# ---- design 1 ----
Design 1, clock routing:
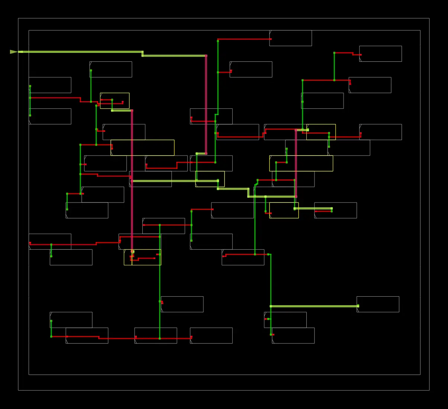
<file path="config.mk">
export PLATFORM = sky130hd
export DESIGN_NAME = mc_controller
export DESIGN_NICKNAME = d
export VERILOG_FILES = /design/src/rtl/riscv_pkg.sv /design/src/rtl/mc_opclass.sv /design/src/rtl/mc_controller.sv
export SDC_FILE = /design/constraint.sdc
export NUM_CORES = 1
export LEC_CHECK = 0
export CAP_MARGIN = 20
export CORE_ASPECT_RATIO = 0.9
export CORE_MARGIN = 1.5
export CORE_UTILIZATION = 54
export DETAILED_ROUTE_END_ITERATION = 8
export PLACE_DENSITY_LB_ADDON = 0.15
export RECOVER_POWER = 25
export SLEW_MARGIN = 20
export SYNTH_ARGS = -nofsm -noshare
export SYNTH_HDL_FRONTEND = slang
export SYNTH_HIERARCHICAL = 1
export SYNTH_SLANG_ARGS = --single-unit
</file>
<file path="constraint.sdc">
create_clock -name clk -period 3.95 [get_ports clk]
set_input_delay 0.395 -clock clk [delete_from_list [all_inputs] [get_ports clk]]
set_output_delay 0.395 -clock clk [all_outputs]
set_load 0.01 [all_outputs]
</file>
<file path="src/rtl/riscv_pkg.sv">
// Shared opcode constants, FSM/opcode-class enums and the control-strobe bundle
// used by the multi-cycle RV32I sequencer.
package riscv_pkg;

  localparam logic [6:0] OP_R      = 7'b0110011;
  localparam logic [6:0] OP_IMM    = 7'b0010011;
  localparam logic [6:0] OP_LOAD   = 7'b0000011;
  localparam logic [6:0] OP_STORE  = 7'b0100011;
  localparam logic [6:0] OP_BRANCH = 7'b1100011;

  typedef enum logic [2:0] {
    ST_FETCH,
    ST_DECODE,
    ST_EXEC,
    ST_MEM,
    ST_WB,
    ST_TRAP
  } mc_state_e;

  typedef enum logic [2:0] {
    CL_R,
    CL_IMM,
    CL_LOAD,
    CL_STORE,
    CL_BRANCH,
    CL_ILLEGAL
  } op_class_e;

  // Datapath strobes, in the order they are driven onto the top-level ports.
  typedef struct packed {
    logic pc_write;
    logic pc_branch;
    logic ir_write;
    logic mem_read;
    logic mem_write;
    logic iord;
    logic alu_src;
    logic mem_to_reg;
    logic reg_write;
  } mc_ctrl_t;

endpackage

</file>
<file path="src/rtl/mc_opclass.sv">
// Combinational opcode classifier: maps instr[6:0] to the coarse class the
// sequencer needs to choose its EXEC/MEM/WB path.
module mc_opclass
  import riscv_pkg::*;
(
  input  logic [6:0] opcode,
  output op_class_e  op_class
);

  always_comb begin
    // NOTE: assigning a default before the case keeps this purely combinational (no latch).
    op_class = CL_ILLEGAL;
    case (opcode)
      OP_R:      op_class = CL_R;
      OP_IMM:    op_class = CL_IMM;
      OP_LOAD:   op_class = CL_LOAD;
      OP_STORE:  op_class = CL_STORE;
      OP_BRANCH: op_class = CL_BRANCH;
      default:   op_class = CL_ILLEGAL;
    endcase
  end

endmodule

</file>
<file path="src/rtl/mc_controller.sv">
// Multi-cycle sequencer: walks each instruction through FETCH/DECODE/EXEC/MEM/WB,
// drives datapath strobes and handshakes with the shared memory via mem_ready.
module mc_controller
  import riscv_pkg::*;
#(
  parameter int XLEN = 32
) (
  input  logic            clk,
  input  logic            rst_n,
  input  logic [6:0]      opcode,
  input  logic            mem_ready,
  output logic            pc_write,
  output logic            pc_branch,
  output logic            ir_write,
  output logic            mem_read,
  output logic            mem_write,
  output logic            iord,
  output logic            alu_src,
  output logic            mem_to_reg,
  output logic            reg_write,
  output logic            illegal,
  output logic [XLEN-1:0] instret
);

  mc_state_e       state_q, state_d;
  op_class_e       op_q;
  op_class_e       dec_class;
  mc_ctrl_t        ctrl;
  logic            retire;
  logic            illegal_q;
  logic [XLEN-1:0] instret_q;

  mc_opclass u_opclass (
    .opcode   (opcode),
    .op_class (dec_class)
  );

  always_comb begin
    state_d = state_q;
    ctrl    = '0;
    retire  = 1'b0;
    case (state_q)
      ST_FETCH: begin
        ctrl.mem_read = 1'b1;
        if (mem_ready) begin
          ctrl.ir_write = 1'b1;
          ctrl.pc_write = 1'b1;
          state_d       = ST_DECODE;
        end
      end
      // The only state that looks at the raw opcode; later states use op_q.
      ST_DECODE: state_d = (dec_class == CL_ILLEGAL) ? ST_TRAP : ST_EXEC;
      ST_EXEC: begin
        ctrl.alu_src = op_q inside {CL_IMM, CL_LOAD, CL_STORE};
        case (op_q)
          CL_R, CL_IMM:      state_d = ST_WB;
          CL_LOAD, CL_STORE: state_d = ST_MEM;
          CL_BRANCH: begin
            ctrl.pc_branch = 1'b1;
            retire         = 1'b1;
            state_d        = ST_FETCH;
          end
          default:           state_d = ST_TRAP;
        endcase
      end
      ST_MEM: begin
        ctrl.iord    = 1'b1;
        ctrl.alu_src = 1'b1;
        case (op_q)
          CL_LOAD: begin
            ctrl.mem_read = 1'b1;
            if (mem_ready) state_d = ST_WB;
          end
          CL_STORE: begin
            ctrl.mem_write = 1'b1;
            if (mem_ready) begin
              retire  = 1'b1;
              state_d = ST_FETCH;
            end
          end
          default: state_d = ST_TRAP;
        endcase
      end
      ST_WB: begin
        ctrl.reg_write  = 1'b1;
        ctrl.mem_to_reg = (op_q == CL_LOAD);
        retire          = 1'b1;
        state_d         = ST_FETCH;
      end
      ST_TRAP: state_d = ST_TRAP;
      default: state_d = ST_FETCH;
    endcase
  end

  always_ff @(posedge clk) begin
    // NOTE: sequential state uses non-blocking assignments so every register samples pre-edge values.
    if (!rst_n) begin
      state_q   <= ST_FETCH;
      op_q      <= CL_ILLEGAL;
      instret_q <= '0;
      illegal_q <= 1'b0;
    end else begin
      state_q <= state_d;
      if (state_q == ST_DECODE) op_q <= dec_class;
      if (retire) instret_q <= instret_q + XLEN'(1);
      if (state_d == ST_TRAP) illegal_q <= 1'b1;
    end
  end

  // Reset masks every output so nothing leaks while the core is held.
  assign {pc_write, pc_branch, ir_write, mem_read, mem_write,
          iord, alu_src, mem_to_reg, reg_write} = rst_n ? ctrl : '0;
  assign illegal = rst_n & illegal_q;
  assign instret = rst_n ? instret_q : '0;

endmodule

</file>
==> run notes <==
run results: clk cell area share under 10%, sequential cell power slightly above 400 uW, Critical Path Stages 4, Final Non-Filler Cells roughly 380, tap cells ~48, Port Buffer Count between 50 and 60, Final Max Tran Viols 0, Sink Count 39, Logic area between 1000 and 1500 um^2, hold path endpoint instret_q[31], most common cell in the netlist dfxtp_1, status finished, final reports clean, Setup CP Type in2out, Top Layout Cells clkdlybuf4s50_1 (49), dfxtp_1 (39), and2_1 (33), Clock buffer cells 6, GPL Wtd Cong 0.817, largest net degree at the start of global routing 27, floorplan utilization around 56%, crit path launch rst_n, area grow syn2layout 27.5%, CTS tree done
## Picture notes: 'clock routing' of design 1
Layout Skew: 9.99 ps
worst-skew pair later-pin latency: 300 ps

==> layer usage <==
layer,share of wire [%],routed length (um)
met5,0,0
met4,1.0,53
met3,4.8,247
met2,45,2350
met1,49,2540
==> sequential cells by signal, indices dropped and copies added, names as in the netlist <==
| signal | cells |
|---|---|
| illegal_q | 1 |
| instret_q | 32 |
| op_q | 3 |
| state_q | 3 |
==> cells by family after synthesis <==
logic type / count (synthesis)
compound gates: 67
xor+xnor: 12
fa+ha+maj: 1
buf+inv: 24
flops: 39
mux: 3
simple gates: 144

# ---- design 2 ----
Design 2, gate-type map:
Scale: 4 px per um.
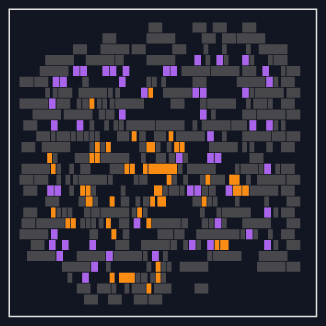
Design 2, PDN straps and rails:
Scale: 4 px per um. Pins as bars on the die edge.
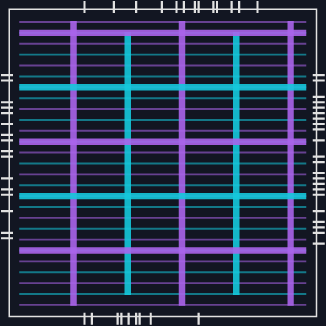
==> config.mk <==
export PLATFORM = sky130hd
export DESIGN_NAME = input_gpio_loader
export DESIGN_NICKNAME = d
export VERILOG_FILES = /design/src/rtl/input_gpio_loader.sv
export SDC_FILE = /design/constraint.sdc
export NUM_CORES = 1
export LEC_CHECK = 0
export ABC_AREA = 1
export CAP_MARGIN = 10
export CORE_MARGIN = 2
export CORE_UTILIZATION = 39
export CTS_BUF_LIST = sky130_fd_sc_hd__clkbuf_2
export CTS_CLUSTER_DIAMETER = 60
export DETAILED_ROUTE_END_ITERATION = 6
export GPL_TIMING_DRIVEN = 0
export PLACE_DENSITY = 0.7
export SLEW_MARGIN = 20
export SYNTH_ARGS = -nofsm -noshare
export SYNTH_HDL_FRONTEND = slang
export SYNTH_SLANG_ARGS = --single-unit
==> constraint.sdc <==
create_clock -name clk -period 2.95 [get_ports clk]
set_input_delay 0.4425 -clock clk [delete_from_list [all_inputs] [get_ports clk]]
set_output_delay 0.4425 -clock clk [all_outputs]
set_load 0.02 [all_outputs]
==> src/rtl/input_gpio_loader.sv <==
// input_gpio_loader: captures one frame of pixels from a valid/ready pin source
// and writes them to consecutive frame-buffer addresses with one cycle of latency.
module input_gpio_loader #(
    parameter logic [17:0] BASE_ADDR = 18'h00000,
    parameter int          PIXELS    = 160000
) (
    input  logic        clk,
    input  logic        rst,
    input  logic        enable,
    input  logic        in_valid,
    input  logic [7:0]  in_data,
    output logic        in_ready,
    output logic [17:0] mem_addr,
    output logic [7:0]  mem_wdata,
    output logic        mem_we,
    output logic [17:0] pixel_count,
    output logic        done,
    output logic        overrun
);
    typedef enum logic [1:0] {IDLE, LOAD, DONE} state_t;
    localparam logic [17:0] LAST = 18'(PIXELS - 1);
    state_t      r_state, w_next;
    logic [17:0] r_addr, r_count;
    logic [7:0]  r_wdata;
    logic        r_we, r_overrun;
    logic        w_accept, w_to_idle;
    assign in_ready    = r_state == LOAD && enable;
    assign w_accept    = in_valid && in_ready;
    assign w_to_idle   = r_state != IDLE && !enable;
    assign done        = r_state == DONE;
    assign mem_addr    = r_addr;
    assign mem_wdata   = r_wdata;
    assign mem_we      = r_we;
    assign pixel_count = r_count;
    assign overrun     = r_overrun;
    always_ff @(posedge clk) begin
        if (rst) r_state <= IDLE;
        else     r_state <= w_next;
    end
    always_comb begin
        w_next = r_state;
        w_next = r_state == IDLE ? (enable ? LOAD : IDLE)
               : !enable ? IDLE
               : (w_accept && r_count == LAST) ? DONE
               : r_state;
    end
    // Dropping back to IDLE (reset or enable removed) clears all frame progress.
    always_ff @(posedge clk) begin
        if (rst || w_to_idle) begin
            r_we      <= 1'b0;
            r_addr    <= '0;
            r_wdata   <= '0;
            r_count   <= '0;
            r_overrun <= 1'b0;
        end else begin
            r_we <= w_accept;
            if (w_accept) begin
                r_addr  <= BASE_ADDR + r_count;
                r_wdata <= in_data;
                r_count <= r_count + 18'd1;
            end
            if (done && in_valid) r_overrun <= 1'b1;
        end
    end
endmodule

==> run notes <==
run results: CTS resizes 0, GR Overflow Total 0, ys flops approximately 48, Dominant cell area share a little under half, status finished, final reports clean, Comb power frac a little under a tenth, nonclk buf count ~69, combinational fraction of the cell area between 30% and 40%, Multiplexer share 0%, top cells by count nand2_1 (72), dfxtp_1 (48), a21oi_1 (35), unrepaired setup endpoints after global routing no, Startpoint Class input pin, met2 Track Usage GR approximately 29%, final setup violation count 0, Final Max Tran Viols 0, Root Driver clkbuf_2, Max-Cap Viols 0, total number of vias roughly 2,000, Unique masters post-synth 25, Ant. Diodes 0, Seq pwr share between 50% and 60%, internal power between 800 and 900 uW, Adder Area Share less than 1%, gate count of the mapped netlist approximately 280, Post CTS Setup Buffer Count 0, Layout non-clock buf frac 23.7%, top comb family, area simple AND/OR/NAND/NOR gates, comb pwr about 110 uW, Syn Nets 294, register share after synthesis approximately 47%
## Picture notes: 'gate-type map' of design 2
orange -> NOR gates  # cells 44, most used nor2_1
purple -> inverting AOI/OAI gates  # cells 52, most used a21oi_1

## Picture notes: 'PDN straps and rails' of design 2
cyan -> VDD
purple -> VSS
rows = 26
met1 rails = 27
met5 straps = 5
met4 straps = 5
signal pins = 60
die outline width: 76.4 um
Core Box Area: 5070 um^2

-- metrics by stage --
step	power (uW)	cells	util [%]	setup WS, ps	cell area, um^2
after floorplan	738	281	-	1510	2050
after global placement	790	410	53.7	733	2730
after detailed placement	790	410	53.7	730	2730
after CTS	1150	418	55.0	726	2790
after global routing	1190	418	55.0	683	2790
final	1140	418	55.0	730	2790
-- worst max-delay path, cell delays in order --
cell             delay (ps)
clkdlybuf4s50_1         510
nand3_1                 150
inv_1                    80
clkdlybuf4s50_1         590

# ---- design 3 ----
Design 3, clock routing:
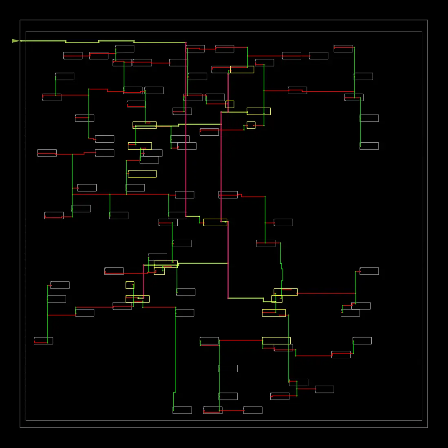
### src/rtl/byte_decode_unpacker.sv
// Unpacks an LSB-first byte stream of packed d-bit fields into 16-bit coefficients, N per job (d=12 reduced mod Q).
// Latency: 2 cycles from the accept of the byte completing a field to out_valid rising.
// Backpressure: out_ready low holds the output register and stalls extraction; in_ready drops once >15 bits are buffered.
module byte_decode_unpacker #(
    parameter int Q     = 3329,
    parameter int N     = 256,
    parameter int ACC_W = 24
) (
    input  logic        clk,
    input  logic        rst_n,
    input  logic        start,
    input  logic [3:0]  d,
    input  logic [7:0]  in_data,
    input  logic        in_valid,
    output logic        in_ready,
    output logic [15:0] out_coef,
    output logic [3:0]  out_d,
    output logic        out_valid,
    input  logic        out_ready,
    output logic        out_last,
    output logic        busy,
    output logic        done,
    output logic        err
);

    localparam int BC_W = $clog2(ACC_W + 1);
    localparam int BL_W = $clog2(32 * 12 + 1);
    localparam int CC_W = $clog2(N + 1);

    typedef enum logic {
        IDLE = 1'b0,
        RUN  = 1'b1
    } state_t;

    state_t            state_q, state_d;
    logic [3:0]        d_cfg_q, d_cfg_d;
    logic [BL_W-1:0]   bytes_left_q, bytes_left_d;
    logic [CC_W-1:0]   coef_cnt_q, coef_cnt_d;
    logic [ACC_W-1:0]  acc_q, acc_d;
    logic [BC_W-1:0]   bit_cnt_q, bit_cnt_d;
    logic [15:0]       coef_q, coef_d;
    logic              valid_q, valid_d;
    logic              last_q, last_d;
    logic              done_q, done_d;
    logic              err_q, err_d;

    logic              d_legal;
    logic              extract;
    logic              in_acc;
    logic              out_hs;
    logic [15:0]       field_mask;
    logic [15:0]       field;
    logic [15:0]       coef_map;
    logic [ACC_W-1:0]  acc_x;
    logic [BC_W-1:0]   bit_cnt_x;

    assign d_legal  = d inside {4'd1, 4'd4, 4'd5, 4'd10, 4'd11, 4'd12};
    assign in_ready = (state_q == RUN) && (bytes_left_q != '0)
                      && (bit_cnt_q <= BC_W'(ACC_W - 9));
    assign in_acc   = in_valid && in_ready;
    assign out_hs   = valid_q && out_ready;
    assign extract  = (state_q == RUN) && (bit_cnt_q >= BC_W'(d_cfg_q))
                      && (!valid_q || out_ready);

    assign field_mask = (16'd1 << d_cfg_q) - 16'd1;
    assign field      = acc_q[15:0] & field_mask;
    // Only 12-bit fields can reach Q; smaller widths pass through untouched.
    assign coef_map   = ((d_cfg_q == 4'd12) && (field >= 16'(Q))) ? field - 16'(Q) : field;

    always_comb begin
        state_d      = state_q;
        d_cfg_d      = d_cfg_q;
        bytes_left_d = bytes_left_q;
        coef_cnt_d   = coef_cnt_q;
        acc_d        = acc_q;
        bit_cnt_d    = bit_cnt_q;
        coef_d       = coef_q;
        valid_d      = valid_q;
        last_d       = last_q;
        done_d       = 1'b0;
        err_d        = 1'b0;
        acc_x        = acc_q;
        bit_cnt_x    = bit_cnt_q;

        case (state_q)
            IDLE: begin
                if (start) begin
                    if (d_legal) begin
                        state_d      = RUN;
                        d_cfg_d      = d;
                        bytes_left_d = BL_W'({d, 5'b00000});
                        coef_cnt_d   = '0;
                        acc_d        = '0;
                        bit_cnt_d    = '0;
                    end else begin
                        err_d = 1'b1;
                    end
                end
            end
            RUN: begin
                if (out_hs) begin
                    valid_d = 1'b0;
                    last_d  = 1'b0;
                end
                if (extract) begin
                    acc_x      = acc_q >> d_cfg_q;
                    bit_cnt_x  = bit_cnt_q - BC_W'(d_cfg_q);
                    coef_d     = coef_map;
                    valid_d    = 1'b1;
                    last_d     = (coef_cnt_q == CC_W'(N - 1));
                    coef_cnt_d = coef_cnt_q + CC_W'(1);
                end
                acc_d     = acc_x;
                bit_cnt_d = bit_cnt_x;
                // A byte arriving with an extraction lands above the already-shifted remainder.
                if (in_acc) begin
                    acc_d        = acc_x | (ACC_W'(in_data) << bit_cnt_x);
                    bit_cnt_d    = bit_cnt_x + BC_W'(8);
                    bytes_left_d = bytes_left_q - BL_W'(1);
                end
                if (out_hs && last_q) begin
                    state_d = IDLE;
                    done_d  = 1'b1;
                end
            end
            default: state_d = IDLE;
        endcase
    end

    always_ff @(posedge clk) begin
        if (!rst_n) begin
            state_q      <= IDLE;
            d_cfg_q      <= '0;
            bytes_left_q <= '0;
            coef_cnt_q   <= '0;
            acc_q        <= '0;
            bit_cnt_q    <= '0;
            coef_q       <= '0;
            valid_q      <= 1'b0;
            last_q       <= 1'b0;
            done_q       <= 1'b0;
            err_q        <= 1'b0;
        end else begin
            state_q      <= state_d;
            d_cfg_q      <= d_cfg_d;
            bytes_left_q <= bytes_left_d;
            coef_cnt_q   <= coef_cnt_d;
            acc_q        <= acc_d;
            bit_cnt_q    <= bit_cnt_d;
            coef_q       <= coef_d;
            valid_q      <= valid_d;
            last_q       <= last_d;
            done_q       <= done_d;
            err_q        <= err_d;
        end
    end

    assign out_coef  = coef_q;
    assign out_d     = d_cfg_q;
    assign out_valid = valid_q;
    assign out_last  = last_q;
    assign busy      = (state_q == RUN);
    assign done      = done_q;
    assign err       = err_q;

endmodule

### config.mk
export PLATFORM = sky130hd
export DESIGN_NAME = byte_decode_unpacker
export DESIGN_NICKNAME = d
export VERILOG_FILES = /design/src/rtl/byte_decode_unpacker.sv
export SDC_FILE = /design/constraint.sdc
export NUM_CORES = 1
export LEC_CHECK = 0
export ABC_AREA = 1
export CORE_MARGIN = 2
export CORE_UTILIZATION = 23
export CTS_CLUSTER_DIAMETER = 60
export DETAILED_ROUTE_END_ITERATION = 16
export PLACE_DENSITY = 0.35
export SKIP_CTS_REPAIR_TIMING = 1
export SLEW_MARGIN = 10
export SYNTH_ARGS = -nofsm -noshare
export SYNTH_HDL_FRONTEND = slang
export SYNTH_SLANG_ARGS = --single-unit
### constraint.sdc
create_clock -name clk -period 3.3 [get_ports clk]
set_input_delay 0.33 -clock clk [delete_from_list [all_inputs] [get_ports clk]]
set_output_delay 0.33 -clock clk [all_outputs]
set_load 0.05 [all_outputs]
==> run notes <==
run results: Cell Area, Placed between 6000 and 7000 um^2, dpl cells around 1,300, top comb family, area simple AND/OR/NAND/NOR gates, max layer used met4, H-tree depth 3, Largest Register acc_q, status finished, final reports clean, Ant. Diodes 0, Yosys warning count 0, Worst Hold Launch bytes_left_q[0], Detailed Place HPWL about 16 mm, die outline width 159 um, post-layout instance area 6700 um^2, Final Max Tran Viols 0, chip height about 160 um, clock group share of total power 37.8%, crit path max fanout 14, floorplan utilization approximately a quarter, Worst Tran Pin Value ~930 ps, Hold Path Stages 1, Buffers & Inverters on Critical Path 4
## Picture notes: 'clock routing' of design 3
seq_cells: 72
Clock buffer cells: 9
CTS Buf Count: 9

## Yosys cell counts (7+ instances only)
| cell | n |
|---|---|
| nand2_1 | 272 |
| o21ai_0 | 109 |
| inv_1 | 98 |
| nand3_1 | 95 |
| nor2_1 | 81 |
| dfxtp_1 | 72 |
| a21oi_1 | 39 |
| clkbuf_1 | 19 |
| o21ai_1 | 13 |
| ha_1 | 10 |
| nor3_1 | 10 |
| nand2_2 | 9 |
| nand4_1 | 8 |
| o22ai_1 | 8 |
| buf_1 | 7 |
| buf_2 | 7 |
| inv_2 | 7 |
| xor2_1 | 7 |

# ---- design 4 ----
Design 4, clock routing:
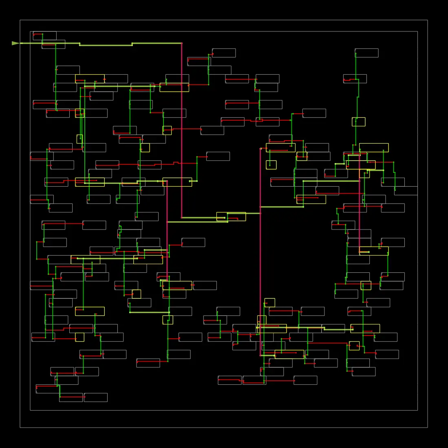
Design 4, PDN straps and rails:
Scale: 3 px per um. Pins as bars on the die edge.
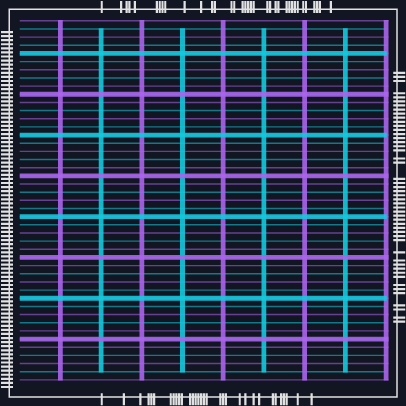
<file path="config.mk">
export PLATFORM = sky130hd
export DESIGN_NAME = load_store_unit
export DESIGN_NICKNAME = d
export VERILOG_FILES = /design/src/rtl/mips_mem_pkg.sv /design/src/rtl/lsu_lane_align.sv /design/src/rtl/load_store_unit.sv
export SDC_FILE = /design/constraint.sdc
export NUM_CORES = 1
export LEC_CHECK = 0
export ABC_AREA = 1
export CORE_MARGIN = 3
export CORE_UTILIZATION = 50
export DETAILED_ROUTE_END_ITERATION = 10
export GPL_TIMING_DRIVEN = 1
export PLACE_DENSITY = 0.89
export SLEW_MARGIN = 40
export SYNTH_ARGS = -nofsm -noshare
export SYNTH_HDL_FRONTEND = slang
export SYNTH_SLANG_ARGS = --single-unit
</file>
<file path="constraint.sdc">
create_clock -name clk -period 4.8 [get_ports clk]
set_clock_uncertainty 0.2 [all_clocks]
set_input_delay 0.48 -clock clk [delete_from_list [all_inputs] [get_ports clk]]
set_output_delay 0.48 -clock clk [all_outputs]
set_load 0.01 [all_outputs]
</file>
<file path="src/rtl/mips_mem_pkg.sv">
// Shared definitions for the load/store unit: access size encodings,
// FSM state enum, word-address constant and the alignment check.
package mips_mem_pkg;

  localparam int unsigned WORD_ADDR_LSB = 2;

  typedef enum logic [1:0] {
    SZ_BYTE = 2'b00,
    SZ_HALF = 2'b01,
    SZ_WORD = 2'b10,
    SZ_RSVD = 2'b11
  } lsu_size_e;

  typedef enum logic [1:0] {
    IDLE  = 2'b00,
    READ  = 2'b01,
    WRITE = 2'b10,
    RESP  = 2'b11
  } lsu_state_e;

  // True when the low address bits do not match the natural alignment of the size.
  function automatic logic is_misaligned(input lsu_size_e size, input logic [1:0] lo);
    return ((size == SZ_HALF) && lo[0]) || ((size == SZ_WORD) && (lo != 2'b00));
  endfunction

endpackage

</file>
<file path="src/rtl/lsu_lane_align.sv">
// Combinational lane logic for the load/store unit: little-endian lane
// extraction with sign/zero extension for loads, and lane merge of store
// data into a read word for sub-word stores.
module lsu_lane_align
  import mips_mem_pkg::*;
(
  input  lsu_size_e   size_i,
  input  logic [1:0]  lane_i,
  input  logic        unsigned_i,
  input  logic [31:0] load_word_i,
  input  logic [31:0] store_data_i,
  input  logic [31:0] base_word_i,
  output logic [31:0] load_data_o,
  output logic [31:0] merged_o
);

  logic [4:0]  byte_sh;
  logic [4:0]  half_sh;
  logic [7:0]  lane_b;
  logic [15:0] lane_h;

  assign byte_sh = {lane_i, 3'b000};
  assign half_sh = {lane_i[1], 4'b0000};
  assign lane_b  = load_word_i[byte_sh +: 8];
  assign lane_h  = load_word_i[half_sh +: 16];

  // Right-justify the selected lane(s) and extend to 32 bits.
  always_comb begin
    load_data_o = '0;
    case (size_i)
      SZ_BYTE: load_data_o = unsigned_i ? {24'h0, lane_b} : {{24{lane_b[7]}}, lane_b};
      SZ_HALF: load_data_o = unsigned_i ? {16'h0, lane_h} : {{16{lane_h[15]}}, lane_h};
      SZ_WORD: load_data_o = load_word_i;
      default: load_data_o = '0;
    endcase
  end

  // Replace only the addressed lane(s) of the base word with store data.
  always_comb begin
    merged_o = base_word_i;
    case (size_i)
      SZ_BYTE: merged_o[byte_sh +: 8]  = store_data_i[7:0];
      SZ_HALF: merged_o[half_sh +: 16] = store_data_i[15:0];
      SZ_WORD: merged_o = store_data_i;
      default: merged_o = base_word_i;
    endcase
  end

endmodule

</file>
<file path="src/rtl/load_store_unit.sv">
// Load/store unit: accepts one access at a time, performs a word read,
// a word write or a read-modify-write against a word-wide data memory,
// and returns one response strobe per request.
// Optional macro LSU_MISALIGN_TRAP_EN: misaligned half/word accesses
// respond with an error instead of having their low address bits cleared.
module load_store_unit
  import mips_mem_pkg::*;
(
  input  logic        clk,
  input  logic        rst_n,
  input  logic        req_valid,
  output logic        req_ready,
  input  logic        req_we,
  input  logic [1:0]  req_size,
  input  logic        req_unsigned,
  input  logic [31:0] req_addr,
  input  logic [31:0] req_wdata,
  output logic        resp_valid,
  output logic [31:0] resp_rdata,
  output logic        resp_err,
  output logic [31:0] mem_addr,
  output logic [31:0] mem_wdata,
  output logic        mem_read,
  output logic        mem_write,
  input  logic [31:0] mem_rdata
);

  lsu_state_e  state_q, state_d;
  logic        rdy_q;
  logic        we_q;
  lsu_size_e   size_q;
  logic        uns_q;
  logic [1:0]  lane_q;
  logic [31:0] wdata_q;
  logic        err_q;
  logic [31:0] rdata_q;
  logic [31:0] mem_addr_q;
  logic [31:0] mem_wdata_q;

  lsu_size_e   size_in;
  logic        accept;
  logic        req_err;
  logic [31:0] addr_fix;
  logic [31:0] load_data;
  logic [31:0] merged;

  assign size_in = lsu_size_e'(req_size);
  assign accept  = req_valid && req_ready;

`ifdef LSU_MISALIGN_TRAP_EN
  assign req_err = (size_in == SZ_RSVD) || is_misaligned(size_in, req_addr[1:0]);
`else
  assign req_err = (size_in == SZ_RSVD);
`endif

  // Clear offending low address bits when misalignment is not trapped.
  always_comb begin
    addr_fix = req_addr;
`ifndef LSU_MISALIGN_TRAP_EN
    if (size_in == SZ_HALF) addr_fix[0] = 1'b0;
    if (size_in == SZ_WORD) addr_fix[1:0] = 2'b00;
`endif
  end

  lsu_lane_align u_align (
    .size_i       (size_q),
    .lane_i       (lane_q),
    .unsigned_i   (uns_q),
    .load_word_i  (rdata_q),
    .store_data_i (wdata_q),
    .base_word_i  (mem_rdata),
    .load_data_o  (load_data),
    .merged_o     (merged)
  );

  // State register; rdy_q holds req_ready low until the first edge out of reset.
  always_ff @(posedge clk) begin
    if (!rst_n) begin
      state_q <= IDLE;
      rdy_q   <= 1'b0;
    end else begin
      state_q <= state_d;
      rdy_q   <= 1'b1;
    end
  end

  // Next-state selection.
  always_comb begin
    state_d = state_q;
    case (state_q)
      IDLE: begin
        if (accept) begin
          if (req_err)                              state_d = RESP;
          else if (!req_we || (size_in != SZ_WORD)) state_d = READ;
          else                                      state_d = WRITE;
        end
      end
      READ:    state_d = we_q ? WRITE : RESP;
      WRITE:   state_d = RESP;
      RESP:    state_d = IDLE;
      default: state_d = IDLE;
    endcase
  end

  // Request capture, read-data capture and memory address/data holding registers.
  always_ff @(posedge clk) begin
    if (!rst_n) begin
      we_q        <= 1'b0;
      size_q      <= SZ_BYTE;
      uns_q       <= 1'b0;
      lane_q      <= '0;
      wdata_q     <= '0;
      err_q       <= 1'b0;
      rdata_q     <= '0;
      mem_addr_q  <= '0;
      mem_wdata_q <= '0;
    end else begin
      if (accept) begin
        we_q    <= req_we;
        size_q  <= size_in;
        uns_q   <= req_unsigned;
        lane_q  <= addr_fix[1:0];
        wdata_q <= req_wdata;
        err_q   <= req_err;
        if (!req_err) begin
          mem_addr_q <= {addr_fix[31:WORD_ADDR_LSB], {WORD_ADDR_LSB{1'b0}}};
          if (req_we && (size_in == SZ_WORD)) mem_wdata_q <= req_wdata;
        end
      end
      if (state_q == READ) begin
        rdata_q <= mem_rdata;
        // Sub-word store: merge into the word being read so WRITE sees a stable value.
        if (we_q) mem_wdata_q <= merged;
      end
    end
  end

  // Outputs decoded from state; memory strobes are gated by reset so an
  // access interrupted by reset never pulses.
  always_comb begin
    req_ready  = rdy_q && (state_q == IDLE);
    resp_valid = (state_q == RESP);
    resp_err   = (state_q == RESP) && err_q;
    resp_rdata = ((state_q == RESP) && !we_q && !err_q) ? load_data : '0;
    mem_read   = rst_n && (state_q == READ);
    mem_write  = rst_n && (state_q == WRITE);
    mem_addr   = mem_addr_q;
    mem_wdata  = mem_wdata_q;
  end

endmodule

</file>
==> run notes <==
run results: status finished, final reports clean, post-place setup slack about 1500 ps, fraction of registers with async set or reset after synthesis 0%, Top Layout Cells nand2_1 (332), nor2_1 (200), clkdlybuf4s50_1 (200), most used routing layer met2, CTS resizes 0, Final Hold Slack around 270 ps, Crit-path slowest cell dfxtp_1, total design power around 4200 uW, met2 Track Usage GR around half, met3 routed WL 2.95 mm, DRT met1 WL approximately 10 mm, Post-Syn Area about 7500 um^2, ao+oa area frac between 20% and 30%, number of enable flip-flop cells 0, Net Switching 1640 uW, Pleak 0.00423 uW, Cell area leaders dfxtp_1 (36%), nand2_1 (17%), nor2_1 (10%), o21ai_0 (8.4%), a21oi_1 (5.8%), Adder Area Share about 1.7%, Avg Inst Size Synth ~6.3 um^2, switching share of power about two fifths, Detail Route Antenna Nets 0, Hold Buf Count CTS 0, Worst path top cell family by delay buffers and inverters, met3 global-route usage just over 10%, drt first pass iters 6, Final Util roughly 70%, Remaining DRCs 0
About 'clock routing' of design 4:
seq_cells: 136
Clock buffer cells: 17
CTS Buf Count: 17
Sink Count: 136
worst-skew pair later-pin latency: 430 ps

About 'PDN straps and rails' of design 4:
purple -> VSS
cyan -> VDD
signal pins = 204
rows = 44
met4 straps = 9

-- layout make-up --
cell class	count	area [um^2]	share of cell area, %
clock buffer	17	425	4.23
inverter	96	360	3.58
sequential	136	2720	27.1
tap	184	230	2.29
clock inverter	15	123	1.22
multi-input combinational	888	4100	40.8
timing repair buffer	213	2100	20.9
-- final timing paths --
check / startpoint / end / depth (start not counted)
hold reg to reg: wdata_q[22] / wdata_q[22] / 2
hold / removal: wdata_q[22] / wdata_q[22] / 2
setup reg to reg: lane_q[1] / mem_wdata[16] / 10
setup / recovery: size_q[0] / resp_rdata[30] / 7

# ---- design 5 ----
Design 5, clock routing:
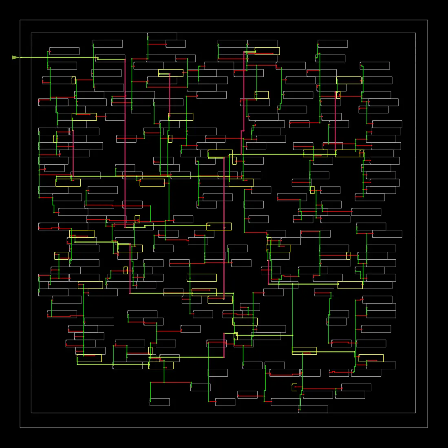
Design 5, signal wires by layer:
Scale: 3 px per um.
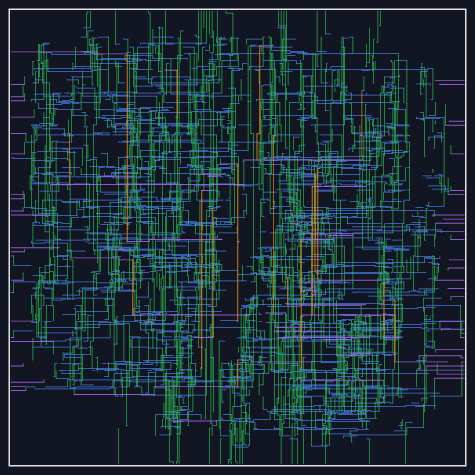
--- src/rtl/router_port_pkg.sv ---
// Shared types for the router port: packet word, byte count and FSM state encodings.
package router_port_pkg;

    localparam int BYTES_PER_PKT = 4;

    typedef logic [8*BYTES_PER_PKT-1:0] pkt_t;

    typedef enum logic {RX_IDLE, RX_BYTES} rx_state_t;
    typedef enum logic {TX_IDLE, TX_SEND} tx_state_t;

    function automatic logic [7:0] pkt_byte(input pkt_t pkt, input logic [1:0] idx);
        return pkt[8*idx +: 8];
    endfunction

endpackage

--- src/rtl/router_port_pkt_fifo.sv ---
// Packet queue with combinational head read; accepts a push on a full queue only when a pop
// happens on the same edge.
module pkt_fifo
    import router_port_pkg::*;
#(
    parameter int DEPTH = 2
) (
    input  logic                         clk,
    input  logic                         rst_b,
    input  logic                         i_push,
    input  pkt_t                         i_data,
    input  logic                         i_pop,
    output pkt_t                         o_data,
    output logic                         o_full,
    output logic                         o_empty,
    output logic [$clog2(DEPTH+1)-1:0]   o_count
);

    localparam int PW = (DEPTH > 1) ? $clog2(DEPTH) : 1;
    localparam int CW = $clog2(DEPTH + 1);

    pkt_t          r_mem [DEPTH];
    logic [PW-1:0] r_wrPtr;
    logic [PW-1:0] r_rdPtr;
    logic [CW-1:0] r_count;
    logic          w_doPush;
    logic          w_doPop;

    function automatic logic [PW-1:0] next_ptr(input logic [PW-1:0] ptr);
        return (ptr == PW'(DEPTH - 1)) ? '0 : ptr + 1'b1;
    endfunction

    assign o_full   = (r_count == CW'(DEPTH));
    assign o_empty  = (r_count == '0);
    assign o_count  = r_count;
    assign o_data   = r_mem[r_rdPtr];
    assign w_doPop  = i_pop && !o_empty;
    assign w_doPush = i_push && (!o_full || w_doPop);

    always_ff @(posedge clk) begin
        if (rst_b) begin
            r_wrPtr <= '0;
            r_rdPtr <= '0;
            r_count <= '0;
            for (int i = 0; i < DEPTH; i++) begin
                r_mem[i] <= '0;
            end
        end else begin
            if (w_doPush) begin
                r_mem[r_wrPtr] <= i_data;
                r_wrPtr        <= next_ptr(r_wrPtr);
            end
            if (w_doPop) begin
                r_rdPtr <= next_ptr(r_rdPtr);
            end
            case ({w_doPush, w_doPop})
                2'b10:   r_count <= r_count + 1'b1;
                2'b01:   r_count <= r_count - 1'b1;
                default: r_count <= r_count;
            endcase
        end
    end

endmodule

--- src/rtl/router_port.sv ---
// Node-facing router port: byte-serial link to the node, whole packets to the router core,
// one packet queue per direction.
module router_port
    import router_port_pkg::*;
#(
    parameter int DEPTH = 2
) (
    input  logic       clk,
    input  logic       rst_b,
    input  logic       put_inbound,
    input  logic [7:0] payload_inbound,
    output logic       free_inbound,
    input  logic       free_outbound,
    output logic       put_outbound,
    output logic [7:0] payload_outbound,
    output pkt_t       in_pkt,
    output logic       in_valid,
    input  logic       in_ready,
    input  pkt_t       out_pkt,
    input  logic       out_valid,
    output logic       out_ready,
    output logic       proto_err
);

    localparam int CW = $clog2(DEPTH + 1);

    rx_state_t   r_rxState, w_rxStateNext;
    logic [1:0]  r_rxCount, w_rxCountNext;
    pkt_t        r_rxData, w_rxDataNext;
    logic        r_freeIn;
    logic        r_protoErr;
    logic        w_inPush, w_inPushOk, w_inPop, w_protoSet;
    logic        w_inFull, w_inEmpty;
    logic [CW-1:0] w_inCount;
    logic [CW:0]   w_inCountNext;

    tx_state_t   r_txState, w_txStateNext;
    logic [1:0]  r_txSel, w_txSelNext;
    pkt_t        r_txShreg, w_txShregNext;
    logic        r_putOut, w_putOutNext;
    logic [7:0]  r_payloadOut, w_payloadOutNext;
    logic        w_txPop, w_outPush;
    logic        w_outEmpty, w_unusedOutFull;
    logic [CW-1:0] w_outCount;
    pkt_t        w_outHead;

    pkt_fifo #(.DEPTH(DEPTH)) u_inFifo (
        .clk     (clk),
        .rst_b   (rst_b),
        .i_push  (w_inPush),
        .i_data  (w_rxDataNext),
        .i_pop   (w_inPop),
        .o_data  (in_pkt),
        .o_full  (w_inFull),
        .o_empty (w_inEmpty),
        .o_count (w_inCount)
    );

    pkt_fifo #(.DEPTH(DEPTH)) u_outFifo (
        .clk     (clk),
        .rst_b   (rst_b),
        .i_push  (w_outPush),
        .i_data  (out_pkt),
        .i_pop   (w_txPop),
        .o_data  (w_outHead),
        .o_full  (w_unusedOutFull),
        .o_empty (w_outEmpty),
        .o_count (w_outCount)
    );

    assign in_valid         = !w_inEmpty;
    assign w_inPop          = in_valid && in_ready;
    assign w_inPushOk       = w_inPush && (!w_inFull || w_inPop);
    assign w_inCountNext    = {1'b0, w_inCount} + (CW+1)'(w_inPushOk) - (CW+1)'(w_inPop);
    assign out_ready        = (w_outCount < CW'(DEPTH));
    assign w_outPush        = out_valid && out_ready;
    assign free_inbound     = r_freeIn;
    assign proto_err        = r_protoErr;
    assign put_outbound     = r_putOut;
    assign payload_outbound = r_payloadOut;

    // Inbound bytes arrive MSB first; the fourth byte pushes the assembled word on the same edge.
    always_comb begin
        w_rxStateNext = r_rxState;
        w_rxCountNext = r_rxCount;
        w_rxDataNext  = r_rxData;
        w_inPush      = 1'b0;
        w_protoSet    = 1'b0;
        case (r_rxState)
            RX_IDLE: begin
                if (put_inbound) begin
                    if (r_freeIn) begin
                        w_rxDataNext[31:24] = payload_inbound;
                        w_rxCountNext       = 2'd1;
                        w_rxStateNext       = RX_BYTES;
                    end else begin
                        w_protoSet = 1'b1;
                    end
                end
            end
            RX_BYTES: begin
                if (put_inbound) begin
                    w_rxDataNext[8*((BYTES_PER_PKT-1) - int'(r_rxCount)) +: 8] = payload_inbound;
                    w_rxCountNext = r_rxCount + 2'd1;
                    if (r_rxCount == 2'(BYTES_PER_PKT - 1)) begin
                        w_inPush      = 1'b1;
                        w_rxStateNext = RX_IDLE;
                    end
                end
            end
            default: w_rxStateNext = RX_IDLE;
        endcase
    end

    always_ff @(posedge clk) begin
        if (rst_b) begin
            r_rxState  <= RX_IDLE;
            r_rxCount  <= '0;
            r_rxData   <= '0;
            r_freeIn   <= 1'b0;
            r_protoErr <= 1'b0;
        end else begin
            r_rxState  <= w_rxStateNext;
            r_rxCount  <= w_rxCountNext;
            r_rxData   <= w_rxDataNext;
            r_freeIn   <= (w_rxStateNext == RX_IDLE) && (w_inCountNext < (CW+1)'(DEPTH));
            r_protoErr <= r_protoErr || w_protoSet;
        end
    end

    // Outbound bytes leave LSB first; free_outbound only matters when choosing to start a packet.
    always_comb begin
        w_txStateNext    = r_txState;
        w_txSelNext      = r_txSel;
        w_txShregNext    = r_txShreg;
        w_putOutNext     = 1'b0;
        w_payloadOutNext = 8'h00;
        w_txPop          = 1'b0;
        case (r_txState)
            TX_IDLE: begin
                if (!w_outEmpty && free_outbound) begin
                    w_txPop       = 1'b1;
                    w_txShregNext = w_outHead;
                    w_txSelNext   = 2'd0;
                    w_txStateNext = TX_SEND;
                end
            end
            TX_SEND: begin
                w_putOutNext     = 1'b1;
                w_payloadOutNext = pkt_byte(r_txShreg, r_txSel);
                w_txSelNext      = r_txSel + 2'd1;
                if (r_txSel == 2'(BYTES_PER_PKT - 1)) begin
                    w_txStateNext = TX_IDLE;
                end
            end
            default: w_txStateNext = TX_IDLE;
        endcase
    end

    always_ff @(posedge clk) begin
        if (rst_b) begin
            r_txState    <= TX_IDLE;
            r_txSel      <= '0;
            r_txShreg    <= '0;
            r_putOut     <= 1'b0;
            r_payloadOut <= 8'h00;
        end else begin
            r_txState    <= w_txStateNext;
            r_txSel      <= w_txSelNext;
            r_txShreg    <= w_txShregNext;
            r_putOut     <= w_putOutNext;
            r_payloadOut <= w_payloadOutNext;
        end
    end

endmodule

--- config.mk ---
export PLATFORM = sky130hd
export DESIGN_NAME = router_port
export DESIGN_NICKNAME = d
export VERILOG_FILES = /design/src/rtl/router_port_pkg.sv /design/src/rtl/router_port_pkt_fifo.sv /design/src/rtl/router_port.sv
export SDC_FILE = /design/constraint.sdc
export NUM_CORES = 1
export LEC_CHECK = 0
export CELL_PAD_IN_SITES_DETAIL_PLACEMENT = 0
export CELL_PAD_IN_SITES_GLOBAL_PLACEMENT = 1
export CORE_MARGIN = 4
export CORE_UTILIZATION = 45
export CTS_CLUSTER_SIZE = 24
export DETAILED_ROUTE_END_ITERATION = 12
export PLACE_DENSITY_LB_ADDON = 0.15
export SLEW_MARGIN = 20
export SYNTH_ARGS = -nofsm -noshare
export SYNTH_HDL_FRONTEND = slang
export SYNTH_SLANG_ARGS = --single-unit
--- constraint.sdc ---
create_clock -name clk -period 3.1 [get_ports clk]
set_input_delay 0.62 -clock clk [delete_from_list [all_inputs] [get_ports clk]]
set_output_delay 0.62 -clock clk [all_outputs]
set_load 0.02 [all_outputs]
==> run notes <==
run results: status finished, final reports clean, top flop regs u_inFifo.r_mem: 64 flops, u_outFifo.r_mem: 64 flops, register share after synthesis 60.8%, post-place setup slack ~300 ps, Yosys Chip Area a little over 9000 um^2, Final Non-Filler Cells between 1,000 and 1,500, Avg Inst Size Synth 12.0 um^2, Crit-path slowest cell clkdlybuf4s50_1, dpl cells 1,088, total design power slightly above 7000 uW, clk cell area share about 6.4%, Inverters 7, Fin. Hold Viols 0, Cell area leaders edfxtp_1 (41%), dfxtp_1 (19%), and2_1 (4.3%), mux2_2 (4.0%), mux2i_1 (3.4%), Hold Path Class reg2reg, Detailed Place HPWL 13.0 mm, number of enable flip-flop cells around 130, Hold Buf Count CTS 0
Notes on 'clock routing' of design 5 above:
Clock buffer cells: 33
worst-skew pair later-pin latency: 490 ps
Sink Count: 218
seq_cells: 218
CTS Buf Count: 23

Notes on 'signal wires by layer' of design 5 above:
purple -> met3  # wire length 1,020 um
green -> met2  # wire length 10,400 um
orange -> met4  # wire length 599 um
blue -> met1  # wire length 8,270 um

how the worst min path moves through the flow:
stage	startpoint	to	slack [ps]	depth (start not counted)
global placement	r_txShreg[21]	r_txShreg[21]	460	2
detailed placement	r_txShreg[22]	r_txShreg[22]	470	2
global route	r_txShreg[9]	r_txShreg[9]	500	2
CTS	r_txShreg[22]	r_txShreg[22]	470	2
finish	r_txShreg[21]	r_txShreg[21]	470	2
floorplan	r_rxData[0]	r_rxData[0]	440	2

# ---- design 6 ----
Design 6, clock routing:
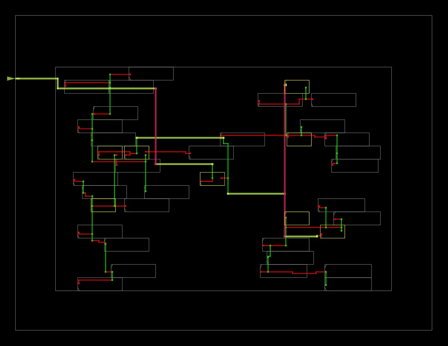
Design 6, signal wires by layer:
Scale: 6 px per um.
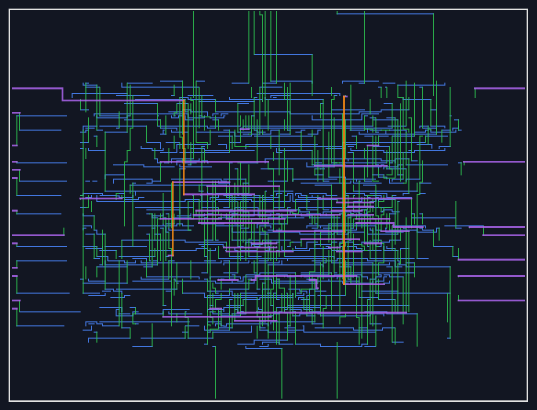
Design 6, gate-type map:
Scale: 3 px per um.
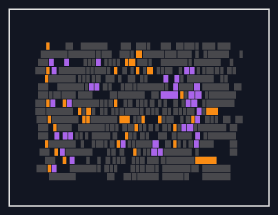
--- src/rtl/pattern_det_ctrl.sv ---
// pattern_det_ctrl
//   Serial pattern detector with run control. A run starts on `start`. Each
//   qualified input bit is shifted into a history register. A match is
//   declared when at least PAT_W bits have been collected and the newest
//   PAT_W bits equal the configured pattern (MSB = oldest bit). Matches are
//   counted, and a nonzero target count ends the run through a one-cycle
//   DONE state.
//
// Optional feature: define PATDET_TIMEOUT_EN to add a run timeout. If no
//   match is seen for 2^TMO_W-1 RUN cycles, the sticky `timeout` flag is set
//   and the run ends through DONE. Without the macro there is no timeout
//   counter and `timeout` is tied to 0.
//
// Ports
//   clk          rising-edge clock
//   rst          asynchronous active-high reset
//   cfg_we       config write strobe (honoured only in IDLE)
//   cfg_pattern  pattern to detect, MSB received first
//   cfg_overlap  1 = overlapping matches, 0 = non-overlapping
//   cfg_target   match count that ends a run, 0 = unlimited
//   start        begin a run (IDLE only)
//   abort        end a run immediately (RUN only), wins over a match
//   in_valid     qualifies `in`
//   in           serial data bit
//   busy         high while in RUN
//   det          one-cycle registered match pulse
//   done         high for the single DONE cycle
//   match_cnt    matches in the current/last run, saturating
//   timeout      sticky timeout flag for the current/last run
//
// state | meaning
// IDLE  | waiting for start, config writable
// RUN   | shifting qualified bits, counting matches
// DONE  | run completed, done high for one cycle

module pattern_det_ctrl #(
    parameter int PAT_W = 4,
    parameter int CNT_W = 8,
    parameter int TMO_W = 10
) (
    input  logic             clk,
    input  logic             rst,
    input  logic             cfg_we,
    input  logic [PAT_W-1:0] cfg_pattern,
    input  logic             cfg_overlap,
    input  logic [CNT_W-1:0] cfg_target,
    input  logic             start,
    input  logic             abort,
    input  logic             in_valid,
    input  logic             in,
    output logic             busy,
    output logic             det,
    output logic             done,
    output logic [CNT_W-1:0] match_cnt,
    output logic             timeout
);

    localparam int FILL_W = $clog2(PAT_W + 1);
    localparam logic [FILL_W-1:0] FILL_FULL = FILL_W'(PAT_W);

    typedef enum logic [1:0] {
        IDLE = 2'd0,
        RUN  = 2'd1,
        DONE = 2'd2
    } state_t;

    state_t              state_q, state_d;
    logic [PAT_W-1:0]    pat_q, pat_d;
    logic                ovl_q, ovl_d;
    logic [CNT_W-1:0]    tgt_q, tgt_d;
    logic [PAT_W-1:0]    hist_q, hist_d;
    logic [FILL_W-1:0]   fill_q, fill_d;
    logic [CNT_W-1:0]    cnt_q, cnt_d;
    logic                det_q, det_d;

    logic [PAT_W-1:0]    hist_new;
    logic [FILL_W-1:0]   fill_inc;
    logic                hit;

`ifdef PATDET_TIMEOUT_EN
    // Down-counter reloaded on start and on every match; terminal count 1
    // means this is the (2^TMO_W-1)th RUN cycle without a match.
    logic [TMO_W-1:0]    tmo_q, tmo_d;
    logic                timeout_q, timeout_d;
`endif

    // Candidate history/fill as if the current bit were accepted.
    assign hist_new = {hist_q[PAT_W-2:0], in};
    assign fill_inc = (fill_q == FILL_FULL) ? fill_q : fill_q + 1'b1;
    assign hit      = in_valid && (fill_inc == FILL_FULL) && (hist_new == pat_q);

    always_comb begin
        state_d = state_q;
        pat_d   = pat_q;
        ovl_d   = ovl_q;
        tgt_d   = tgt_q;
        hist_d  = hist_q;
        fill_d  = fill_q;
        cnt_d   = cnt_q;
        det_d   = 1'b0;
`ifdef PATDET_TIMEOUT_EN
        tmo_d     = tmo_q;
        timeout_d = timeout_q;
`endif
        case (state_q)
            IDLE: begin
                if (cfg_we) begin
                    pat_d = cfg_pattern;
                    ovl_d = cfg_overlap;
                    tgt_d = cfg_target;
                end
                if (start) begin
                    state_d = RUN;
                    cnt_d   = '0;
                    hist_d  = '0;
                    fill_d  = '0;
`ifdef PATDET_TIMEOUT_EN
                    tmo_d     = '1;
                    timeout_d = 1'b0;
`endif
                end
            end
            RUN: begin
                if (abort) begin
                    state_d = IDLE;
                end else begin
                    if (in_valid) begin
                        hist_d = hist_new;
                        fill_d = fill_inc;
                    end
                    if (hit) begin
                        det_d = 1'b1;
                        cnt_d = (cnt_q == '1) ? cnt_q : cnt_q + 1'b1;
                        // Non-overlapping: the matched bits may not seed the next match.
                        if (!ovl_q) begin
                            fill_d = '0;
                        end
`ifdef PATDET_TIMEOUT_EN
                        tmo_d = '1;
`endif
                        if ((tgt_q != '0) && (cnt_d == tgt_q)) begin
                            state_d = DONE;
                        end
                    end
`ifdef PATDET_TIMEOUT_EN
                    else if (tmo_q == TMO_W'(1)) begin
                        timeout_d = 1'b1;
                        state_d   = DONE;
                    end else begin
                        tmo_d = tmo_q - 1'b1;
                    end
`endif
                end
            end
            DONE: begin
                state_d = IDLE;
            end
            default: begin
                state_d = IDLE;
            end
        endcase
    end

    always_ff @(posedge clk or posedge rst) begin
        if (rst) begin
            state_q <= IDLE;
            pat_q   <= '0;
            ovl_q   <= 1'b0;
            tgt_q   <= '0;
            hist_q  <= '0;
            fill_q  <= '0;
            cnt_q   <= '0;
            det_q   <= 1'b0;
        end else begin
            state_q <= state_d;
            pat_q   <= pat_d;
            ovl_q   <= ovl_d;
            tgt_q   <= tgt_d;
            hist_q  <= hist_d;
            fill_q  <= fill_d;
            cnt_q   <= cnt_d;
            det_q   <= det_d;
        end
    end

`ifdef PATDET_TIMEOUT_EN
    always_ff @(posedge clk or posedge rst) begin
        if (rst) begin
            tmo_q     <= '1;
            timeout_q <= 1'b0;
        end else begin
            tmo_q     <= tmo_d;
            timeout_q <= timeout_d;
        end
    end

    assign timeout = timeout_q;
`else
    assign timeout = 1'b0;
`endif

    assign busy      = (state_q == RUN);
    assign done      = (state_q == DONE);
    assign det       = det_q;
    assign match_cnt = cnt_q;

endmodule
--- config.mk ---
export PLATFORM = sky130hd
export DESIGN_NAME = pattern_det_ctrl
export DESIGN_NICKNAME = d
export VERILOG_FILES = /design/src/rtl/pattern_det_ctrl.sv
export SDC_FILE = /design/constraint.sdc
export NUM_CORES = 1
export LEC_CHECK = 0
export ABC_AREA = 1
export CAP_MARGIN = 30
export CORE_ASPECT_RATIO = 0.7
export CORE_MARGIN = 8
export CORE_UTILIZATION = 55
export CTS_BUF_LIST = sky130_fd_sc_hd__clkbuf_8
export CTS_CLUSTER_SIZE = 16
export DETAILED_ROUTE_END_ITERATION = 8
export GPL_ROUTABILITY_DRIVEN = 0
export GPL_TIMING_DRIVEN = 1
export PLACE_DENSITY_LB_ADDON = 0.25
export SLEW_MARGIN = 20
export SYNTH_ARGS = -nofsm -noshare
export SYNTH_HDL_FRONTEND = slang
export SYNTH_SLANG_ARGS = --single-unit
--- constraint.sdc ---
create_clock -name clk -period 2 [get_ports clk]
set_input_delay 0.4 -clock clk [delete_from_list [all_inputs] [get_ports clk]]
set_output_delay 0.4 -clock clk [all_outputs]
set_load 0.1 [all_outputs]
==> run notes <==
run results: Remaining DRCs 0, Setup CP Type reg2reg, Comb power frac around 41%, Core Box Area roughly 3200 um^2, Detail Route Antenna Nets 0, Hold Buf Count CTS 0, Starting DRT DRC Count 238, num ports 32, pwr dens around 1000 nW/um^2, Unique masters post-synth 28, Max-Cap Viols 0, fraction of registers with async set or reset after synthesis 100%, Reg2Reg Capture Point state_q[0], DRT Wirelength around 4.7 mm, Worst R2R Path Depth 11, largest net degree at the start of global routing 31, clock group share of total power between 20% and 30%, Post-synth top flop dfrtp_1, CTS tree done, Dominant cell area share roughly two fifths, layout cells sized above 1 16.9%, worst-skew pair later-pin latency 280 ps, die outline width 86.1 um, status finished, final reports clean, Ant. Diodes 0, simple-gate share of the synthesized area a little over a third, internal power around 1400 uW, nonclk buf count 42, Post-Syn Area around 1900 um^2
Notes on 'clock routing' of design 6 above:
Layout Skew: 1.95 ps
CTS Buf Count: 5
Clock group: 569 uW
Clock buffer cells: 8

Notes on 'signal wires by layer' of design 6 above:
blue -> met1  # wire length 2,240 um
purple -> met3  # wire length 458 um
green -> met2  # wire length 1,940 um
orange -> met4  # wire length 59.2 um

Notes on 'gate-type map' of design 6 above:
purple -> inverting AOI/OAI gates  # cells 35
orange -> NOR gates  # cells 35, most used nor2_1
Final Non-Filler Cells: 360
combinational fraction of the cell area: 39.5%

==> how the worst max path moves through the flow <==
stage                  from      endpoint  cells after the start
3_5_place_dp             in  match_cnt[3]                     12
6_report       match_cnt[0]    state_q[0]                     11
4_1_cts           fill_q[0]  match_cnt[3]                     12
2_1_floorplan  match_cnt[0]    state_q[0]                     12
5_1_grt           fill_q[0]  match_cnt[3]                     12
3_3_place_gp             in  match_cnt[3]                     12
==> per-layer routing <==
layer | routed length (um) | part of all wire, %
met1 | 2240 | 48
met2 | 1940 | 41
met3 | 457 | 9.7
met4 | 59 | 1.3
met5 | 0 | 0

# ---- design 7 ----
Design 7, clock wires, drivers and flops:
Scale: 3 px per um.
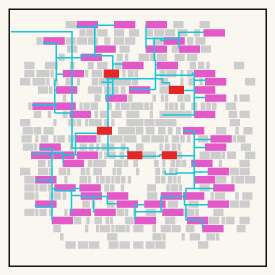
Design 7, clock routing:
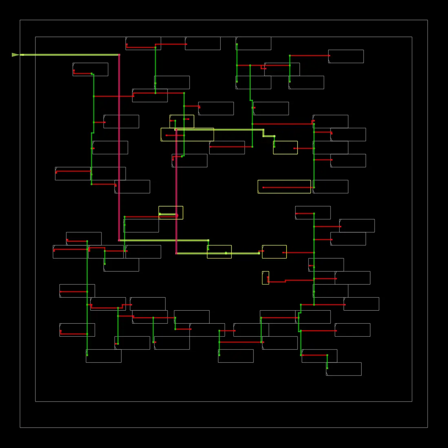
### src/rtl/cla_serial_adder_ctrl_if.sv
// Operand/result handshake bundle for the serial CLA adder.
// master = operand source and result consumer, slave = adder.
interface cla_serial_adder_ctrl_if #(
  parameter int WIDTH = 16
);
  logic             in_valid;
  logic             in_ready;
  logic [WIDTH-1:0] a;
  logic [WIDTH-1:0] b;
  logic             cin;
  logic             sub;
  logic             out_valid;
  logic             out_ready;
  logic [WIDTH-1:0] sum;
  logic             cout;
  logic             ovf;
  logic             busy;

  modport master (
    output in_valid, a, b, cin, sub, out_ready,
    input  in_ready, out_valid, sum, cout, ovf, busy
  );

  modport slave (
    input  in_valid, a, b, cin, sub, out_ready,
    output in_ready, out_valid, sum, cout, ovf, busy
  );
endinterface

### src/rtl/cla_serial_adder_ctrl.sv
// Serial WIDTH-bit add/sub over one 4-bit CLA slice, LS nibble first; result valid NSLICE cycles after accept.
// Result is held in DONE until out_ready; operands are not accepted again until the result is consumed.
module cla_serial_adder_ctrl #(
  parameter int WIDTH = 16
) (
  input  logic                  clk,
  input  logic                  rst_n,
  cla_serial_adder_ctrl_if.slave bus
);

  localparam int NSLICE = WIDTH / 4;
  localparam int IDXW   = (NSLICE > 1) ? $clog2(NSLICE) : 1;

  generate
    if ((WIDTH % 4) != 0 || WIDTH < 4) begin : g_bad_width
      $error("cla_serial_adder_ctrl: WIDTH must be a multiple of 4 and >= 4");
    end
  endgenerate

  typedef enum logic [1:0] {IDLE, RUN, DONE} state_t;

  state_t           state_q, state_d;
  logic [WIDTH-1:0] a_q, a_d;
  logic [WIDTH-1:0] b_q, b_d;
  logic [WIDTH-1:0] sum_q, sum_d;
  logic             carry_q, carry_d;
  logic             cout_q, cout_d;
  logic             ovf_q, ovf_d;
  logic [IDXW-1:0]  idx_q, idx_d;

  logic [3:0] nib_a, nib_b, slice_g, slice_p, slice_s;
  logic [4:0] slice_c;
  logic       last_slice;

  // 4-bit carry-lookahead slice on the currently selected nibble
  always_comb begin
    nib_a = '0;
    nib_b = '0;
    for (int i = 0; i < NSLICE; i++) begin
      if (idx_q == IDXW'(i)) begin
        nib_a = a_q[i*4 +: 4];
        nib_b = b_q[i*4 +: 4];
      end
    end
    slice_g    = nib_a & nib_b;
    slice_p    = nib_a ^ nib_b;
    slice_c[0] = carry_q;
    slice_c[1] = slice_g[0] | (slice_p[0] & carry_q);
    slice_c[2] = slice_g[1] | (slice_p[1] & slice_g[0])
               | (slice_p[1] & slice_p[0] & carry_q);
    slice_c[3] = slice_g[2] | (slice_p[2] & slice_g[1])
               | (slice_p[2] & slice_p[1] & slice_g[0])
               | (slice_p[2] & slice_p[1] & slice_p[0] & carry_q);
    slice_c[4] = slice_g[3] | (slice_p[3] & slice_g[2])
               | (slice_p[3] & slice_p[2] & slice_g[1])
               | (slice_p[3] & slice_p[2] & slice_p[1] & slice_g[0])
               | (slice_p[3] & slice_p[2] & slice_p[1] & slice_p[0] & carry_q);
    slice_s    = slice_p ^ slice_c[3:0];
    last_slice = (idx_q == IDXW'(NSLICE - 1));
  end

  always_comb begin
    state_d      = state_q;
    a_d          = a_q;
    b_d          = b_q;
    sum_d        = sum_q;
    carry_d      = carry_q;
    cout_d       = cout_q;
    ovf_d        = ovf_q;
    idx_d        = idx_q;
    bus.in_ready  = 1'b0;
    bus.out_valid = 1'b0;
    bus.busy      = 1'b0;

    case (state_q)
      IDLE: begin
        bus.in_ready = 1'b1;
        if (bus.in_valid) begin
          a_d     = bus.a;
          b_d     = bus.sub ? ~bus.b : bus.b;
          carry_d = bus.sub | bus.cin;
          sum_d   = '0;
          idx_d   = '0;
          state_d = RUN;
        end
      end
      RUN: begin
        bus.busy = 1'b1;
        for (int i = 0; i < NSLICE; i++) begin
          if (idx_q == IDXW'(i)) sum_d[i*4 +: 4] = slice_s;
        end
        carry_d = slice_c[4];
        idx_d   = idx_q + IDXW'(1);
        if (last_slice) begin
          // The last slice writes the top nibble, so slice_s[3] is the new sum MSB
          cout_d  = slice_c[4];
          ovf_d   = (a_q[WIDTH-1] == b_q[WIDTH-1]) && (slice_s[3] != a_q[WIDTH-1]);
          state_d = DONE;
        end
      end
      DONE: begin
        bus.busy      = 1'b1;
        bus.out_valid = 1'b1;
        if (bus.out_ready) state_d = IDLE;
      end
      default: state_d = IDLE;
    endcase
  end

  always_ff @(posedge clk) begin
    if (!rst_n) begin
      state_q <= IDLE;
      a_q     <= '0;
      b_q     <= '0;
      sum_q   <= '0;
      carry_q <= 1'b0;
      cout_q  <= 1'b0;
      ovf_q   <= 1'b0;
      idx_q   <= '0;
    end else begin
      state_q <= state_d;
      a_q     <= a_d;
      b_q     <= b_d;
      sum_q   <= sum_d;
      carry_q <= carry_d;
      cout_q  <= cout_d;
      ovf_q   <= ovf_d;
      idx_q   <= idx_d;
    end
  end

  assign bus.sum  = sum_q;
  assign bus.cout = cout_q;
  assign bus.ovf  = ovf_q;

endmodule
### src/flat_wrapper.sv
// flat-port wrapper written by rule: the top's interface ports become plain ports
module cla_serial_adder_ctrl_flat 
#(
  parameter int WIDTH = 16
)
  (clk, rst_n, bus_in_valid, bus_a, bus_b, bus_cin, bus_sub, bus_out_ready, bus_in_ready, bus_out_valid, bus_sum, bus_cout, bus_ovf, bus_busy);
  cla_serial_adder_ctrl_if #(.WIDTH(WIDTH)) bus_i ();
  input  logic clk;
  input  logic rst_n;
  input wire logic [$bits(bus_i.in_valid)-1:0] bus_in_valid;
  input wire logic [$bits(bus_i.a)-1:0] bus_a;
  input wire logic [$bits(bus_i.b)-1:0] bus_b;
  input wire logic [$bits(bus_i.cin)-1:0] bus_cin;
  input wire logic [$bits(bus_i.sub)-1:0] bus_sub;
  input wire logic [$bits(bus_i.out_ready)-1:0] bus_out_ready;
  output wire logic [$bits(bus_i.in_ready)-1:0] bus_in_ready;
  output wire logic [$bits(bus_i.out_valid)-1:0] bus_out_valid;
  output wire logic [$bits(bus_i.sum)-1:0] bus_sum;
  output wire logic [$bits(bus_i.cout)-1:0] bus_cout;
  output wire logic [$bits(bus_i.ovf)-1:0] bus_ovf;
  output wire logic [$bits(bus_i.busy)-1:0] bus_busy;
  assign bus_i.in_valid = bus_in_valid;
  assign bus_i.a = bus_a;
  assign bus_i.b = bus_b;
  assign bus_i.cin = bus_cin;
  assign bus_i.sub = bus_sub;
  assign bus_i.out_ready = bus_out_ready;
  assign bus_in_ready = bus_i.in_ready;
  assign bus_out_valid = bus_i.out_valid;
  assign bus_sum = bus_i.sum;
  assign bus_cout = bus_i.cout;
  assign bus_ovf = bus_i.ovf;
  assign bus_busy = bus_i.busy;
  cla_serial_adder_ctrl #(.WIDTH(WIDTH)) u_core (.clk(clk), .rst_n(rst_n), .bus(bus_i));
endmodule
### config.mk
export PLATFORM = sky130hd
export DESIGN_NAME = cla_serial_adder_ctrl_flat
export DESIGN_NICKNAME = d
export VERILOG_FILES = /design/src/rtl/cla_serial_adder_ctrl_if.sv /design/src/rtl/cla_serial_adder_ctrl.sv /design/src/flat_wrapper.sv
export SDC_FILE = /design/constraint.sdc
export NUM_CORES = 1
export LEC_CHECK = 0
export ABC_CLOCK_PERIOD_IN_PS = 6240
export CAP_MARGIN = 20
export CORE_MARGIN = 3
export CORE_UTILIZATION = 45
export CTS_CLUSTER_DIAMETER = 30
export DETAILED_ROUTE_END_ITERATION = 16
export GPL_ROUTABILITY_DRIVEN = 0
export PLACE_DENSITY_LB_ADDON = 0.15
export SLEW_MARGIN = 20
export SYNTH_ARGS = -nofsm -noshare
export SYNTH_HDL_FRONTEND = slang
export SYNTH_SLANG_ARGS = --single-unit
### constraint.sdc
create_clock -name clk -period 6.24 [get_ports clk]
set_clock_uncertainty 0.15 [all_clocks]
set_input_delay 1.248 -clock clk [delete_from_list [all_inputs] [get_ports clk]]
set_output_delay 1.248 -clock clk [all_outputs]
set_load 0.005 [all_outputs]
==> run notes <==
run results: fin crit period ~3100 ps, Adder Area Share about 5.6%, CTS tree done, Yosys Instances between 300 and 400, mi-comb count roughly 240, Multiplexer share about 4.8%, first-pass GRT wire length a little over 10 mm, routed vias/inst approximately 5.1, crit path max fanout 17, Max-Cap Viols 0, number of global-route vias before repair between 2,000 and 2,500, register share after synthesis around two fifths, GR Util All Layers between 10% and 20%, Post CTS Setup Buffer Count 0, Hold Path Class reg2reg, status finished, final reports clean, die outline width around 85 um, number of enable flip-flop cells 0, Port Buffer Count just under 60, unrepaired setup endpoints after global routing no, reg2reg setup slack about 3100 ps, total number of vias approximately 2,300, Final Max Tran Viols 0, DRT Wirelength slightly above 6 mm, Detail Route Antenna Nets 0, top comb family, area AND-OR/OR-AND gates, Worst Tran Pin Value around 970 ps, Final TNS setup 0 ps, Cell Area, Placed 3420 um^2
About 'clock wires, drivers and flops' of design 7:
magenta -> flip-flops  # count 55
red -> cells driving clock nets  # count 5
cyan -> clock wires  # length 620 um
flops lie = widely spread
clock group share of total power: 30.7%
Clock group: 273 uW
worst-skew pair later-pin latency: 300 ps

About 'clock routing' of design 7:
Clock buffer cells: 6
Sink Count: 55

cells by family (layout without fill, tap and decap cells):
logic type	Yosys count	count (layout)
compound gates	86	86
flops	55	55
simple gates	112	112
buf+inv	35	82
mux	13	13
fa+ha+maj	12	12
xor+xnor	18	18
worst max-delay path: stages, from the launching register on:
cell and delay [ps]:
dfxtp_1 350, inv_1 120, ha_1 510, a21oi_1 70, a21oi_1 160, nor2_1 70
a21o_1 180, ha_1 300, a211o_2 370, a21oi_4 160, xor2_2 290, o22ai_1 130
and2_1 170

# ---- design 8 ----
--- src/rtl/reg_debug_port_if.sv ---
// Signal bundle between the debug port, the host link and the register file ports.
// The slave modport is the debug port; the master modport is the host/register-file side.
interface reg_debug_port_if #(
  parameter int unsigned DATA_W = 32,
  parameter int unsigned IDX_W  = 5
);
  logic              DBG_start;
  logic              DBG_mode;
  logic              DBG_busy;
  logic              DBG_cpu_hold;
  logic              DBG_done;
  logic [IDX_W-1:0]  REG_address;
  logic [DATA_W-1:0] REG_data_in;
  logic [IDX_W-1:0]  REG_address_wr;
  logic              REG_write;
  logic [DATA_W-1:0] REG_data_wr;
  logic [DATA_W-1:0] DBG_out_data;
  logic [IDX_W-1:0]  DBG_out_addr;
  logic              DBG_out_valid;
  logic              DBG_out_ready;
  logic [DATA_W-1:0] DBG_in_data;
  logic              DBG_in_valid;
  logic              DBG_in_ready;

  modport slave (
    input  DBG_start, DBG_mode, REG_data_in, DBG_out_ready, DBG_in_data, DBG_in_valid,
    output DBG_busy, DBG_cpu_hold, DBG_done, REG_address, REG_address_wr, REG_write,
           REG_data_wr, DBG_out_data, DBG_out_addr, DBG_out_valid, DBG_in_ready
  );

  modport master (
    output DBG_start, DBG_mode, REG_data_in, DBG_out_ready, DBG_in_data, DBG_in_valid,
    input  DBG_busy, DBG_cpu_hold, DBG_done, REG_address, REG_address_wr, REG_write,
           REG_data_wr, DBG_out_data, DBG_out_addr, DBG_out_valid, DBG_in_ready
  );
endinterface

--- src/rtl/reg_debug_port.sv ---
// Debug initiator for the register file: dumps every register over a valid/ready
// stream, or loads a word stream into registers 1..N-1, stalling the core meanwhile.
module reg_debug_port #(
  parameter int unsigned NUM_REGS = 32,
  parameter int unsigned DATA_W   = 32
) (
  input logic            DBG_clk,
  input logic            DBG_rst_n,
  reg_debug_port_if.slave bus
);

  localparam int unsigned IDX_W = $clog2(NUM_REGS);
  localparam logic [IDX_W-1:0] LAST_IDX = IDX_W'(NUM_REGS - 1);

  typedef enum logic [2:0] {
    ST_IDLE      = 3'd0,
    ST_DUMP_RD   = 3'd1,
    ST_DUMP_HOLD = 3'd2,
    ST_LOAD      = 3'd3,
    ST_DONE      = 3'd4
  } state_t;

  state_t            state, state_nx;
  logic [IDX_W-1:0]  idx, idx_nx;
  logic [DATA_W-1:0] out_data, out_data_nx;
  logic [IDX_W-1:0]  out_addr, out_addr_nx;
  logic              out_valid, out_valid_nx;

  logic              busy_c;
  logic              done_c;
  logic [IDX_W-1:0]  rd_addr_c;
  logic [IDX_W-1:0]  wr_addr_c;
  logic              wr_en_c;
  logic [DATA_W-1:0] wr_data_c;
  logic              in_ready_c;

  // State, index and dump output registers; reset aborts any transfer in flight.
  always_ff @(posedge DBG_clk or negedge DBG_rst_n) begin
    if (!DBG_rst_n) begin
      state     <= ST_IDLE;
      idx       <= '0;
      out_data  <= '0;
      out_addr  <= '0;
      out_valid <= 1'b0;
    end else begin
      state     <= state_nx;
      idx       <= idx_nx;
      out_data  <= out_data_nx;
      out_addr  <= out_addr_nx;
      out_valid <= out_valid_nx;
    end
  end

  // Next-state and register-port decode.
  always_comb begin
    state_nx     = state;
    idx_nx       = idx;
    out_data_nx  = out_data;
    out_addr_nx  = out_addr;
    out_valid_nx = out_valid;
    busy_c       = 1'b0;
    done_c       = 1'b0;
    rd_addr_c    = '0;
    wr_addr_c    = '0;
    wr_en_c      = 1'b0;
    wr_data_c    = '0;
    in_ready_c   = 1'b0;

    unique case (state)
      ST_IDLE: begin
        if (bus.DBG_start) begin
          if (bus.DBG_mode) begin
            idx_nx   = IDX_W'(1);
            state_nx = ST_LOAD;
          end else begin
            idx_nx   = '0;
            state_nx = ST_DUMP_RD;
          end
        end
      end

      ST_DUMP_RD: begin
        busy_c       = 1'b1;
        rd_addr_c    = idx;
        out_data_nx  = bus.REG_data_in;
        out_addr_nx  = idx;
        out_valid_nx = 1'b1;
        state_nx     = ST_DUMP_HOLD;
      end

      ST_DUMP_HOLD: begin
        busy_c = 1'b1;
        // Word stays on the channel until the host takes it.
        if (out_valid && bus.DBG_out_ready) begin
          out_valid_nx = 1'b0;
          if (idx == LAST_IDX) begin
            state_nx = ST_DONE;
          end else begin
            idx_nx   = idx + IDX_W'(1);
            state_nx = ST_DUMP_RD;
          end
        end
      end

      ST_LOAD: begin
        busy_c     = 1'b1;
        in_ready_c = 1'b1;
        wr_addr_c  = idx;
        wr_data_c  = bus.DBG_in_data;
        // Register 0 is hardwired; never drive a write to it.
        wr_en_c    = bus.DBG_in_valid && (idx != '0);
        if (bus.DBG_in_valid) begin
          if (idx == LAST_IDX) begin
            state_nx = ST_DONE;
          end else begin
            idx_nx = idx + IDX_W'(1);
          end
        end
      end

      ST_DONE: begin
        done_c   = 1'b1;
        state_nx = ST_IDLE;
      end

      default: begin
        state_nx = ST_IDLE;
      end
    endcase
  end

  assign bus.DBG_busy       = busy_c;
  assign bus.DBG_cpu_hold   = busy_c;
  assign bus.DBG_done       = done_c;
  assign bus.REG_address    = rd_addr_c;
  assign bus.REG_address_wr = wr_addr_c;
  assign bus.REG_write      = wr_en_c;
  assign bus.REG_data_wr    = wr_data_c;
  assign bus.DBG_in_ready   = in_ready_c;
  assign bus.DBG_out_data   = out_data;
  assign bus.DBG_out_addr   = out_addr;
  assign bus.DBG_out_valid  = out_valid;

endmodule

--- src/flat_wrapper.sv ---
// flat-port wrapper written by rule: the top's interface ports become plain ports
module reg_debug_port_flat 
#(
  parameter int unsigned NUM_REGS = 32,
  parameter int unsigned DATA_W   = 32
)
  (DBG_clk, DBG_rst_n, bus_DBG_start, bus_DBG_mode, bus_REG_data_in, bus_DBG_out_ready, bus_DBG_in_data, bus_DBG_in_valid, bus_DBG_busy, bus_DBG_cpu_hold, bus_DBG_done, bus_REG_address, bus_REG_address_wr, bus_REG_write, bus_REG_data_wr, bus_DBG_out_data, bus_DBG_out_addr, bus_DBG_out_valid, bus_DBG_in_ready);
  reg_debug_port_if #(.DATA_W(DATA_W), .IDX_W(5)) bus_i ();
  input logic DBG_clk;
  input logic DBG_rst_n;
  input wire logic [$bits(bus_i.DBG_start)-1:0] bus_DBG_start;
  input wire logic [$bits(bus_i.DBG_mode)-1:0] bus_DBG_mode;
  input wire logic [$bits(bus_i.REG_data_in)-1:0] bus_REG_data_in;
  input wire logic [$bits(bus_i.DBG_out_ready)-1:0] bus_DBG_out_ready;
  input wire logic [$bits(bus_i.DBG_in_data)-1:0] bus_DBG_in_data;
  input wire logic [$bits(bus_i.DBG_in_valid)-1:0] bus_DBG_in_valid;
  output wire logic [$bits(bus_i.DBG_busy)-1:0] bus_DBG_busy;
  output wire logic [$bits(bus_i.DBG_cpu_hold)-1:0] bus_DBG_cpu_hold;
  output wire logic [$bits(bus_i.DBG_done)-1:0] bus_DBG_done;
  output wire logic [$bits(bus_i.REG_address)-1:0] bus_REG_address;
  output wire logic [$bits(bus_i.REG_address_wr)-1:0] bus_REG_address_wr;
  output wire logic [$bits(bus_i.REG_write)-1:0] bus_REG_write;
  output wire logic [$bits(bus_i.REG_data_wr)-1:0] bus_REG_data_wr;
  output wire logic [$bits(bus_i.DBG_out_data)-1:0] bus_DBG_out_data;
  output wire logic [$bits(bus_i.DBG_out_addr)-1:0] bus_DBG_out_addr;
  output wire logic [$bits(bus_i.DBG_out_valid)-1:0] bus_DBG_out_valid;
  output wire logic [$bits(bus_i.DBG_in_ready)-1:0] bus_DBG_in_ready;
  assign bus_i.DBG_start = bus_DBG_start;
  assign bus_i.DBG_mode = bus_DBG_mode;
  assign bus_i.REG_data_in = bus_REG_data_in;
  assign bus_i.DBG_out_ready = bus_DBG_out_ready;
  assign bus_i.DBG_in_data = bus_DBG_in_data;
  assign bus_i.DBG_in_valid = bus_DBG_in_valid;
  assign bus_DBG_busy = bus_i.DBG_busy;
  assign bus_DBG_cpu_hold = bus_i.DBG_cpu_hold;
  assign bus_DBG_done = bus_i.DBG_done;
  assign bus_REG_address = bus_i.REG_address;
  assign bus_REG_address_wr = bus_i.REG_address_wr;
  assign bus_REG_write = bus_i.REG_write;
  assign bus_REG_data_wr = bus_i.REG_data_wr;
  assign bus_DBG_out_data = bus_i.DBG_out_data;
  assign bus_DBG_out_addr = bus_i.DBG_out_addr;
  assign bus_DBG_out_valid = bus_i.DBG_out_valid;
  assign bus_DBG_in_ready = bus_i.DBG_in_ready;
  reg_debug_port #(.NUM_REGS(NUM_REGS), .DATA_W(DATA_W)) u_core (.DBG_clk(DBG_clk), .DBG_rst_n(DBG_rst_n), .bus(bus_i));
endmodule
--- config.mk ---
export PLATFORM = sky130hd
export DESIGN_NAME = reg_debug_port_flat
export DESIGN_NICKNAME = d
export VERILOG_FILES = /design/src/rtl/reg_debug_port_if.sv /design/src/rtl/reg_debug_port.sv /design/src/flat_wrapper.sv
export SDC_FILE = /design/constraint.sdc
export NUM_CORES = 1
export LEC_CHECK = 0
export CAP_MARGIN = 20
export CELL_PAD_IN_SITES_DETAIL_PLACEMENT = 0
export CELL_PAD_IN_SITES_GLOBAL_PLACEMENT = 2
export CORE_MARGIN = 2
export CORE_UTILIZATION = 20
export CTS_BUF_LIST = sky130_fd_sc_hd__clkbuf_16
export CTS_CLUSTER_DIAMETER = 60
export DETAILED_ROUTE_END_ITERATION = 8
export PLACE_DENSITY_LB_ADDON = 0.2
export SKIP_CTS_REPAIR_TIMING = 1
export SYNTH_ARGS = -nofsm -noshare
export SYNTH_HDL_FRONTEND = slang
export SYNTH_SLANG_ARGS = --single-unit
--- constraint.sdc ---
create_clock -name DBG_clk -period 2.3 [get_ports DBG_clk]
set_input_delay 0.46 -clock DBG_clk [delete_from_list [all_inputs] [get_ports DBG_clk]]
set_output_delay 0.46 -clock DBG_clk [all_outputs]
set_load 0.005 [all_outputs]
Design 8, clock wires, drivers and flops:
Scale: 2 px per um.
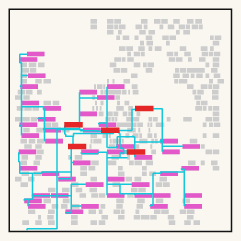
cyan -> clock wires  # length 696 um
magenta -> flip-flops  # count 46
red -> cells driving clock nets  # count 5
routed clock nets = 6

==> run notes <==
run results: Seq pwr share between 20 and 30%, status finished, violations left, post-place setup slack about 160 ps, failing checks negative setup slack, met2 wire len about 3.7 mm, Final Max Tran Viols 0, final setup violation count 3, Cell Area, Placed 3990 um^2, Post-synth top flop dfrtp_1, Max clock buf depth 2, Yosys warning count 0, Worst slew margin between 60% and 70%, die area around 12,000 um^2, Worst Path Arrival 1870 ps, DRT met1 WL between 2 and 3 mm, comb pwr 2630 uW, largest net degree at the start of global routing 38, first-pass GRT wire length ~11 mm, CTS Buf Count 5, setup slack after layout -29.8 ps, worst vdd ir about 460 uV, seq_cells between 40 and 50
Design 8, PDN straps and rails:
Scale: 3 px per um. Pins as bars on the die edge.
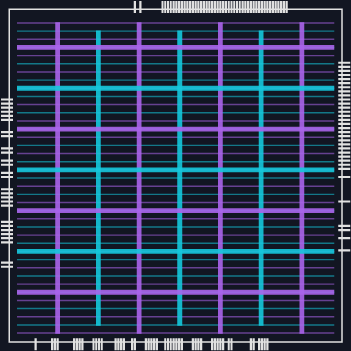
purple -> VSS
cyan -> VDD
signal pins = 155
met4 straps = 7
rows = 38
met5 straps = 7

flip-flops by register name, indices dropped and copies added (netlist names):
name	count
u_core.bus.DBG_out_addr	5
u_core.state	3
u_core.idx	5
u_core.bus.DBG_out_data	32
u_core.bus.DBG_out_valid	1
through the flow:
stage	utilization (%)	TNS [ps]	hold WS [ps]
after floorplan	-	0	164
after global placement	36.5	0	471
after detailed placement	36.5	0	463
after CTS	37.8	-1940	157
after global routing	38.5	-1400	184
final	38.5	-56.5	137

# ---- design 9 ----
### src/rtl/systolic_ctrl.sv
// Job sequencer for a ROWS x COLS systolic array. It loads the weights, streams the activations,
// and flags each result row. The array enable stays high for the whole job because the PEs have no stall.
module systolic_ctrl #(
  parameter int ROWS       = 4,
  parameter int COLS       = 4,
  parameter int PE_LATENCY = 4,
  parameter int PIPE_LAT   = PE_LATENCY * (ROWS + COLS - 1) + 2,
  parameter int VEC_W      = 16
) (
  input  logic                                      i_clk,
  input  logic                                      i_rst_n,
  input  logic                                      i_start,
  input  logic                                      i_load_w,
  input  logic [VEC_W-1:0]                          i_num_vecs,
  input  logic                                      i_abort,
  output logic                                      o_busy,
  output logic                                      o_done,
  output logic                                      o_arr_enable,
  output logic                                      o_arr_ld_weight,
  output logic                                      o_w_rd_en,
  output logic [(ROWS > 1 ? $clog2(ROWS) : 1)-1:0]  o_w_rd_addr,
  output logic                                      o_act_rd_en,
  output logic [VEC_W-1:0]                          o_act_rd_addr,
  output logic                                      o_res_valid,
  output logic [VEC_W-1:0]                          o_res_addr
);

  localparam int WA_W  = (ROWS > 1) ? $clog2(ROWS) : 1;
  localparam int DLY_W = (PIPE_LAT > 1) ? $clog2(PIPE_LAT) : 1;

  typedef enum logic [1:0] {S_IDLE, S_LOAD_W, S_FEED, S_DRAIN} state_t;

  state_t           r_state;
  logic [VEC_W-1:0] r_num;
  logic [VEC_W-1:0] r_act_addr;
  logic [VEC_W-1:0] r_res_addr;
  logic [WA_W-1:0]  r_w_addr;
  logic [DLY_W-1:0] r_dly;
  logic             r_dly_run;
  logic             r_busy;
  logic             r_done;
  logic             r_ld_weight;
  logic             r_w_en;
  logic             r_act_en;
  logic             r_res_valid;

  logic [VEC_W-1:0] w_num_m1;
  logic             w_last_act;
  logic             w_last_res;

  assign w_num_m1   = r_num - VEC_W'(1);
  assign w_last_act = (r_act_addr == w_num_m1);
  assign w_last_res = r_res_valid && (r_res_addr == w_num_m1);

  // All outputs are registered and hold the values for the next cycle. Results follow the first
  // activation read by PIPE_LAT cycles. After that they run contiguously, so a small counter
  // takes the place of a delay line.
  always_ff @(posedge i_clk or negedge i_rst_n) begin
    if (!i_rst_n) begin
      r_state     <= S_IDLE;
      r_num       <= '0;
      r_act_addr  <= '0;
      r_res_addr  <= '0;
      r_w_addr    <= '0;
      r_dly       <= '0;
      r_dly_run   <= 1'b0;
      r_busy      <= 1'b0;
      r_done      <= 1'b0;
      r_ld_weight <= 1'b0;
      r_w_en      <= 1'b0;
      r_act_en    <= 1'b0;
      r_res_valid <= 1'b0;
    end else if (i_abort && r_state != S_IDLE) begin
      r_state     <= S_IDLE;
      r_num       <= '0;
      r_act_addr  <= '0;
      r_res_addr  <= '0;
      r_w_addr    <= '0;
      r_dly       <= '0;
      r_dly_run   <= 1'b0;
      r_busy      <= 1'b0;
      r_done      <= 1'b0;
      r_ld_weight <= 1'b0;
      r_w_en      <= 1'b0;
      r_act_en    <= 1'b0;
      r_res_valid <= 1'b0;
    end else begin
      r_done      <= 1'b0;
      r_ld_weight <= r_w_en;

      if (r_dly_run) begin
        if (r_dly == DLY_W'(PIPE_LAT - 1)) begin
          r_dly_run   <= 1'b0;
          r_res_valid <= 1'b1;
          r_res_addr  <= '0;
        end else begin
          r_dly <= r_dly + DLY_W'(1);
        end
      end

      if (r_res_valid) begin
        if (w_last_res) begin
          r_res_valid <= 1'b0;
          r_res_addr  <= '0;
        end else begin
          r_res_addr <= r_res_addr + VEC_W'(1);
        end
      end

      case (r_state)
        S_IDLE: begin
          if (i_start && !i_abort) begin
            r_num <= i_num_vecs;
            if (i_load_w) begin
              r_state  <= S_LOAD_W;
              r_busy   <= 1'b1;
              r_w_en   <= 1'b1;
              r_w_addr <= WA_W'(ROWS - 1);
            end else if (i_num_vecs != '0) begin
              r_state    <= S_FEED;
              r_busy     <= 1'b1;
              r_act_en   <= 1'b1;
              r_act_addr <= '0;
              r_dly      <= '0;
              r_dly_run  <= 1'b1;
            end else begin
              r_done <= 1'b1;
            end
          end
        end
        S_LOAD_W: begin
          if (r_w_addr == '0) begin
            r_w_en <= 1'b0;
            if (r_num != '0) begin
              r_state    <= S_FEED;
              r_act_en   <= 1'b1;
              r_act_addr <= '0;
              r_dly      <= '0;
              r_dly_run  <= 1'b1;
            end else begin
              r_state <= S_DRAIN;
            end
          end else begin
            r_w_addr <= r_w_addr - WA_W'(1);
          end
        end
        S_FEED: begin
          if (w_last_act) begin
            r_state    <= S_DRAIN;
            r_act_en   <= 1'b0;
            r_act_addr <= '0;
          end else begin
            r_act_addr <= r_act_addr + VEC_W'(1);
          end
        end
        S_DRAIN: begin
          if (r_num == '0 || w_last_res) begin
            r_state <= S_IDLE;
            r_busy  <= 1'b0;
            r_done  <= 1'b1;
          end
        end
        default: r_state <= S_IDLE;
      endcase
    end
  end

  assign o_busy          = r_busy;
  assign o_arr_enable    = r_busy;
  assign o_done          = r_done;
  assign o_arr_ld_weight = r_ld_weight;
  assign o_w_rd_en       = r_w_en;
  assign o_w_rd_addr     = r_w_addr;
  assign o_act_rd_en     = r_act_en;
  assign o_act_rd_addr   = r_act_addr;
  assign o_res_valid     = r_res_valid;
  assign o_res_addr      = r_res_addr;

endmodule

### config.mk
export PLATFORM = sky130hd
export DESIGN_NAME = systolic_ctrl
export DESIGN_NICKNAME = d
export VERILOG_FILES = /design/src/rtl/systolic_ctrl.sv
export SDC_FILE = /design/constraint.sdc
export NUM_CORES = 1
export LEC_CHECK = 0
export ABC_AREA = 0
export CORE_MARGIN = 8
export CORE_UTILIZATION = 51
export DETAILED_ROUTE_END_ITERATION = 7
export DONT_BUFFER_PORTS = 1
export GPL_TIMING_DRIVEN = 0
export HOLD_SLACK_MARGIN = 0.12
export PLACE_DENSITY = 0.78
export SKIP_LAST_GASP = 1
export SYNTH_ARGS = -nofsm -noshare
export SYNTH_HDL_FRONTEND = slang
export SYNTH_SLANG_ARGS = --single-unit
### constraint.sdc
create_clock -name i_clk -period 4.2 [get_ports i_clk]
set_input_delay 1.26 -clock i_clk [delete_from_list [all_inputs] [get_ports i_clk]]
set_output_delay 1.26 -clock i_clk [all_outputs]
set_load 0.005 [all_outputs]
Design 9, signal wires by layer:
Scale: 4 px per um.
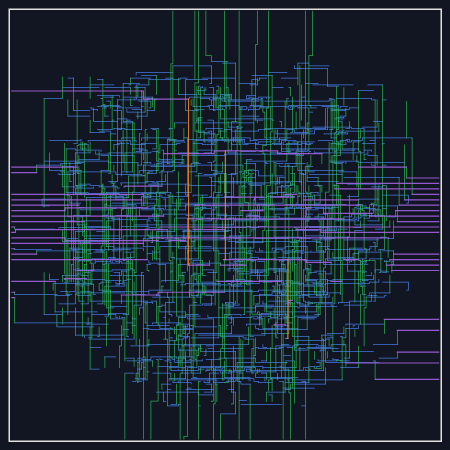
purple -> met3  # wire length 1,130 um
blue -> met1  # wire length 4,330 um
green -> met2  # wire length 5,070 um
orange -> met4  # wire length 88.4 um

Design 9, clock routing:
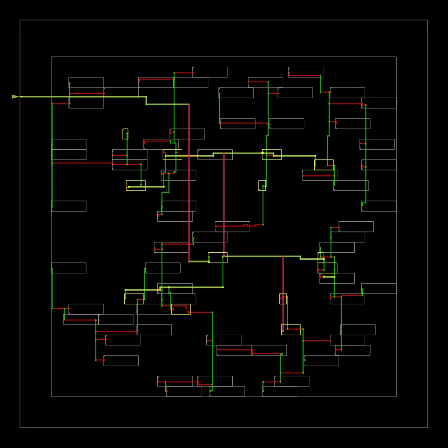
CTS Buf Count: 9
Layout Skew: 6.61 ps
Sink Count: 64
worst-skew pair later-pin latency: 340 ps

worst paths after layout:
path / end / slack [ps] / depth (start not counted)
min reg2reg: o_act_rd_en / 550 / 1
max reg2reg: o_act_rd_addr[4] / 750 / 10
max in group asynchronous: o_arr_enable / 3490 / 0
min in group asynchronous: o_act_rd_addr[7] / 610 / 0
min: o_act_rd_en / 550 / 1
max: o_act_rd_addr[4] / 750 / 10
routing by layer:
metal	routed length (um)	part of all wire (%)	GRT usage (%)	vias to the layer above
met5	0	0	0	-
met1	4330	41	23.3	1700
met3	1130	11	7.31	6
met2	5070	48	31.3	105
met4	88	0.83	5.65	0
li1	-	-	-	1750
==> run notes <==
run results: Setup CP Type reg2reg, status finished, final reports clean, xor-xnor portion of the synthesized cell area between 10% and 20%, ys flops 64, Max clock buf depth 2, most common cell in the netlist dfrtp_1, Final Max Tran Viols 0, Avg WL per Cell around 17 um, comb pwr about 1600 uW, Detailed Place HPWL between 8 and 9 mm, Post-Syn Area about 4300 um^2, fin crit period around 3500 ps, Unique masters post-synth a little over 60, Inverters 24, Dominant cell area share 37.4%, Worst Hold Launch o_act_rd_en, combinational fraction of the cell area 54.5%, Ant. Diodes 0, mi-comb count 379, Hold Buf Count CTS 0, Hold Path Class reg2reg, Post-synth top flop dfrtp_1, clock group share of total power between 10% and 20%

# ---- design 10 ----
`config.mk`:
```
export PLATFORM = sky130hd
export DESIGN_NAME = dmi_tl_arbiter_flat
export DESIGN_NICKNAME = d
export VERILOG_FILES = /design/src/rtl/dmi_tl_arbiter_pkg.sv /design/src/rtl/dmi_tl_arbiter_if.sv /design/src/rtl/dmi_tl_arbiter_rr_arb2.sv /design/src/rtl/dmi_tl_arbiter.sv /design/src/flat_wrapper.sv
export SDC_FILE = /design/constraint.sdc
export NUM_CORES = 1
export LEC_CHECK = 0
export CAP_MARGIN = 5
export CORE_MARGIN = 8
export CORE_UTILIZATION = 37
export CTS_CLUSTER_DIAMETER = 50
export CTS_CLUSTER_SIZE = 28
export DETAILED_ROUTE_END_ITERATION = 10
export HOLD_SLACK_MARGIN = 0.06
export PLACE_DENSITY = 0.81
export SYNTH_ARGS = -nofsm -noshare
export SYNTH_HDL_FRONTEND = slang
export SYNTH_SLANG_ARGS = --single-unit
export TNS_END_PERCENT = 50
```
`constraint.sdc`:
```
create_clock -name clock -period 2.6 [get_ports clock]
set_clock_uncertainty 0.05 [all_clocks]
set_input_delay 0.52 -clock clock [delete_from_list [all_inputs] [get_ports clock]]
set_output_delay 0.52 -clock clock [all_outputs]
set_load 0.005 [all_outputs]
```
`src/rtl/dmi_tl_arbiter_pkg.sv`:
```
// Shared types and constants for the DMI-to-TL-UL arbiter.
// The DRAIN state exists only when DMI_ARB_TIMEOUT_EN is defined.
package dmi_tl_pkg;

`ifdef DMI_ARB_TIMEOUT_EN
    typedef enum logic [2:0] {
        ST_IDLE,
        ST_SEND_A,
        ST_WAIT_D,
        ST_RESP,
        ST_DRAIN
    } state_e;
`else
    typedef enum logic [1:0] {
        ST_IDLE,
        ST_SEND_A,
        ST_WAIT_D,
        ST_RESP
    } state_e;
`endif

    localparam logic [1:0] OP_NOP   = 2'd0;
    localparam logic [1:0] OP_READ  = 2'd1;
    localparam logic [1:0] OP_WRITE = 2'd2;

    localparam logic [2:0] TL_GET     = 3'd4;
    localparam logic [2:0] TL_PUTFULL = 3'd0;

    localparam logic [8:0] NOP_ADDR = 9'h048;

    localparam logic [1:0] RESP_OK      = 2'd0;
    localparam logic [1:0] RESP_FAILED  = 2'd2;
    localparam logic [1:0] RESP_TIMEOUT = 2'd3;

    function automatic logic [2:0] tlOpcode(input logic [1:0] op);
        return (op == OP_READ) ? TL_GET : TL_PUTFULL;
    endfunction

    // Opcodes 0 and 3 are both treated as a harmless write of zero to NOP_ADDR.
    function automatic logic [8:0] tlAddress(input logic [1:0] op, input logic [6:0] addr);
        return (op == OP_READ || op == OP_WRITE) ? {addr, 2'b00} : NOP_ADDR;
    endfunction

    function automatic logic [31:0] tlData(input logic [1:0] op, input logic [31:0] data);
        return (op == OP_WRITE) ? data : 32'h0;
    endfunction

endpackage

```
`src/rtl/dmi_tl_arbiter_if.sv`:
```
// Bundle of the two DMI requester ports and the TL-UL A/D channels.
// The master modport is the arbiter's view; slave is the environment's view.
interface dmi_tl_arbiter_if;
    logic        r0_req_valid;
    logic        r0_req_ready;
    logic [6:0]  r0_req_addr;
    logic [1:0]  r0_req_op;
    logic [31:0] r0_req_data;
    logic        r0_resp_valid;
    logic        r0_resp_ready;
    logic [31:0] r0_resp_data;
    logic [1:0]  r0_resp_resp;

    logic        r1_req_valid;
    logic        r1_req_ready;
    logic [6:0]  r1_req_addr;
    logic [1:0]  r1_req_op;
    logic [31:0] r1_req_data;
    logic        r1_resp_valid;
    logic        r1_resp_ready;
    logic [31:0] r1_resp_data;
    logic [1:0]  r1_resp_resp;

    logic        a_valid;
    logic        a_ready;
    logic [2:0]  a_opcode;
    logic [8:0]  a_address;
    logic [31:0] a_data;

    logic        d_valid;
    logic        d_ready;
    logic [31:0] d_data;
    logic        d_denied;
    logic        d_corrupt;

    modport master (
        input  r0_req_valid, r0_req_addr, r0_req_op, r0_req_data, r0_resp_ready,
        input  r1_req_valid, r1_req_addr, r1_req_op, r1_req_data, r1_resp_ready,
        input  a_ready, d_valid, d_data, d_denied, d_corrupt,
        output r0_req_ready, r0_resp_valid, r0_resp_data, r0_resp_resp,
        output r1_req_ready, r1_resp_valid, r1_resp_data, r1_resp_resp,
        output a_valid, a_opcode, a_address, a_data, d_ready
    );

    modport slave (
        output r0_req_valid, r0_req_addr, r0_req_op, r0_req_data, r0_resp_ready,
        output r1_req_valid, r1_req_addr, r1_req_op, r1_req_data, r1_resp_ready,
        output a_ready, d_valid, d_data, d_denied, d_corrupt,
        input  r0_req_ready, r0_resp_valid, r0_resp_data, r0_resp_resp,
        input  r1_req_ready, r1_resp_valid, r1_resp_data, r1_resp_resp,
        input  a_valid, a_opcode, a_address, a_data, d_ready
    );
endinterface

```
`src/rtl/dmi_tl_arbiter_rr_arb2.sv`:
```
// Two-way round-robin grant; the pointer names the requester that wins a tie.
module dmi_rr_arb2 (
    input  logic       clk_i,
    input  logic       rst_ni,
    input  logic [1:0] req_i,
    input  logic       accept_i,
    output logic [1:0] gnt_o,
    output logic       gnt_idx_o
);
    logic prefer1_q;

    assign gnt_idx_o = req_i[1] & (~req_i[0] | prefer1_q);
    assign gnt_o     = {req_i[1] & gnt_idx_o, req_i[0] & ~gnt_idx_o};

    always_ff @(posedge clk_i or negedge rst_ni) begin
        if (!rst_ni) begin
            prefer1_q <= 1'b0;
        end else if (accept_i) begin
            prefer1_q <= ~gnt_idx_o;
        end
    end
endmodule

```
`src/rtl/dmi_tl_arbiter.sv`:
```
// Arbitrates two DMI requesters onto one TL-UL port, one transaction at a time.
// Optional D-channel timeout with drain state: define DMI_ARB_TIMEOUT_EN.
module dmi_tl_arbiter
    import dmi_tl_pkg::*;
#(
    parameter int unsigned TIMEOUT_CYCLES = 255
) (
    input logic              clock,
    input logic              reset_n,
    dmi_tl_arbiter_if.master bus
);
    localparam logic [7:0] TimeoutLast = 8'(TIMEOUT_CYCLES - 1);

    state_e      state_q;
    logic        grant_q;
    logic        a_valid_q;
    logic [2:0]  a_opcode_q;
    logic [8:0]  a_address_q;
    logic [31:0] a_data_q;
    logic        resp_valid_q;
    logic [31:0] resp_data_q;
    logic [1:0]  resp_resp_q;

    logic [1:0]  reqVec;
    logic [1:0]  gnt;
    logic        gntIdx;
    logic        inIdle;
    logic        accept;
    logic        respReady;
    logic [1:0]  selOp;
    logic [6:0]  selAddr;
    logic [31:0] selData;

    assign reqVec = {bus.r1_req_valid, bus.r0_req_valid};
    assign inIdle = (state_q == ST_IDLE);

    dmi_rr_arb2 u_arb (
        .clk_i     (clock),
        .rst_ni    (reset_n),
        .req_i     (reqVec),
        .accept_i  (accept),
        .gnt_o     (gnt),
        .gnt_idx_o (gntIdx)
    );

    // Ready is combinational so a new grant can be taken in the first IDLE cycle.
    assign bus.r0_req_ready = reset_n & inIdle & gnt[0];
    assign bus.r1_req_ready = reset_n & inIdle & gnt[1];
    assign accept = (bus.r0_req_valid & bus.r0_req_ready) |
                    (bus.r1_req_valid & bus.r1_req_ready);

    assign selOp   = gntIdx ? bus.r1_req_op   : bus.r0_req_op;
    assign selAddr = gntIdx ? bus.r1_req_addr : bus.r0_req_addr;
    assign selData = gntIdx ? bus.r1_req_data : bus.r0_req_data;

    assign respReady = grant_q ? bus.r1_resp_ready : bus.r0_resp_ready;

    assign bus.a_valid   = a_valid_q;
    assign bus.a_opcode  = a_opcode_q;
    assign bus.a_address = a_address_q;
    assign bus.a_data    = a_data_q;

    assign bus.r0_resp_valid = resp_valid_q & ~grant_q;
    assign bus.r1_resp_valid = resp_valid_q & grant_q;
    assign bus.r0_resp_data  = resp_data_q;
    assign bus.r1_resp_data  = resp_data_q;
    assign bus.r0_resp_resp  = resp_resp_q;
    assign bus.r1_resp_resp  = resp_resp_q;

`ifdef DMI_ARB_TIMEOUT_EN
    logic [7:0] cnt_q;
    assign bus.d_ready = (state_q == ST_WAIT_D) || (state_q == ST_DRAIN);
`else
    logic unused_timeout;
    assign unused_timeout = ^TimeoutLast;
    assign bus.d_ready = (state_q == ST_WAIT_D);
`endif

    always_ff @(posedge clock or negedge reset_n) begin
        if (!reset_n) begin
            state_q      <= ST_IDLE;
            grant_q      <= 1'b0;
            a_valid_q    <= 1'b0;
            a_opcode_q   <= 3'd0;
            a_address_q  <= 9'd0;
            a_data_q     <= 32'd0;
            resp_valid_q <= 1'b0;
            resp_data_q  <= 32'd0;
            resp_resp_q  <= RESP_OK;
`ifdef DMI_ARB_TIMEOUT_EN
            cnt_q        <= 8'd0;
`endif
        end else begin
            case (state_q)
                ST_IDLE: begin
                    if (accept) begin
                        grant_q     <= gntIdx;
                        a_opcode_q  <= tlOpcode(selOp);
                        a_address_q <= tlAddress(selOp, selAddr);
                        a_data_q    <= tlData(selOp, selData);
                        a_valid_q   <= 1'b1;
                        state_q     <= ST_SEND_A;
`ifdef DMI_ARB_TIMEOUT_EN
                        cnt_q       <= 8'd0;
`endif
                    end
                end
                ST_SEND_A: begin
                    if (bus.a_ready) begin
                        a_valid_q <= 1'b0;
                        state_q   <= ST_WAIT_D;
                    end
                end
                ST_WAIT_D: begin
                    if (bus.d_valid) begin
                        resp_data_q  <= (a_opcode_q == TL_GET) ? bus.d_data : 32'd0;
                        resp_resp_q  <= (bus.d_denied | bus.d_corrupt) ? RESP_FAILED : RESP_OK;
                        resp_valid_q <= 1'b1;
                        state_q      <= ST_RESP;
`ifdef DMI_ARB_TIMEOUT_EN
                    end else if (cnt_q == TimeoutLast) begin
                        resp_data_q  <= 32'd0;
                        resp_resp_q  <= RESP_TIMEOUT;
                        resp_valid_q <= 1'b1;
                        state_q      <= ST_RESP;
                    end else begin
                        cnt_q <= cnt_q + 8'd1;
`endif
                    end
                end
                ST_RESP: begin
                    if (respReady) begin
                        resp_valid_q <= 1'b0;
`ifdef DMI_ARB_TIMEOUT_EN
                        // A timed-out beat may still arrive; swallow it before new work.
                        state_q <= (resp_resp_q == RESP_TIMEOUT) ? ST_DRAIN : ST_IDLE;
`else
                        state_q <= ST_IDLE;
`endif
                    end
                end
`ifdef DMI_ARB_TIMEOUT_EN
                ST_DRAIN: begin
                    if (bus.d_valid) begin
                        state_q <= ST_IDLE;
                    end
                end
`endif
                default: state_q <= ST_IDLE;
            endcase
        end
    end
endmodule

```
`src/flat_wrapper.sv`:
```
// flat-port wrapper written by rule: the top's interface ports become plain ports
module dmi_tl_arbiter_flat import dmi_tl_pkg::*;
#(
    parameter int unsigned TIMEOUT_CYCLES = 255
)
  (clock, reset_n, bus_r0_req_valid, bus_r0_req_addr, bus_r0_req_op, bus_r0_req_data, bus_r0_resp_ready, bus_r1_req_valid, bus_r1_req_addr, bus_r1_req_op, bus_r1_req_data, bus_r1_resp_ready, bus_a_ready, bus_d_valid, bus_d_data, bus_d_denied, bus_d_corrupt, bus_r0_req_ready, bus_r0_resp_valid, bus_r0_resp_data, bus_r0_resp_resp, bus_r1_req_ready, bus_r1_resp_valid, bus_r1_resp_data, bus_r1_resp_resp, bus_a_valid, bus_a_opcode, bus_a_address, bus_a_data, bus_d_ready);
  dmi_tl_arbiter_if bus_i ();
  input logic clock;
  input logic reset_n;
  input wire logic [$bits(bus_i.r0_req_valid)-1:0] bus_r0_req_valid;
  input wire logic [$bits(bus_i.r0_req_addr)-1:0] bus_r0_req_addr;
  input wire logic [$bits(bus_i.r0_req_op)-1:0] bus_r0_req_op;
  input wire logic [$bits(bus_i.r0_req_data)-1:0] bus_r0_req_data;
  input wire logic [$bits(bus_i.r0_resp_ready)-1:0] bus_r0_resp_ready;
  input wire logic [$bits(bus_i.r1_req_valid)-1:0] bus_r1_req_valid;
  input wire logic [$bits(bus_i.r1_req_addr)-1:0] bus_r1_req_addr;
  input wire logic [$bits(bus_i.r1_req_op)-1:0] bus_r1_req_op;
  input wire logic [$bits(bus_i.r1_req_data)-1:0] bus_r1_req_data;
  input wire logic [$bits(bus_i.r1_resp_ready)-1:0] bus_r1_resp_ready;
  input wire logic [$bits(bus_i.a_ready)-1:0] bus_a_ready;
  input wire logic [$bits(bus_i.d_valid)-1:0] bus_d_valid;
  input wire logic [$bits(bus_i.d_data)-1:0] bus_d_data;
  input wire logic [$bits(bus_i.d_denied)-1:0] bus_d_denied;
  input wire logic [$bits(bus_i.d_corrupt)-1:0] bus_d_corrupt;
  output wire logic [$bits(bus_i.r0_req_ready)-1:0] bus_r0_req_ready;
  output wire logic [$bits(bus_i.r0_resp_valid)-1:0] bus_r0_resp_valid;
  output wire logic [$bits(bus_i.r0_resp_data)-1:0] bus_r0_resp_data;
  output wire logic [$bits(bus_i.r0_resp_resp)-1:0] bus_r0_resp_resp;
  output wire logic [$bits(bus_i.r1_req_ready)-1:0] bus_r1_req_ready;
  output wire logic [$bits(bus_i.r1_resp_valid)-1:0] bus_r1_resp_valid;
  output wire logic [$bits(bus_i.r1_resp_data)-1:0] bus_r1_resp_data;
  output wire logic [$bits(bus_i.r1_resp_resp)-1:0] bus_r1_resp_resp;
  output wire logic [$bits(bus_i.a_valid)-1:0] bus_a_valid;
  output wire logic [$bits(bus_i.a_opcode)-1:0] bus_a_opcode;
  output wire logic [$bits(bus_i.a_address)-1:0] bus_a_address;
  output wire logic [$bits(bus_i.a_data)-1:0] bus_a_data;
  output wire logic [$bits(bus_i.d_ready)-1:0] bus_d_ready;
  assign bus_i.r0_req_valid = bus_r0_req_valid;
  assign bus_i.r0_req_addr = bus_r0_req_addr;
  assign bus_i.r0_req_op = bus_r0_req_op;
  assign bus_i.r0_req_data = bus_r0_req_data;
  assign bus_i.r0_resp_ready = bus_r0_resp_ready;
  assign bus_i.r1_req_valid = bus_r1_req_valid;
  assign bus_i.r1_req_addr = bus_r1_req_addr;
  assign bus_i.r1_req_op = bus_r1_req_op;
  assign bus_i.r1_req_data = bus_r1_req_data;
  assign bus_i.r1_resp_ready = bus_r1_resp_ready;
  assign bus_i.a_ready = bus_a_ready;
  assign bus_i.d_valid = bus_d_valid;
  assign bus_i.d_data = bus_d_data;
  assign bus_i.d_denied = bus_d_denied;
  assign bus_i.d_corrupt = bus_d_corrupt;
  assign bus_r0_req_ready = bus_i.r0_req_ready;
  assign bus_r0_resp_valid = bus_i.r0_resp_valid;
  assign bus_r0_resp_data = bus_i.r0_resp_data;
  assign bus_r0_resp_resp = bus_i.r0_resp_resp;
  assign bus_r1_req_ready = bus_i.r1_req_ready;
  assign bus_r1_resp_valid = bus_i.r1_resp_valid;
  assign bus_r1_resp_data = bus_i.r1_resp_data;
  assign bus_r1_resp_resp = bus_i.r1_resp_resp;
  assign bus_a_valid = bus_i.a_valid;
  assign bus_a_opcode = bus_i.a_opcode;
  assign bus_a_address = bus_i.a_address;
  assign bus_a_data = bus_i.a_data;
  assign bus_d_ready = bus_i.d_ready;
  dmi_tl_arbiter #(.TIMEOUT_CYCLES(TIMEOUT_CYCLES)) u_core (.clock(clock), .reset_n(reset_n), .bus(bus_i));
endmodule
```
Design 10, clock routing:
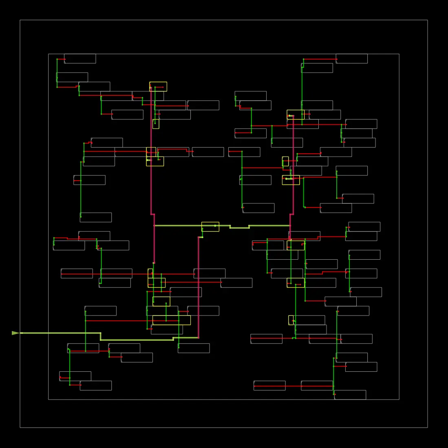
Clock buffer cells: 11
worst-skew pair later-pin latency: 330 ps
seq_cells: 79
Sink Count: 79

Design 10, PDN straps and rails:
Scale: 3 px per um. Pins as bars on the die edge.
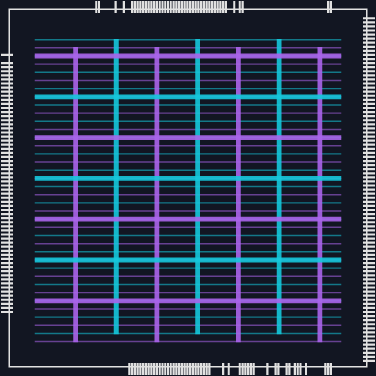
cyan -> VDD
purple -> VSS
signal pins = 242
met5 straps = 7

==> run notes <==
run results: worst vdd ir ~450 uV, period utilisation layout 96.5%, GR Overflow Total 0, gate count of the mapped netlist slightly above 400, Comb power frac between 50% and 60%, Clock group between 800 and 900 uW, switching share of power 33.1%, Worst slew margin 57.5%, Setup crit end bus_r1_req_ready, status finished, final reports clean, Top Layout Cells clkdlybuf4s50_1 (233), nand2_1 (112), dfrtp_1 (79), setup slack after layout 91.4 ps, Cell area leaders dfrtp_1 (51%), nand2_1 (11%), mux2i_1 (10%), buf_4 (7.5%), o21ai_1 (4.7%), number of global-route vias before repair ~4,000, sequential cell power 2210 uW
Design 10, clock wires, drivers and flops:
Scale: 2 px per um.
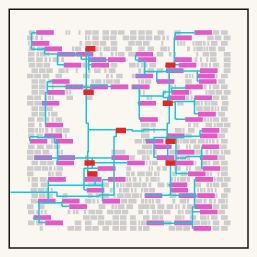
red -> cells driving clock nets  # count 9
cyan -> clock wires  # length 970 um
magenta -> flip-flops  # count 79
routed clock nets = 10
flops lie = widely spread

## Yosys cell counts (2+ instances only)
cell type,number
nor2b_1,3
mux2_2,3
nand2_1,113
nor2_1,7
o21ai_0,36
o21ai_1,37
a21oi_1,4
buf_4,39
dfrtp_1,79
inv_1,4
mux2i_1,40
clkbuf_1,14
ha_1,7
nand3_1,3
buf_1,2
buf_8,4
## cell type report
cell class                 count  area, um^2  area share, %
timing repair buffer         246        2440           38.9
sequential                    79        1980           31.4
multi-input combinational    269        1500           23.9
tap                          136         170           2.71
clock buffer                  11         131           2.09
clock inverter                 4        47.5          0.756
inverter                       5        18.8          0.298

# ---- design 11 ----
Design 11, signal wires by layer:
Scale: 4 px per um.
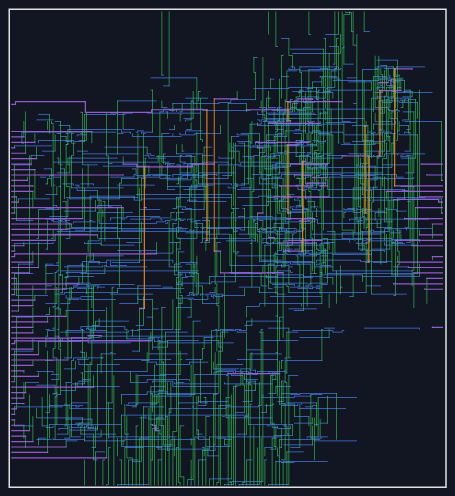
Design 11, PDN straps and rails:
Scale: 3 px per um. Pins as bars on the die edge.
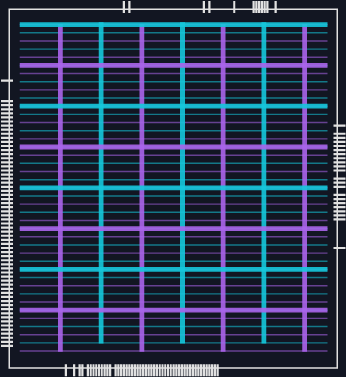
File: src/rtl/rb_pkg.sv
// Shared register-bank constants and writeback FSM state encoding.
package rb_pkg;

    localparam int unsigned RB_ADDR_W = 4;
    localparam int unsigned RB_DATA_W = 32;
    localparam int unsigned RB_NREGS  = 2 ** RB_ADDR_W;

    typedef enum logic {
        ST_CLEAR = 1'b0,
        ST_RUN   = 1'b1
    } rb_state_e;

endpackage

File: src/rtl/rr_arbiter.sv
// Round-robin arbiter: grants the first valid requester at or above PTR (mod N_REQ).
module rr_arbiter #(
    parameter int unsigned N_REQ = 2,
    parameter int unsigned PTR_W = 1
) (
    input  logic [N_REQ-1:0] REQ_VALID,
    input  logic [PTR_W-1:0] PTR,
    output logic [N_REQ-1:0] GRANT,
    output logic [PTR_W-1:0] GRANT_IDX,
    output logic             GRANT_ANY
);

    // Rotate search start to PTR and take the first valid requester found.
    always_comb begin
        GRANT     = '0;
        GRANT_IDX = '0;
        GRANT_ANY = 1'b0;
        for (int unsigned i = 0; i < N_REQ; i++) begin
            int unsigned j;
            j = (int'(PTR) + i) % N_REQ;
            if (!GRANT_ANY && REQ_VALID[j]) begin
                GRANT[j]  = 1'b1;
                GRANT_IDX = PTR_W'(j);
                GRANT_ANY = 1'b1;
            end
        end
    end

endmodule

File: src/rtl/regbank_wb_arbiter.sv
// Register bank write-port owner: post-reset clear sweep, round-robin writeback
// arbitration and a busy scoreboard driving the decode STALL.
// Optional feature macro: RB_WB_FWD_EN (source forwarding from the writeback path).
module regbank_wb_arbiter
    import rb_pkg::*;
#(
    parameter int unsigned N_REQ  = 2,
    parameter int unsigned DATA_W = RB_DATA_W,
    parameter int unsigned ADDR_W = RB_ADDR_W
) (
    input  logic                     CLK,
    input  logic                     RESET,
    input  logic [N_REQ-1:0]         REQ_VALID,
    input  logic [N_REQ*ADDR_W-1:0]  REQ_ADDR,
    input  logic [N_REQ*DATA_W-1:0]  REQ_DATA,
    output logic [N_REQ-1:0]         REQ_READY,
    input  logic                     ISS_VALID,
    input  logic                     ISS_WE,
    input  logic [ADDR_W-1:0]        ISS_RD,
    input  logic [ADDR_W-1:0]        ISS_RA,
    input  logic [ADDR_W-1:0]        ISS_RB,
    output logic                     STALL,
    output logic                     INIT_DONE,
`ifdef RB_WB_FWD_EN
    output logic                     FWD_HIT_A,
    output logic                     FWD_HIT_B,
    output logic [DATA_W-1:0]        FWD_DATA_A,
    output logic [DATA_W-1:0]        FWD_DATA_B,
`endif
    output logic [ADDR_W-1:0]        WC,
    output logic [DATA_W-1:0]        WPC,
    output logic                     W_RB,
    output logic [2**ADDR_W-1:0]     BUSY
);

    localparam int unsigned NREGS = 2 ** ADDR_W;
    localparam int unsigned PTR_W = (N_REQ > 1) ? $clog2(N_REQ) : 1;

    rb_state_e               state_q, state_d;
    logic [ADDR_W:0]         clr_cnt_q, clr_cnt_d;
    logic [PTR_W-1:0]        rr_ptr_q, rr_ptr_d;
    logic [ADDR_W-1:0]       wc_q, wc_d;
    logic [DATA_W-1:0]       wpc_q, wpc_d;
    logic                    wrb_q, wrb_d;
    logic [NREGS-1:0]        busy_q, busy_d;

    logic [N_REQ-1:0]        grant;
    logic [PTR_W-1:0]        grant_idx;
    logic                    grant_any;
    logic                    run;
    logic                    xfer;
    logic                    issue;
    logic [ADDR_W-1:0]       xfer_addr;
    logic [DATA_W-1:0]       xfer_data;
    logic                    src_a_busy, src_b_busy;

    rr_arbiter #(
        .N_REQ (N_REQ),
        .PTR_W (PTR_W)
    ) u_rr_arbiter (
        .REQ_VALID (REQ_VALID),
        .PTR       (rr_ptr_q),
        .GRANT     (grant),
        .GRANT_IDX (grant_idx),
        .GRANT_ANY (grant_any)
    );

    assign run       = (state_q == ST_RUN);
    assign xfer      = run & grant_any;
    assign REQ_READY = run ? grant : '0;
    assign INIT_DONE = run;
    assign WC        = wc_q;
    assign WPC       = wpc_q;
    assign W_RB      = wrb_q;
    assign BUSY      = busy_q;

    // Select the granted requester's address and data (grant is one-hot).
    always_comb begin
        xfer_addr = '0;
        xfer_data = '0;
        for (int unsigned i = 0; i < N_REQ; i++) begin
            if (grant[i]) begin
                xfer_addr = REQ_ADDR[i*ADDR_W +: ADDR_W];
                xfer_data = REQ_DATA[i*DATA_W +: DATA_W];
            end
        end
    end

`ifdef RB_WB_FWD_EN
    // Forward a source from this cycle's transfer, else from the bank write in flight.
    always_comb begin
        FWD_HIT_A  = 1'b0;
        FWD_HIT_B  = 1'b0;
        FWD_DATA_A = '0;
        FWD_DATA_B = '0;
        if (xfer && xfer_addr == ISS_RA) begin
            FWD_HIT_A  = 1'b1;
            FWD_DATA_A = xfer_data;
        end else if (run && wrb_q && wc_q == ISS_RA) begin
            FWD_HIT_A  = 1'b1;
            FWD_DATA_A = wpc_q;
        end
        if (xfer && xfer_addr == ISS_RB) begin
            FWD_HIT_B  = 1'b1;
            FWD_DATA_B = xfer_data;
        end else if (run && wrb_q && wc_q == ISS_RB) begin
            FWD_HIT_B  = 1'b1;
            FWD_DATA_B = wpc_q;
        end
    end

    assign src_a_busy = busy_q[ISS_RA] & ~(xfer && xfer_addr == ISS_RA);
    assign src_b_busy = busy_q[ISS_RB] & ~(xfer && xfer_addr == ISS_RB);
`else
    assign src_a_busy = busy_q[ISS_RA];
    assign src_b_busy = busy_q[ISS_RB];
`endif

    assign STALL = ~run | src_a_busy | src_b_busy | (ISS_WE & busy_q[ISS_RD]);
    assign issue = ISS_VALID & ISS_WE & ~STALL;

    // Next-state: clear sweep, then one granted writeback per cycle plus scoreboard update.
    always_comb begin
        state_d   = state_q;
        clr_cnt_d = clr_cnt_q;
        rr_ptr_d  = rr_ptr_q;
        wc_d      = wc_q;
        wpc_d     = wpc_q;
        wrb_d     = 1'b0;
        busy_d    = busy_q;
        unique case (state_q)
            ST_CLEAR: begin
                wrb_d     = 1'b1;
                wc_d      = clr_cnt_q[ADDR_W-1:0];
                wpc_d     = '0;
                clr_cnt_d = clr_cnt_q + 1'b1;
                if (clr_cnt_q == (ADDR_W+1)'(NREGS - 1)) begin
                    state_d = ST_RUN;
                end
            end
            ST_RUN: begin
                if (xfer) begin
                    wrb_d    = 1'b1;
                    wc_d     = xfer_addr;
                    wpc_d    = xfer_data;
                    rr_ptr_d = PTR_W'((int'(grant_idx) + 1) % N_REQ);
                    busy_d[xfer_addr] = 1'b0;
                end
                // Applied after the clear so a same-index issue keeps the bit set.
                if (issue) begin
                    busy_d[ISS_RD] = 1'b1;
                end
            end
            default: state_d = ST_CLEAR;
        endcase
    end

    // State and output registers; reset restarts the clear sweep.
    always_ff @(posedge CLK or posedge RESET) begin
        if (RESET) begin
            state_q   <= ST_CLEAR;
            clr_cnt_q <= '0;
            rr_ptr_q  <= '0;
            wc_q      <= '0;
            wpc_q     <= '0;
            wrb_q     <= 1'b0;
            busy_q    <= '0;
        end else begin
            state_q   <= state_d;
            clr_cnt_q <= clr_cnt_d;
            rr_ptr_q  <= rr_ptr_d;
            wc_q      <= wc_d;
            wpc_q     <= wpc_d;
            wrb_q     <= wrb_d;
            busy_q    <= busy_d;
        end
    end

endmodule
File: config.mk
export PLATFORM = sky130hd
export DESIGN_NAME = regbank_wb_arbiter
export DESIGN_NICKNAME = d
export VERILOG_FILES = /design/src/rtl/rb_pkg.sv /design/src/rtl/rr_arbiter.sv /design/src/rtl/regbank_wb_arbiter.sv
export SDC_FILE = /design/constraint.sdc
export NUM_CORES = 1
export LEC_CHECK = 0
export ABC_AREA = 1
export CAP_MARGIN = 20
export CORE_ASPECT_RATIO = 1.1
export CORE_MARGIN = 3
export CORE_UTILIZATION = 30
export CTS_BUF_LIST = sky130_fd_sc_hd__clkbuf_8
export CTS_CLUSTER_DIAMETER = 100
export DETAILED_ROUTE_END_ITERATION = 12
export SLEW_MARGIN = 20
export SYNTH_ARGS = -nofsm -noshare
export SYNTH_HDL_FRONTEND = slang
export SYNTH_SLANG_ARGS = --single-unit
File: constraint.sdc
create_clock -name CLK -period 4.48 [get_ports CLK]
set_input_delay 0.896 -clock CLK [delete_from_list [all_inputs] [get_ports CLK]]
set_output_delay 0.896 -clock CLK [all_outputs]
set_load 0.05 [all_outputs]
==> run notes <==
run results: CTS resizes 0, Logic area roughly 1700 um^2, Remaining DRCs 0, top cells by count nand2_1 (97), a22o_1 (64), dfrtp_1 (60), Startpoint Class input pin, register share after synthesis about 43%, Final Non-Filler Cells 707, final setup violation count 0, Inverters about 46, combinational fraction of the cell area between 30% and 40%, routed vias/inst about 5.0, largest class multi-input combinational cells, Cell Area, Placed about 5000 um^2, Yosys Chip Area 3490 um^2, Adder Area Share 0.717%, Final TNS setup 0 ps, Worst slew margin between 50 and 60%, number of enable flip-flop cells 0, clk cell area share 3.25%, Starting DRT DRC Count about 190, fraction of registers with async set or reset after synthesis 100%, clock group share of total power a little under a quarter, Top Layout Cells clkdlybuf4s50_1 (146), nand2_1 (97), a22o_1 (64), met3 routed WL just under 1 mm, Fmax about 240 MHz, setup slack after layout approximately 340 ps, grt met1 use about a fifth, status finished, final reports clean, Hold Path Class reg2reg
About 'signal wires by layer' of design 11:
blue -> met1  # wire length 4,730 um
purple -> met3  # wire length 963 um
green -> met2  # wire length 5,760 um
orange -> met4  # wire length 244 um
total number of vias: 3,544
Avg WL per Cell: 16.5 um
GR Util All Layers: 18.4%
DRT Wirelength: 11.7 mm

About 'PDN straps and rails' of design 11:
purple -> VSS
cyan -> VDD
met1 rails = 41
rows = 40

==> worst min path at each step <==
stage	start	to	cells past startpoint
global route	clr_cnt_q[4]	clr_cnt_q[4]	2
floorplan	clr_cnt_q[4]	clr_cnt_q[4]	2
detailed placement	clr_cnt_q[4]	clr_cnt_q[4]	2
CTS	clr_cnt_q[4]	clr_cnt_q[4]	2
global placement	clr_cnt_q[4]	clr_cnt_q[4]	2
finish	clr_cnt_q[4]	clr_cnt_q[4]	2
==> worst min-delay path: cells and delay by family (launching register included) <==
family | cells | cell delay (ps)
AOI/OAI and AO/OA | 1 | 60
DFF | 1 | 340
and+or+nand+nor | 1 | 50

# ---- design 12 ----
**config.mk**
```make
export PLATFORM = sky130hd
export DESIGN_NAME = playseq_uc_param
export DESIGN_NICKNAME = d
export VERILOG_FILES = /design/src/rtl/playseq_uc_param.sv
export SDC_FILE = /design/constraint.sdc
export NUM_CORES = 1
export LEC_CHECK = 0
export ABC_AREA = 0
export ABC_CLOCK_PERIOD_IN_PS = 2690
export CORE_MARGIN = 2
export CORE_UTILIZATION = 52
export CTS_CLUSTER_DIAMETER = 120
export CTS_CLUSTER_SIZE = 12
export DETAILED_ROUTE_END_ITERATION = 8
export PLACE_DENSITY = 0.8
export SETUP_SLACK_MARGIN = 0.3
export SLEW_MARGIN = 25
export SYNTH_ARGS = -nofsm -noshare
export SYNTH_HDL_FRONTEND = slang
export SYNTH_SLANG_ARGS = --single-unit
```
**constraint.sdc**
```tcl
create_clock -name clock -period 2.69 [get_ports clock]
set_input_delay 0.538 -clock clock [delete_from_list [all_inputs] [get_ports clock]]
set_output_delay 0.538 -clock clock [all_outputs]
set_load 0.005 [all_outputs]
```
**src/rtl/playseq_uc_param.sv**
```systemverilog
// PlaySeq control unit: one FSM with address (E), round (S), length (L), timer and lives
// counters, driving an external sequence RAM. Optional lives feature: PLAYSEQ_VIDAS_EN.
module playseq_uc_param #(
    parameter int NB       = 4,
    parameter int PROF     = 16,
    parameter int T_JOGADA = 5000,
    parameter int T_LED    = 1000,
    parameter int VIDAS    = 3,
    localparam int AW      = (PROF > 1) ? $clog2(PROF) : 1
) (
    input  logic          clock,
    input  logic          reset_n,
    input  logic          jogar,
    input  logic [1:0]    modo,
    input  logic [AW:0]   tam,
    input  logic [NB-1:0] jogada,
    input  logic [NB-1:0] dado_mem,
    output logic [AW-1:0] endereco,
    output logic          ram_we,
    output logic [NB-1:0] ram_dado,
    output logic [NB-1:0] leds,
    output logic          pronto,
    output logic          ganhou,
    output logic          perdeu,
    output logic          deu_timeout,
    output logic [1:0]    vidas_rest,
    output logic [AW-1:0] rodada,
    output logic [4:0]    db_estado
);

    localparam int TMAX = (T_JOGADA > T_LED) ? T_JOGADA : T_LED;
    localparam int TW   = $clog2(TMAX + 1);
    localparam logic [TW-1:0] T_JOG_LAST = TW'(T_JOGADA - 1);
    localparam logic [TW-1:0] T_LED_LAST = TW'(T_LED - 1);
    localparam logic [AW:0]   PROF_W     = (AW+1)'(PROF);

    typedef enum logic [4:0] {
        INICIAL       = 5'h00,
        PREPARA       = 5'h01,
        NOVA_RODADA   = 5'h02,
        ESPERA        = 5'h03,
        REGISTRA      = 5'h04,
        COMPARA       = 5'h05,
        PROXIMO       = 5'h06,
        ERRO_VIDA     = 5'h07,
        GRAVA_ESCREVE = 5'h09,
        FIM_ACERTO    = 5'h0A,
        MOSTRA        = 5'h0B,
        APAGA         = 5'h0C,
        INICIA_RODADA = 5'h0D,
        FIM_ERRO      = 5'h0E,
        FIM_TIMEOUT   = 5'h0F,
        GRAVA_ESPERA  = 5'h10,
        GRAVA_REG     = 5'h11,
        GRAVA_FIM     = 5'h12
    } state_t;

    state_t          state_q, state_d;
    logic [AW-1:0]   e_q, e_d;
    logic [AW-1:0]   s_q, s_d;
    logic [AW-1:0]   l_q, l_d;
    logic [TW-1:0]   timer_q, timer_d;
    logic [NB-1:0]   jogada_prev_q, jogada_prev_d;
    logic [NB-1:0]   jogada_reg_q, jogada_reg_d;
`ifdef PLAYSEQ_VIDAS_EN
    logic [1:0]      vidas_q, vidas_d;
`endif

    logic            tem_jogada;
    logic [AW:0]     tam_clamp;
    logic [AW-1:0]   l_new;

    // A move is the first cycle of a non-zero vector after an all-released cycle.
    assign tem_jogada    = (jogada != '0) && (jogada_prev_q == '0);
    assign jogada_prev_d = jogada;

    always_comb begin
        tam_clamp = tam;
        if (tam == '0) begin
            tam_clamp = (AW+1)'(1);
        end else if (tam > PROF_W) begin
            tam_clamp = PROF_W;
        end
        l_new = AW'(tam_clamp - (AW+1)'(1));
    end

    // State register and datapath registers.
    always_ff @(posedge clock) begin
        if (!reset_n) begin
            state_q       <= INICIAL;
            e_q           <= '0;
            s_q           <= '0;
            l_q           <= '0;
            timer_q       <= '0;
            jogada_prev_q <= '0;
            jogada_reg_q  <= '0;
`ifdef PLAYSEQ_VIDAS_EN
            vidas_q       <= 2'(VIDAS);
`endif
        end else begin
            state_q       <= state_d;
            e_q           <= e_d;
            s_q           <= s_d;
            l_q           <= l_d;
            timer_q       <= timer_d;
            jogada_prev_q <= jogada_prev_d;
            jogada_reg_q  <= jogada_reg_d;
`ifdef PLAYSEQ_VIDAS_EN
            vidas_q       <= vidas_d;
`endif
        end
    end

    // Next state and counter updates; the timer clears in every state that does not count.
    always_comb begin
        state_d      = state_q;
        e_d          = e_q;
        s_d          = s_q;
        l_d          = l_q;
        timer_d      = '0;
        jogada_reg_d = jogada_reg_q;
`ifdef PLAYSEQ_VIDAS_EN
        vidas_d      = vidas_q;
`endif
        case (state_q)
            INICIAL: begin
                if (jogar) state_d = PREPARA;
            end
            PREPARA: begin
                l_d = l_new;
                e_d = '0;
                s_d = (modo == 2'b00 || modo == 2'b11) ? l_new : '0;
`ifdef PLAYSEQ_VIDAS_EN
                vidas_d = 2'(VIDAS);
`endif
                state_d = (modo == 2'b10) ? GRAVA_ESPERA : MOSTRA;
            end
            GRAVA_ESPERA: begin
                if (tem_jogada) state_d = GRAVA_REG;
            end
            GRAVA_REG: begin
                jogada_reg_d = jogada;
                state_d      = GRAVA_ESCREVE;
            end
            GRAVA_ESCREVE: begin
                if (e_q == l_q) begin
                    e_d     = '0;
                    state_d = GRAVA_FIM;
                end else begin
                    e_d     = e_q + AW'(1);
                    state_d = GRAVA_ESPERA;
                end
            end
            GRAVA_FIM: begin
                if (jogar) state_d = MOSTRA;
            end
            MOSTRA: begin
                if (timer_q == T_LED_LAST) state_d = APAGA;
                else timer_d = timer_q + TW'(1);
            end
            APAGA: begin
                if (timer_q == T_LED_LAST) begin
                    if (e_q == s_q) begin
                        state_d = INICIA_RODADA;
                    end else begin
                        e_d     = e_q + AW'(1);
                        state_d = MOSTRA;
                    end
                end else begin
                    timer_d = timer_q + TW'(1);
                end
            end
            INICIA_RODADA: begin
                e_d     = '0;
                state_d = ESPERA;
            end
            ESPERA: begin
                // Timeout is checked first so it wins over a press in the same cycle.
                if (timer_q == T_JOG_LAST) begin
                    state_d = FIM_TIMEOUT;
                end else begin
                    timer_d = timer_q + TW'(1);
                    if (tem_jogada) state_d = REGISTRA;
                end
            end
            REGISTRA: begin
                jogada_reg_d = jogada;
                state_d      = COMPARA;
            end
            COMPARA: begin
                if (jogada_reg_q == dado_mem) begin
                    if (e_q != s_q)      state_d = PROXIMO;
                    else if (s_q == l_q) state_d = FIM_ACERTO;
                    else                 state_d = NOVA_RODADA;
                end else begin
`ifdef PLAYSEQ_VIDAS_EN
                    state_d = (vidas_q > 2'd1) ? ERRO_VIDA : FIM_ERRO;
`else
                    state_d = FIM_ERRO;
`endif
                end
            end
            PROXIMO: begin
                e_d     = e_q + AW'(1);
                state_d = ESPERA;
            end
            NOVA_RODADA: begin
                s_d     = s_q + AW'(1);
                e_d     = '0;
                state_d = MOSTRA;
            end
`ifdef PLAYSEQ_VIDAS_EN
            ERRO_VIDA: begin
                vidas_d = vidas_q - 2'd1;
                e_d     = '0;
                state_d = MOSTRA;
            end
`endif
            FIM_ACERTO, FIM_ERRO, FIM_TIMEOUT: begin
                if (jogar) state_d = PREPARA;
            end
            default: state_d = INICIAL;
        endcase
    end

    // Moore outputs; leds echoes the buttons except during the preview.
    always_comb begin
        ram_we      = 1'b0;
        pronto      = 1'b0;
        ganhou      = 1'b0;
        perdeu      = 1'b0;
        deu_timeout = 1'b0;
        leds        = jogada;
        case (state_q)
            MOSTRA:        leds = dado_mem;
            APAGA:         leds = '0;
            GRAVA_ESCREVE: ram_we = 1'b1;
            FIM_ACERTO: begin
                pronto = 1'b1;
                ganhou = 1'b1;
            end
            FIM_ERRO: begin
                pronto = 1'b1;
                perdeu = 1'b1;
            end
            FIM_TIMEOUT: begin
                pronto      = 1'b1;
                perdeu      = 1'b1;
                deu_timeout = 1'b1;
            end
            default: ;
        endcase
    end

    assign endereco  = e_q;
    assign rodada    = s_q;
    assign ram_dado  = jogada_reg_q;
    assign db_estado = state_q;
`ifdef PLAYSEQ_VIDAS_EN
    assign vidas_rest = vidas_q;
`else
    // Without the lives counter the reported count is always zero.
    assign vidas_rest = 2'(VIDAS) & 2'b00;
`endif

endmodule

```
Design 12, signal wires by layer:
Scale: 6 px per um.
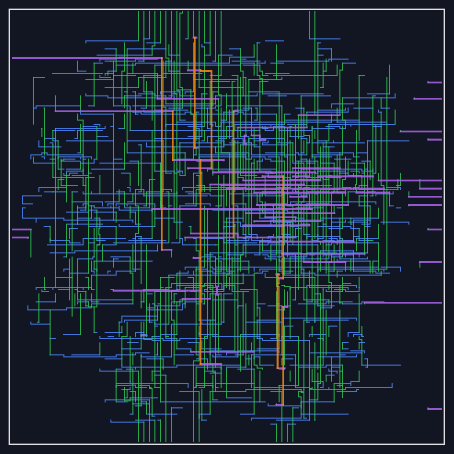
purple -> met3  # wire length 467 um
green -> met2  # wire length 2,740 um
blue -> met1  # wire length 2,540 um
orange -> met4  # wire length 181 um

Design 12, clock wires, drivers and flops:
Scale: 4 px per um.
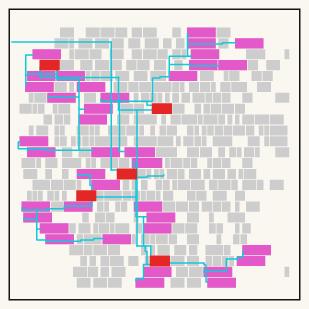
red -> cells driving clock nets  # count 5
magenta -> flip-flops  # count 38
cyan -> clock wires  # length 460 um
routed clock nets = 6

==> run notes <==
run results: status finished, final reports clean, Detailed Place HPWL roughly 4.3 mm, period utilisation layout roughly nine tenths, internal power between 1000 and 1500 uW, first-pass GRT wire length around 9.8 mm, fraction of registers with async set or reset after synthesis 0%, drt first pass iters 4, Setup CP Type reg2out, crit end category output port, chip height just over 70 um, nonclk buf count between 60 and 70, Fin. Hold Viols 0, Startpoint Class flop, Post-synth top flop dfxtp_1, crit path max fanout 8, Hold Path Class reg2reg, Port Buffer Count between 40 and 50, Fmax about 420 MHz, ys flops 38, Worst-path clk slew 70 ps, CP peak stage delay roughly 520 ps, Seq pwr share 31.5%, top comb family, area simple AND/OR/NAND/NOR gates, Yosys warning count 0, Final TNS setup 0 ps, Final Max Tran Viols 0
## path summary, 6_finish.rpt
check	from	endpoint	slack, ps	cells past startpoint
worst min-delay path	timer_q[0]	timer_q[0]	460	1
worst min register to register	timer_q[0]	timer_q[0]	460	1
worst max register to register	timer_q[2]	db_estado[4]	520	6
worst max-delay path	db_estado[1]	ram_we	320	5
## metal layers
metal	vias to the layer above	wire, um	GRT usage (%)
li1	1160	-	-
met1	1028	2540	31.7
met2	98	2740	36.1
met3	20	467	6.11
met4	0	180	12.4
met5	-	0	0

# ---- design 13 ----
Design 13, signal wires by layer:
Scale: 2 px per um.
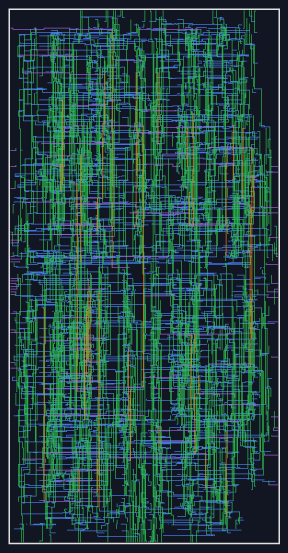
File: src/rtl/sram_pipelined.sv
// 1W/1R block SRAM for the switch packet buffer: byte-enabled writes, 1..4 cycle
// fully pipelined reads with tags, selectable read-during-write, out-of-range flag.
package mem_pkg;
  parameter int ADDR_W     = 4;
  parameter int BLOCK_BITS = 32;
  parameter int NUM_BLOCKS = 12;
endpackage

module sram_pipelined #(
  parameter int ADDR_W     = mem_pkg::ADDR_W,
  parameter int BLOCK_BITS = mem_pkg::BLOCK_BITS,
  parameter int NUM_BLOCKS = mem_pkg::NUM_BLOCKS,
  parameter int RD_LATENCY = 1,
  parameter int RDW_MODE   = 0,
  parameter int TAG_W      = 4
) (
  input logic              clk,
  input logic              rst,
  sram_pipelined_if.slave  bus
);
  localparam int BE_W  = BLOCK_BITS / 8;
  localparam int IDX_W = (NUM_BLOCKS > 1) ? $clog2(NUM_BLOCKS) : 1;
  localparam logic [ADDR_W:0] LIMIT = NUM_BLOCKS[ADDR_W:0];

  if (RD_LATENCY < 1 || RD_LATENCY > 4) begin : g_bad_latency
    $error("sram_pipelined: RD_LATENCY must be in 1..4");
  end
  if (BLOCK_BITS % 8 != 0) begin : g_bad_width
    $error("sram_pipelined: BLOCK_BITS must be a multiple of 8");
  end
  if (NUM_BLOCKS > 2 ** ADDR_W) begin : g_bad_depth
    $error("sram_pipelined: NUM_BLOCKS exceeds the address space");
  end

  logic [BLOCK_BITS-1:0] mem [NUM_BLOCKS];

  logic                  wr_ok;
  logic                  rd_in_range;
  logic [IDX_W-1:0]      w_idx;
  logic [IDX_W-1:0]      r_idx;
  logic [BLOCK_BITS-1:0] rd_data_c;
  logic                  rd_err_c;

  logic                  vld_q  [RD_LATENCY];
  logic [BLOCK_BITS-1:0] data_q [RD_LATENCY];
  logic [TAG_W-1:0]      tag_q  [RD_LATENCY];
  logic                  err_q  [RD_LATENCY];

  // Index truncation is safe: the index is only used once the range check passes.
  assign wr_ok       = bus.we && ({1'b0, bus.w_addr} < LIMIT);
  assign rd_in_range = {1'b0, bus.r_addr} < LIMIT;
  assign w_idx       = bus.w_addr[IDX_W-1:0];
  assign r_idx       = bus.r_addr[IDX_W-1:0];

  // The array is never reset; only writes in non-reset cycles touch it.
  always_ff @(posedge clk) begin
    if (!rst && wr_ok) begin
      for (int i = 0; i < BE_W; i++) begin
        if (bus.wbe[i]) mem[w_idx][8*i +: 8] <= bus.wdata[8*i +: 8];
      end
    end
  end

  // Array is read in the acceptance cycle; write-first mode forwards the merged block.
  always_comb begin
    rd_data_c = '0;
    rd_err_c  = 1'b0;
    if (!rd_in_range) begin
      rd_err_c = 1'b1;
    end else begin
      rd_data_c = mem[r_idx];
      if (RDW_MODE == 1 && wr_ok && bus.w_addr == bus.r_addr) begin
        for (int i = 0; i < BE_W; i++) begin
          if (bus.wbe[i]) rd_data_c[8*i +: 8] = bus.wdata[8*i +: 8];
        end
      end
    end
  end

  // Later stages are pure delay, so writes after acceptance cannot reach a read in flight.
  always_ff @(posedge clk) begin
    if (rst) begin
      for (int i = 0; i < RD_LATENCY; i++) begin
        vld_q[i]  <= 1'b0;
        data_q[i] <= '0;
        tag_q[i]  <= '0;
        err_q[i]  <= 1'b0;
      end
    end else begin
      vld_q[0]  <= bus.re;
      data_q[0] <= rd_data_c;
      tag_q[0]  <= bus.r_tag;
      err_q[0]  <= rd_err_c;
      for (int i = 1; i < RD_LATENCY; i++) begin
        vld_q[i]  <= vld_q[i-1];
        data_q[i] <= data_q[i-1];
        tag_q[i]  <= tag_q[i-1];
        err_q[i]  <= err_q[i-1];
      end
    end
  end

  assign bus.rvalid = vld_q[RD_LATENCY-1];
  assign bus.rdata  = vld_q[RD_LATENCY-1] ? data_q[RD_LATENCY-1] : '0;
  assign bus.rtag   = vld_q[RD_LATENCY-1] ? tag_q[RD_LATENCY-1]  : '0;
  assign bus.rerr   = vld_q[RD_LATENCY-1] ? err_q[RD_LATENCY-1]  : 1'b0;
endmodule

File: src/rtl/sram_pipelined_if.sv
// Request/response bundle for the packet-buffer SRAM. The allocator or ingress
// writer and the egress reader drive the master side; the SRAM is the slave side.
interface sram_pipelined_if #(
  parameter int ADDR_W     = 4,
  parameter int BLOCK_BITS = 32,
  parameter int TAG_W      = 4
);
  logic                    we;
  logic [ADDR_W-1:0]       w_addr;
  logic [BLOCK_BITS-1:0]   wdata;
  logic [BLOCK_BITS/8-1:0] wbe;
  logic                    re;
  logic [ADDR_W-1:0]       r_addr;
  logic [TAG_W-1:0]        r_tag;
  logic [BLOCK_BITS-1:0]   rdata;
  logic                    rvalid;
  logic [TAG_W-1:0]        rtag;
  logic                    rerr;

  modport master (
    output we, w_addr, wdata, wbe, re, r_addr, r_tag,
    input  rdata, rvalid, rtag, rerr
  );

  modport slave (
    input  we, w_addr, wdata, wbe, re, r_addr, r_tag,
    output rdata, rvalid, rtag, rerr
  );
endinterface

File: src/flat_wrapper.sv
// flat-port wrapper written by rule: the top's interface ports become plain ports
module sram_pipelined_flat 
#(
  parameter int ADDR_W     = mem_pkg::ADDR_W,
  parameter int BLOCK_BITS = mem_pkg::BLOCK_BITS,
  parameter int NUM_BLOCKS = mem_pkg::NUM_BLOCKS,
  parameter int RD_LATENCY = 1,
  parameter int RDW_MODE   = 0,
  parameter int TAG_W      = 4
)
  (clk, rst, bus_we, bus_w_addr, bus_wdata, bus_wbe, bus_re, bus_r_addr, bus_r_tag, bus_rdata, bus_rvalid, bus_rtag, bus_rerr);
  sram_pipelined_if #(.ADDR_W(ADDR_W), .BLOCK_BITS(BLOCK_BITS), .TAG_W(TAG_W)) bus_i ();
  input logic clk;
  input logic rst;
  input wire logic [$bits(bus_i.we)-1:0] bus_we;
  input wire logic [$bits(bus_i.w_addr)-1:0] bus_w_addr;
  input wire logic [$bits(bus_i.wdata)-1:0] bus_wdata;
  input wire logic [$bits(bus_i.wbe)-1:0] bus_wbe;
  input wire logic [$bits(bus_i.re)-1:0] bus_re;
  input wire logic [$bits(bus_i.r_addr)-1:0] bus_r_addr;
  input wire logic [$bits(bus_i.r_tag)-1:0] bus_r_tag;
  output wire logic [$bits(bus_i.rdata)-1:0] bus_rdata;
  output wire logic [$bits(bus_i.rvalid)-1:0] bus_rvalid;
  output wire logic [$bits(bus_i.rtag)-1:0] bus_rtag;
  output wire logic [$bits(bus_i.rerr)-1:0] bus_rerr;
  assign bus_i.we = bus_we;
  assign bus_i.w_addr = bus_w_addr;
  assign bus_i.wdata = bus_wdata;
  assign bus_i.wbe = bus_wbe;
  assign bus_i.re = bus_re;
  assign bus_i.r_addr = bus_r_addr;
  assign bus_i.r_tag = bus_r_tag;
  assign bus_rdata = bus_i.rdata;
  assign bus_rvalid = bus_i.rvalid;
  assign bus_rtag = bus_i.rtag;
  assign bus_rerr = bus_i.rerr;
  sram_pipelined #(.ADDR_W(ADDR_W), .BLOCK_BITS(BLOCK_BITS), .NUM_BLOCKS(NUM_BLOCKS), .RD_LATENCY(RD_LATENCY), .RDW_MODE(RDW_MODE), .TAG_W(TAG_W)) u_core (.clk(clk), .rst(rst), .bus(bus_i));
endmodule
File: config.mk
export PLATFORM = sky130hd
export DESIGN_NAME = sram_pipelined_flat
export DESIGN_NICKNAME = d
export VERILOG_FILES = /design/src/rtl/sram_pipelined.sv /design/src/rtl/sram_pipelined_if.sv /design/src/flat_wrapper.sv
export SDC_FILE = /design/constraint.sdc
export NUM_CORES = 1
export LEC_CHECK = 0
export ABC_AREA = 1
export CAP_MARGIN = 0
export CELL_PAD_IN_SITES_DETAIL_PLACEMENT = 0
export CELL_PAD_IN_SITES_GLOBAL_PLACEMENT = 1
export CORE_ASPECT_RATIO = 2
export CORE_UTILIZATION = 48
export CTS_BUF_LIST = sky130_fd_sc_hd__clkbuf_16
export DETAILED_ROUTE_END_ITERATION = 16
export MAX_ROUTING_LAYER = met4
export PLACE_DENSITY_LB_ADDON = 0.1
export SLEW_MARGIN = 5
export SYNTH_ARGS = -nofsm -noshare
export SYNTH_HDL_FRONTEND = slang
export SYNTH_SLANG_ARGS = --single-unit
export TNS_END_PERCENT = 30
File: constraint.sdc
create_clock -name clk -period 2.1 [get_ports clk]
set_clock_uncertainty 0.15 [all_clocks]
set_input_delay 0.21 -clock clk [delete_from_list [all_inputs] [get_ports clk]]
set_output_delay 0.21 -clock clk [all_outputs]
set_load 0.02 [all_outputs]
==> run notes <==
run results: clock group share of total power 39.2%, Remaining DRCs 0, Final nets approximately 1,700, Starting DRT DRC Count 829, largest net degree at the start of global routing approximately 97, status finished, final reports clean, most used routing layer met2, Cell area leaders edfxtp_1 (69%), nand2_1 (9.1%), nor2_1 (6.4%), nand3_1 (4.8%), dfxtp_1 (4.5%), ao+oa area frac between 2 and 3%, Critical Path Stages 6, post-place setup slack -468 ps, met3 global-route usage ~2.5%, Worst slew margin a little over half, area grow syn2layout 18.2%, die area between 30,000 and 40,000 um^2, Ant. Diodes 0, row cnt 96, num ports ~90, dpl cells approximately 2,000
## Picture notes: 'signal wires by layer' of design 13
purple -> met3  # wire length 1,670 um
green -> met2  # wire length 24.8 mm
blue -> met1  # wire length 16,000 um
orange -> met4  # wire length 1,680 um
Avg WL per Cell: 20.9 um
DRT Wirelength: 44.2 mm
GR Util All Layers: 26.3%

## worst min-delay path, stage by stage
cell and delay [ps]:
buf_2 190, nand3_1 110, nand2_1 60, nor2_1 90
## sequential cells by signal, summed over array words and instances, names as in the netlist
signal / count
u_core.mem: 384
u_core.tag_q: 4
u_core.vld_q: 1
u_core.data_q: 32
u_core.err_q: 1
## synth_stat cells (all sizes together)
cell type  number
a21oi          33
buf            53
clkbuf         36
dfxtp          38
edfxtp        384
inv            51
nand2         406
nand3         160
nor2          284
nor3            1
o21ai          65

# ---- design 14 ----
Design 14, clock routing:
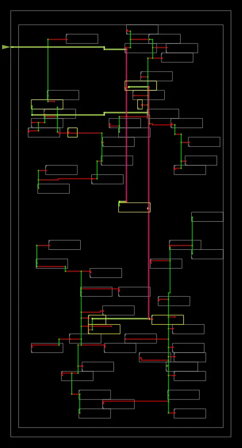
## src/rtl/clock_ratio_monitor.sv

```systemverilog
// clock_ratio_monitor
// Measures the period and high time of a divided clock in reference_clk
// cycles and checks each period against the programmed division ratio.
// It reports every measured period, a lock level, a mismatch pulse and a
// saturating error count.

module clock_ratio_monitor #(
  parameter int SYNC_STAGES = 2,
  parameter int LOCK_COUNT  = 4,
  parameter int ERR_CNT_W   = 8
) (
  input  logic                 reference_clk,
  input  logic                 reset,
  input  logic                 monitor_enable,
  input  logic [5:0]           expected_ratio,
  input  logic                 divided_clk,
  output logic [5:0]           measured_period,
  output logic [5:0]           measured_high,
  output logic                 measure_valid,
  output logic                 ratio_error,
  output logic                 locked,
  output logic [ERR_CNT_W-1:0] error_count
);

  typedef enum logic [1:0] {
    IDLE,
    WAIT_EDGE,
    MEASURE
  } state_t;

  localparam logic [3:0] LOCK_MAX = 4'(LOCK_COUNT);
  localparam logic [6:0] PCNT_TIMEOUT = 7'd64;

  state_t                 state_q, state_d;
  logic [SYNC_STAGES-1:0] sync_q, sync_d;
  logic                   s_dly_q, s_dly_d;
  logic [5:0]             ratio_q, ratio_d;
  logic [6:0]             pcnt_q, pcnt_d;
  logic [6:0]             hcnt_q, hcnt_d;
  logic [3:0]             lock_cnt_q, lock_cnt_d;
  logic [5:0]             measured_period_q, measured_period_d;
  logic [5:0]             measured_high_q, measured_high_d;
  logic                   measure_valid_q, measure_valid_d;
  logic                   ratio_error_q, ratio_error_d;
  logic                   locked_q, locked_d;
  logic [ERR_CNT_W-1:0]   error_count_q, error_count_d;

  logic       s;
  logic       rise;
  logic       ratio_change;
  logic       check_on;
  logic       report;
  logic       report_timeout;
  logic       is_match;
  logic [6:0] half_ratio;
  logic [3:0] lock_cnt_inc;

  assign s            = sync_q[SYNC_STAGES-1];
  assign rise         = s & ~s_dly_q;
  assign ratio_change = (expected_ratio != ratio_q);
  assign check_on     = (ratio_q >= 6'd2);
  assign half_ratio   = {2'b00, ratio_q[5:1]};
  assign lock_cnt_inc = (lock_cnt_q == LOCK_MAX) ? LOCK_MAX : lock_cnt_q + 4'd1;

  // Odd ratios accept either duty phase, so the high time may be N>>1 or one more.
  always_comb begin
    is_match = (pcnt_q == {1'b0, ratio_q}) &&
               ((hcnt_q == half_ratio) ||
                (ratio_q[0] && (hcnt_q == half_ratio + 7'd1)));
  end

  // Next-state logic: enable and ratio change take priority over edges and timeouts.
  always_comb begin
    state_d           = state_q;
    sync_d            = {sync_q[SYNC_STAGES-2:0], divided_clk};
    s_dly_d           = s;
    ratio_d           = expected_ratio;
    pcnt_d            = pcnt_q;
    hcnt_d            = hcnt_q;
    lock_cnt_d        = lock_cnt_q;
    measured_period_d = measured_period_q;
    measured_high_d   = measured_high_q;
    measure_valid_d   = 1'b0;
    ratio_error_d     = 1'b0;
    locked_d          = locked_q;
    error_count_d     = error_count_q;
    report            = 1'b0;
    report_timeout    = 1'b0;

    if (!monitor_enable) begin
      state_d    = IDLE;
      locked_d   = 1'b0;
      lock_cnt_d = 4'd0;
    end else if (ratio_change) begin
      state_d    = WAIT_EDGE;
      locked_d   = 1'b0;
      lock_cnt_d = 4'd0;
    end else begin
      case (state_q)
        IDLE: begin
          state_d = WAIT_EDGE;
        end
        WAIT_EDGE: begin
          if (rise) begin
            state_d = MEASURE;
            pcnt_d  = 7'd1;
            hcnt_d  = 7'd1;
          end
        end
        MEASURE: begin
          if (rise) begin
            report = 1'b1;
            pcnt_d = 7'd1;
            hcnt_d = 7'd1;
          end else if (pcnt_q == PCNT_TIMEOUT) begin
            report         = 1'b1;
            report_timeout = 1'b1;
            state_d        = WAIT_EDGE;
          end else begin
            pcnt_d = pcnt_q + 7'd1;
            hcnt_d = hcnt_q + {6'd0, s};
          end
        end
        default: begin
          state_d = IDLE;
        end
      endcase
    end

    if (report) begin
      measure_valid_d   = 1'b1;
      measured_period_d = report_timeout ? 6'd0 : pcnt_q[5:0];
      measured_high_d   = report_timeout ? 6'd0 : hcnt_q[5:0];
      if (!check_on) begin
        lock_cnt_d = 4'd0;
        locked_d   = 1'b0;
      end else if (!report_timeout && is_match) begin
        lock_cnt_d = lock_cnt_inc;
        locked_d   = (lock_cnt_inc == LOCK_MAX);
      end else begin
        ratio_error_d = 1'b1;
        lock_cnt_d    = 4'd0;
        locked_d      = 1'b0;
        if (!(&error_count_q)) begin
          error_count_d = error_count_q + 1'b1;
        end
      end
    end
  end

  // State and output registers, cleared asynchronously by the active-low reset.
  always_ff @(posedge reference_clk or negedge reset) begin
    if (!reset) begin
      state_q           <= IDLE;
      sync_q            <= '0;
      s_dly_q           <= 1'b0;
      ratio_q           <= 6'd0;
      pcnt_q            <= 7'd0;
      hcnt_q            <= 7'd0;
      lock_cnt_q        <= 4'd0;
      measured_period_q <= 6'd0;
      measured_high_q   <= 6'd0;
      measure_valid_q   <= 1'b0;
      ratio_error_q     <= 1'b0;
      locked_q          <= 1'b0;
      error_count_q     <= '0;
    end else begin
      state_q           <= state_d;
      sync_q            <= sync_d;
      s_dly_q           <= s_dly_d;
      ratio_q           <= ratio_d;
      pcnt_q            <= pcnt_d;
      hcnt_q            <= hcnt_d;
      lock_cnt_q        <= lock_cnt_d;
      measured_period_q <= measured_period_d;
      measured_high_q   <= measured_high_d;
      measure_valid_q   <= measure_valid_d;
      ratio_error_q     <= ratio_error_d;
      locked_q          <= locked_d;
      error_count_q     <= error_count_d;
    end
  end

  assign measured_period = measured_period_q;
  assign measured_high   = measured_high_q;
  assign measure_valid   = measure_valid_q;
  assign ratio_error     = ratio_error_q;
  assign locked          = locked_q;
  assign error_count     = error_count_q;

endmodule

```

## config.mk

```make
export PLATFORM = sky130hd
export DESIGN_NAME = clock_ratio_monitor
export DESIGN_NICKNAME = d
export VERILOG_FILES = /design/src/rtl/clock_ratio_monitor.sv
export SDC_FILE = /design/constraint.sdc
export NUM_CORES = 1
export LEC_CHECK = 0
export CELL_PAD_IN_SITES_DETAIL_PLACEMENT = 1
export CELL_PAD_IN_SITES_GLOBAL_PLACEMENT = 1
export CORE_ASPECT_RATIO = 2
export CORE_MARGIN = 2
export CORE_UTILIZATION = 39
export CTS_CLUSTER_DIAMETER = 50
export DETAILED_ROUTE_END_ITERATION = 10
export PLACE_DENSITY = 0.84
export SYNTH_ARGS = -nofsm -noshare
export SYNTH_HDL_FRONTEND = slang
export SYNTH_SLANG_ARGS = --single-unit
```

## constraint.sdc

```tcl
create_clock -name reference_clk -period 4.7 [get_ports reference_clk]
set_clock_uncertainty 0.15 [all_clocks]
set_input_delay 0.705 -clock reference_clk [delete_from_list [all_inputs] [get_ports reference_clk]]
set_output_delay 0.705 -clock reference_clk [all_outputs]
set_load 0.02 [all_outputs]
```

==> run notes <==
run results: Final Hold Slack about 210 ps, Final nets 348, Worst R2R Path Depth 7, Hold Buf Count CTS 0, status finished, final reports clean, worst path required time about 4700 ps, H-tree depth 2, die area 7910 um^2, Post CTS Setup Buffer Count 0, met2 wire len 4.41 mm, number of global-route vias before repair ~2,600, Cell area leaders dfrtp_1 (47%), nand2_1 (6.6%), ha_1 (5.4%), xnor2_1 (5.3%), o21ai_0 (4.5%), Critical Path Stages 8, crit path max fanout 23, Ant. Diodes 0, period utilisation layout 66.3%, gate count of the mapped netlist ~300, Core Box Area between 6000 and 7000 um^2, fin crit period a little over 3000 ps, reg2reg setup slack between 1500 and 2000 ps, GPL Wtd Cong around 0.82, Hold Path Stages 0, total area of sequential cells 1300 um^2, num ports 33, Unique masters post-synth approximately 46, CTS resizes 0
Notes on 'clock routing' of design 14 above:
Clock buffer cells: 7
CTS Buf Count: 5

[logic make-up (layout without fill, tap and decap cells)]
logic type,after synthesis,count (layout),share of synthesized area (%)
mux,4,4,1.57
simple gates,124,124,21.8
xor+xnor,25,25,7.83
compound gates,59,59,13.7
fa+ha+maj,12,12,5.37
buf+inv,21,51,3.22
flops,52,52,46.5
[report_power, final]
group          total, uW  internal [uW]  switching (uW)  leakage (uW)
clock                374            212             162     0.0000701
combinational       62.5           27.7            34.7      0.000641
sequential           474            456            17.9      0.000698
total                911            696             215       0.00141

# ---- design 15 ----
Design 15, clock routing:
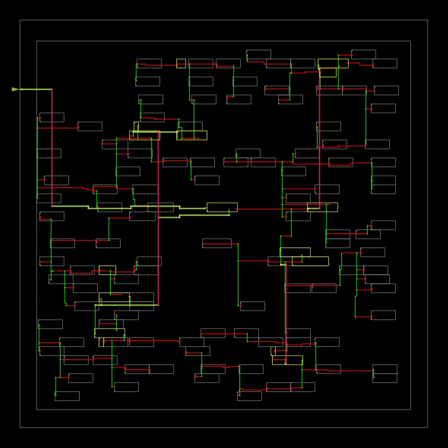
Design 15, PDN straps and rails:
Scale: 3 px per um. Pins as bars on the die edge.
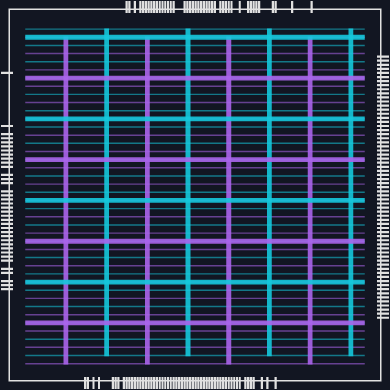
Design 15, signal wires by layer:
Scale: 4 px per um.
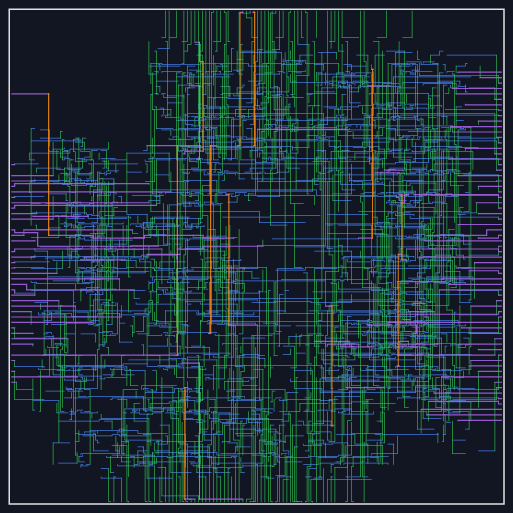
$ cat src/rtl/alu_pkg.sv
// Shared op codes and sequencer state encoding for the
// register-file / ALU / write-back datapath.
package alu_pkg;

  localparam logic [3:0] OP_AND = 4'b0000;
  localparam logic [3:0] OP_OR  = 4'b0001;
  localparam logic [3:0] OP_ADD = 4'b0010;
  localparam logic [3:0] OP_SUB = 4'b0110;
  localparam logic [3:0] OP_SLT = 4'b0111;
  localparam logic [3:0] OP_SGT = 4'b1000;
  localparam logic [3:0] OP_NOR = 4'b1100;
  localparam logic [3:0] OP_SRL = 4'b1101;
  localparam logic [3:0] OP_SLL = 4'b1110;
  localparam logic [3:0] OP_SRA = 4'b1111;

  typedef enum logic [1:0] {
    IDLE  = 2'd0,
    READ  = 2'd1,
    EXEC  = 2'd2,
    WRITE = 2'd3
  } state_t;

endpackage

$ cat src/rtl/alu_op_legal.sv
// Combinational legality check for a 4-bit ALU op code.
// Shared with the future decoder.
module alu_op_legal
  import alu_pkg::*;
(
  input  logic [3:0] op,
  output logic       legal
);

  always_comb begin
    legal = 1'b0;
    case (op)
      OP_AND, OP_OR, OP_ADD, OP_SUB, OP_SLT,
      OP_SGT, OP_NOR, OP_SRL, OP_SLL, OP_SRA:
        legal = 1'b1;
      default:
        legal = 1'b0;
    endcase
  end

endmodule

$ cat src/rtl/alu_cmd_sequencer.sv
// One-command-at-a-time controller for the register file,
// ALU and write-back mux; every output is a register.
module alu_cmd_sequencer
  import alu_pkg::*;
#(
  parameter int DATA_W = 32,
  parameter int REG_AW = 5,
  parameter int CNT_W  = 16
) (
  input  logic              clk,
  input  logic              rst,
  input  logic              cmd_valid,
  output logic              cmd_ready,
  input  logic [3:0]        cmd_op,
  input  logic [REG_AW-1:0] cmd_rs,
  input  logic [REG_AW-1:0] cmd_rt,
  input  logic [REG_AW-1:0] cmd_rd,
  input  logic [4:0]        cmd_shamt,
  input  logic              cmd_imm_en,
  input  logic [DATA_W-1:0] cmd_imm,
  input  logic              cmd_we,
  output logic [REG_AW-1:0] rf_rr1,
  output logic [REG_AW-1:0] rf_rr2,
  output logic [REG_AW-1:0] rf_wr,
  output logic              rf_we,
  output logic [DATA_W-1:0] rf_wd,
  output logic              mux_sel,
  output logic [3:0]        alu_op,
  output logic [4:0]        alu_shamt,
  input  logic [DATA_W-1:0] alu_result,
  output logic              rsp_valid,
  output logic [DATA_W-1:0] rsp_result,
  output logic              rsp_err,
  output logic [CNT_W-1:0]  retired_cnt
);

  state_t state;
  logic   we_q;
  logic   legal;

  alu_op_legal u_legal (
    .op    (cmd_op),
    .legal (legal)
  );

  always_ff @(posedge clk) begin
    if (rst) begin
      state       <= IDLE;
      cmd_ready   <= 1'b1;
      we_q        <= 1'b0;
      rf_rr1      <= '0;
      rf_rr2      <= '0;
      rf_wr       <= '0;
      rf_we       <= 1'b0;
      rf_wd       <= '0;
      mux_sel     <= 1'b1;
      alu_op      <= '0;
      alu_shamt   <= '0;
      rsp_valid   <= 1'b0;
      rsp_result  <= '0;
      rsp_err     <= 1'b0;
      retired_cnt <= '0;
    end else begin
      unique case (state)
        IDLE: begin
          if (cmd_valid && cmd_ready) begin
            cmd_ready <= 1'b0;
            rf_wr     <= cmd_rd;
            we_q      <= cmd_we;
            if (cmd_imm_en) begin
              state      <= WRITE;
              rf_we      <= cmd_we;
              mux_sel    <= 1'b0;
              rf_wd      <= cmd_imm;
              rsp_valid  <= 1'b1;
              rsp_result <= cmd_imm;
            end else if (legal) begin
              state     <= READ;
              rf_rr1    <= cmd_rs;
              rf_rr2    <= cmd_rt;
              alu_op    <= cmd_op;
              alu_shamt <= cmd_shamt;
              mux_sel   <= 1'b1;
            end else begin
              // illegal op: report immediately, never write
              state      <= WRITE;
              rsp_valid  <= 1'b1;
              rsp_err    <= 1'b1;
              rsp_result <= '0;
            end
          end
        end
        READ: begin
          state <= EXEC;
        end
        EXEC: begin
          state      <= WRITE;
          rf_we      <= we_q;
          rsp_valid  <= 1'b1;
          rsp_result <= alu_result;
        end
        WRITE: begin
          state       <= IDLE;
          cmd_ready   <= 1'b1;
          rf_we       <= 1'b0;
          rsp_valid   <= 1'b0;
          rsp_err     <= 1'b0;
          retired_cnt <= retired_cnt + CNT_W'(1);
        end
        default: begin
          state <= IDLE;
        end
      endcase
    end
  end

endmodule

$ cat config.mk
export PLATFORM = sky130hd
export DESIGN_NAME = alu_cmd_sequencer
export DESIGN_NICKNAME = d
export VERILOG_FILES = /design/src/rtl/alu_pkg.sv /design/src/rtl/alu_op_legal.sv /design/src/rtl/alu_cmd_sequencer.sv
export SDC_FILE = /design/constraint.sdc
export NUM_CORES = 1
export LEC_CHECK = 0
export ABC_AREA = 1
export CAP_MARGIN = 25
export CORE_MARGIN = 5
export CORE_UTILIZATION = 39
export CTS_CLUSTER_SIZE = 16
export DETAILED_ROUTE_END_ITERATION = 7
export PLACE_DENSITY = 0.76
export SYNTH_ARGS = -nofsm -noshare
export SYNTH_HDL_FRONTEND = slang
export SYNTH_SLANG_ARGS = --single-unit
$ cat constraint.sdc
create_clock -name clk -period 1.7 [get_ports clk]
set_clock_uncertainty 0.2 [all_clocks]
set_input_delay 0.51 -clock clk [delete_from_list [all_inputs] [get_ports clk]]
set_output_delay 0.51 -clock clk [all_outputs]
set_load 0.02 [all_outputs]
==> run notes <==
run results: Final Hold Slack between 200 and 300 ps, first-pass GRT wire length ~26 mm, Yosys Chip Area 5010 um^2, number of global-route vias before repair between 5,000 and 6,000, Adder Area Share 1.50%, Logic area 2700 um^2, CTS tree done, drt first pass iters 5, top comb family, area simple AND/OR/NAND/NOR gates, status finished, violations left, Final Util between 60% and 70%, Yosys top cell by area dfxtp_1, post-place setup slack -489 ps, clk cell area share 3.61%, total design power approximately 13,000 uW, setup slack after layout -51.6 ps, sequential cell power roughly 3600 uW, final setup violation count 47, Tool Warnings 32, row cnt between 40 and 50, worst-skew pair later-pin latency ~350 ps, failing checks negative setup slack, routed vias/inst around 5.0, ao+oa area frac approximately 14%, Fmax roughly 570 MHz
About 'clock routing' of design 15:
Clock group: 2180 uW
Sink Count: 112
CTS Buf Count: 9
Clock buffer cells: 14
seq_cells: 112

About 'PDN straps and rails' of design 15:
purple -> VSS
cyan -> VDD
signal pins = 202
rows = 41

About 'signal wires by layer' of design 15:
green -> met2  # wire length 8,960 um
orange -> met4  # wire length 459 um
purple -> met3  # wire length 1,440 um
blue -> met1  # wire length 7,310 um
DRT Wirelength: 18.2 mm
total number of vias: 5,575
Avg WL per Cell: 16.2 um
GR Util All Layers: 22.2%

[logic make-up (layout without fill, tap and decap cells)]
family / count (synthesis) / in the layout
flops: 112 / 112
buf+inv: 86 / 338
compound gates: 130 / 130
xor+xnor: 1 / 1
other cells: 0 / 1
simple gates: 361 / 361
fa+ha+maj: 6 / 6
[registers in the layout, summed over array words and instances (netlist names), 2 cells and up]
signal	count
alu_op	4
alu_shamt	5
retired_cnt	16
rf_rr1	5
rf_rr2	5
rf_wd	32
rf_wr	5
rsp_result	32
state	2

# ---- design 16 ----
Design 16, PDN straps and rails:
Scale: 4 px per um. Pins as bars on the die edge.
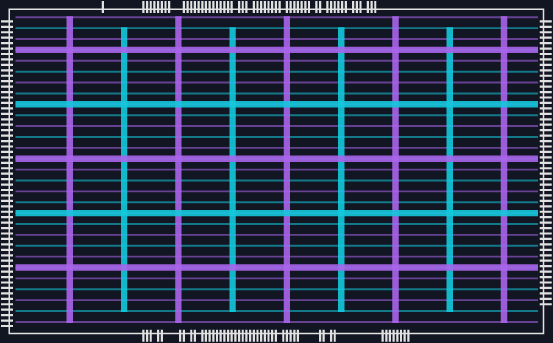
File: config.mk
export PLATFORM = sky130hd
export DESIGN_NAME = pbus_master_ctrl
export DESIGN_NICKNAME = d
export VERILOG_FILES = /design/src/rtl/pbus_master_ctrl.sv
export SDC_FILE = /design/constraint.sdc
export NUM_CORES = 1
export LEC_CHECK = 0
export ABC_AREA = 0
export CAP_MARGIN = 20
export CORE_ASPECT_RATIO = 0.6
export CORE_MARGIN = 1
export CORE_UTILIZATION = 44
export DETAILED_ROUTE_END_ITERATION = 10
export PLACE_DENSITY = 0.87
export SYNTH_ARGS = -nofsm -noshare
export SYNTH_HDL_FRONTEND = slang
export SYNTH_SLANG_ARGS = --single-unit
File: constraint.sdc
create_clock -name clk -period 5.97 [get_ports clk]
set_input_delay 1.194 -clock clk [delete_from_list [all_inputs] [get_ports clk]]
set_output_delay 1.194 -clock clk [all_outputs]
set_load 0.01 [all_outputs]
File: src/rtl/pbus_master_ctrl.sv
// Peripheral-bus master: runs one registered valid/ready transaction per memory-stage
// request, stalls the pipeline meanwhile, and returns read data, bus error or timeout.
module pbus_master_ctrl #(
   parameter int TIMEOUT_CYCLES = 200,
   parameter int CNT_W          = 8
) (
   input  logic        clk,
   input  logic        rst,
   input  logic        clear_l3,
   input  logic        req_valid_l2,
   input  logic        req_we_l2,
   input  logic [31:0] req_addr_l2,
   input  logic [31:0] req_wdata_l2,
   input  logic [3:0]  req_be_l2,
   output logic        stall,
   output logic        rsp_valid,
   output logic [31:0] rsp_rdata,
   output logic        rsp_err,
   output logic        pbus_valid,
   output logic        pbus_we,
   output logic [31:0] pbus_addr,
   output logic [31:0] pbus_wdata,
   output logic [3:0]  pbus_be,
   input  logic        pbus_ready,
   input  logic [31:0] pbus_rdata,
   input  logic        pbus_err
);

   typedef enum logic [1:0] {IDLE, REQ, RESP} state_t;

   state_t           state, state_nxt;
   logic [CNT_W-1:0] cnt;
   logic             drop;
   logic             rsp_valid_r;
   logic             accept, hs, timeout;

   always_ff @(posedge clk or posedge rst) begin
      if (rst) state <= IDLE;
      else     state <= state_nxt;
   end

   always_comb begin
      state_nxt = state;
      accept    = 1'b0;
      hs        = 1'b0;
      timeout   = 1'b0;
      case (state)
         IDLE: begin
            accept = req_valid_l2 && !clear_l3;
            if (accept) state_nxt = REQ;
         end
         REQ: begin
            hs      = pbus_ready;
            timeout = !pbus_ready && (cnt == CNT_W'(TIMEOUT_CYCLES - 1));
            if (hs || timeout) state_nxt = RESP;
         end
         RESP:    state_nxt = IDLE;
         default: state_nxt = IDLE;
      endcase
   end

   assign stall     = !rst && (accept || state == REQ);
   // A flush landing in the response cycle itself kills the strobe the pipeline would consume.
   assign rsp_valid = rsp_valid_r && !clear_l3;

   always_ff @(posedge clk or posedge rst) begin
      if (rst) begin
         pbus_valid  <= 1'b0;
         pbus_we     <= 1'b0;
         pbus_addr   <= '0;
         pbus_wdata  <= '0;
         pbus_be     <= '0;
         rsp_valid_r <= 1'b0;
         rsp_rdata   <= '0;
         rsp_err     <= 1'b0;
         cnt         <= '0;
         drop        <= 1'b0;
      end else begin
         if (accept) begin
            pbus_valid <= 1'b1;
            pbus_we    <= req_we_l2;
            pbus_addr  <= req_addr_l2;
            pbus_wdata <= req_wdata_l2;
            pbus_be    <= req_be_l2;
            cnt        <= '0;
            drop       <= 1'b0;
         end
         if (state == REQ) begin
            if (clear_l3) drop <= 1'b1;
            if (hs || timeout) begin
               pbus_valid  <= 1'b0;
               rsp_valid_r <= !(drop || clear_l3);
               rsp_rdata   <= (hs && !pbus_we) ? pbus_rdata : 32'h0;
               rsp_err     <= hs ? pbus_err : 1'b1;
            end else begin
               cnt <= cnt + 1'b1;
            end
         end
         if (state == RESP) rsp_valid_r <= 1'b0;
      end
   end

endmodule

==> run notes <==
run results: status finished, final reports clean, clock group share of total power between 20% and 30%, die area 10,700 um^2, tap cells about 140, fraction of registers with async set or reset after synthesis 100%, dpl cells between 700 and 800, Multiplexer share less than 1%, GR Overflow Total 0, worst-skew pair later-pin latency around 390 ps, crit end category output port, largest net degree at the start of global routing 77, Max clock buf depth 2, reg2reg setup slack between 3000 and 4000 ps, Setup CP Type in2out, Final Hold Slack 472 ps, Yosys warning count 0, Yosys Chip Area 4540 um^2, mi-comb count around 310, Final nets just under 800
About 'PDN straps and rails' of design 16:
purple -> VSS
cyan -> VDD
met1 rails = 29
signal pins = 212
Core Box Area: 9950 um^2
chip height: 80.7 um
die outline width: 133 um

==> worst max-delay path: stages <==
cell and delay (ps):
clkdlybuf4s50_1 470, nor2b_1 300, and2_2 210, nor2_1 60, nor2_1 110, clkdlybuf4s50_1 540
==> metal layers <==
| layer | GRT usage (%) | share of wire (%) | routed length [um] |
|---|---|---|---|
| met1 | 29.4 | 43 | 5340 |
| met2 | 40.3 | 48 | 6000 |
| met3 | 9.22 | 8.2 | 1020 |
| met4 | 8.30 | 0.87 | 108 |
| met5 | 0 | 0 | 0 |

# ---- design 17 ----
Design 17, clock wires, drivers and flops:
Scale: 3 px per um.
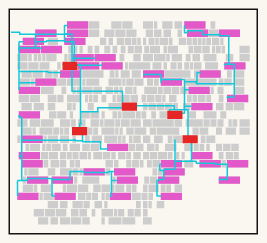
Design 17, signal wires by layer:
Scale: 6 px per um.
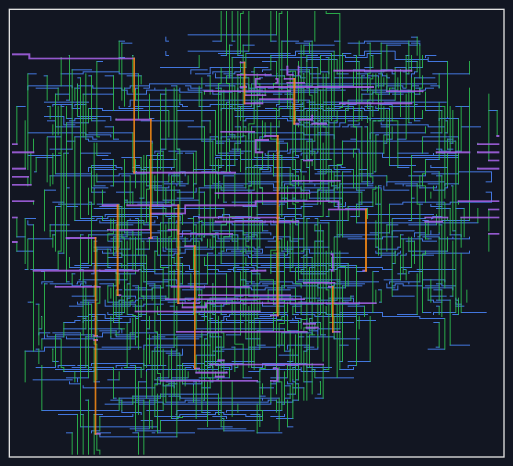
Design 17, gate-type map:
Scale: 3 px per um.
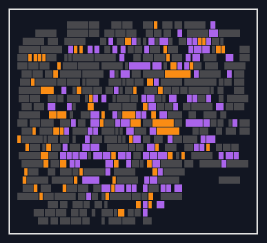
File: src/rtl/level_pattern_gen.sv
// level_pattern_gen
//
// Drives a single-bit level stream as a programmed train of low/high phases.
// Each low phase followed by a high phase forms one "0 then 1" event for the
// downstream level-trigger detector. A start/busy/done handshake controls it.
//
// Ports:
//   clk         single clock, all logic on its rising edge
//   reset       synchronous, active-high reset
//   start       request, sampled only while idle
//   low_len     cycles x_out is held low per pulse (0 behaves as 1)
//   high_len    cycles x_out is held high per pulse (0 behaves as 1)
//   num_pulses  number of low->high pulses to emit
//   x_out       generated level stream, registered, idles high
//   busy        high from the cycle after an accepted start through done
//   done        one-cycle completion pulse
//   pulse_cnt   rising edges emitted since the last accepted start

module level_pattern_gen #(
   parameter int LEN_W = 8,
   parameter int NUM_W = 8
) (
   input  logic             clk,
   input  logic             reset,
   input  logic             start,
   input  logic [LEN_W-1:0] low_len,
   input  logic [LEN_W-1:0] high_len,
   input  logic [NUM_W-1:0] num_pulses,
   output logic             x_out,
   output logic             busy,
   output logic             done,
   output logic [NUM_W-1:0] pulse_cnt
);

   typedef enum logic [1:0] {
      IDLE,
      LOW,
      HIGH,
      FINISH
   } state_t;

   state_t           state, state_next;
   logic [LEN_W-1:0] phase_cnt, phase_next;
   logic [NUM_W-1:0] remain_cnt, remain_next;
   logic [NUM_W-1:0] cnt_next;
   logic [LEN_W-1:0] low_q, low_next;
   logic [LEN_W-1:0] high_q, high_next;
   logic             x_next, busy_next, done_next;

   // The phase counter is loaded with (length - 1) and counts down to zero,
   // so a phase lasts exactly max(length, 1) cycles. A programmed length of
   // zero therefore behaves as a one-cycle phase.
   function automatic logic [LEN_W-1:0] len_minus_one(input logic [LEN_W-1:0] len);
      return (len == '0) ? '0 : len - LEN_W'(1);
   endfunction

   // Next-state logic. Every output is derived from the next state and then
   // registered, so x_out, busy and done change only on clock edges and
   // x_out makes exactly one transition at each phase boundary. The remaining
   // counter is decremented on entry to HIGH, which means that when a HIGH
   // phase ends with the counter at zero, the last pulse has been emitted.
   always_comb begin
      state_next  = state;
      phase_next  = phase_cnt;
      remain_next = remain_cnt;
      cnt_next    = pulse_cnt;
      low_next    = low_q;
      high_next   = high_q;

      case (state)
         IDLE: begin
            if (start) begin
               cnt_next = '0;
               if (num_pulses != '0) begin
                  low_next    = low_len;
                  high_next   = high_len;
                  remain_next = num_pulses;
                  phase_next  = len_minus_one(low_len);
                  state_next  = LOW;
               end else begin
                  state_next = FINISH;
               end
            end
         end

         LOW: begin
            if (phase_cnt == '0) begin
               state_next  = HIGH;
               phase_next  = len_minus_one(high_q);
               remain_next = remain_cnt - NUM_W'(1);
               if (pulse_cnt != '1) begin
                  cnt_next = pulse_cnt + NUM_W'(1);
               end
            end else begin
               phase_next = phase_cnt - LEN_W'(1);
            end
         end

         HIGH: begin
            if (phase_cnt == '0) begin
               if (remain_cnt != '0) begin
                  state_next = LOW;
                  phase_next = len_minus_one(low_q);
               end else begin
                  state_next = FINISH;
               end
            end else begin
               phase_next = phase_cnt - LEN_W'(1);
            end
         end

         FINISH: begin
            state_next = IDLE;
         end

         default: begin
            state_next = IDLE;
         end
      endcase

      x_next    = (state_next != LOW);
      busy_next = (state_next != IDLE);
      done_next = (state_next == FINISH);
   end

   // State and output registers. Reset is synchronous and aborts any train
   // in progress: the outputs return to their idle values at the next edge
   // and no done pulse is produced.
   always_ff @(posedge clk) begin
      if (reset) begin
         state      <= IDLE;
         phase_cnt  <= '0;
         remain_cnt <= '0;
         pulse_cnt  <= '0;
         low_q      <= '0;
         high_q     <= '0;
         x_out      <= 1'b1;
         busy       <= 1'b0;
         done       <= 1'b0;
      end else begin
         state      <= state_next;
         phase_cnt  <= phase_next;
         remain_cnt <= remain_next;
         pulse_cnt  <= cnt_next;
         low_q      <= low_next;
         high_q     <= high_next;
         x_out      <= x_next;
         busy       <= busy_next;
         done       <= done_next;
      end
   end

endmodule

File: config.mk
export PLATFORM = sky130hd
export DESIGN_NAME = level_pattern_gen
export DESIGN_NICKNAME = d
export VERILOG_FILES = /design/src/rtl/level_pattern_gen.sv
export SDC_FILE = /design/constraint.sdc
export NUM_CORES = 1
export LEC_CHECK = 0
export CORE_ASPECT_RATIO = 0.9
export CORE_MARGIN = 2
export CORE_UTILIZATION = 56
export CTS_CLUSTER_DIAMETER = 120
export DETAILED_ROUTE_END_ITERATION = 10
export PLACE_DENSITY = 0.87
export SETUP_SLACK_MARGIN = 0.1
export SYNTH_ARGS = -nofsm -noshare
export SYNTH_HDL_FRONTEND = slang
export SYNTH_SLANG_ARGS = --single-unit
File: constraint.sdc
create_clock -name clk -period 2.41 [get_ports clk]
set_clock_uncertainty 0.05 [all_clocks]
set_input_delay 0.482 -clock clk [delete_from_list [all_inputs] [get_ports clk]]
set_output_delay 0.482 -clock clk [all_outputs]
set_load 0.01 [all_outputs]
==> run notes <==
run results: Post-Syn Area ~3100 um^2, clk cell area share around 3%, tap cells approximately 67, Syn Nets between 400 and 500, Multiplexer share 5.56%, most common cell in the netlist dfxtp_1, Worst Tran Pin Value between 700 and 800 ps, reg2reg setup slack approximately 200 ps, Setup crit end remain_cnt[6], met2 Track Usage GR ~45%, top comb family, area AND-OR/OR-AND gates, simple-gate share of the synthesized area a little under a quarter, nonclk buf count between 60 and 70, Comb power frac roughly 60%, Adder Area Share under 10%, Yosys Instances ~370, status finished, final reports clean, chip height roughly 74 um, num ports 38, Sink Count 45, Starting DRT DRC Count between 300 and 400, drt first pass iters 5, crit end category flop, Net Switching approximately 2000 uW
## Picture notes: 'clock wires, drivers and flops' of design 17
magenta -> flip-flops  # count 45
cyan -> clock wires  # length 527 um
red -> cells driving clock nets  # count 5
routed clock nets = 6
flops lie = widely spread

## Picture notes: 'signal wires by layer' of design 17
purple -> met3  # wire length 563 um
green -> met2  # wire length 3,850 um
blue -> met1  # wire length 3,640 um
orange -> met4  # wire length 184 um
Avg WL per Cell: 16.5 um
GR Util All Layers: 27.5%
total number of vias: 3,139
DRT Wirelength: 8.23 mm

## Picture notes: 'gate-type map' of design 17
orange -> NOR gates  # cells 69, most used nor2_1
purple -> inverting AOI/OAI gates  # cells 112, most used a21oi_1

power groups by stage:
stage / Clock [uW] / Combinational (uW) / Sequential (uW)
detailed placement: 0 / 2490 / 1190
global placement: 0 / 2420 / 1180
finish: 572 / 2670 / 1180
global route: 602 / 2900 / 1210
CTS: 575 / 2520 / 1170
floorplan: 0 / 1860 / 1140
worst reg2reg max path, cell delays in order, from the launching register on:
cell      delay [ps]
dfxtp_1          340
inv_1            100
ha_1             200
or3b_4           460
nor2_8           170
nor2_1           120
o311ai_0         470
a311oi_1         160

# ---- design 18 ----
Design 18, clock routing:
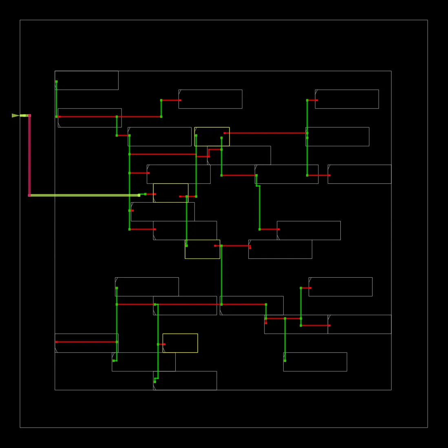
Design 18, PDN straps and rails:
Scale: 6 px per um. Pins as bars on the die edge.
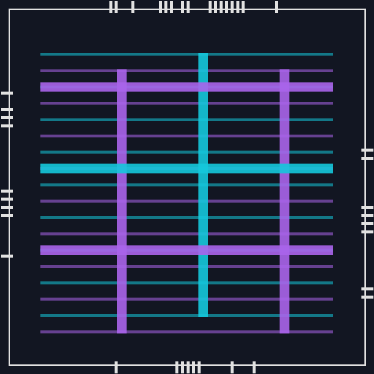
Design 18, clock wires, drivers and flops:
Scale: 4 px per um.
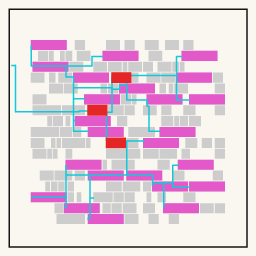
===== src/rtl/dest_fifo_reader_pkg.sv =====
// Shared types for the destination FIFO read engine: FSM encoding and
// destination tags used on out_dest.
package dest_fifo_reader_pkg;

   typedef enum logic [1:0] {
      IDLE  = 2'd0,
      READ  = 2'd1,
      PAUSE = 2'd2,
      ERROR = 2'd3
   } state_e;

   localparam logic DEST_D0 = 1'b0;
   localparam logic DEST_D1 = 1'b1;

   // One-hot grant {D1, D0} to destination tag.
   function automatic logic gnt_to_dest(input logic [1:0] gnt);
      if (gnt[1]) begin
         return DEST_D1;
      end else begin
         return DEST_D0;
      end
   endfunction

endpackage


===== src/rtl/dest_fifo_reader_if.sv =====
// Bus between the two destination FIFOs, the read engine and downstream.
// master = read engine view, slave = FIFO/downstream view.
interface dest_fifo_reader_if #(
   parameter int BW    = 6,
   parameter int CNT_W = 5
);
   logic             D0_empty;
   logic [BW-1:0]    D0_data_out;
   logic             D0_error_output;
   logic             D1_empty;
   logic [BW-1:0]    D1_data_out;
   logic             D1_error_output;
   logic             out_pause;
   logic             D0_rd;
   logic             D1_rd;
   logic [BW-1:0]    out_data;
   logic             out_valid;
   logic             out_dest;
   logic [CNT_W-1:0] cnt_D0;
   logic [CNT_W-1:0] cnt_D1;
   logic             error;
   logic             idle;

   modport master (
      input  D0_empty, D0_data_out, D0_error_output,
      input  D1_empty, D1_data_out, D1_error_output,
      input  out_pause,
      output D0_rd, D1_rd, out_data, out_valid, out_dest,
      output cnt_D0, cnt_D1, error, idle
   );

   modport slave (
      output D0_empty, D0_data_out, D0_error_output,
      output D1_empty, D1_data_out, D1_error_output,
      output out_pause,
      input  D0_rd, D1_rd, out_data, out_valid, out_dest,
      input  cnt_D0, cnt_D1, error, idle
   );
endinterface


===== src/rtl/dest_fifo_reader_rr_arbiter2.sv =====
// Two-requester round-robin arbiter. The pointer always moves to the
// requester that was not just served, so a lone requester leaves it primed
// for the other side.
module rr_arbiter2 (
   input  logic       clk,
   input  logic       reset_L,
   input  logic       en_i,
   input  logic [1:0] req_i,
   output logic [1:0] gnt_o
);
   logic ptr_q;
   logic ptr_d;

   // Grant selection and next pointer.
   always_comb begin
      gnt_o = 2'b00;
      ptr_d = ptr_q;
      if (en_i) begin
         case (req_i)
            2'b01: begin
               gnt_o = 2'b01;
               ptr_d = 1'b1;
            end
            2'b10: begin
               gnt_o = 2'b10;
               ptr_d = 1'b0;
            end
            2'b11: begin
               if (ptr_q) begin
                  gnt_o = 2'b10;
                  ptr_d = 1'b0;
               end else begin
                  gnt_o = 2'b01;
                  ptr_d = 1'b1;
               end
            end
            default: begin
               gnt_o = 2'b00;
               ptr_d = ptr_q;
            end
         endcase
      end else begin
         gnt_o = 2'b00;
         ptr_d = ptr_q;
      end
   end

   // Pointer register; 0 gives D0 priority out of reset.
   always_ff @(posedge clk or negedge reset_L) begin
      if (!reset_L) begin
         ptr_q <= 1'b0;
      end else begin
         ptr_q <= ptr_d;
      end
   end
endmodule


===== src/rtl/dest_fifo_reader.sv =====
// Read engine for destination FIFOs D0/D1: round-robin pops, 2-cycle
// registered output with destination tag, per-destination counters, sticky error.
module dest_fifo_reader
   import dest_fifo_reader_pkg::*;
#(
   parameter int BW    = 6,
   parameter int CNT_W = 5
) (
   input  logic               clk,
   input  logic               reset_L,
   dest_fifo_reader_if.master bus
);
   state_e           state_q, state_d;
   logic             inflight_q, inflight_d;
   logic             tag_q, tag_d;
   logic [BW-1:0]    out_data_q, out_data_d;
   logic             out_valid_q, out_valid_d;
   logic             out_dest_q, out_dest_d;
   logic [CNT_W-1:0] cnt_d0_q, cnt_d0_d;
   logic [CNT_W-1:0] cnt_d1_q, cnt_d1_d;
   logic             error_q, error_d;

   logic             err_in_s;
   logic             any_ne_s;
   logic             rd_en_s;
   logic [1:0]       req_s;
   logic [1:0]       gnt_s;

   assign err_in_s = bus.D0_error_output | bus.D1_error_output;
   assign req_s    = {~bus.D1_empty, ~bus.D0_empty};
   assign any_ne_s = |req_s;
   assign rd_en_s  = (state_q == READ) && !bus.out_pause;

   rr_arbiter2 u_arb (
      .clk     (clk),
      .reset_L (reset_L),
      .en_i    (rd_en_s),
      .req_i   (req_s),
      .gnt_o   (gnt_s)
   );

   // FSM next state; a FIFO error overrides every other transition.
   always_comb begin
      state_d = state_q;
      if (err_in_s) begin
         state_d = ERROR;
      end else begin
         case (state_q)
            IDLE: begin
               if (any_ne_s) state_d = READ;
               else          state_d = IDLE;
            end
            READ: begin
               if (bus.out_pause)  state_d = PAUSE;
               else if (!any_ne_s) state_d = IDLE;
               else                state_d = READ;
            end
            PAUSE: begin
               if (!any_ne_s)          state_d = IDLE;
               else if (!bus.out_pause) state_d = READ;
               else                    state_d = PAUSE;
            end
            ERROR:   state_d = ERROR;
            default: state_d = IDLE;
         endcase
      end
   end

   // In-flight tracking and output capture; an error drops both the word
   // being captured and any pop issued in the same cycle.
   always_comb begin
      inflight_d  = 1'b0;
      tag_d       = tag_q;
      out_valid_d = 1'b0;
      out_data_d  = out_data_q;
      out_dest_d  = out_dest_q;
      cnt_d0_d    = cnt_d0_q;
      cnt_d1_d    = cnt_d1_q;
      error_d     = error_q;
      if (err_in_s) begin
         error_d = 1'b1;
      end else begin
         inflight_d = |gnt_s;
         if (|gnt_s) begin
            tag_d = gnt_to_dest(gnt_s);
         end else begin
            tag_d = tag_q;
         end
         if (inflight_q) begin
            out_valid_d = 1'b1;
            out_dest_d  = tag_q;
            if (tag_q == DEST_D1) begin
               out_data_d = bus.D1_data_out;
               cnt_d1_d   = cnt_d1_q + CNT_W'(1'b1);
            end else begin
               out_data_d = bus.D0_data_out;
               cnt_d0_d   = cnt_d0_q + CNT_W'(1'b1);
            end
         end else begin
            out_valid_d = 1'b0;
         end
      end
   end

   // State and output registers.
   always_ff @(posedge clk or negedge reset_L) begin
      if (!reset_L) begin
         state_q     <= IDLE;
         inflight_q  <= 1'b0;
         tag_q       <= DEST_D0;
         out_data_q  <= '0;
         out_valid_q <= 1'b0;
         out_dest_q  <= DEST_D0;
         cnt_d0_q    <= '0;
         cnt_d1_q    <= '0;
         error_q     <= 1'b0;
      end else begin
         state_q     <= state_d;
         inflight_q  <= inflight_d;
         tag_q       <= tag_d;
         out_data_q  <= out_data_d;
         out_valid_q <= out_valid_d;
         out_dest_q  <= out_dest_d;
         cnt_d0_q    <= cnt_d0_d;
         cnt_d1_q    <= cnt_d1_d;
         error_q     <= error_d;
      end
   end

   assign bus.D0_rd     = gnt_s[0];
   assign bus.D1_rd     = gnt_s[1];
   assign bus.out_data  = out_data_q;
   assign bus.out_valid = out_valid_q;
   assign bus.out_dest  = out_dest_q;
   assign bus.cnt_D0    = cnt_d0_q;
   assign bus.cnt_D1    = cnt_d1_q;
   assign bus.error     = error_q;
   assign bus.idle      = (state_q == IDLE);
endmodule


===== src/flat_wrapper.sv =====
// flat-port wrapper written by rule: the top's interface ports become plain ports
module dest_fifo_reader_flat import dest_fifo_reader_pkg::*;
#(
   parameter int BW    = 6,
   parameter int CNT_W = 5
)
  (clk, reset_L, bus_D0_empty, bus_D0_data_out, bus_D0_error_output, bus_D1_empty, bus_D1_data_out, bus_D1_error_output, bus_out_pause, bus_D0_rd, bus_D1_rd, bus_out_data, bus_out_valid, bus_out_dest, bus_cnt_D0, bus_cnt_D1, bus_error, bus_idle);
  dest_fifo_reader_if #(.BW(BW), .CNT_W(CNT_W)) bus_i ();
  input  logic clk;
  input  logic reset_L;
  input wire logic [$bits(bus_i.D0_empty)-1:0] bus_D0_empty;
  input wire logic [$bits(bus_i.D0_data_out)-1:0] bus_D0_data_out;
  input wire logic [$bits(bus_i.D0_error_output)-1:0] bus_D0_error_output;
  input wire logic [$bits(bus_i.D1_empty)-1:0] bus_D1_empty;
  input wire logic [$bits(bus_i.D1_data_out)-1:0] bus_D1_data_out;
  input wire logic [$bits(bus_i.D1_error_output)-1:0] bus_D1_error_output;
  input wire logic [$bits(bus_i.out_pause)-1:0] bus_out_pause;
  output wire logic [$bits(bus_i.D0_rd)-1:0] bus_D0_rd;
  output wire logic [$bits(bus_i.D1_rd)-1:0] bus_D1_rd;
  output wire logic [$bits(bus_i.out_data)-1:0] bus_out_data;
  output wire logic [$bits(bus_i.out_valid)-1:0] bus_out_valid;
  output wire logic [$bits(bus_i.out_dest)-1:0] bus_out_dest;
  output wire logic [$bits(bus_i.cnt_D0)-1:0] bus_cnt_D0;
  output wire logic [$bits(bus_i.cnt_D1)-1:0] bus_cnt_D1;
  output wire logic [$bits(bus_i.error)-1:0] bus_error;
  output wire logic [$bits(bus_i.idle)-1:0] bus_idle;
  assign bus_i.D0_empty = bus_D0_empty;
  assign bus_i.D0_data_out = bus_D0_data_out;
  assign bus_i.D0_error_output = bus_D0_error_output;
  assign bus_i.D1_empty = bus_D1_empty;
  assign bus_i.D1_data_out = bus_D1_data_out;
  assign bus_i.D1_error_output = bus_D1_error_output;
  assign bus_i.out_pause = bus_out_pause;
  assign bus_D0_rd = bus_i.D0_rd;
  assign bus_D1_rd = bus_i.D1_rd;
  assign bus_out_data = bus_i.out_data;
  assign bus_out_valid = bus_i.out_valid;
  assign bus_out_dest = bus_i.out_dest;
  assign bus_cnt_D0 = bus_i.cnt_D0;
  assign bus_cnt_D1 = bus_i.cnt_D1;
  assign bus_error = bus_i.error;
  assign bus_idle = bus_i.idle;
  dest_fifo_reader #(.BW(BW), .CNT_W(CNT_W)) u_core (.clk(clk), .reset_L(reset_L), .bus(bus_i));
endmodule

===== config.mk =====
export PLATFORM = sky130hd
export DESIGN_NAME = dest_fifo_reader_flat
export DESIGN_NICKNAME = d
export VERILOG_FILES = /design/src/rtl/dest_fifo_reader_pkg.sv /design/src/rtl/dest_fifo_reader_if.sv /design/src/rtl/dest_fifo_reader_rr_arbiter2.sv /design/src/rtl/dest_fifo_reader.sv /design/src/flat_wrapper.sv
export SDC_FILE = /design/constraint.sdc
export NUM_CORES = 1
export LEC_CHECK = 0
export CAP_MARGIN = 20
export CORE_MARGIN = 5
export CORE_UTILIZATION = 45
export CTS_BUF_LIST = sky130_fd_sc_hd__clkbuf_8
export CTS_CLUSTER_DIAMETER = 80
export DETAILED_ROUTE_END_ITERATION = 8
export PLACE_DENSITY_LB_ADDON = 0.15
export SYNTH_ARGS = -nofsm -noshare
export SYNTH_HDL_FRONTEND = slang
export SYNTH_HIERARCHICAL = 1
export SYNTH_SLANG_ARGS = --single-unit

===== constraint.sdc =====
create_clock -name clk -period 1.9 [get_ports clk]
set_input_delay 0.285 -clock clk [delete_from_list [all_inputs] [get_ports clk]]
set_output_delay 0.285 -clock clk [all_outputs]
set_load 0.1 [all_outputs]

==> run notes <==
run results: status finished, final reports clean, mi-comb count approximately 62, Port Buffer Count 40, top comb family, area simple AND/OR/NAND/NOR gates, Root Driver clkbuf_8, CP peak stage delay 430 ps, Fin. Hold Viols 0, Layout non-clock buf frac approximately a quarter, initial antenna violation count 0, Adder Area Share 2.31%, critical-path cell list clkdlybuf4s50_1 -> nor3b_2 -> nand2_1 -> a21oi_4 -> buf_12, total design power just over 900 uW, Max-Cap Viols 0, Startpoint Class input pin, Worst slew margin roughly three quarters, pwr dens between 500 and 600 nW/um^2, layout cells sized above 1 31.9%, Post-synth top flop dfrtp_1, fraction of registers with async set or reset after synthesis 100%, Final nets 160, final setup violation count 0, tap cells 28, simple-gate share of the synthesized area roughly 17%, crit end category output port, Comb power frac around 8.7%, largest class flip-flops and latches, first-pass GRT wire length roughly 3.9 mm
Notes on 'clock routing' of design 18 above:
Layout Skew: 5.50 ps
Sink Count: 24

Notes on 'PDN straps and rails' of design 18 above:
cyan -> VDD
purple -> VSS
rows = 17
met1 rails = 18
Core Box Area: 2250 um^2
chip height: 59.1 um
die outline width: 59.1 um
worst vdd ir: 371 uV

Notes on 'clock wires, drivers and flops' of design 18 above:
cyan -> clock wires  # length 256 um
magenta -> flip-flops  # count 24
red -> cells driving clock nets  # count 3
routed clock nets = 4

cell usage in the layout, fill, tap and decap left out, types with 4 or more instances in the layout:
master,Yosys,layout
a21oi_1,8,6
buf_4,1,24
clkbuf_8,0,4
clkdlybuf4s50_1,0,18
dfrtp_1,24,24
mux2i_1,6,6
nand2_1,8,8
nand4_1,4,4
nor2_1,8,7
xnor2_1,6,6
critical path, delay by kind of cell:
kind | cells | cell delay [ps]
buffers and inverters | 2 | 620
and+or+nand+nor | 2 | 400
AOI/OAI and AO/OA | 1 | 190

# ---- design 19 ----
Design 19, clock routing:
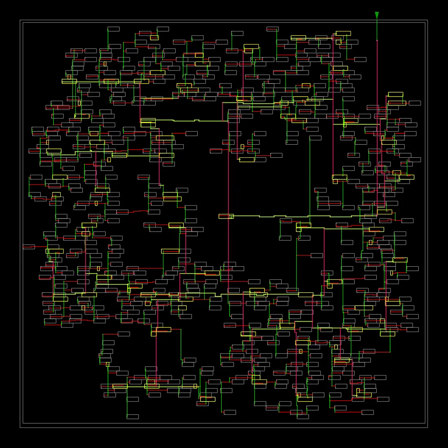
### src/rtl/pipelined_tmr_adder_if.sv
// Purpose: operand/result bundle for pipelined_tmr_adder.
// Latency: n/a, wires only.
// Backpressure: none; the master may present a transaction on any cycle.
interface pipelined_tmr_adder_if #(
  parameter int WIDTH = 64,
  parameter int CNT_W = 8
);
  logic             in_valid;
  logic [WIDTH-1:0] a;
  logic [WIDTH-1:0] b;
  logic             cin;
  logic [2:0]       inj_mask;
  logic             out_valid;
  logic [WIDTH-1:0] s;
  logic             cout;
  logic             fault;
  logic [CNT_W-1:0] fault_count;

  modport master (
    output in_valid, a, b, cin, inj_mask,
    input  out_valid, s, cout, fault, fault_count
  );

  modport slave (
    input  in_valid, a, b, cin, inj_mask,
    output out_valid, s, cout, fault, fault_count
  );
endinterface

### src/rtl/pipelined_tmr_adder.sv
// Purpose: chunked carry-pipelined adder, optionally three voted copies with fault flag/count.
// Latency: STAGES+1 cycles (input capture + STAGES add stages feed the registered voter).
// Backpressure: none; one transaction per cycle, bubbles pass through as out_valid=0.
module pipelined_tmr_adder #(
  parameter int WIDTH  = 64,
  parameter int STAGES = 4,
  parameter int TMR    = 1,
  parameter int CNT_W  = 8
) (
  input logic                  clk,
  input logic                  rst,
  pipelined_tmr_adder_if.slave bus
);
  localparam int C  = WIDTH / STAGES;
  localparam int NC = (TMR != 0) ? 3 : 1;

  logic [WIDTH-1:0] w_cp_sum [NC];
  logic [NC-1:0]    w_cp_cout;
  logic [NC-1:0]    w_cp_vld;

  for (genvar g = 0; g < NC; g++) begin : g_copy
    // r_a/r_b[j] feed stage j; operands shift down one chunk per stage so the
    // chunk a stage needs always sits in the low C bits.
    logic [WIDTH-1:0] r_a   [STAGES];
    logic [WIDTH-1:0] r_b   [STAGES];
    // Sum chunks enter at the top and shift down; after STAGES shifts every
    // chunk lands in its own bit position.
    logic [WIDTH-1:0] r_sum [STAGES+1];
    logic [STAGES:0]  r_c;
    logic [STAGES:0]  r_v;
    logic             r_inj;
    logic [C:0]       w_add [STAGES];
    logic [C-1:0]     w_res [STAGES];

    // Per-stage chunk add; injection flips only the chunk-0 sum bit, never its carry.
    always_comb begin
      for (int j = 0; j < STAGES; j++) begin
        w_add[j] = {1'b0, r_a[j][C-1:0]} + {1'b0, r_b[j][C-1:0]} + {{C{1'b0}}, r_c[j]};
        w_res[j] = w_add[j][C-1:0] ^ ((j == 0) ? C'(r_inj) : {C{1'b0}});
      end
    end

    // Input capture, operand skew and sum deskew registers for this copy.
    always_ff @(posedge clk) begin
      if (rst) begin
        for (int j = 0; j < STAGES; j++) begin
          r_a[j] <= '0;
          r_b[j] <= '0;
        end
        for (int j = 0; j <= STAGES; j++) begin
          r_sum[j] <= '0;
        end
        r_c   <= '0;
        r_v   <= '0;
        r_inj <= 1'b0;
      end else begin
        r_v[0]   <= bus.in_valid;
        r_a[0]   <= bus.a;
        r_b[0]   <= bus.b;
        r_c[0]   <= bus.cin;
        r_inj    <= bus.in_valid & bus.inj_mask[g];
        r_sum[0] <= '0;
        for (int j = 1; j < STAGES; j++) begin
          r_a[j] <= r_a[j-1] >> C;
          r_b[j] <= r_b[j-1] >> C;
        end
        for (int j = 0; j < STAGES; j++) begin
          r_v[j+1]   <= r_v[j];
          r_c[j+1]   <= w_add[j][C];
          r_sum[j+1] <= WIDTH'({w_res[j], r_sum[j]} >> C);
        end
      end
    end

    assign w_cp_sum[g]  = r_sum[STAGES];
    assign w_cp_cout[g] = r_c[STAGES];
    assign w_cp_vld[g]  = r_v[STAGES];
  end

  logic [WIDTH-1:0] w_sum;
  logic             w_cout;
  logic             w_vld;
  logic             w_fault;

  if (TMR != 0) begin : g_vote
    // Bitwise majority; any copy disagreeing with the vote raises fault.
    always_comb begin
      w_sum   = (w_cp_sum[0] & w_cp_sum[1]) | (w_cp_sum[0] & w_cp_sum[2]) |
                (w_cp_sum[1] & w_cp_sum[2]);
      w_cout  = (w_cp_cout[0] & w_cp_cout[1]) | (w_cp_cout[0] & w_cp_cout[2]) |
                (w_cp_cout[1] & w_cp_cout[2]);
      w_vld   = (w_cp_vld[0] & w_cp_vld[1]) | (w_cp_vld[0] & w_cp_vld[2]) |
                (w_cp_vld[1] & w_cp_vld[2]);
      w_fault = w_vld & (({w_cp_cout[0], w_cp_sum[0]} != {w_cout, w_sum}) |
                         ({w_cp_cout[1], w_cp_sum[1]} != {w_cout, w_sum}) |
                         ({w_cp_cout[2], w_cp_sum[2]} != {w_cout, w_sum}));
    end
  end else begin : g_single
    // Single copy passes straight through; nothing to compare against.
    always_comb begin
      w_sum   = w_cp_sum[0];
      w_cout  = w_cp_cout[0];
      w_vld   = w_cp_vld[0];
      w_fault = 1'b0;
    end
  end

  logic             r_out_vld;
  logic [WIDTH-1:0] r_s;
  logic             r_cout;
  logic             r_fault;
  logic [CNT_W-1:0] r_cnt;

  // Output stage: hold last valid result, pulse fault, saturating fault count.
  always_ff @(posedge clk) begin
    if (rst) begin
      r_out_vld <= 1'b0;
      r_s       <= '0;
      r_cout    <= 1'b0;
      r_fault   <= 1'b0;
      r_cnt     <= '0;
    end else begin
      r_out_vld <= w_vld;
      r_fault   <= w_fault;
      if (w_vld) begin
        r_s    <= w_sum;
        r_cout <= w_cout;
      end
      if (w_fault && (r_cnt != {CNT_W{1'b1}})) begin
        r_cnt <= r_cnt + 1'b1;
      end
    end
  end

  assign bus.out_valid   = r_out_vld;
  assign bus.s           = r_s;
  assign bus.cout        = r_cout;
  assign bus.fault       = r_fault;
  assign bus.fault_count = r_cnt;
endmodule

### src/flat_wrapper.sv
// flat-port wrapper written by rule: the top's interface ports become plain ports
module pipelined_tmr_adder_flat 
#(
  parameter int WIDTH  = 64,
  parameter int STAGES = 4,
  parameter int TMR    = 1,
  parameter int CNT_W  = 8
)
  (clk, rst, bus_in_valid, bus_a, bus_b, bus_cin, bus_inj_mask, bus_out_valid, bus_s, bus_cout, bus_fault, bus_fault_count);
  pipelined_tmr_adder_if #(.WIDTH(WIDTH), .CNT_W(CNT_W)) bus_i ();
  input logic clk;
  input logic rst;
  input wire logic [$bits(bus_i.in_valid)-1:0] bus_in_valid;
  input wire logic [$bits(bus_i.a)-1:0] bus_a;
  input wire logic [$bits(bus_i.b)-1:0] bus_b;
  input wire logic [$bits(bus_i.cin)-1:0] bus_cin;
  input wire logic [$bits(bus_i.inj_mask)-1:0] bus_inj_mask;
  output wire logic [$bits(bus_i.out_valid)-1:0] bus_out_valid;
  output wire logic [$bits(bus_i.s)-1:0] bus_s;
  output wire logic [$bits(bus_i.cout)-1:0] bus_cout;
  output wire logic [$bits(bus_i.fault)-1:0] bus_fault;
  output wire logic [$bits(bus_i.fault_count)-1:0] bus_fault_count;
  assign bus_i.in_valid = bus_in_valid;
  assign bus_i.a = bus_a;
  assign bus_i.b = bus_b;
  assign bus_i.cin = bus_cin;
  assign bus_i.inj_mask = bus_inj_mask;
  assign bus_out_valid = bus_i.out_valid;
  assign bus_s = bus_i.s;
  assign bus_cout = bus_i.cout;
  assign bus_fault = bus_i.fault;
  assign bus_fault_count = bus_i.fault_count;
  pipelined_tmr_adder #(.WIDTH(WIDTH), .STAGES(STAGES), .TMR(TMR), .CNT_W(CNT_W)) u_core (.clk(clk), .rst(rst), .bus(bus_i));
endmodule
### config.mk
export PLATFORM = sky130hd
export DESIGN_NAME = pipelined_tmr_adder_flat
export DESIGN_NICKNAME = d
export VERILOG_FILES = /design/src/rtl/pipelined_tmr_adder_if.sv /design/src/rtl/pipelined_tmr_adder.sv /design/src/flat_wrapper.sv
export SDC_FILE = /design/constraint.sdc
export NUM_CORES = 1
export LEC_CHECK = 0
export CAP_MARGIN = 10
export CORE_MARGIN = 1.5
export CORE_UTILIZATION = 30
export DETAILED_ROUTE_END_ITERATION = 8
export PLACE_DENSITY = 0.45
export RECOVER_POWER = 25
export SKIP_LAST_GASP = 1
export SLEW_MARGIN = 20
export SYNTH_ARGS = -nofsm -noshare
export SYNTH_HDL_FRONTEND = slang
export SYNTH_SLANG_ARGS = --single-unit
### constraint.sdc
create_clock -name clk -period 2.8 [get_ports clk]
set_input_delay 0.28 -clock clk [delete_from_list [all_inputs] [get_ports clk]]
set_output_delay 0.28 -clock clk [all_outputs]
set_load 0.005 [all_outputs]
==> run notes <==
run results: max layer used met4, layout cells sized above 1 under 10%, total area of sequential cells 11,500 um^2, failing checks max-capacitance violations, max-slew violations, Port Buffer Count about 210, combinational fraction of the cell area between 20 and 30%, clk cell area share just under 9%, switching share of power a little over a fifth, status finished, violations left, Final Max Tran Viols roughly 74, unrepaired setup endpoints after global routing no, Post-synth top flop dfxtp_1, post-place setup slack 129 ps, Detailed Place HPWL around 26 mm, pwr dens around 730 nW/um^2, Root Driver clkbuf_16, Max-Cap Viols 1
## Picture notes: 'clock routing' of design 19
Clock buffer cells: 84
Clock group: 8280 uW
worst-skew pair later-pin latency: 610 ps
CTS Buf Count: 61

-- cell families (layout without fill, tap and decap cells) --
logic type	count (synthesis)	in the layout	synth area share, %
fa+ha+maj	69	69	4.86
mux	69	69	3.68
xor+xnor	46	46	2.12
compound gates	162	162	5.66
buf+inv	93	347	1.91
flops	576	576	60.7
simple gates	714	714	21.0
-- critical path: stages (launching register included) --
cell,delay [ps]
dfxtp_1,310
inv_1,50
fa_1,470
fa_1,470
nand2b_1,180
a21oi_1,200
o21ai_1,190
a21boi_2,220
mux2i_1,200
o311ai_0,130

# ---- design 20 ----
Design 20, clock wires, drivers and flops:
Scale: 1 px per um.
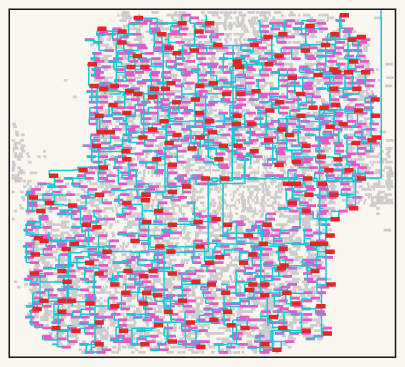
Design 20, PDN straps and rails:
Scale: 1 px per um. Pins as bars on the die edge.
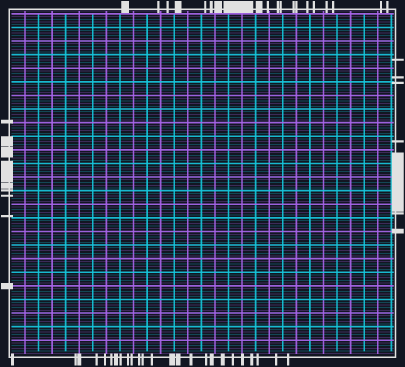
Design 20, signal wires by layer:
Scale: 1 px per um.
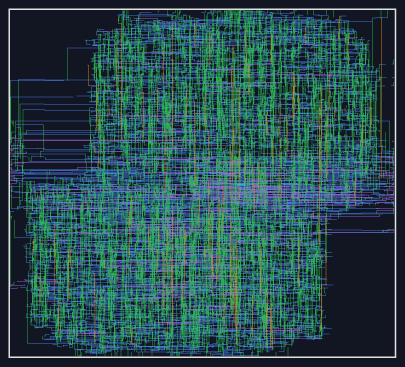
===== src/rtl/branch_predictor.sv =====
// -----------------------------------------------------------------------------
// branch_predictor
//   Dynamic branch predictor for the 5-stage pipeline: a direct-mapped BTB with
//   a 2-bit saturating counter per entry. IF looks up the current PC with zero
//   latency; EX reports each resolved branch, which trains the table and yields
//   the mispredict flush request plus the corrected next PC.
//
//   Optional feature macro: BP_STATS_EN adds saturating branch/mispredict
//   counters (stat_branches, stat_mispred).
//
// Ports
//   clk             in   rising-edge clock
//   rst             in   asynchronous active-low reset
//   lu_pc           in   IF-stage PC to look up
//   lu_hit          out  valid entry with matching tag
//   lu_taken        out  lu_hit and counter MSB
//   lu_target       out  stored target (0 on miss)
//   upd_valid       in   EX resolves a branch this cycle
//   upd_pc          in   PC of the resolved branch
//   upd_taken       in   actual outcome
//   upd_target      in   actual taken target
//   upd_pred_taken  in   prediction carried with the branch
//   upd_pred_target in   predicted target carried with the branch
//   mispredict      out  flush request
//   redirect_pc     out  correct next PC (0 when upd_valid=0)
//   stat_branches   out  [BP_STATS_EN] resolved-branch count, saturating
//   stat_mispred    out  [BP_STATS_EN] mispredict count, saturating
// -----------------------------------------------------------------------------
module branch_predictor #(
  parameter int          ADDR_W    = 32,
  parameter int          ENTRIES   = 16,
  parameter logic [1:0]  ALLOC_CTR = 2'b10
) (
  input  logic              clk,
  input  logic              rst,
  input  logic [ADDR_W-1:0] lu_pc,
  output logic              lu_hit,
  output logic              lu_taken,
  output logic [ADDR_W-1:0] lu_target,
  input  logic              upd_valid,
  input  logic [ADDR_W-1:0] upd_pc,
  input  logic              upd_taken,
  input  logic [ADDR_W-1:0] upd_target,
  input  logic              upd_pred_taken,
  input  logic [ADDR_W-1:0] upd_pred_target,
  output logic              mispredict,
  output logic [ADDR_W-1:0] redirect_pc
`ifdef BP_STATS_EN
  ,
  output logic [31:0]       stat_branches,
  output logic [31:0]       stat_mispred
`endif
);

  localparam int IDX_W = $clog2(ENTRIES);
  localparam int TAG_W = ADDR_W - 2 - IDX_W;
  localparam logic [ADDR_W-1:0] PC_STEP = ADDR_W'(4);

  logic              valid_q  [ENTRIES];
  logic [TAG_W-1:0]  tag_q    [ENTRIES];
  logic [ADDR_W-1:0] target_q [ENTRIES];
  logic [1:0]        ctr_q    [ENTRIES];

  logic [IDX_W-1:0] lu_idx;
  logic [TAG_W-1:0] lu_tag;
  logic [IDX_W-1:0] upd_idx;
  logic [TAG_W-1:0] upd_tag;
  logic             upd_hit;

  // Instructions are word aligned, so the low PC bits carry no information.
  logic unused_lu_pc_bits;
  assign unused_lu_pc_bits = ^lu_pc[1:0];

  assign lu_idx  = lu_pc[IDX_W+1:2];
  assign lu_tag  = lu_pc[ADDR_W-1:IDX_W+2];
  assign upd_idx = upd_pc[IDX_W+1:2];
  assign upd_tag = upd_pc[ADDR_W-1:IDX_W+2];

  // Lookup reads registered state only, so a same-cycle update to the same
  // index is seen by IF one cycle later.
  assign lu_hit    = valid_q[lu_idx] && (tag_q[lu_idx] == lu_tag);
  assign lu_taken  = lu_hit && ctr_q[lu_idx][1];
  assign lu_target = lu_hit ? target_q[lu_idx] : '0;

  assign upd_hit = valid_q[upd_idx] && (tag_q[upd_idx] == upd_tag);

  assign mispredict = upd_valid &&
                      ((upd_taken != upd_pred_taken) ||
                       (upd_taken && upd_pred_taken && (upd_target != upd_pred_target)));

  // pc+4 wraps modulo 2^ADDR_W by construction.
  assign redirect_pc = !upd_valid ? '0 :
                       upd_taken  ? upd_target : (upd_pc + PC_STEP);

  always_ff @(posedge clk or negedge rst) begin
    if (!rst) begin
      for (int i = 0; i < ENTRIES; i++) begin
        valid_q[i]  <= 1'b0;
        tag_q[i]    <= '0;
        target_q[i] <= '0;
        ctr_q[i]    <= 2'b01;
      end
    end else if (upd_valid) begin
      if (upd_hit) begin
        if (upd_taken) begin
          if (ctr_q[upd_idx] != 2'b11) ctr_q[upd_idx] <= ctr_q[upd_idx] + 2'b01;
          target_q[upd_idx] <= upd_target;
        end else if (ctr_q[upd_idx] != 2'b00) begin
          ctr_q[upd_idx] <= ctr_q[upd_idx] - 2'b01;
        end
      end else if (upd_taken) begin
        // Direct-mapped: a taken miss simply overwrites whatever lives here.
        valid_q[upd_idx]  <= 1'b1;
        tag_q[upd_idx]    <= upd_tag;
        target_q[upd_idx] <= upd_target;
        ctr_q[upd_idx]    <= ALLOC_CTR;
      end
    end
  end

`ifdef BP_STATS_EN
  always_ff @(posedge clk or negedge rst) begin
    if (!rst) begin
      stat_branches <= '0;
      stat_mispred  <= '0;
    end else begin
      if (upd_valid && (stat_branches != 32'hFFFF_FFFF))
        stat_branches <= stat_branches + 32'd1;
      if (mispredict && (stat_mispred != 32'hFFFF_FFFF))
        stat_mispred <= stat_mispred + 32'd1;
    end
  end
`endif

endmodule


===== config.mk =====
export PLATFORM = sky130hd
export DESIGN_NAME = branch_predictor
export DESIGN_NICKNAME = d
export VERILOG_FILES = /design/src/rtl/branch_predictor.sv
export SDC_FILE = /design/constraint.sdc
export NUM_CORES = 2
export LEC_CHECK = 0
export CAP_MARGIN = 10
export CORE_ASPECT_RATIO = 0.9
export CORE_UTILIZATION = 39
export CTS_CLUSTER_DIAMETER = 30
export DETAILED_ROUTE_END_ITERATION = 16
export PLACE_DENSITY = 0.57
export SLEW_MARGIN = 20
export SYNTH_ARGS = -nofsm -noshare
export SYNTH_HDL_FRONTEND = slang
export SYNTH_SLANG_ARGS = --single-unit

===== constraint.sdc =====
create_clock -name clk -period 7.5 [get_ports clk]
set_input_delay 1.875 -clock clk [delete_from_list [all_inputs] [get_ports clk]]
set_output_delay 1.875 -clock clk [all_outputs]
set_load 0.03 [all_outputs]

==> run notes <==
run results: Fillers 11,100, Fin. Hold Viols 0, Post-synth top flop dfrtp_1, fraction of registers with async set or reset after synthesis 100%, period utilisation layout 95.8%, simple-gate share of the synthesized area under 10%, top cells by count dfrtp_1 (960), mux2_2 (760), mux4_2 (398), nonclk buf count around 380, Worst path top cell family by delay simple AND/OR/NAND/NOR gates, status finished, final reports clean, sequential cell power 6950 uW, Multiplexer share about two fifths, Detail Route Antenna Nets 0, xor-xnor portion of the synthesized cell area 2.01%, Yosys Chip Area roughly 51,000 um^2, Setup CP Type in2out, Worst R2R Path Depth 11, chip height approximately 350 um, largest net degree at the start of global routing 163
## Picture notes: 'clock wires, drivers and flops' of design 20
red -> cells driving clock nets  # count 221
cyan -> clock wires  # length 15,300 um
magenta -> flip-flops  # count 976
flops lie = widely spread
routed clock nets = 222

## Picture notes: 'PDN straps and rails' of design 20
cyan -> VDD
purple -> VSS
met5 straps = 25
signal pins = 200
met1 rails = 127

## Picture notes: 'signal wires by layer' of design 20
purple -> met3  # wire length 12,100 um
cyan -> met5  # wire length 7.40 um
green -> met2  # wire length 74.9 mm
blue -> met1  # wire length 75.0 mm
orange -> met4  # wire length 4,150 um
Avg WL per Cell: 29.9 um
GR Util All Layers: 25.3%

layout by cell type, fill, tap and decap left out, drive strengths merged, types with 26 or more instances in the layout:
master and instances:
clkdlybuf4s50 128, mux4 398, and2 34, nor2 44, o21ai 35, clkbuf 285, inv 43, clkinv 69
dfrtp 960, xnor2 102, mux2i 93, nand4 26, nand2 88, bufinv 30, mux2 954, and3 44
buf 252
per-layer routing:
metal  routed length [um]  up-vias  GRT usage, %
met5                    7        -             0
met2                74900     1133          37.6
met3                12100      258          6.01
li1                     -    13300             -
met4                 4150        2          7.71
met1                75000    17700          36.6

# ---- design 21 ----
Design 21, clock wires, drivers and flops:
Scale: 1 px per um.
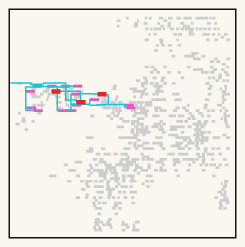
[config.mk]
export PLATFORM = sky130hd
export DESIGN_NAME = pmem_arbiter
export DESIGN_NICKNAME = d
export VERILOG_FILES = /design/src/rtl/pmem_arbiter.sv
export SDC_FILE = /design/constraint.sdc
export NUM_CORES = 1
export LEC_CHECK = 0
export CAP_MARGIN = 20
export CORE_AREA = 5 5 220 222
export CTS_CLUSTER_DIAMETER = 40
export DETAILED_ROUTE_END_ITERATION = 6
export DIE_AREA = 0 0 225 227
export PLACE_DENSITY_LB_ADDON = 0.2
export REMOVE_ABC_BUFFERS = 1
export SLEW_MARGIN = 20
export SYNTH_ARGS = -nofsm -noshare
export SYNTH_HDL_FRONTEND = slang
export SYNTH_SLANG_ARGS = --single-unit
[constraint.sdc]
create_clock -name clk -period 1.8 [get_ports clk]
set_clock_uncertainty 0.1 [all_clocks]
set_input_delay 0.45 -clock clk [delete_from_list [all_inputs] [get_ports clk]]
set_output_delay 0.45 -clock clk [all_outputs]
set_load 0.02 [all_outputs]
[src/rtl/pmem_arbiter.sv]
// pmem_arbiter: round-robin share of one pmem line port between I-cache and D-cache (optional prefetch port via PMEM_PREFETCH_PORT_EN)
module pmem_arbiter #(
   parameter int ADDR_W         = 16,
   parameter int LINE_W         = 128,
   parameter int TIMEOUT_CYCLES = 1023
) (
   input  logic              clk,
   input  logic              rst_n,
`ifdef PMEM_PREFETCH_PORT_EN
   input  logic              pf_pmem_read,
   input  logic [ADDR_W-1:0] pf_pmem_address,
   output logic              pf_pmem_resp,
   output logic              l1_lockout,
`endif
   input  logic              i_pmem_read,
   input  logic [ADDR_W-1:0] i_pmem_address,
   output logic              i_pmem_resp,
   input  logic              d_pmem_read,
   input  logic              d_pmem_write,
   input  logic [ADDR_W-1:0] d_pmem_address,
   input  logic [LINE_W-1:0] d_pmem_wdata,
   output logic              d_pmem_resp,
   output logic [LINE_W-1:0] pmem_rdata_out,
   output logic              pmem_read,
   output logic              pmem_write,
   output logic [ADDR_W-1:0] pmem_address,
   output logic [LINE_W-1:0] pmem_wdata,
   input  logic [LINE_W-1:0] pmem_rdata,
   input  logic              pmem_resp,
   output logic              err_timeout
);
   localparam int WDOG_W = $clog2(TIMEOUT_CYCLES + 1);
   localparam logic [WDOG_W-1:0] WDOG_MAX = WDOG_W'(TIMEOUT_CYCLES);
   localparam logic [WDOG_W-1:0] WDOG_PRE = WDOG_W'(TIMEOUT_CYCLES - 1);
   typedef enum logic [1:0] {
      IDLE,
      GNT_I,
`ifdef PMEM_PREFETCH_PORT_EN
      GNT_P,
`endif
      GNT_D
   } state_t;
   state_t state, state_nxt;
   logic last_d;
   logic [WDOG_W-1:0] wdog;
   logic pend_i, pend_d;
   assign pend_i = i_pmem_read;
   assign pend_d = d_pmem_read | d_pmem_write;
   assign pmem_rdata_out = pmem_rdata;
   // state register and round-robin memory; last only tracks I/D grants
   always_ff @(posedge clk or negedge rst_n) begin
      if (!rst_n) begin
         state  <= IDLE;
         last_d <= 1'b1;
      end else begin
         state  <= state_nxt;
         if (state == IDLE && state_nxt == GNT_I) last_d <= 1'b0;
         if (state == IDLE && state_nxt == GNT_D) last_d <= 1'b1;
      end
   end
   // grant watchdog: counts unanswered grant cycles, flags once it reaches the limit
   always_ff @(posedge clk or negedge rst_n) begin
      if (!rst_n) begin
         wdog        <= '0;
         err_timeout <= 1'b0;
      end else if (state == IDLE) begin
         wdog <= '0;
      end else if (!pmem_resp && wdog != WDOG_MAX) begin
         wdog <= wdog + WDOG_W'(1);
         if (wdog == WDOG_PRE) err_timeout <= 1'b1;
      end
   end
   // next-state and owner-routed pmem command / response decode
   always_comb begin
      state_nxt    = state;
      pmem_read    = 1'b0;
      pmem_write   = 1'b0;
      pmem_address = '0;
      pmem_wdata   = '0;
      i_pmem_resp  = 1'b0;
      d_pmem_resp  = 1'b0;
`ifdef PMEM_PREFETCH_PORT_EN
      pf_pmem_resp = 1'b0;
      l1_lockout   = 1'b0;
`endif
      case (state)
         IDLE: begin
            if (pend_i && (!pend_d || last_d)) state_nxt = GNT_I;
            else if (pend_d) state_nxt = GNT_D;
`ifdef PMEM_PREFETCH_PORT_EN
            else if (pf_pmem_read) state_nxt = GNT_P;
`endif
         end
         GNT_I: begin
            pmem_read    = i_pmem_read;
            pmem_address = i_pmem_address;
            i_pmem_resp  = pmem_resp;
            if (pmem_resp || !pend_i) state_nxt = IDLE;
         end
         GNT_D: begin
            pmem_write   = d_pmem_write;
            pmem_read    = d_pmem_read & ~d_pmem_write;
            pmem_address = d_pmem_address;
            pmem_wdata   = d_pmem_wdata;
            d_pmem_resp  = pmem_resp;
            if (pmem_resp || !pend_d) state_nxt = IDLE;
         end
`ifdef PMEM_PREFETCH_PORT_EN
         GNT_P: begin
            pmem_read    = pf_pmem_read;
            pmem_address = pf_pmem_address;
            pf_pmem_resp = pmem_resp;
            l1_lockout   = 1'b1;
            if (pmem_resp || !pf_pmem_read) state_nxt = IDLE;
         end
`endif
         default: state_nxt = IDLE;
      endcase
   end
endmodule

==> run notes <==
run results: worst-skew pair later-pin latency between 200 and 300 ps, worst path required time between 1000 and 1500 ps, Pleak approximately 0.0032 uW, Worst R2R Path Depth 9, num ports 571, reg2reg setup slack -180 ps, final setup violation count approximately 150, switching share of power about 43%, top cells by count and2_1 (132), buf_4 (128), clkbuf_1 (18), CP peak stage delay around 410 ps, nonclk buf count between 300 and 400, setup slack after layout -466 ps, Setup CP Type reg2out, worst reg2reg path startpoint state[1], status finished, violations left, sequential cell power roughly 430 uW, clk cell area share roughly 1.1%, CTS resizes roughly 470, post-layout instance area approximately 7800 um^2, fraction of registers with async set or reset after synthesis 100%, failing checks negative setup slack, CTS Buf Count 3, Max-Cap Viols 0
## Picture notes: 'clock wires, drivers and flops' of design 21
magenta -> flip-flops  # count 14
red -> cells driving clock nets  # count 3
cyan -> clock wires  # length 355 um
routed clock nets = 4

-- cell families after synthesis --
family | count (synthesis) | share of synthesized area [%]
simple gates | 182 | 37.3
compound gates | 39 | 10.5
xor+xnor | 7 | 2.04
buf+inv | 156 | 36.0
flops | 14 | 11.7
fa+ha+maj | 6 | 2.50
-- critical path, delay by kind of cell, from the launching register on --
family	cells	cell delay, ps
and+or+nand+nor	1	140
adders and majority gates	1	200
buffers and inverters	5	710
DFF	1	410
-- sequential cells by signal (all words and copies together), names as in the netlist --
signal,count
err_timeout,1
state,2
wdog,10
last_d,1


## Gallery

Gate-type map.
shot_01.png
Scale: 2 px per um.
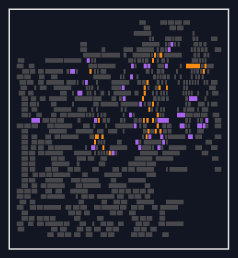
shot_02.png
Scale: 2 px per um.
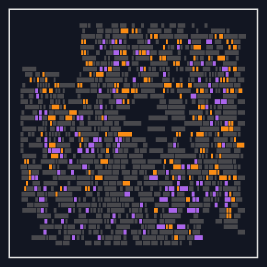
shot_03.png
Scale: 3 px per um.
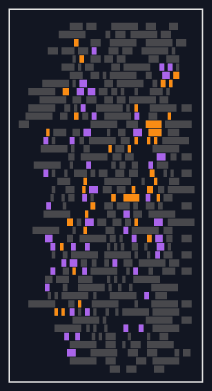
shot_04.png
Scale: 1.5 px per um.
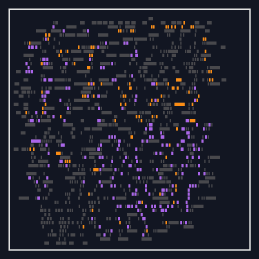
shot_05.png
Scale: 4 px per um.
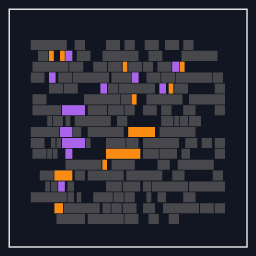
shot_06.png
Scale: 1.5 px per um.
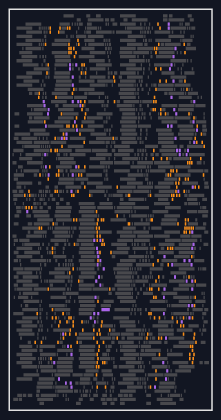
Of these, largest die: shot_06.png
Of these, most cells: shot_06.png
Design 3 is shot_04.png.
Design 14 is shot_03.png.
Design 18 is shot_05.png.
Design 13 is shot_06.png.
Design 11 is shot_01.png.
Design 15 is shot_02.png.


## Gallery

Clock routing.
picture 1
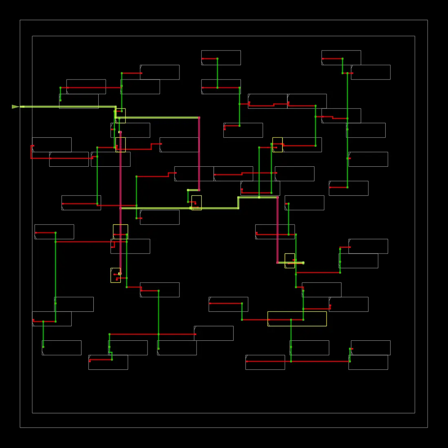
picture 2
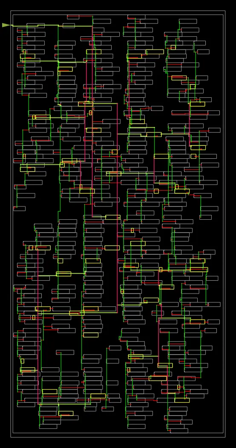
picture 3
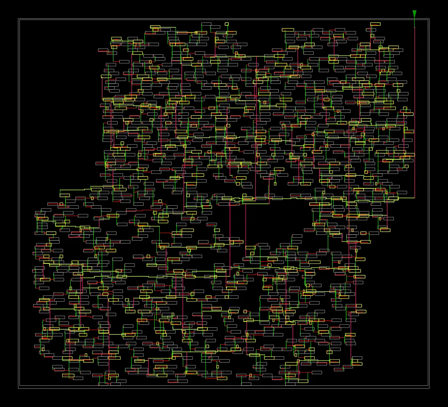
picture 4
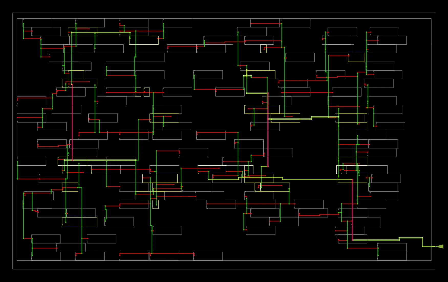
picture 5
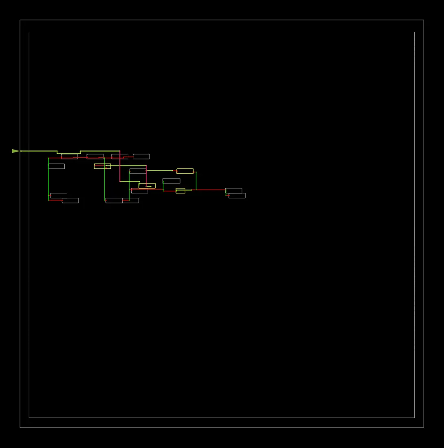
picture 6
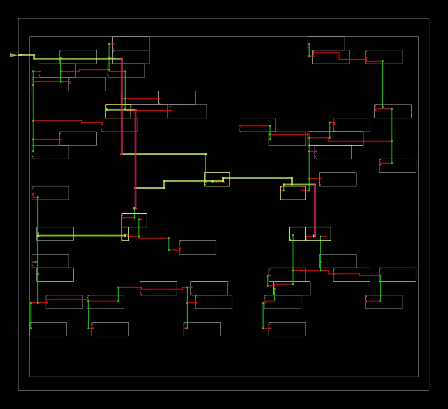
- fewest sequential cells: picture 5
Design 2 is picture 1.
Design 13 is picture 2.
Design 17 is picture 6.
Design 16 is picture 4.
Design 21 is picture 5.
Design 20 is picture 3.

No activity file was given, so power comes from the tool's default toggle rates.
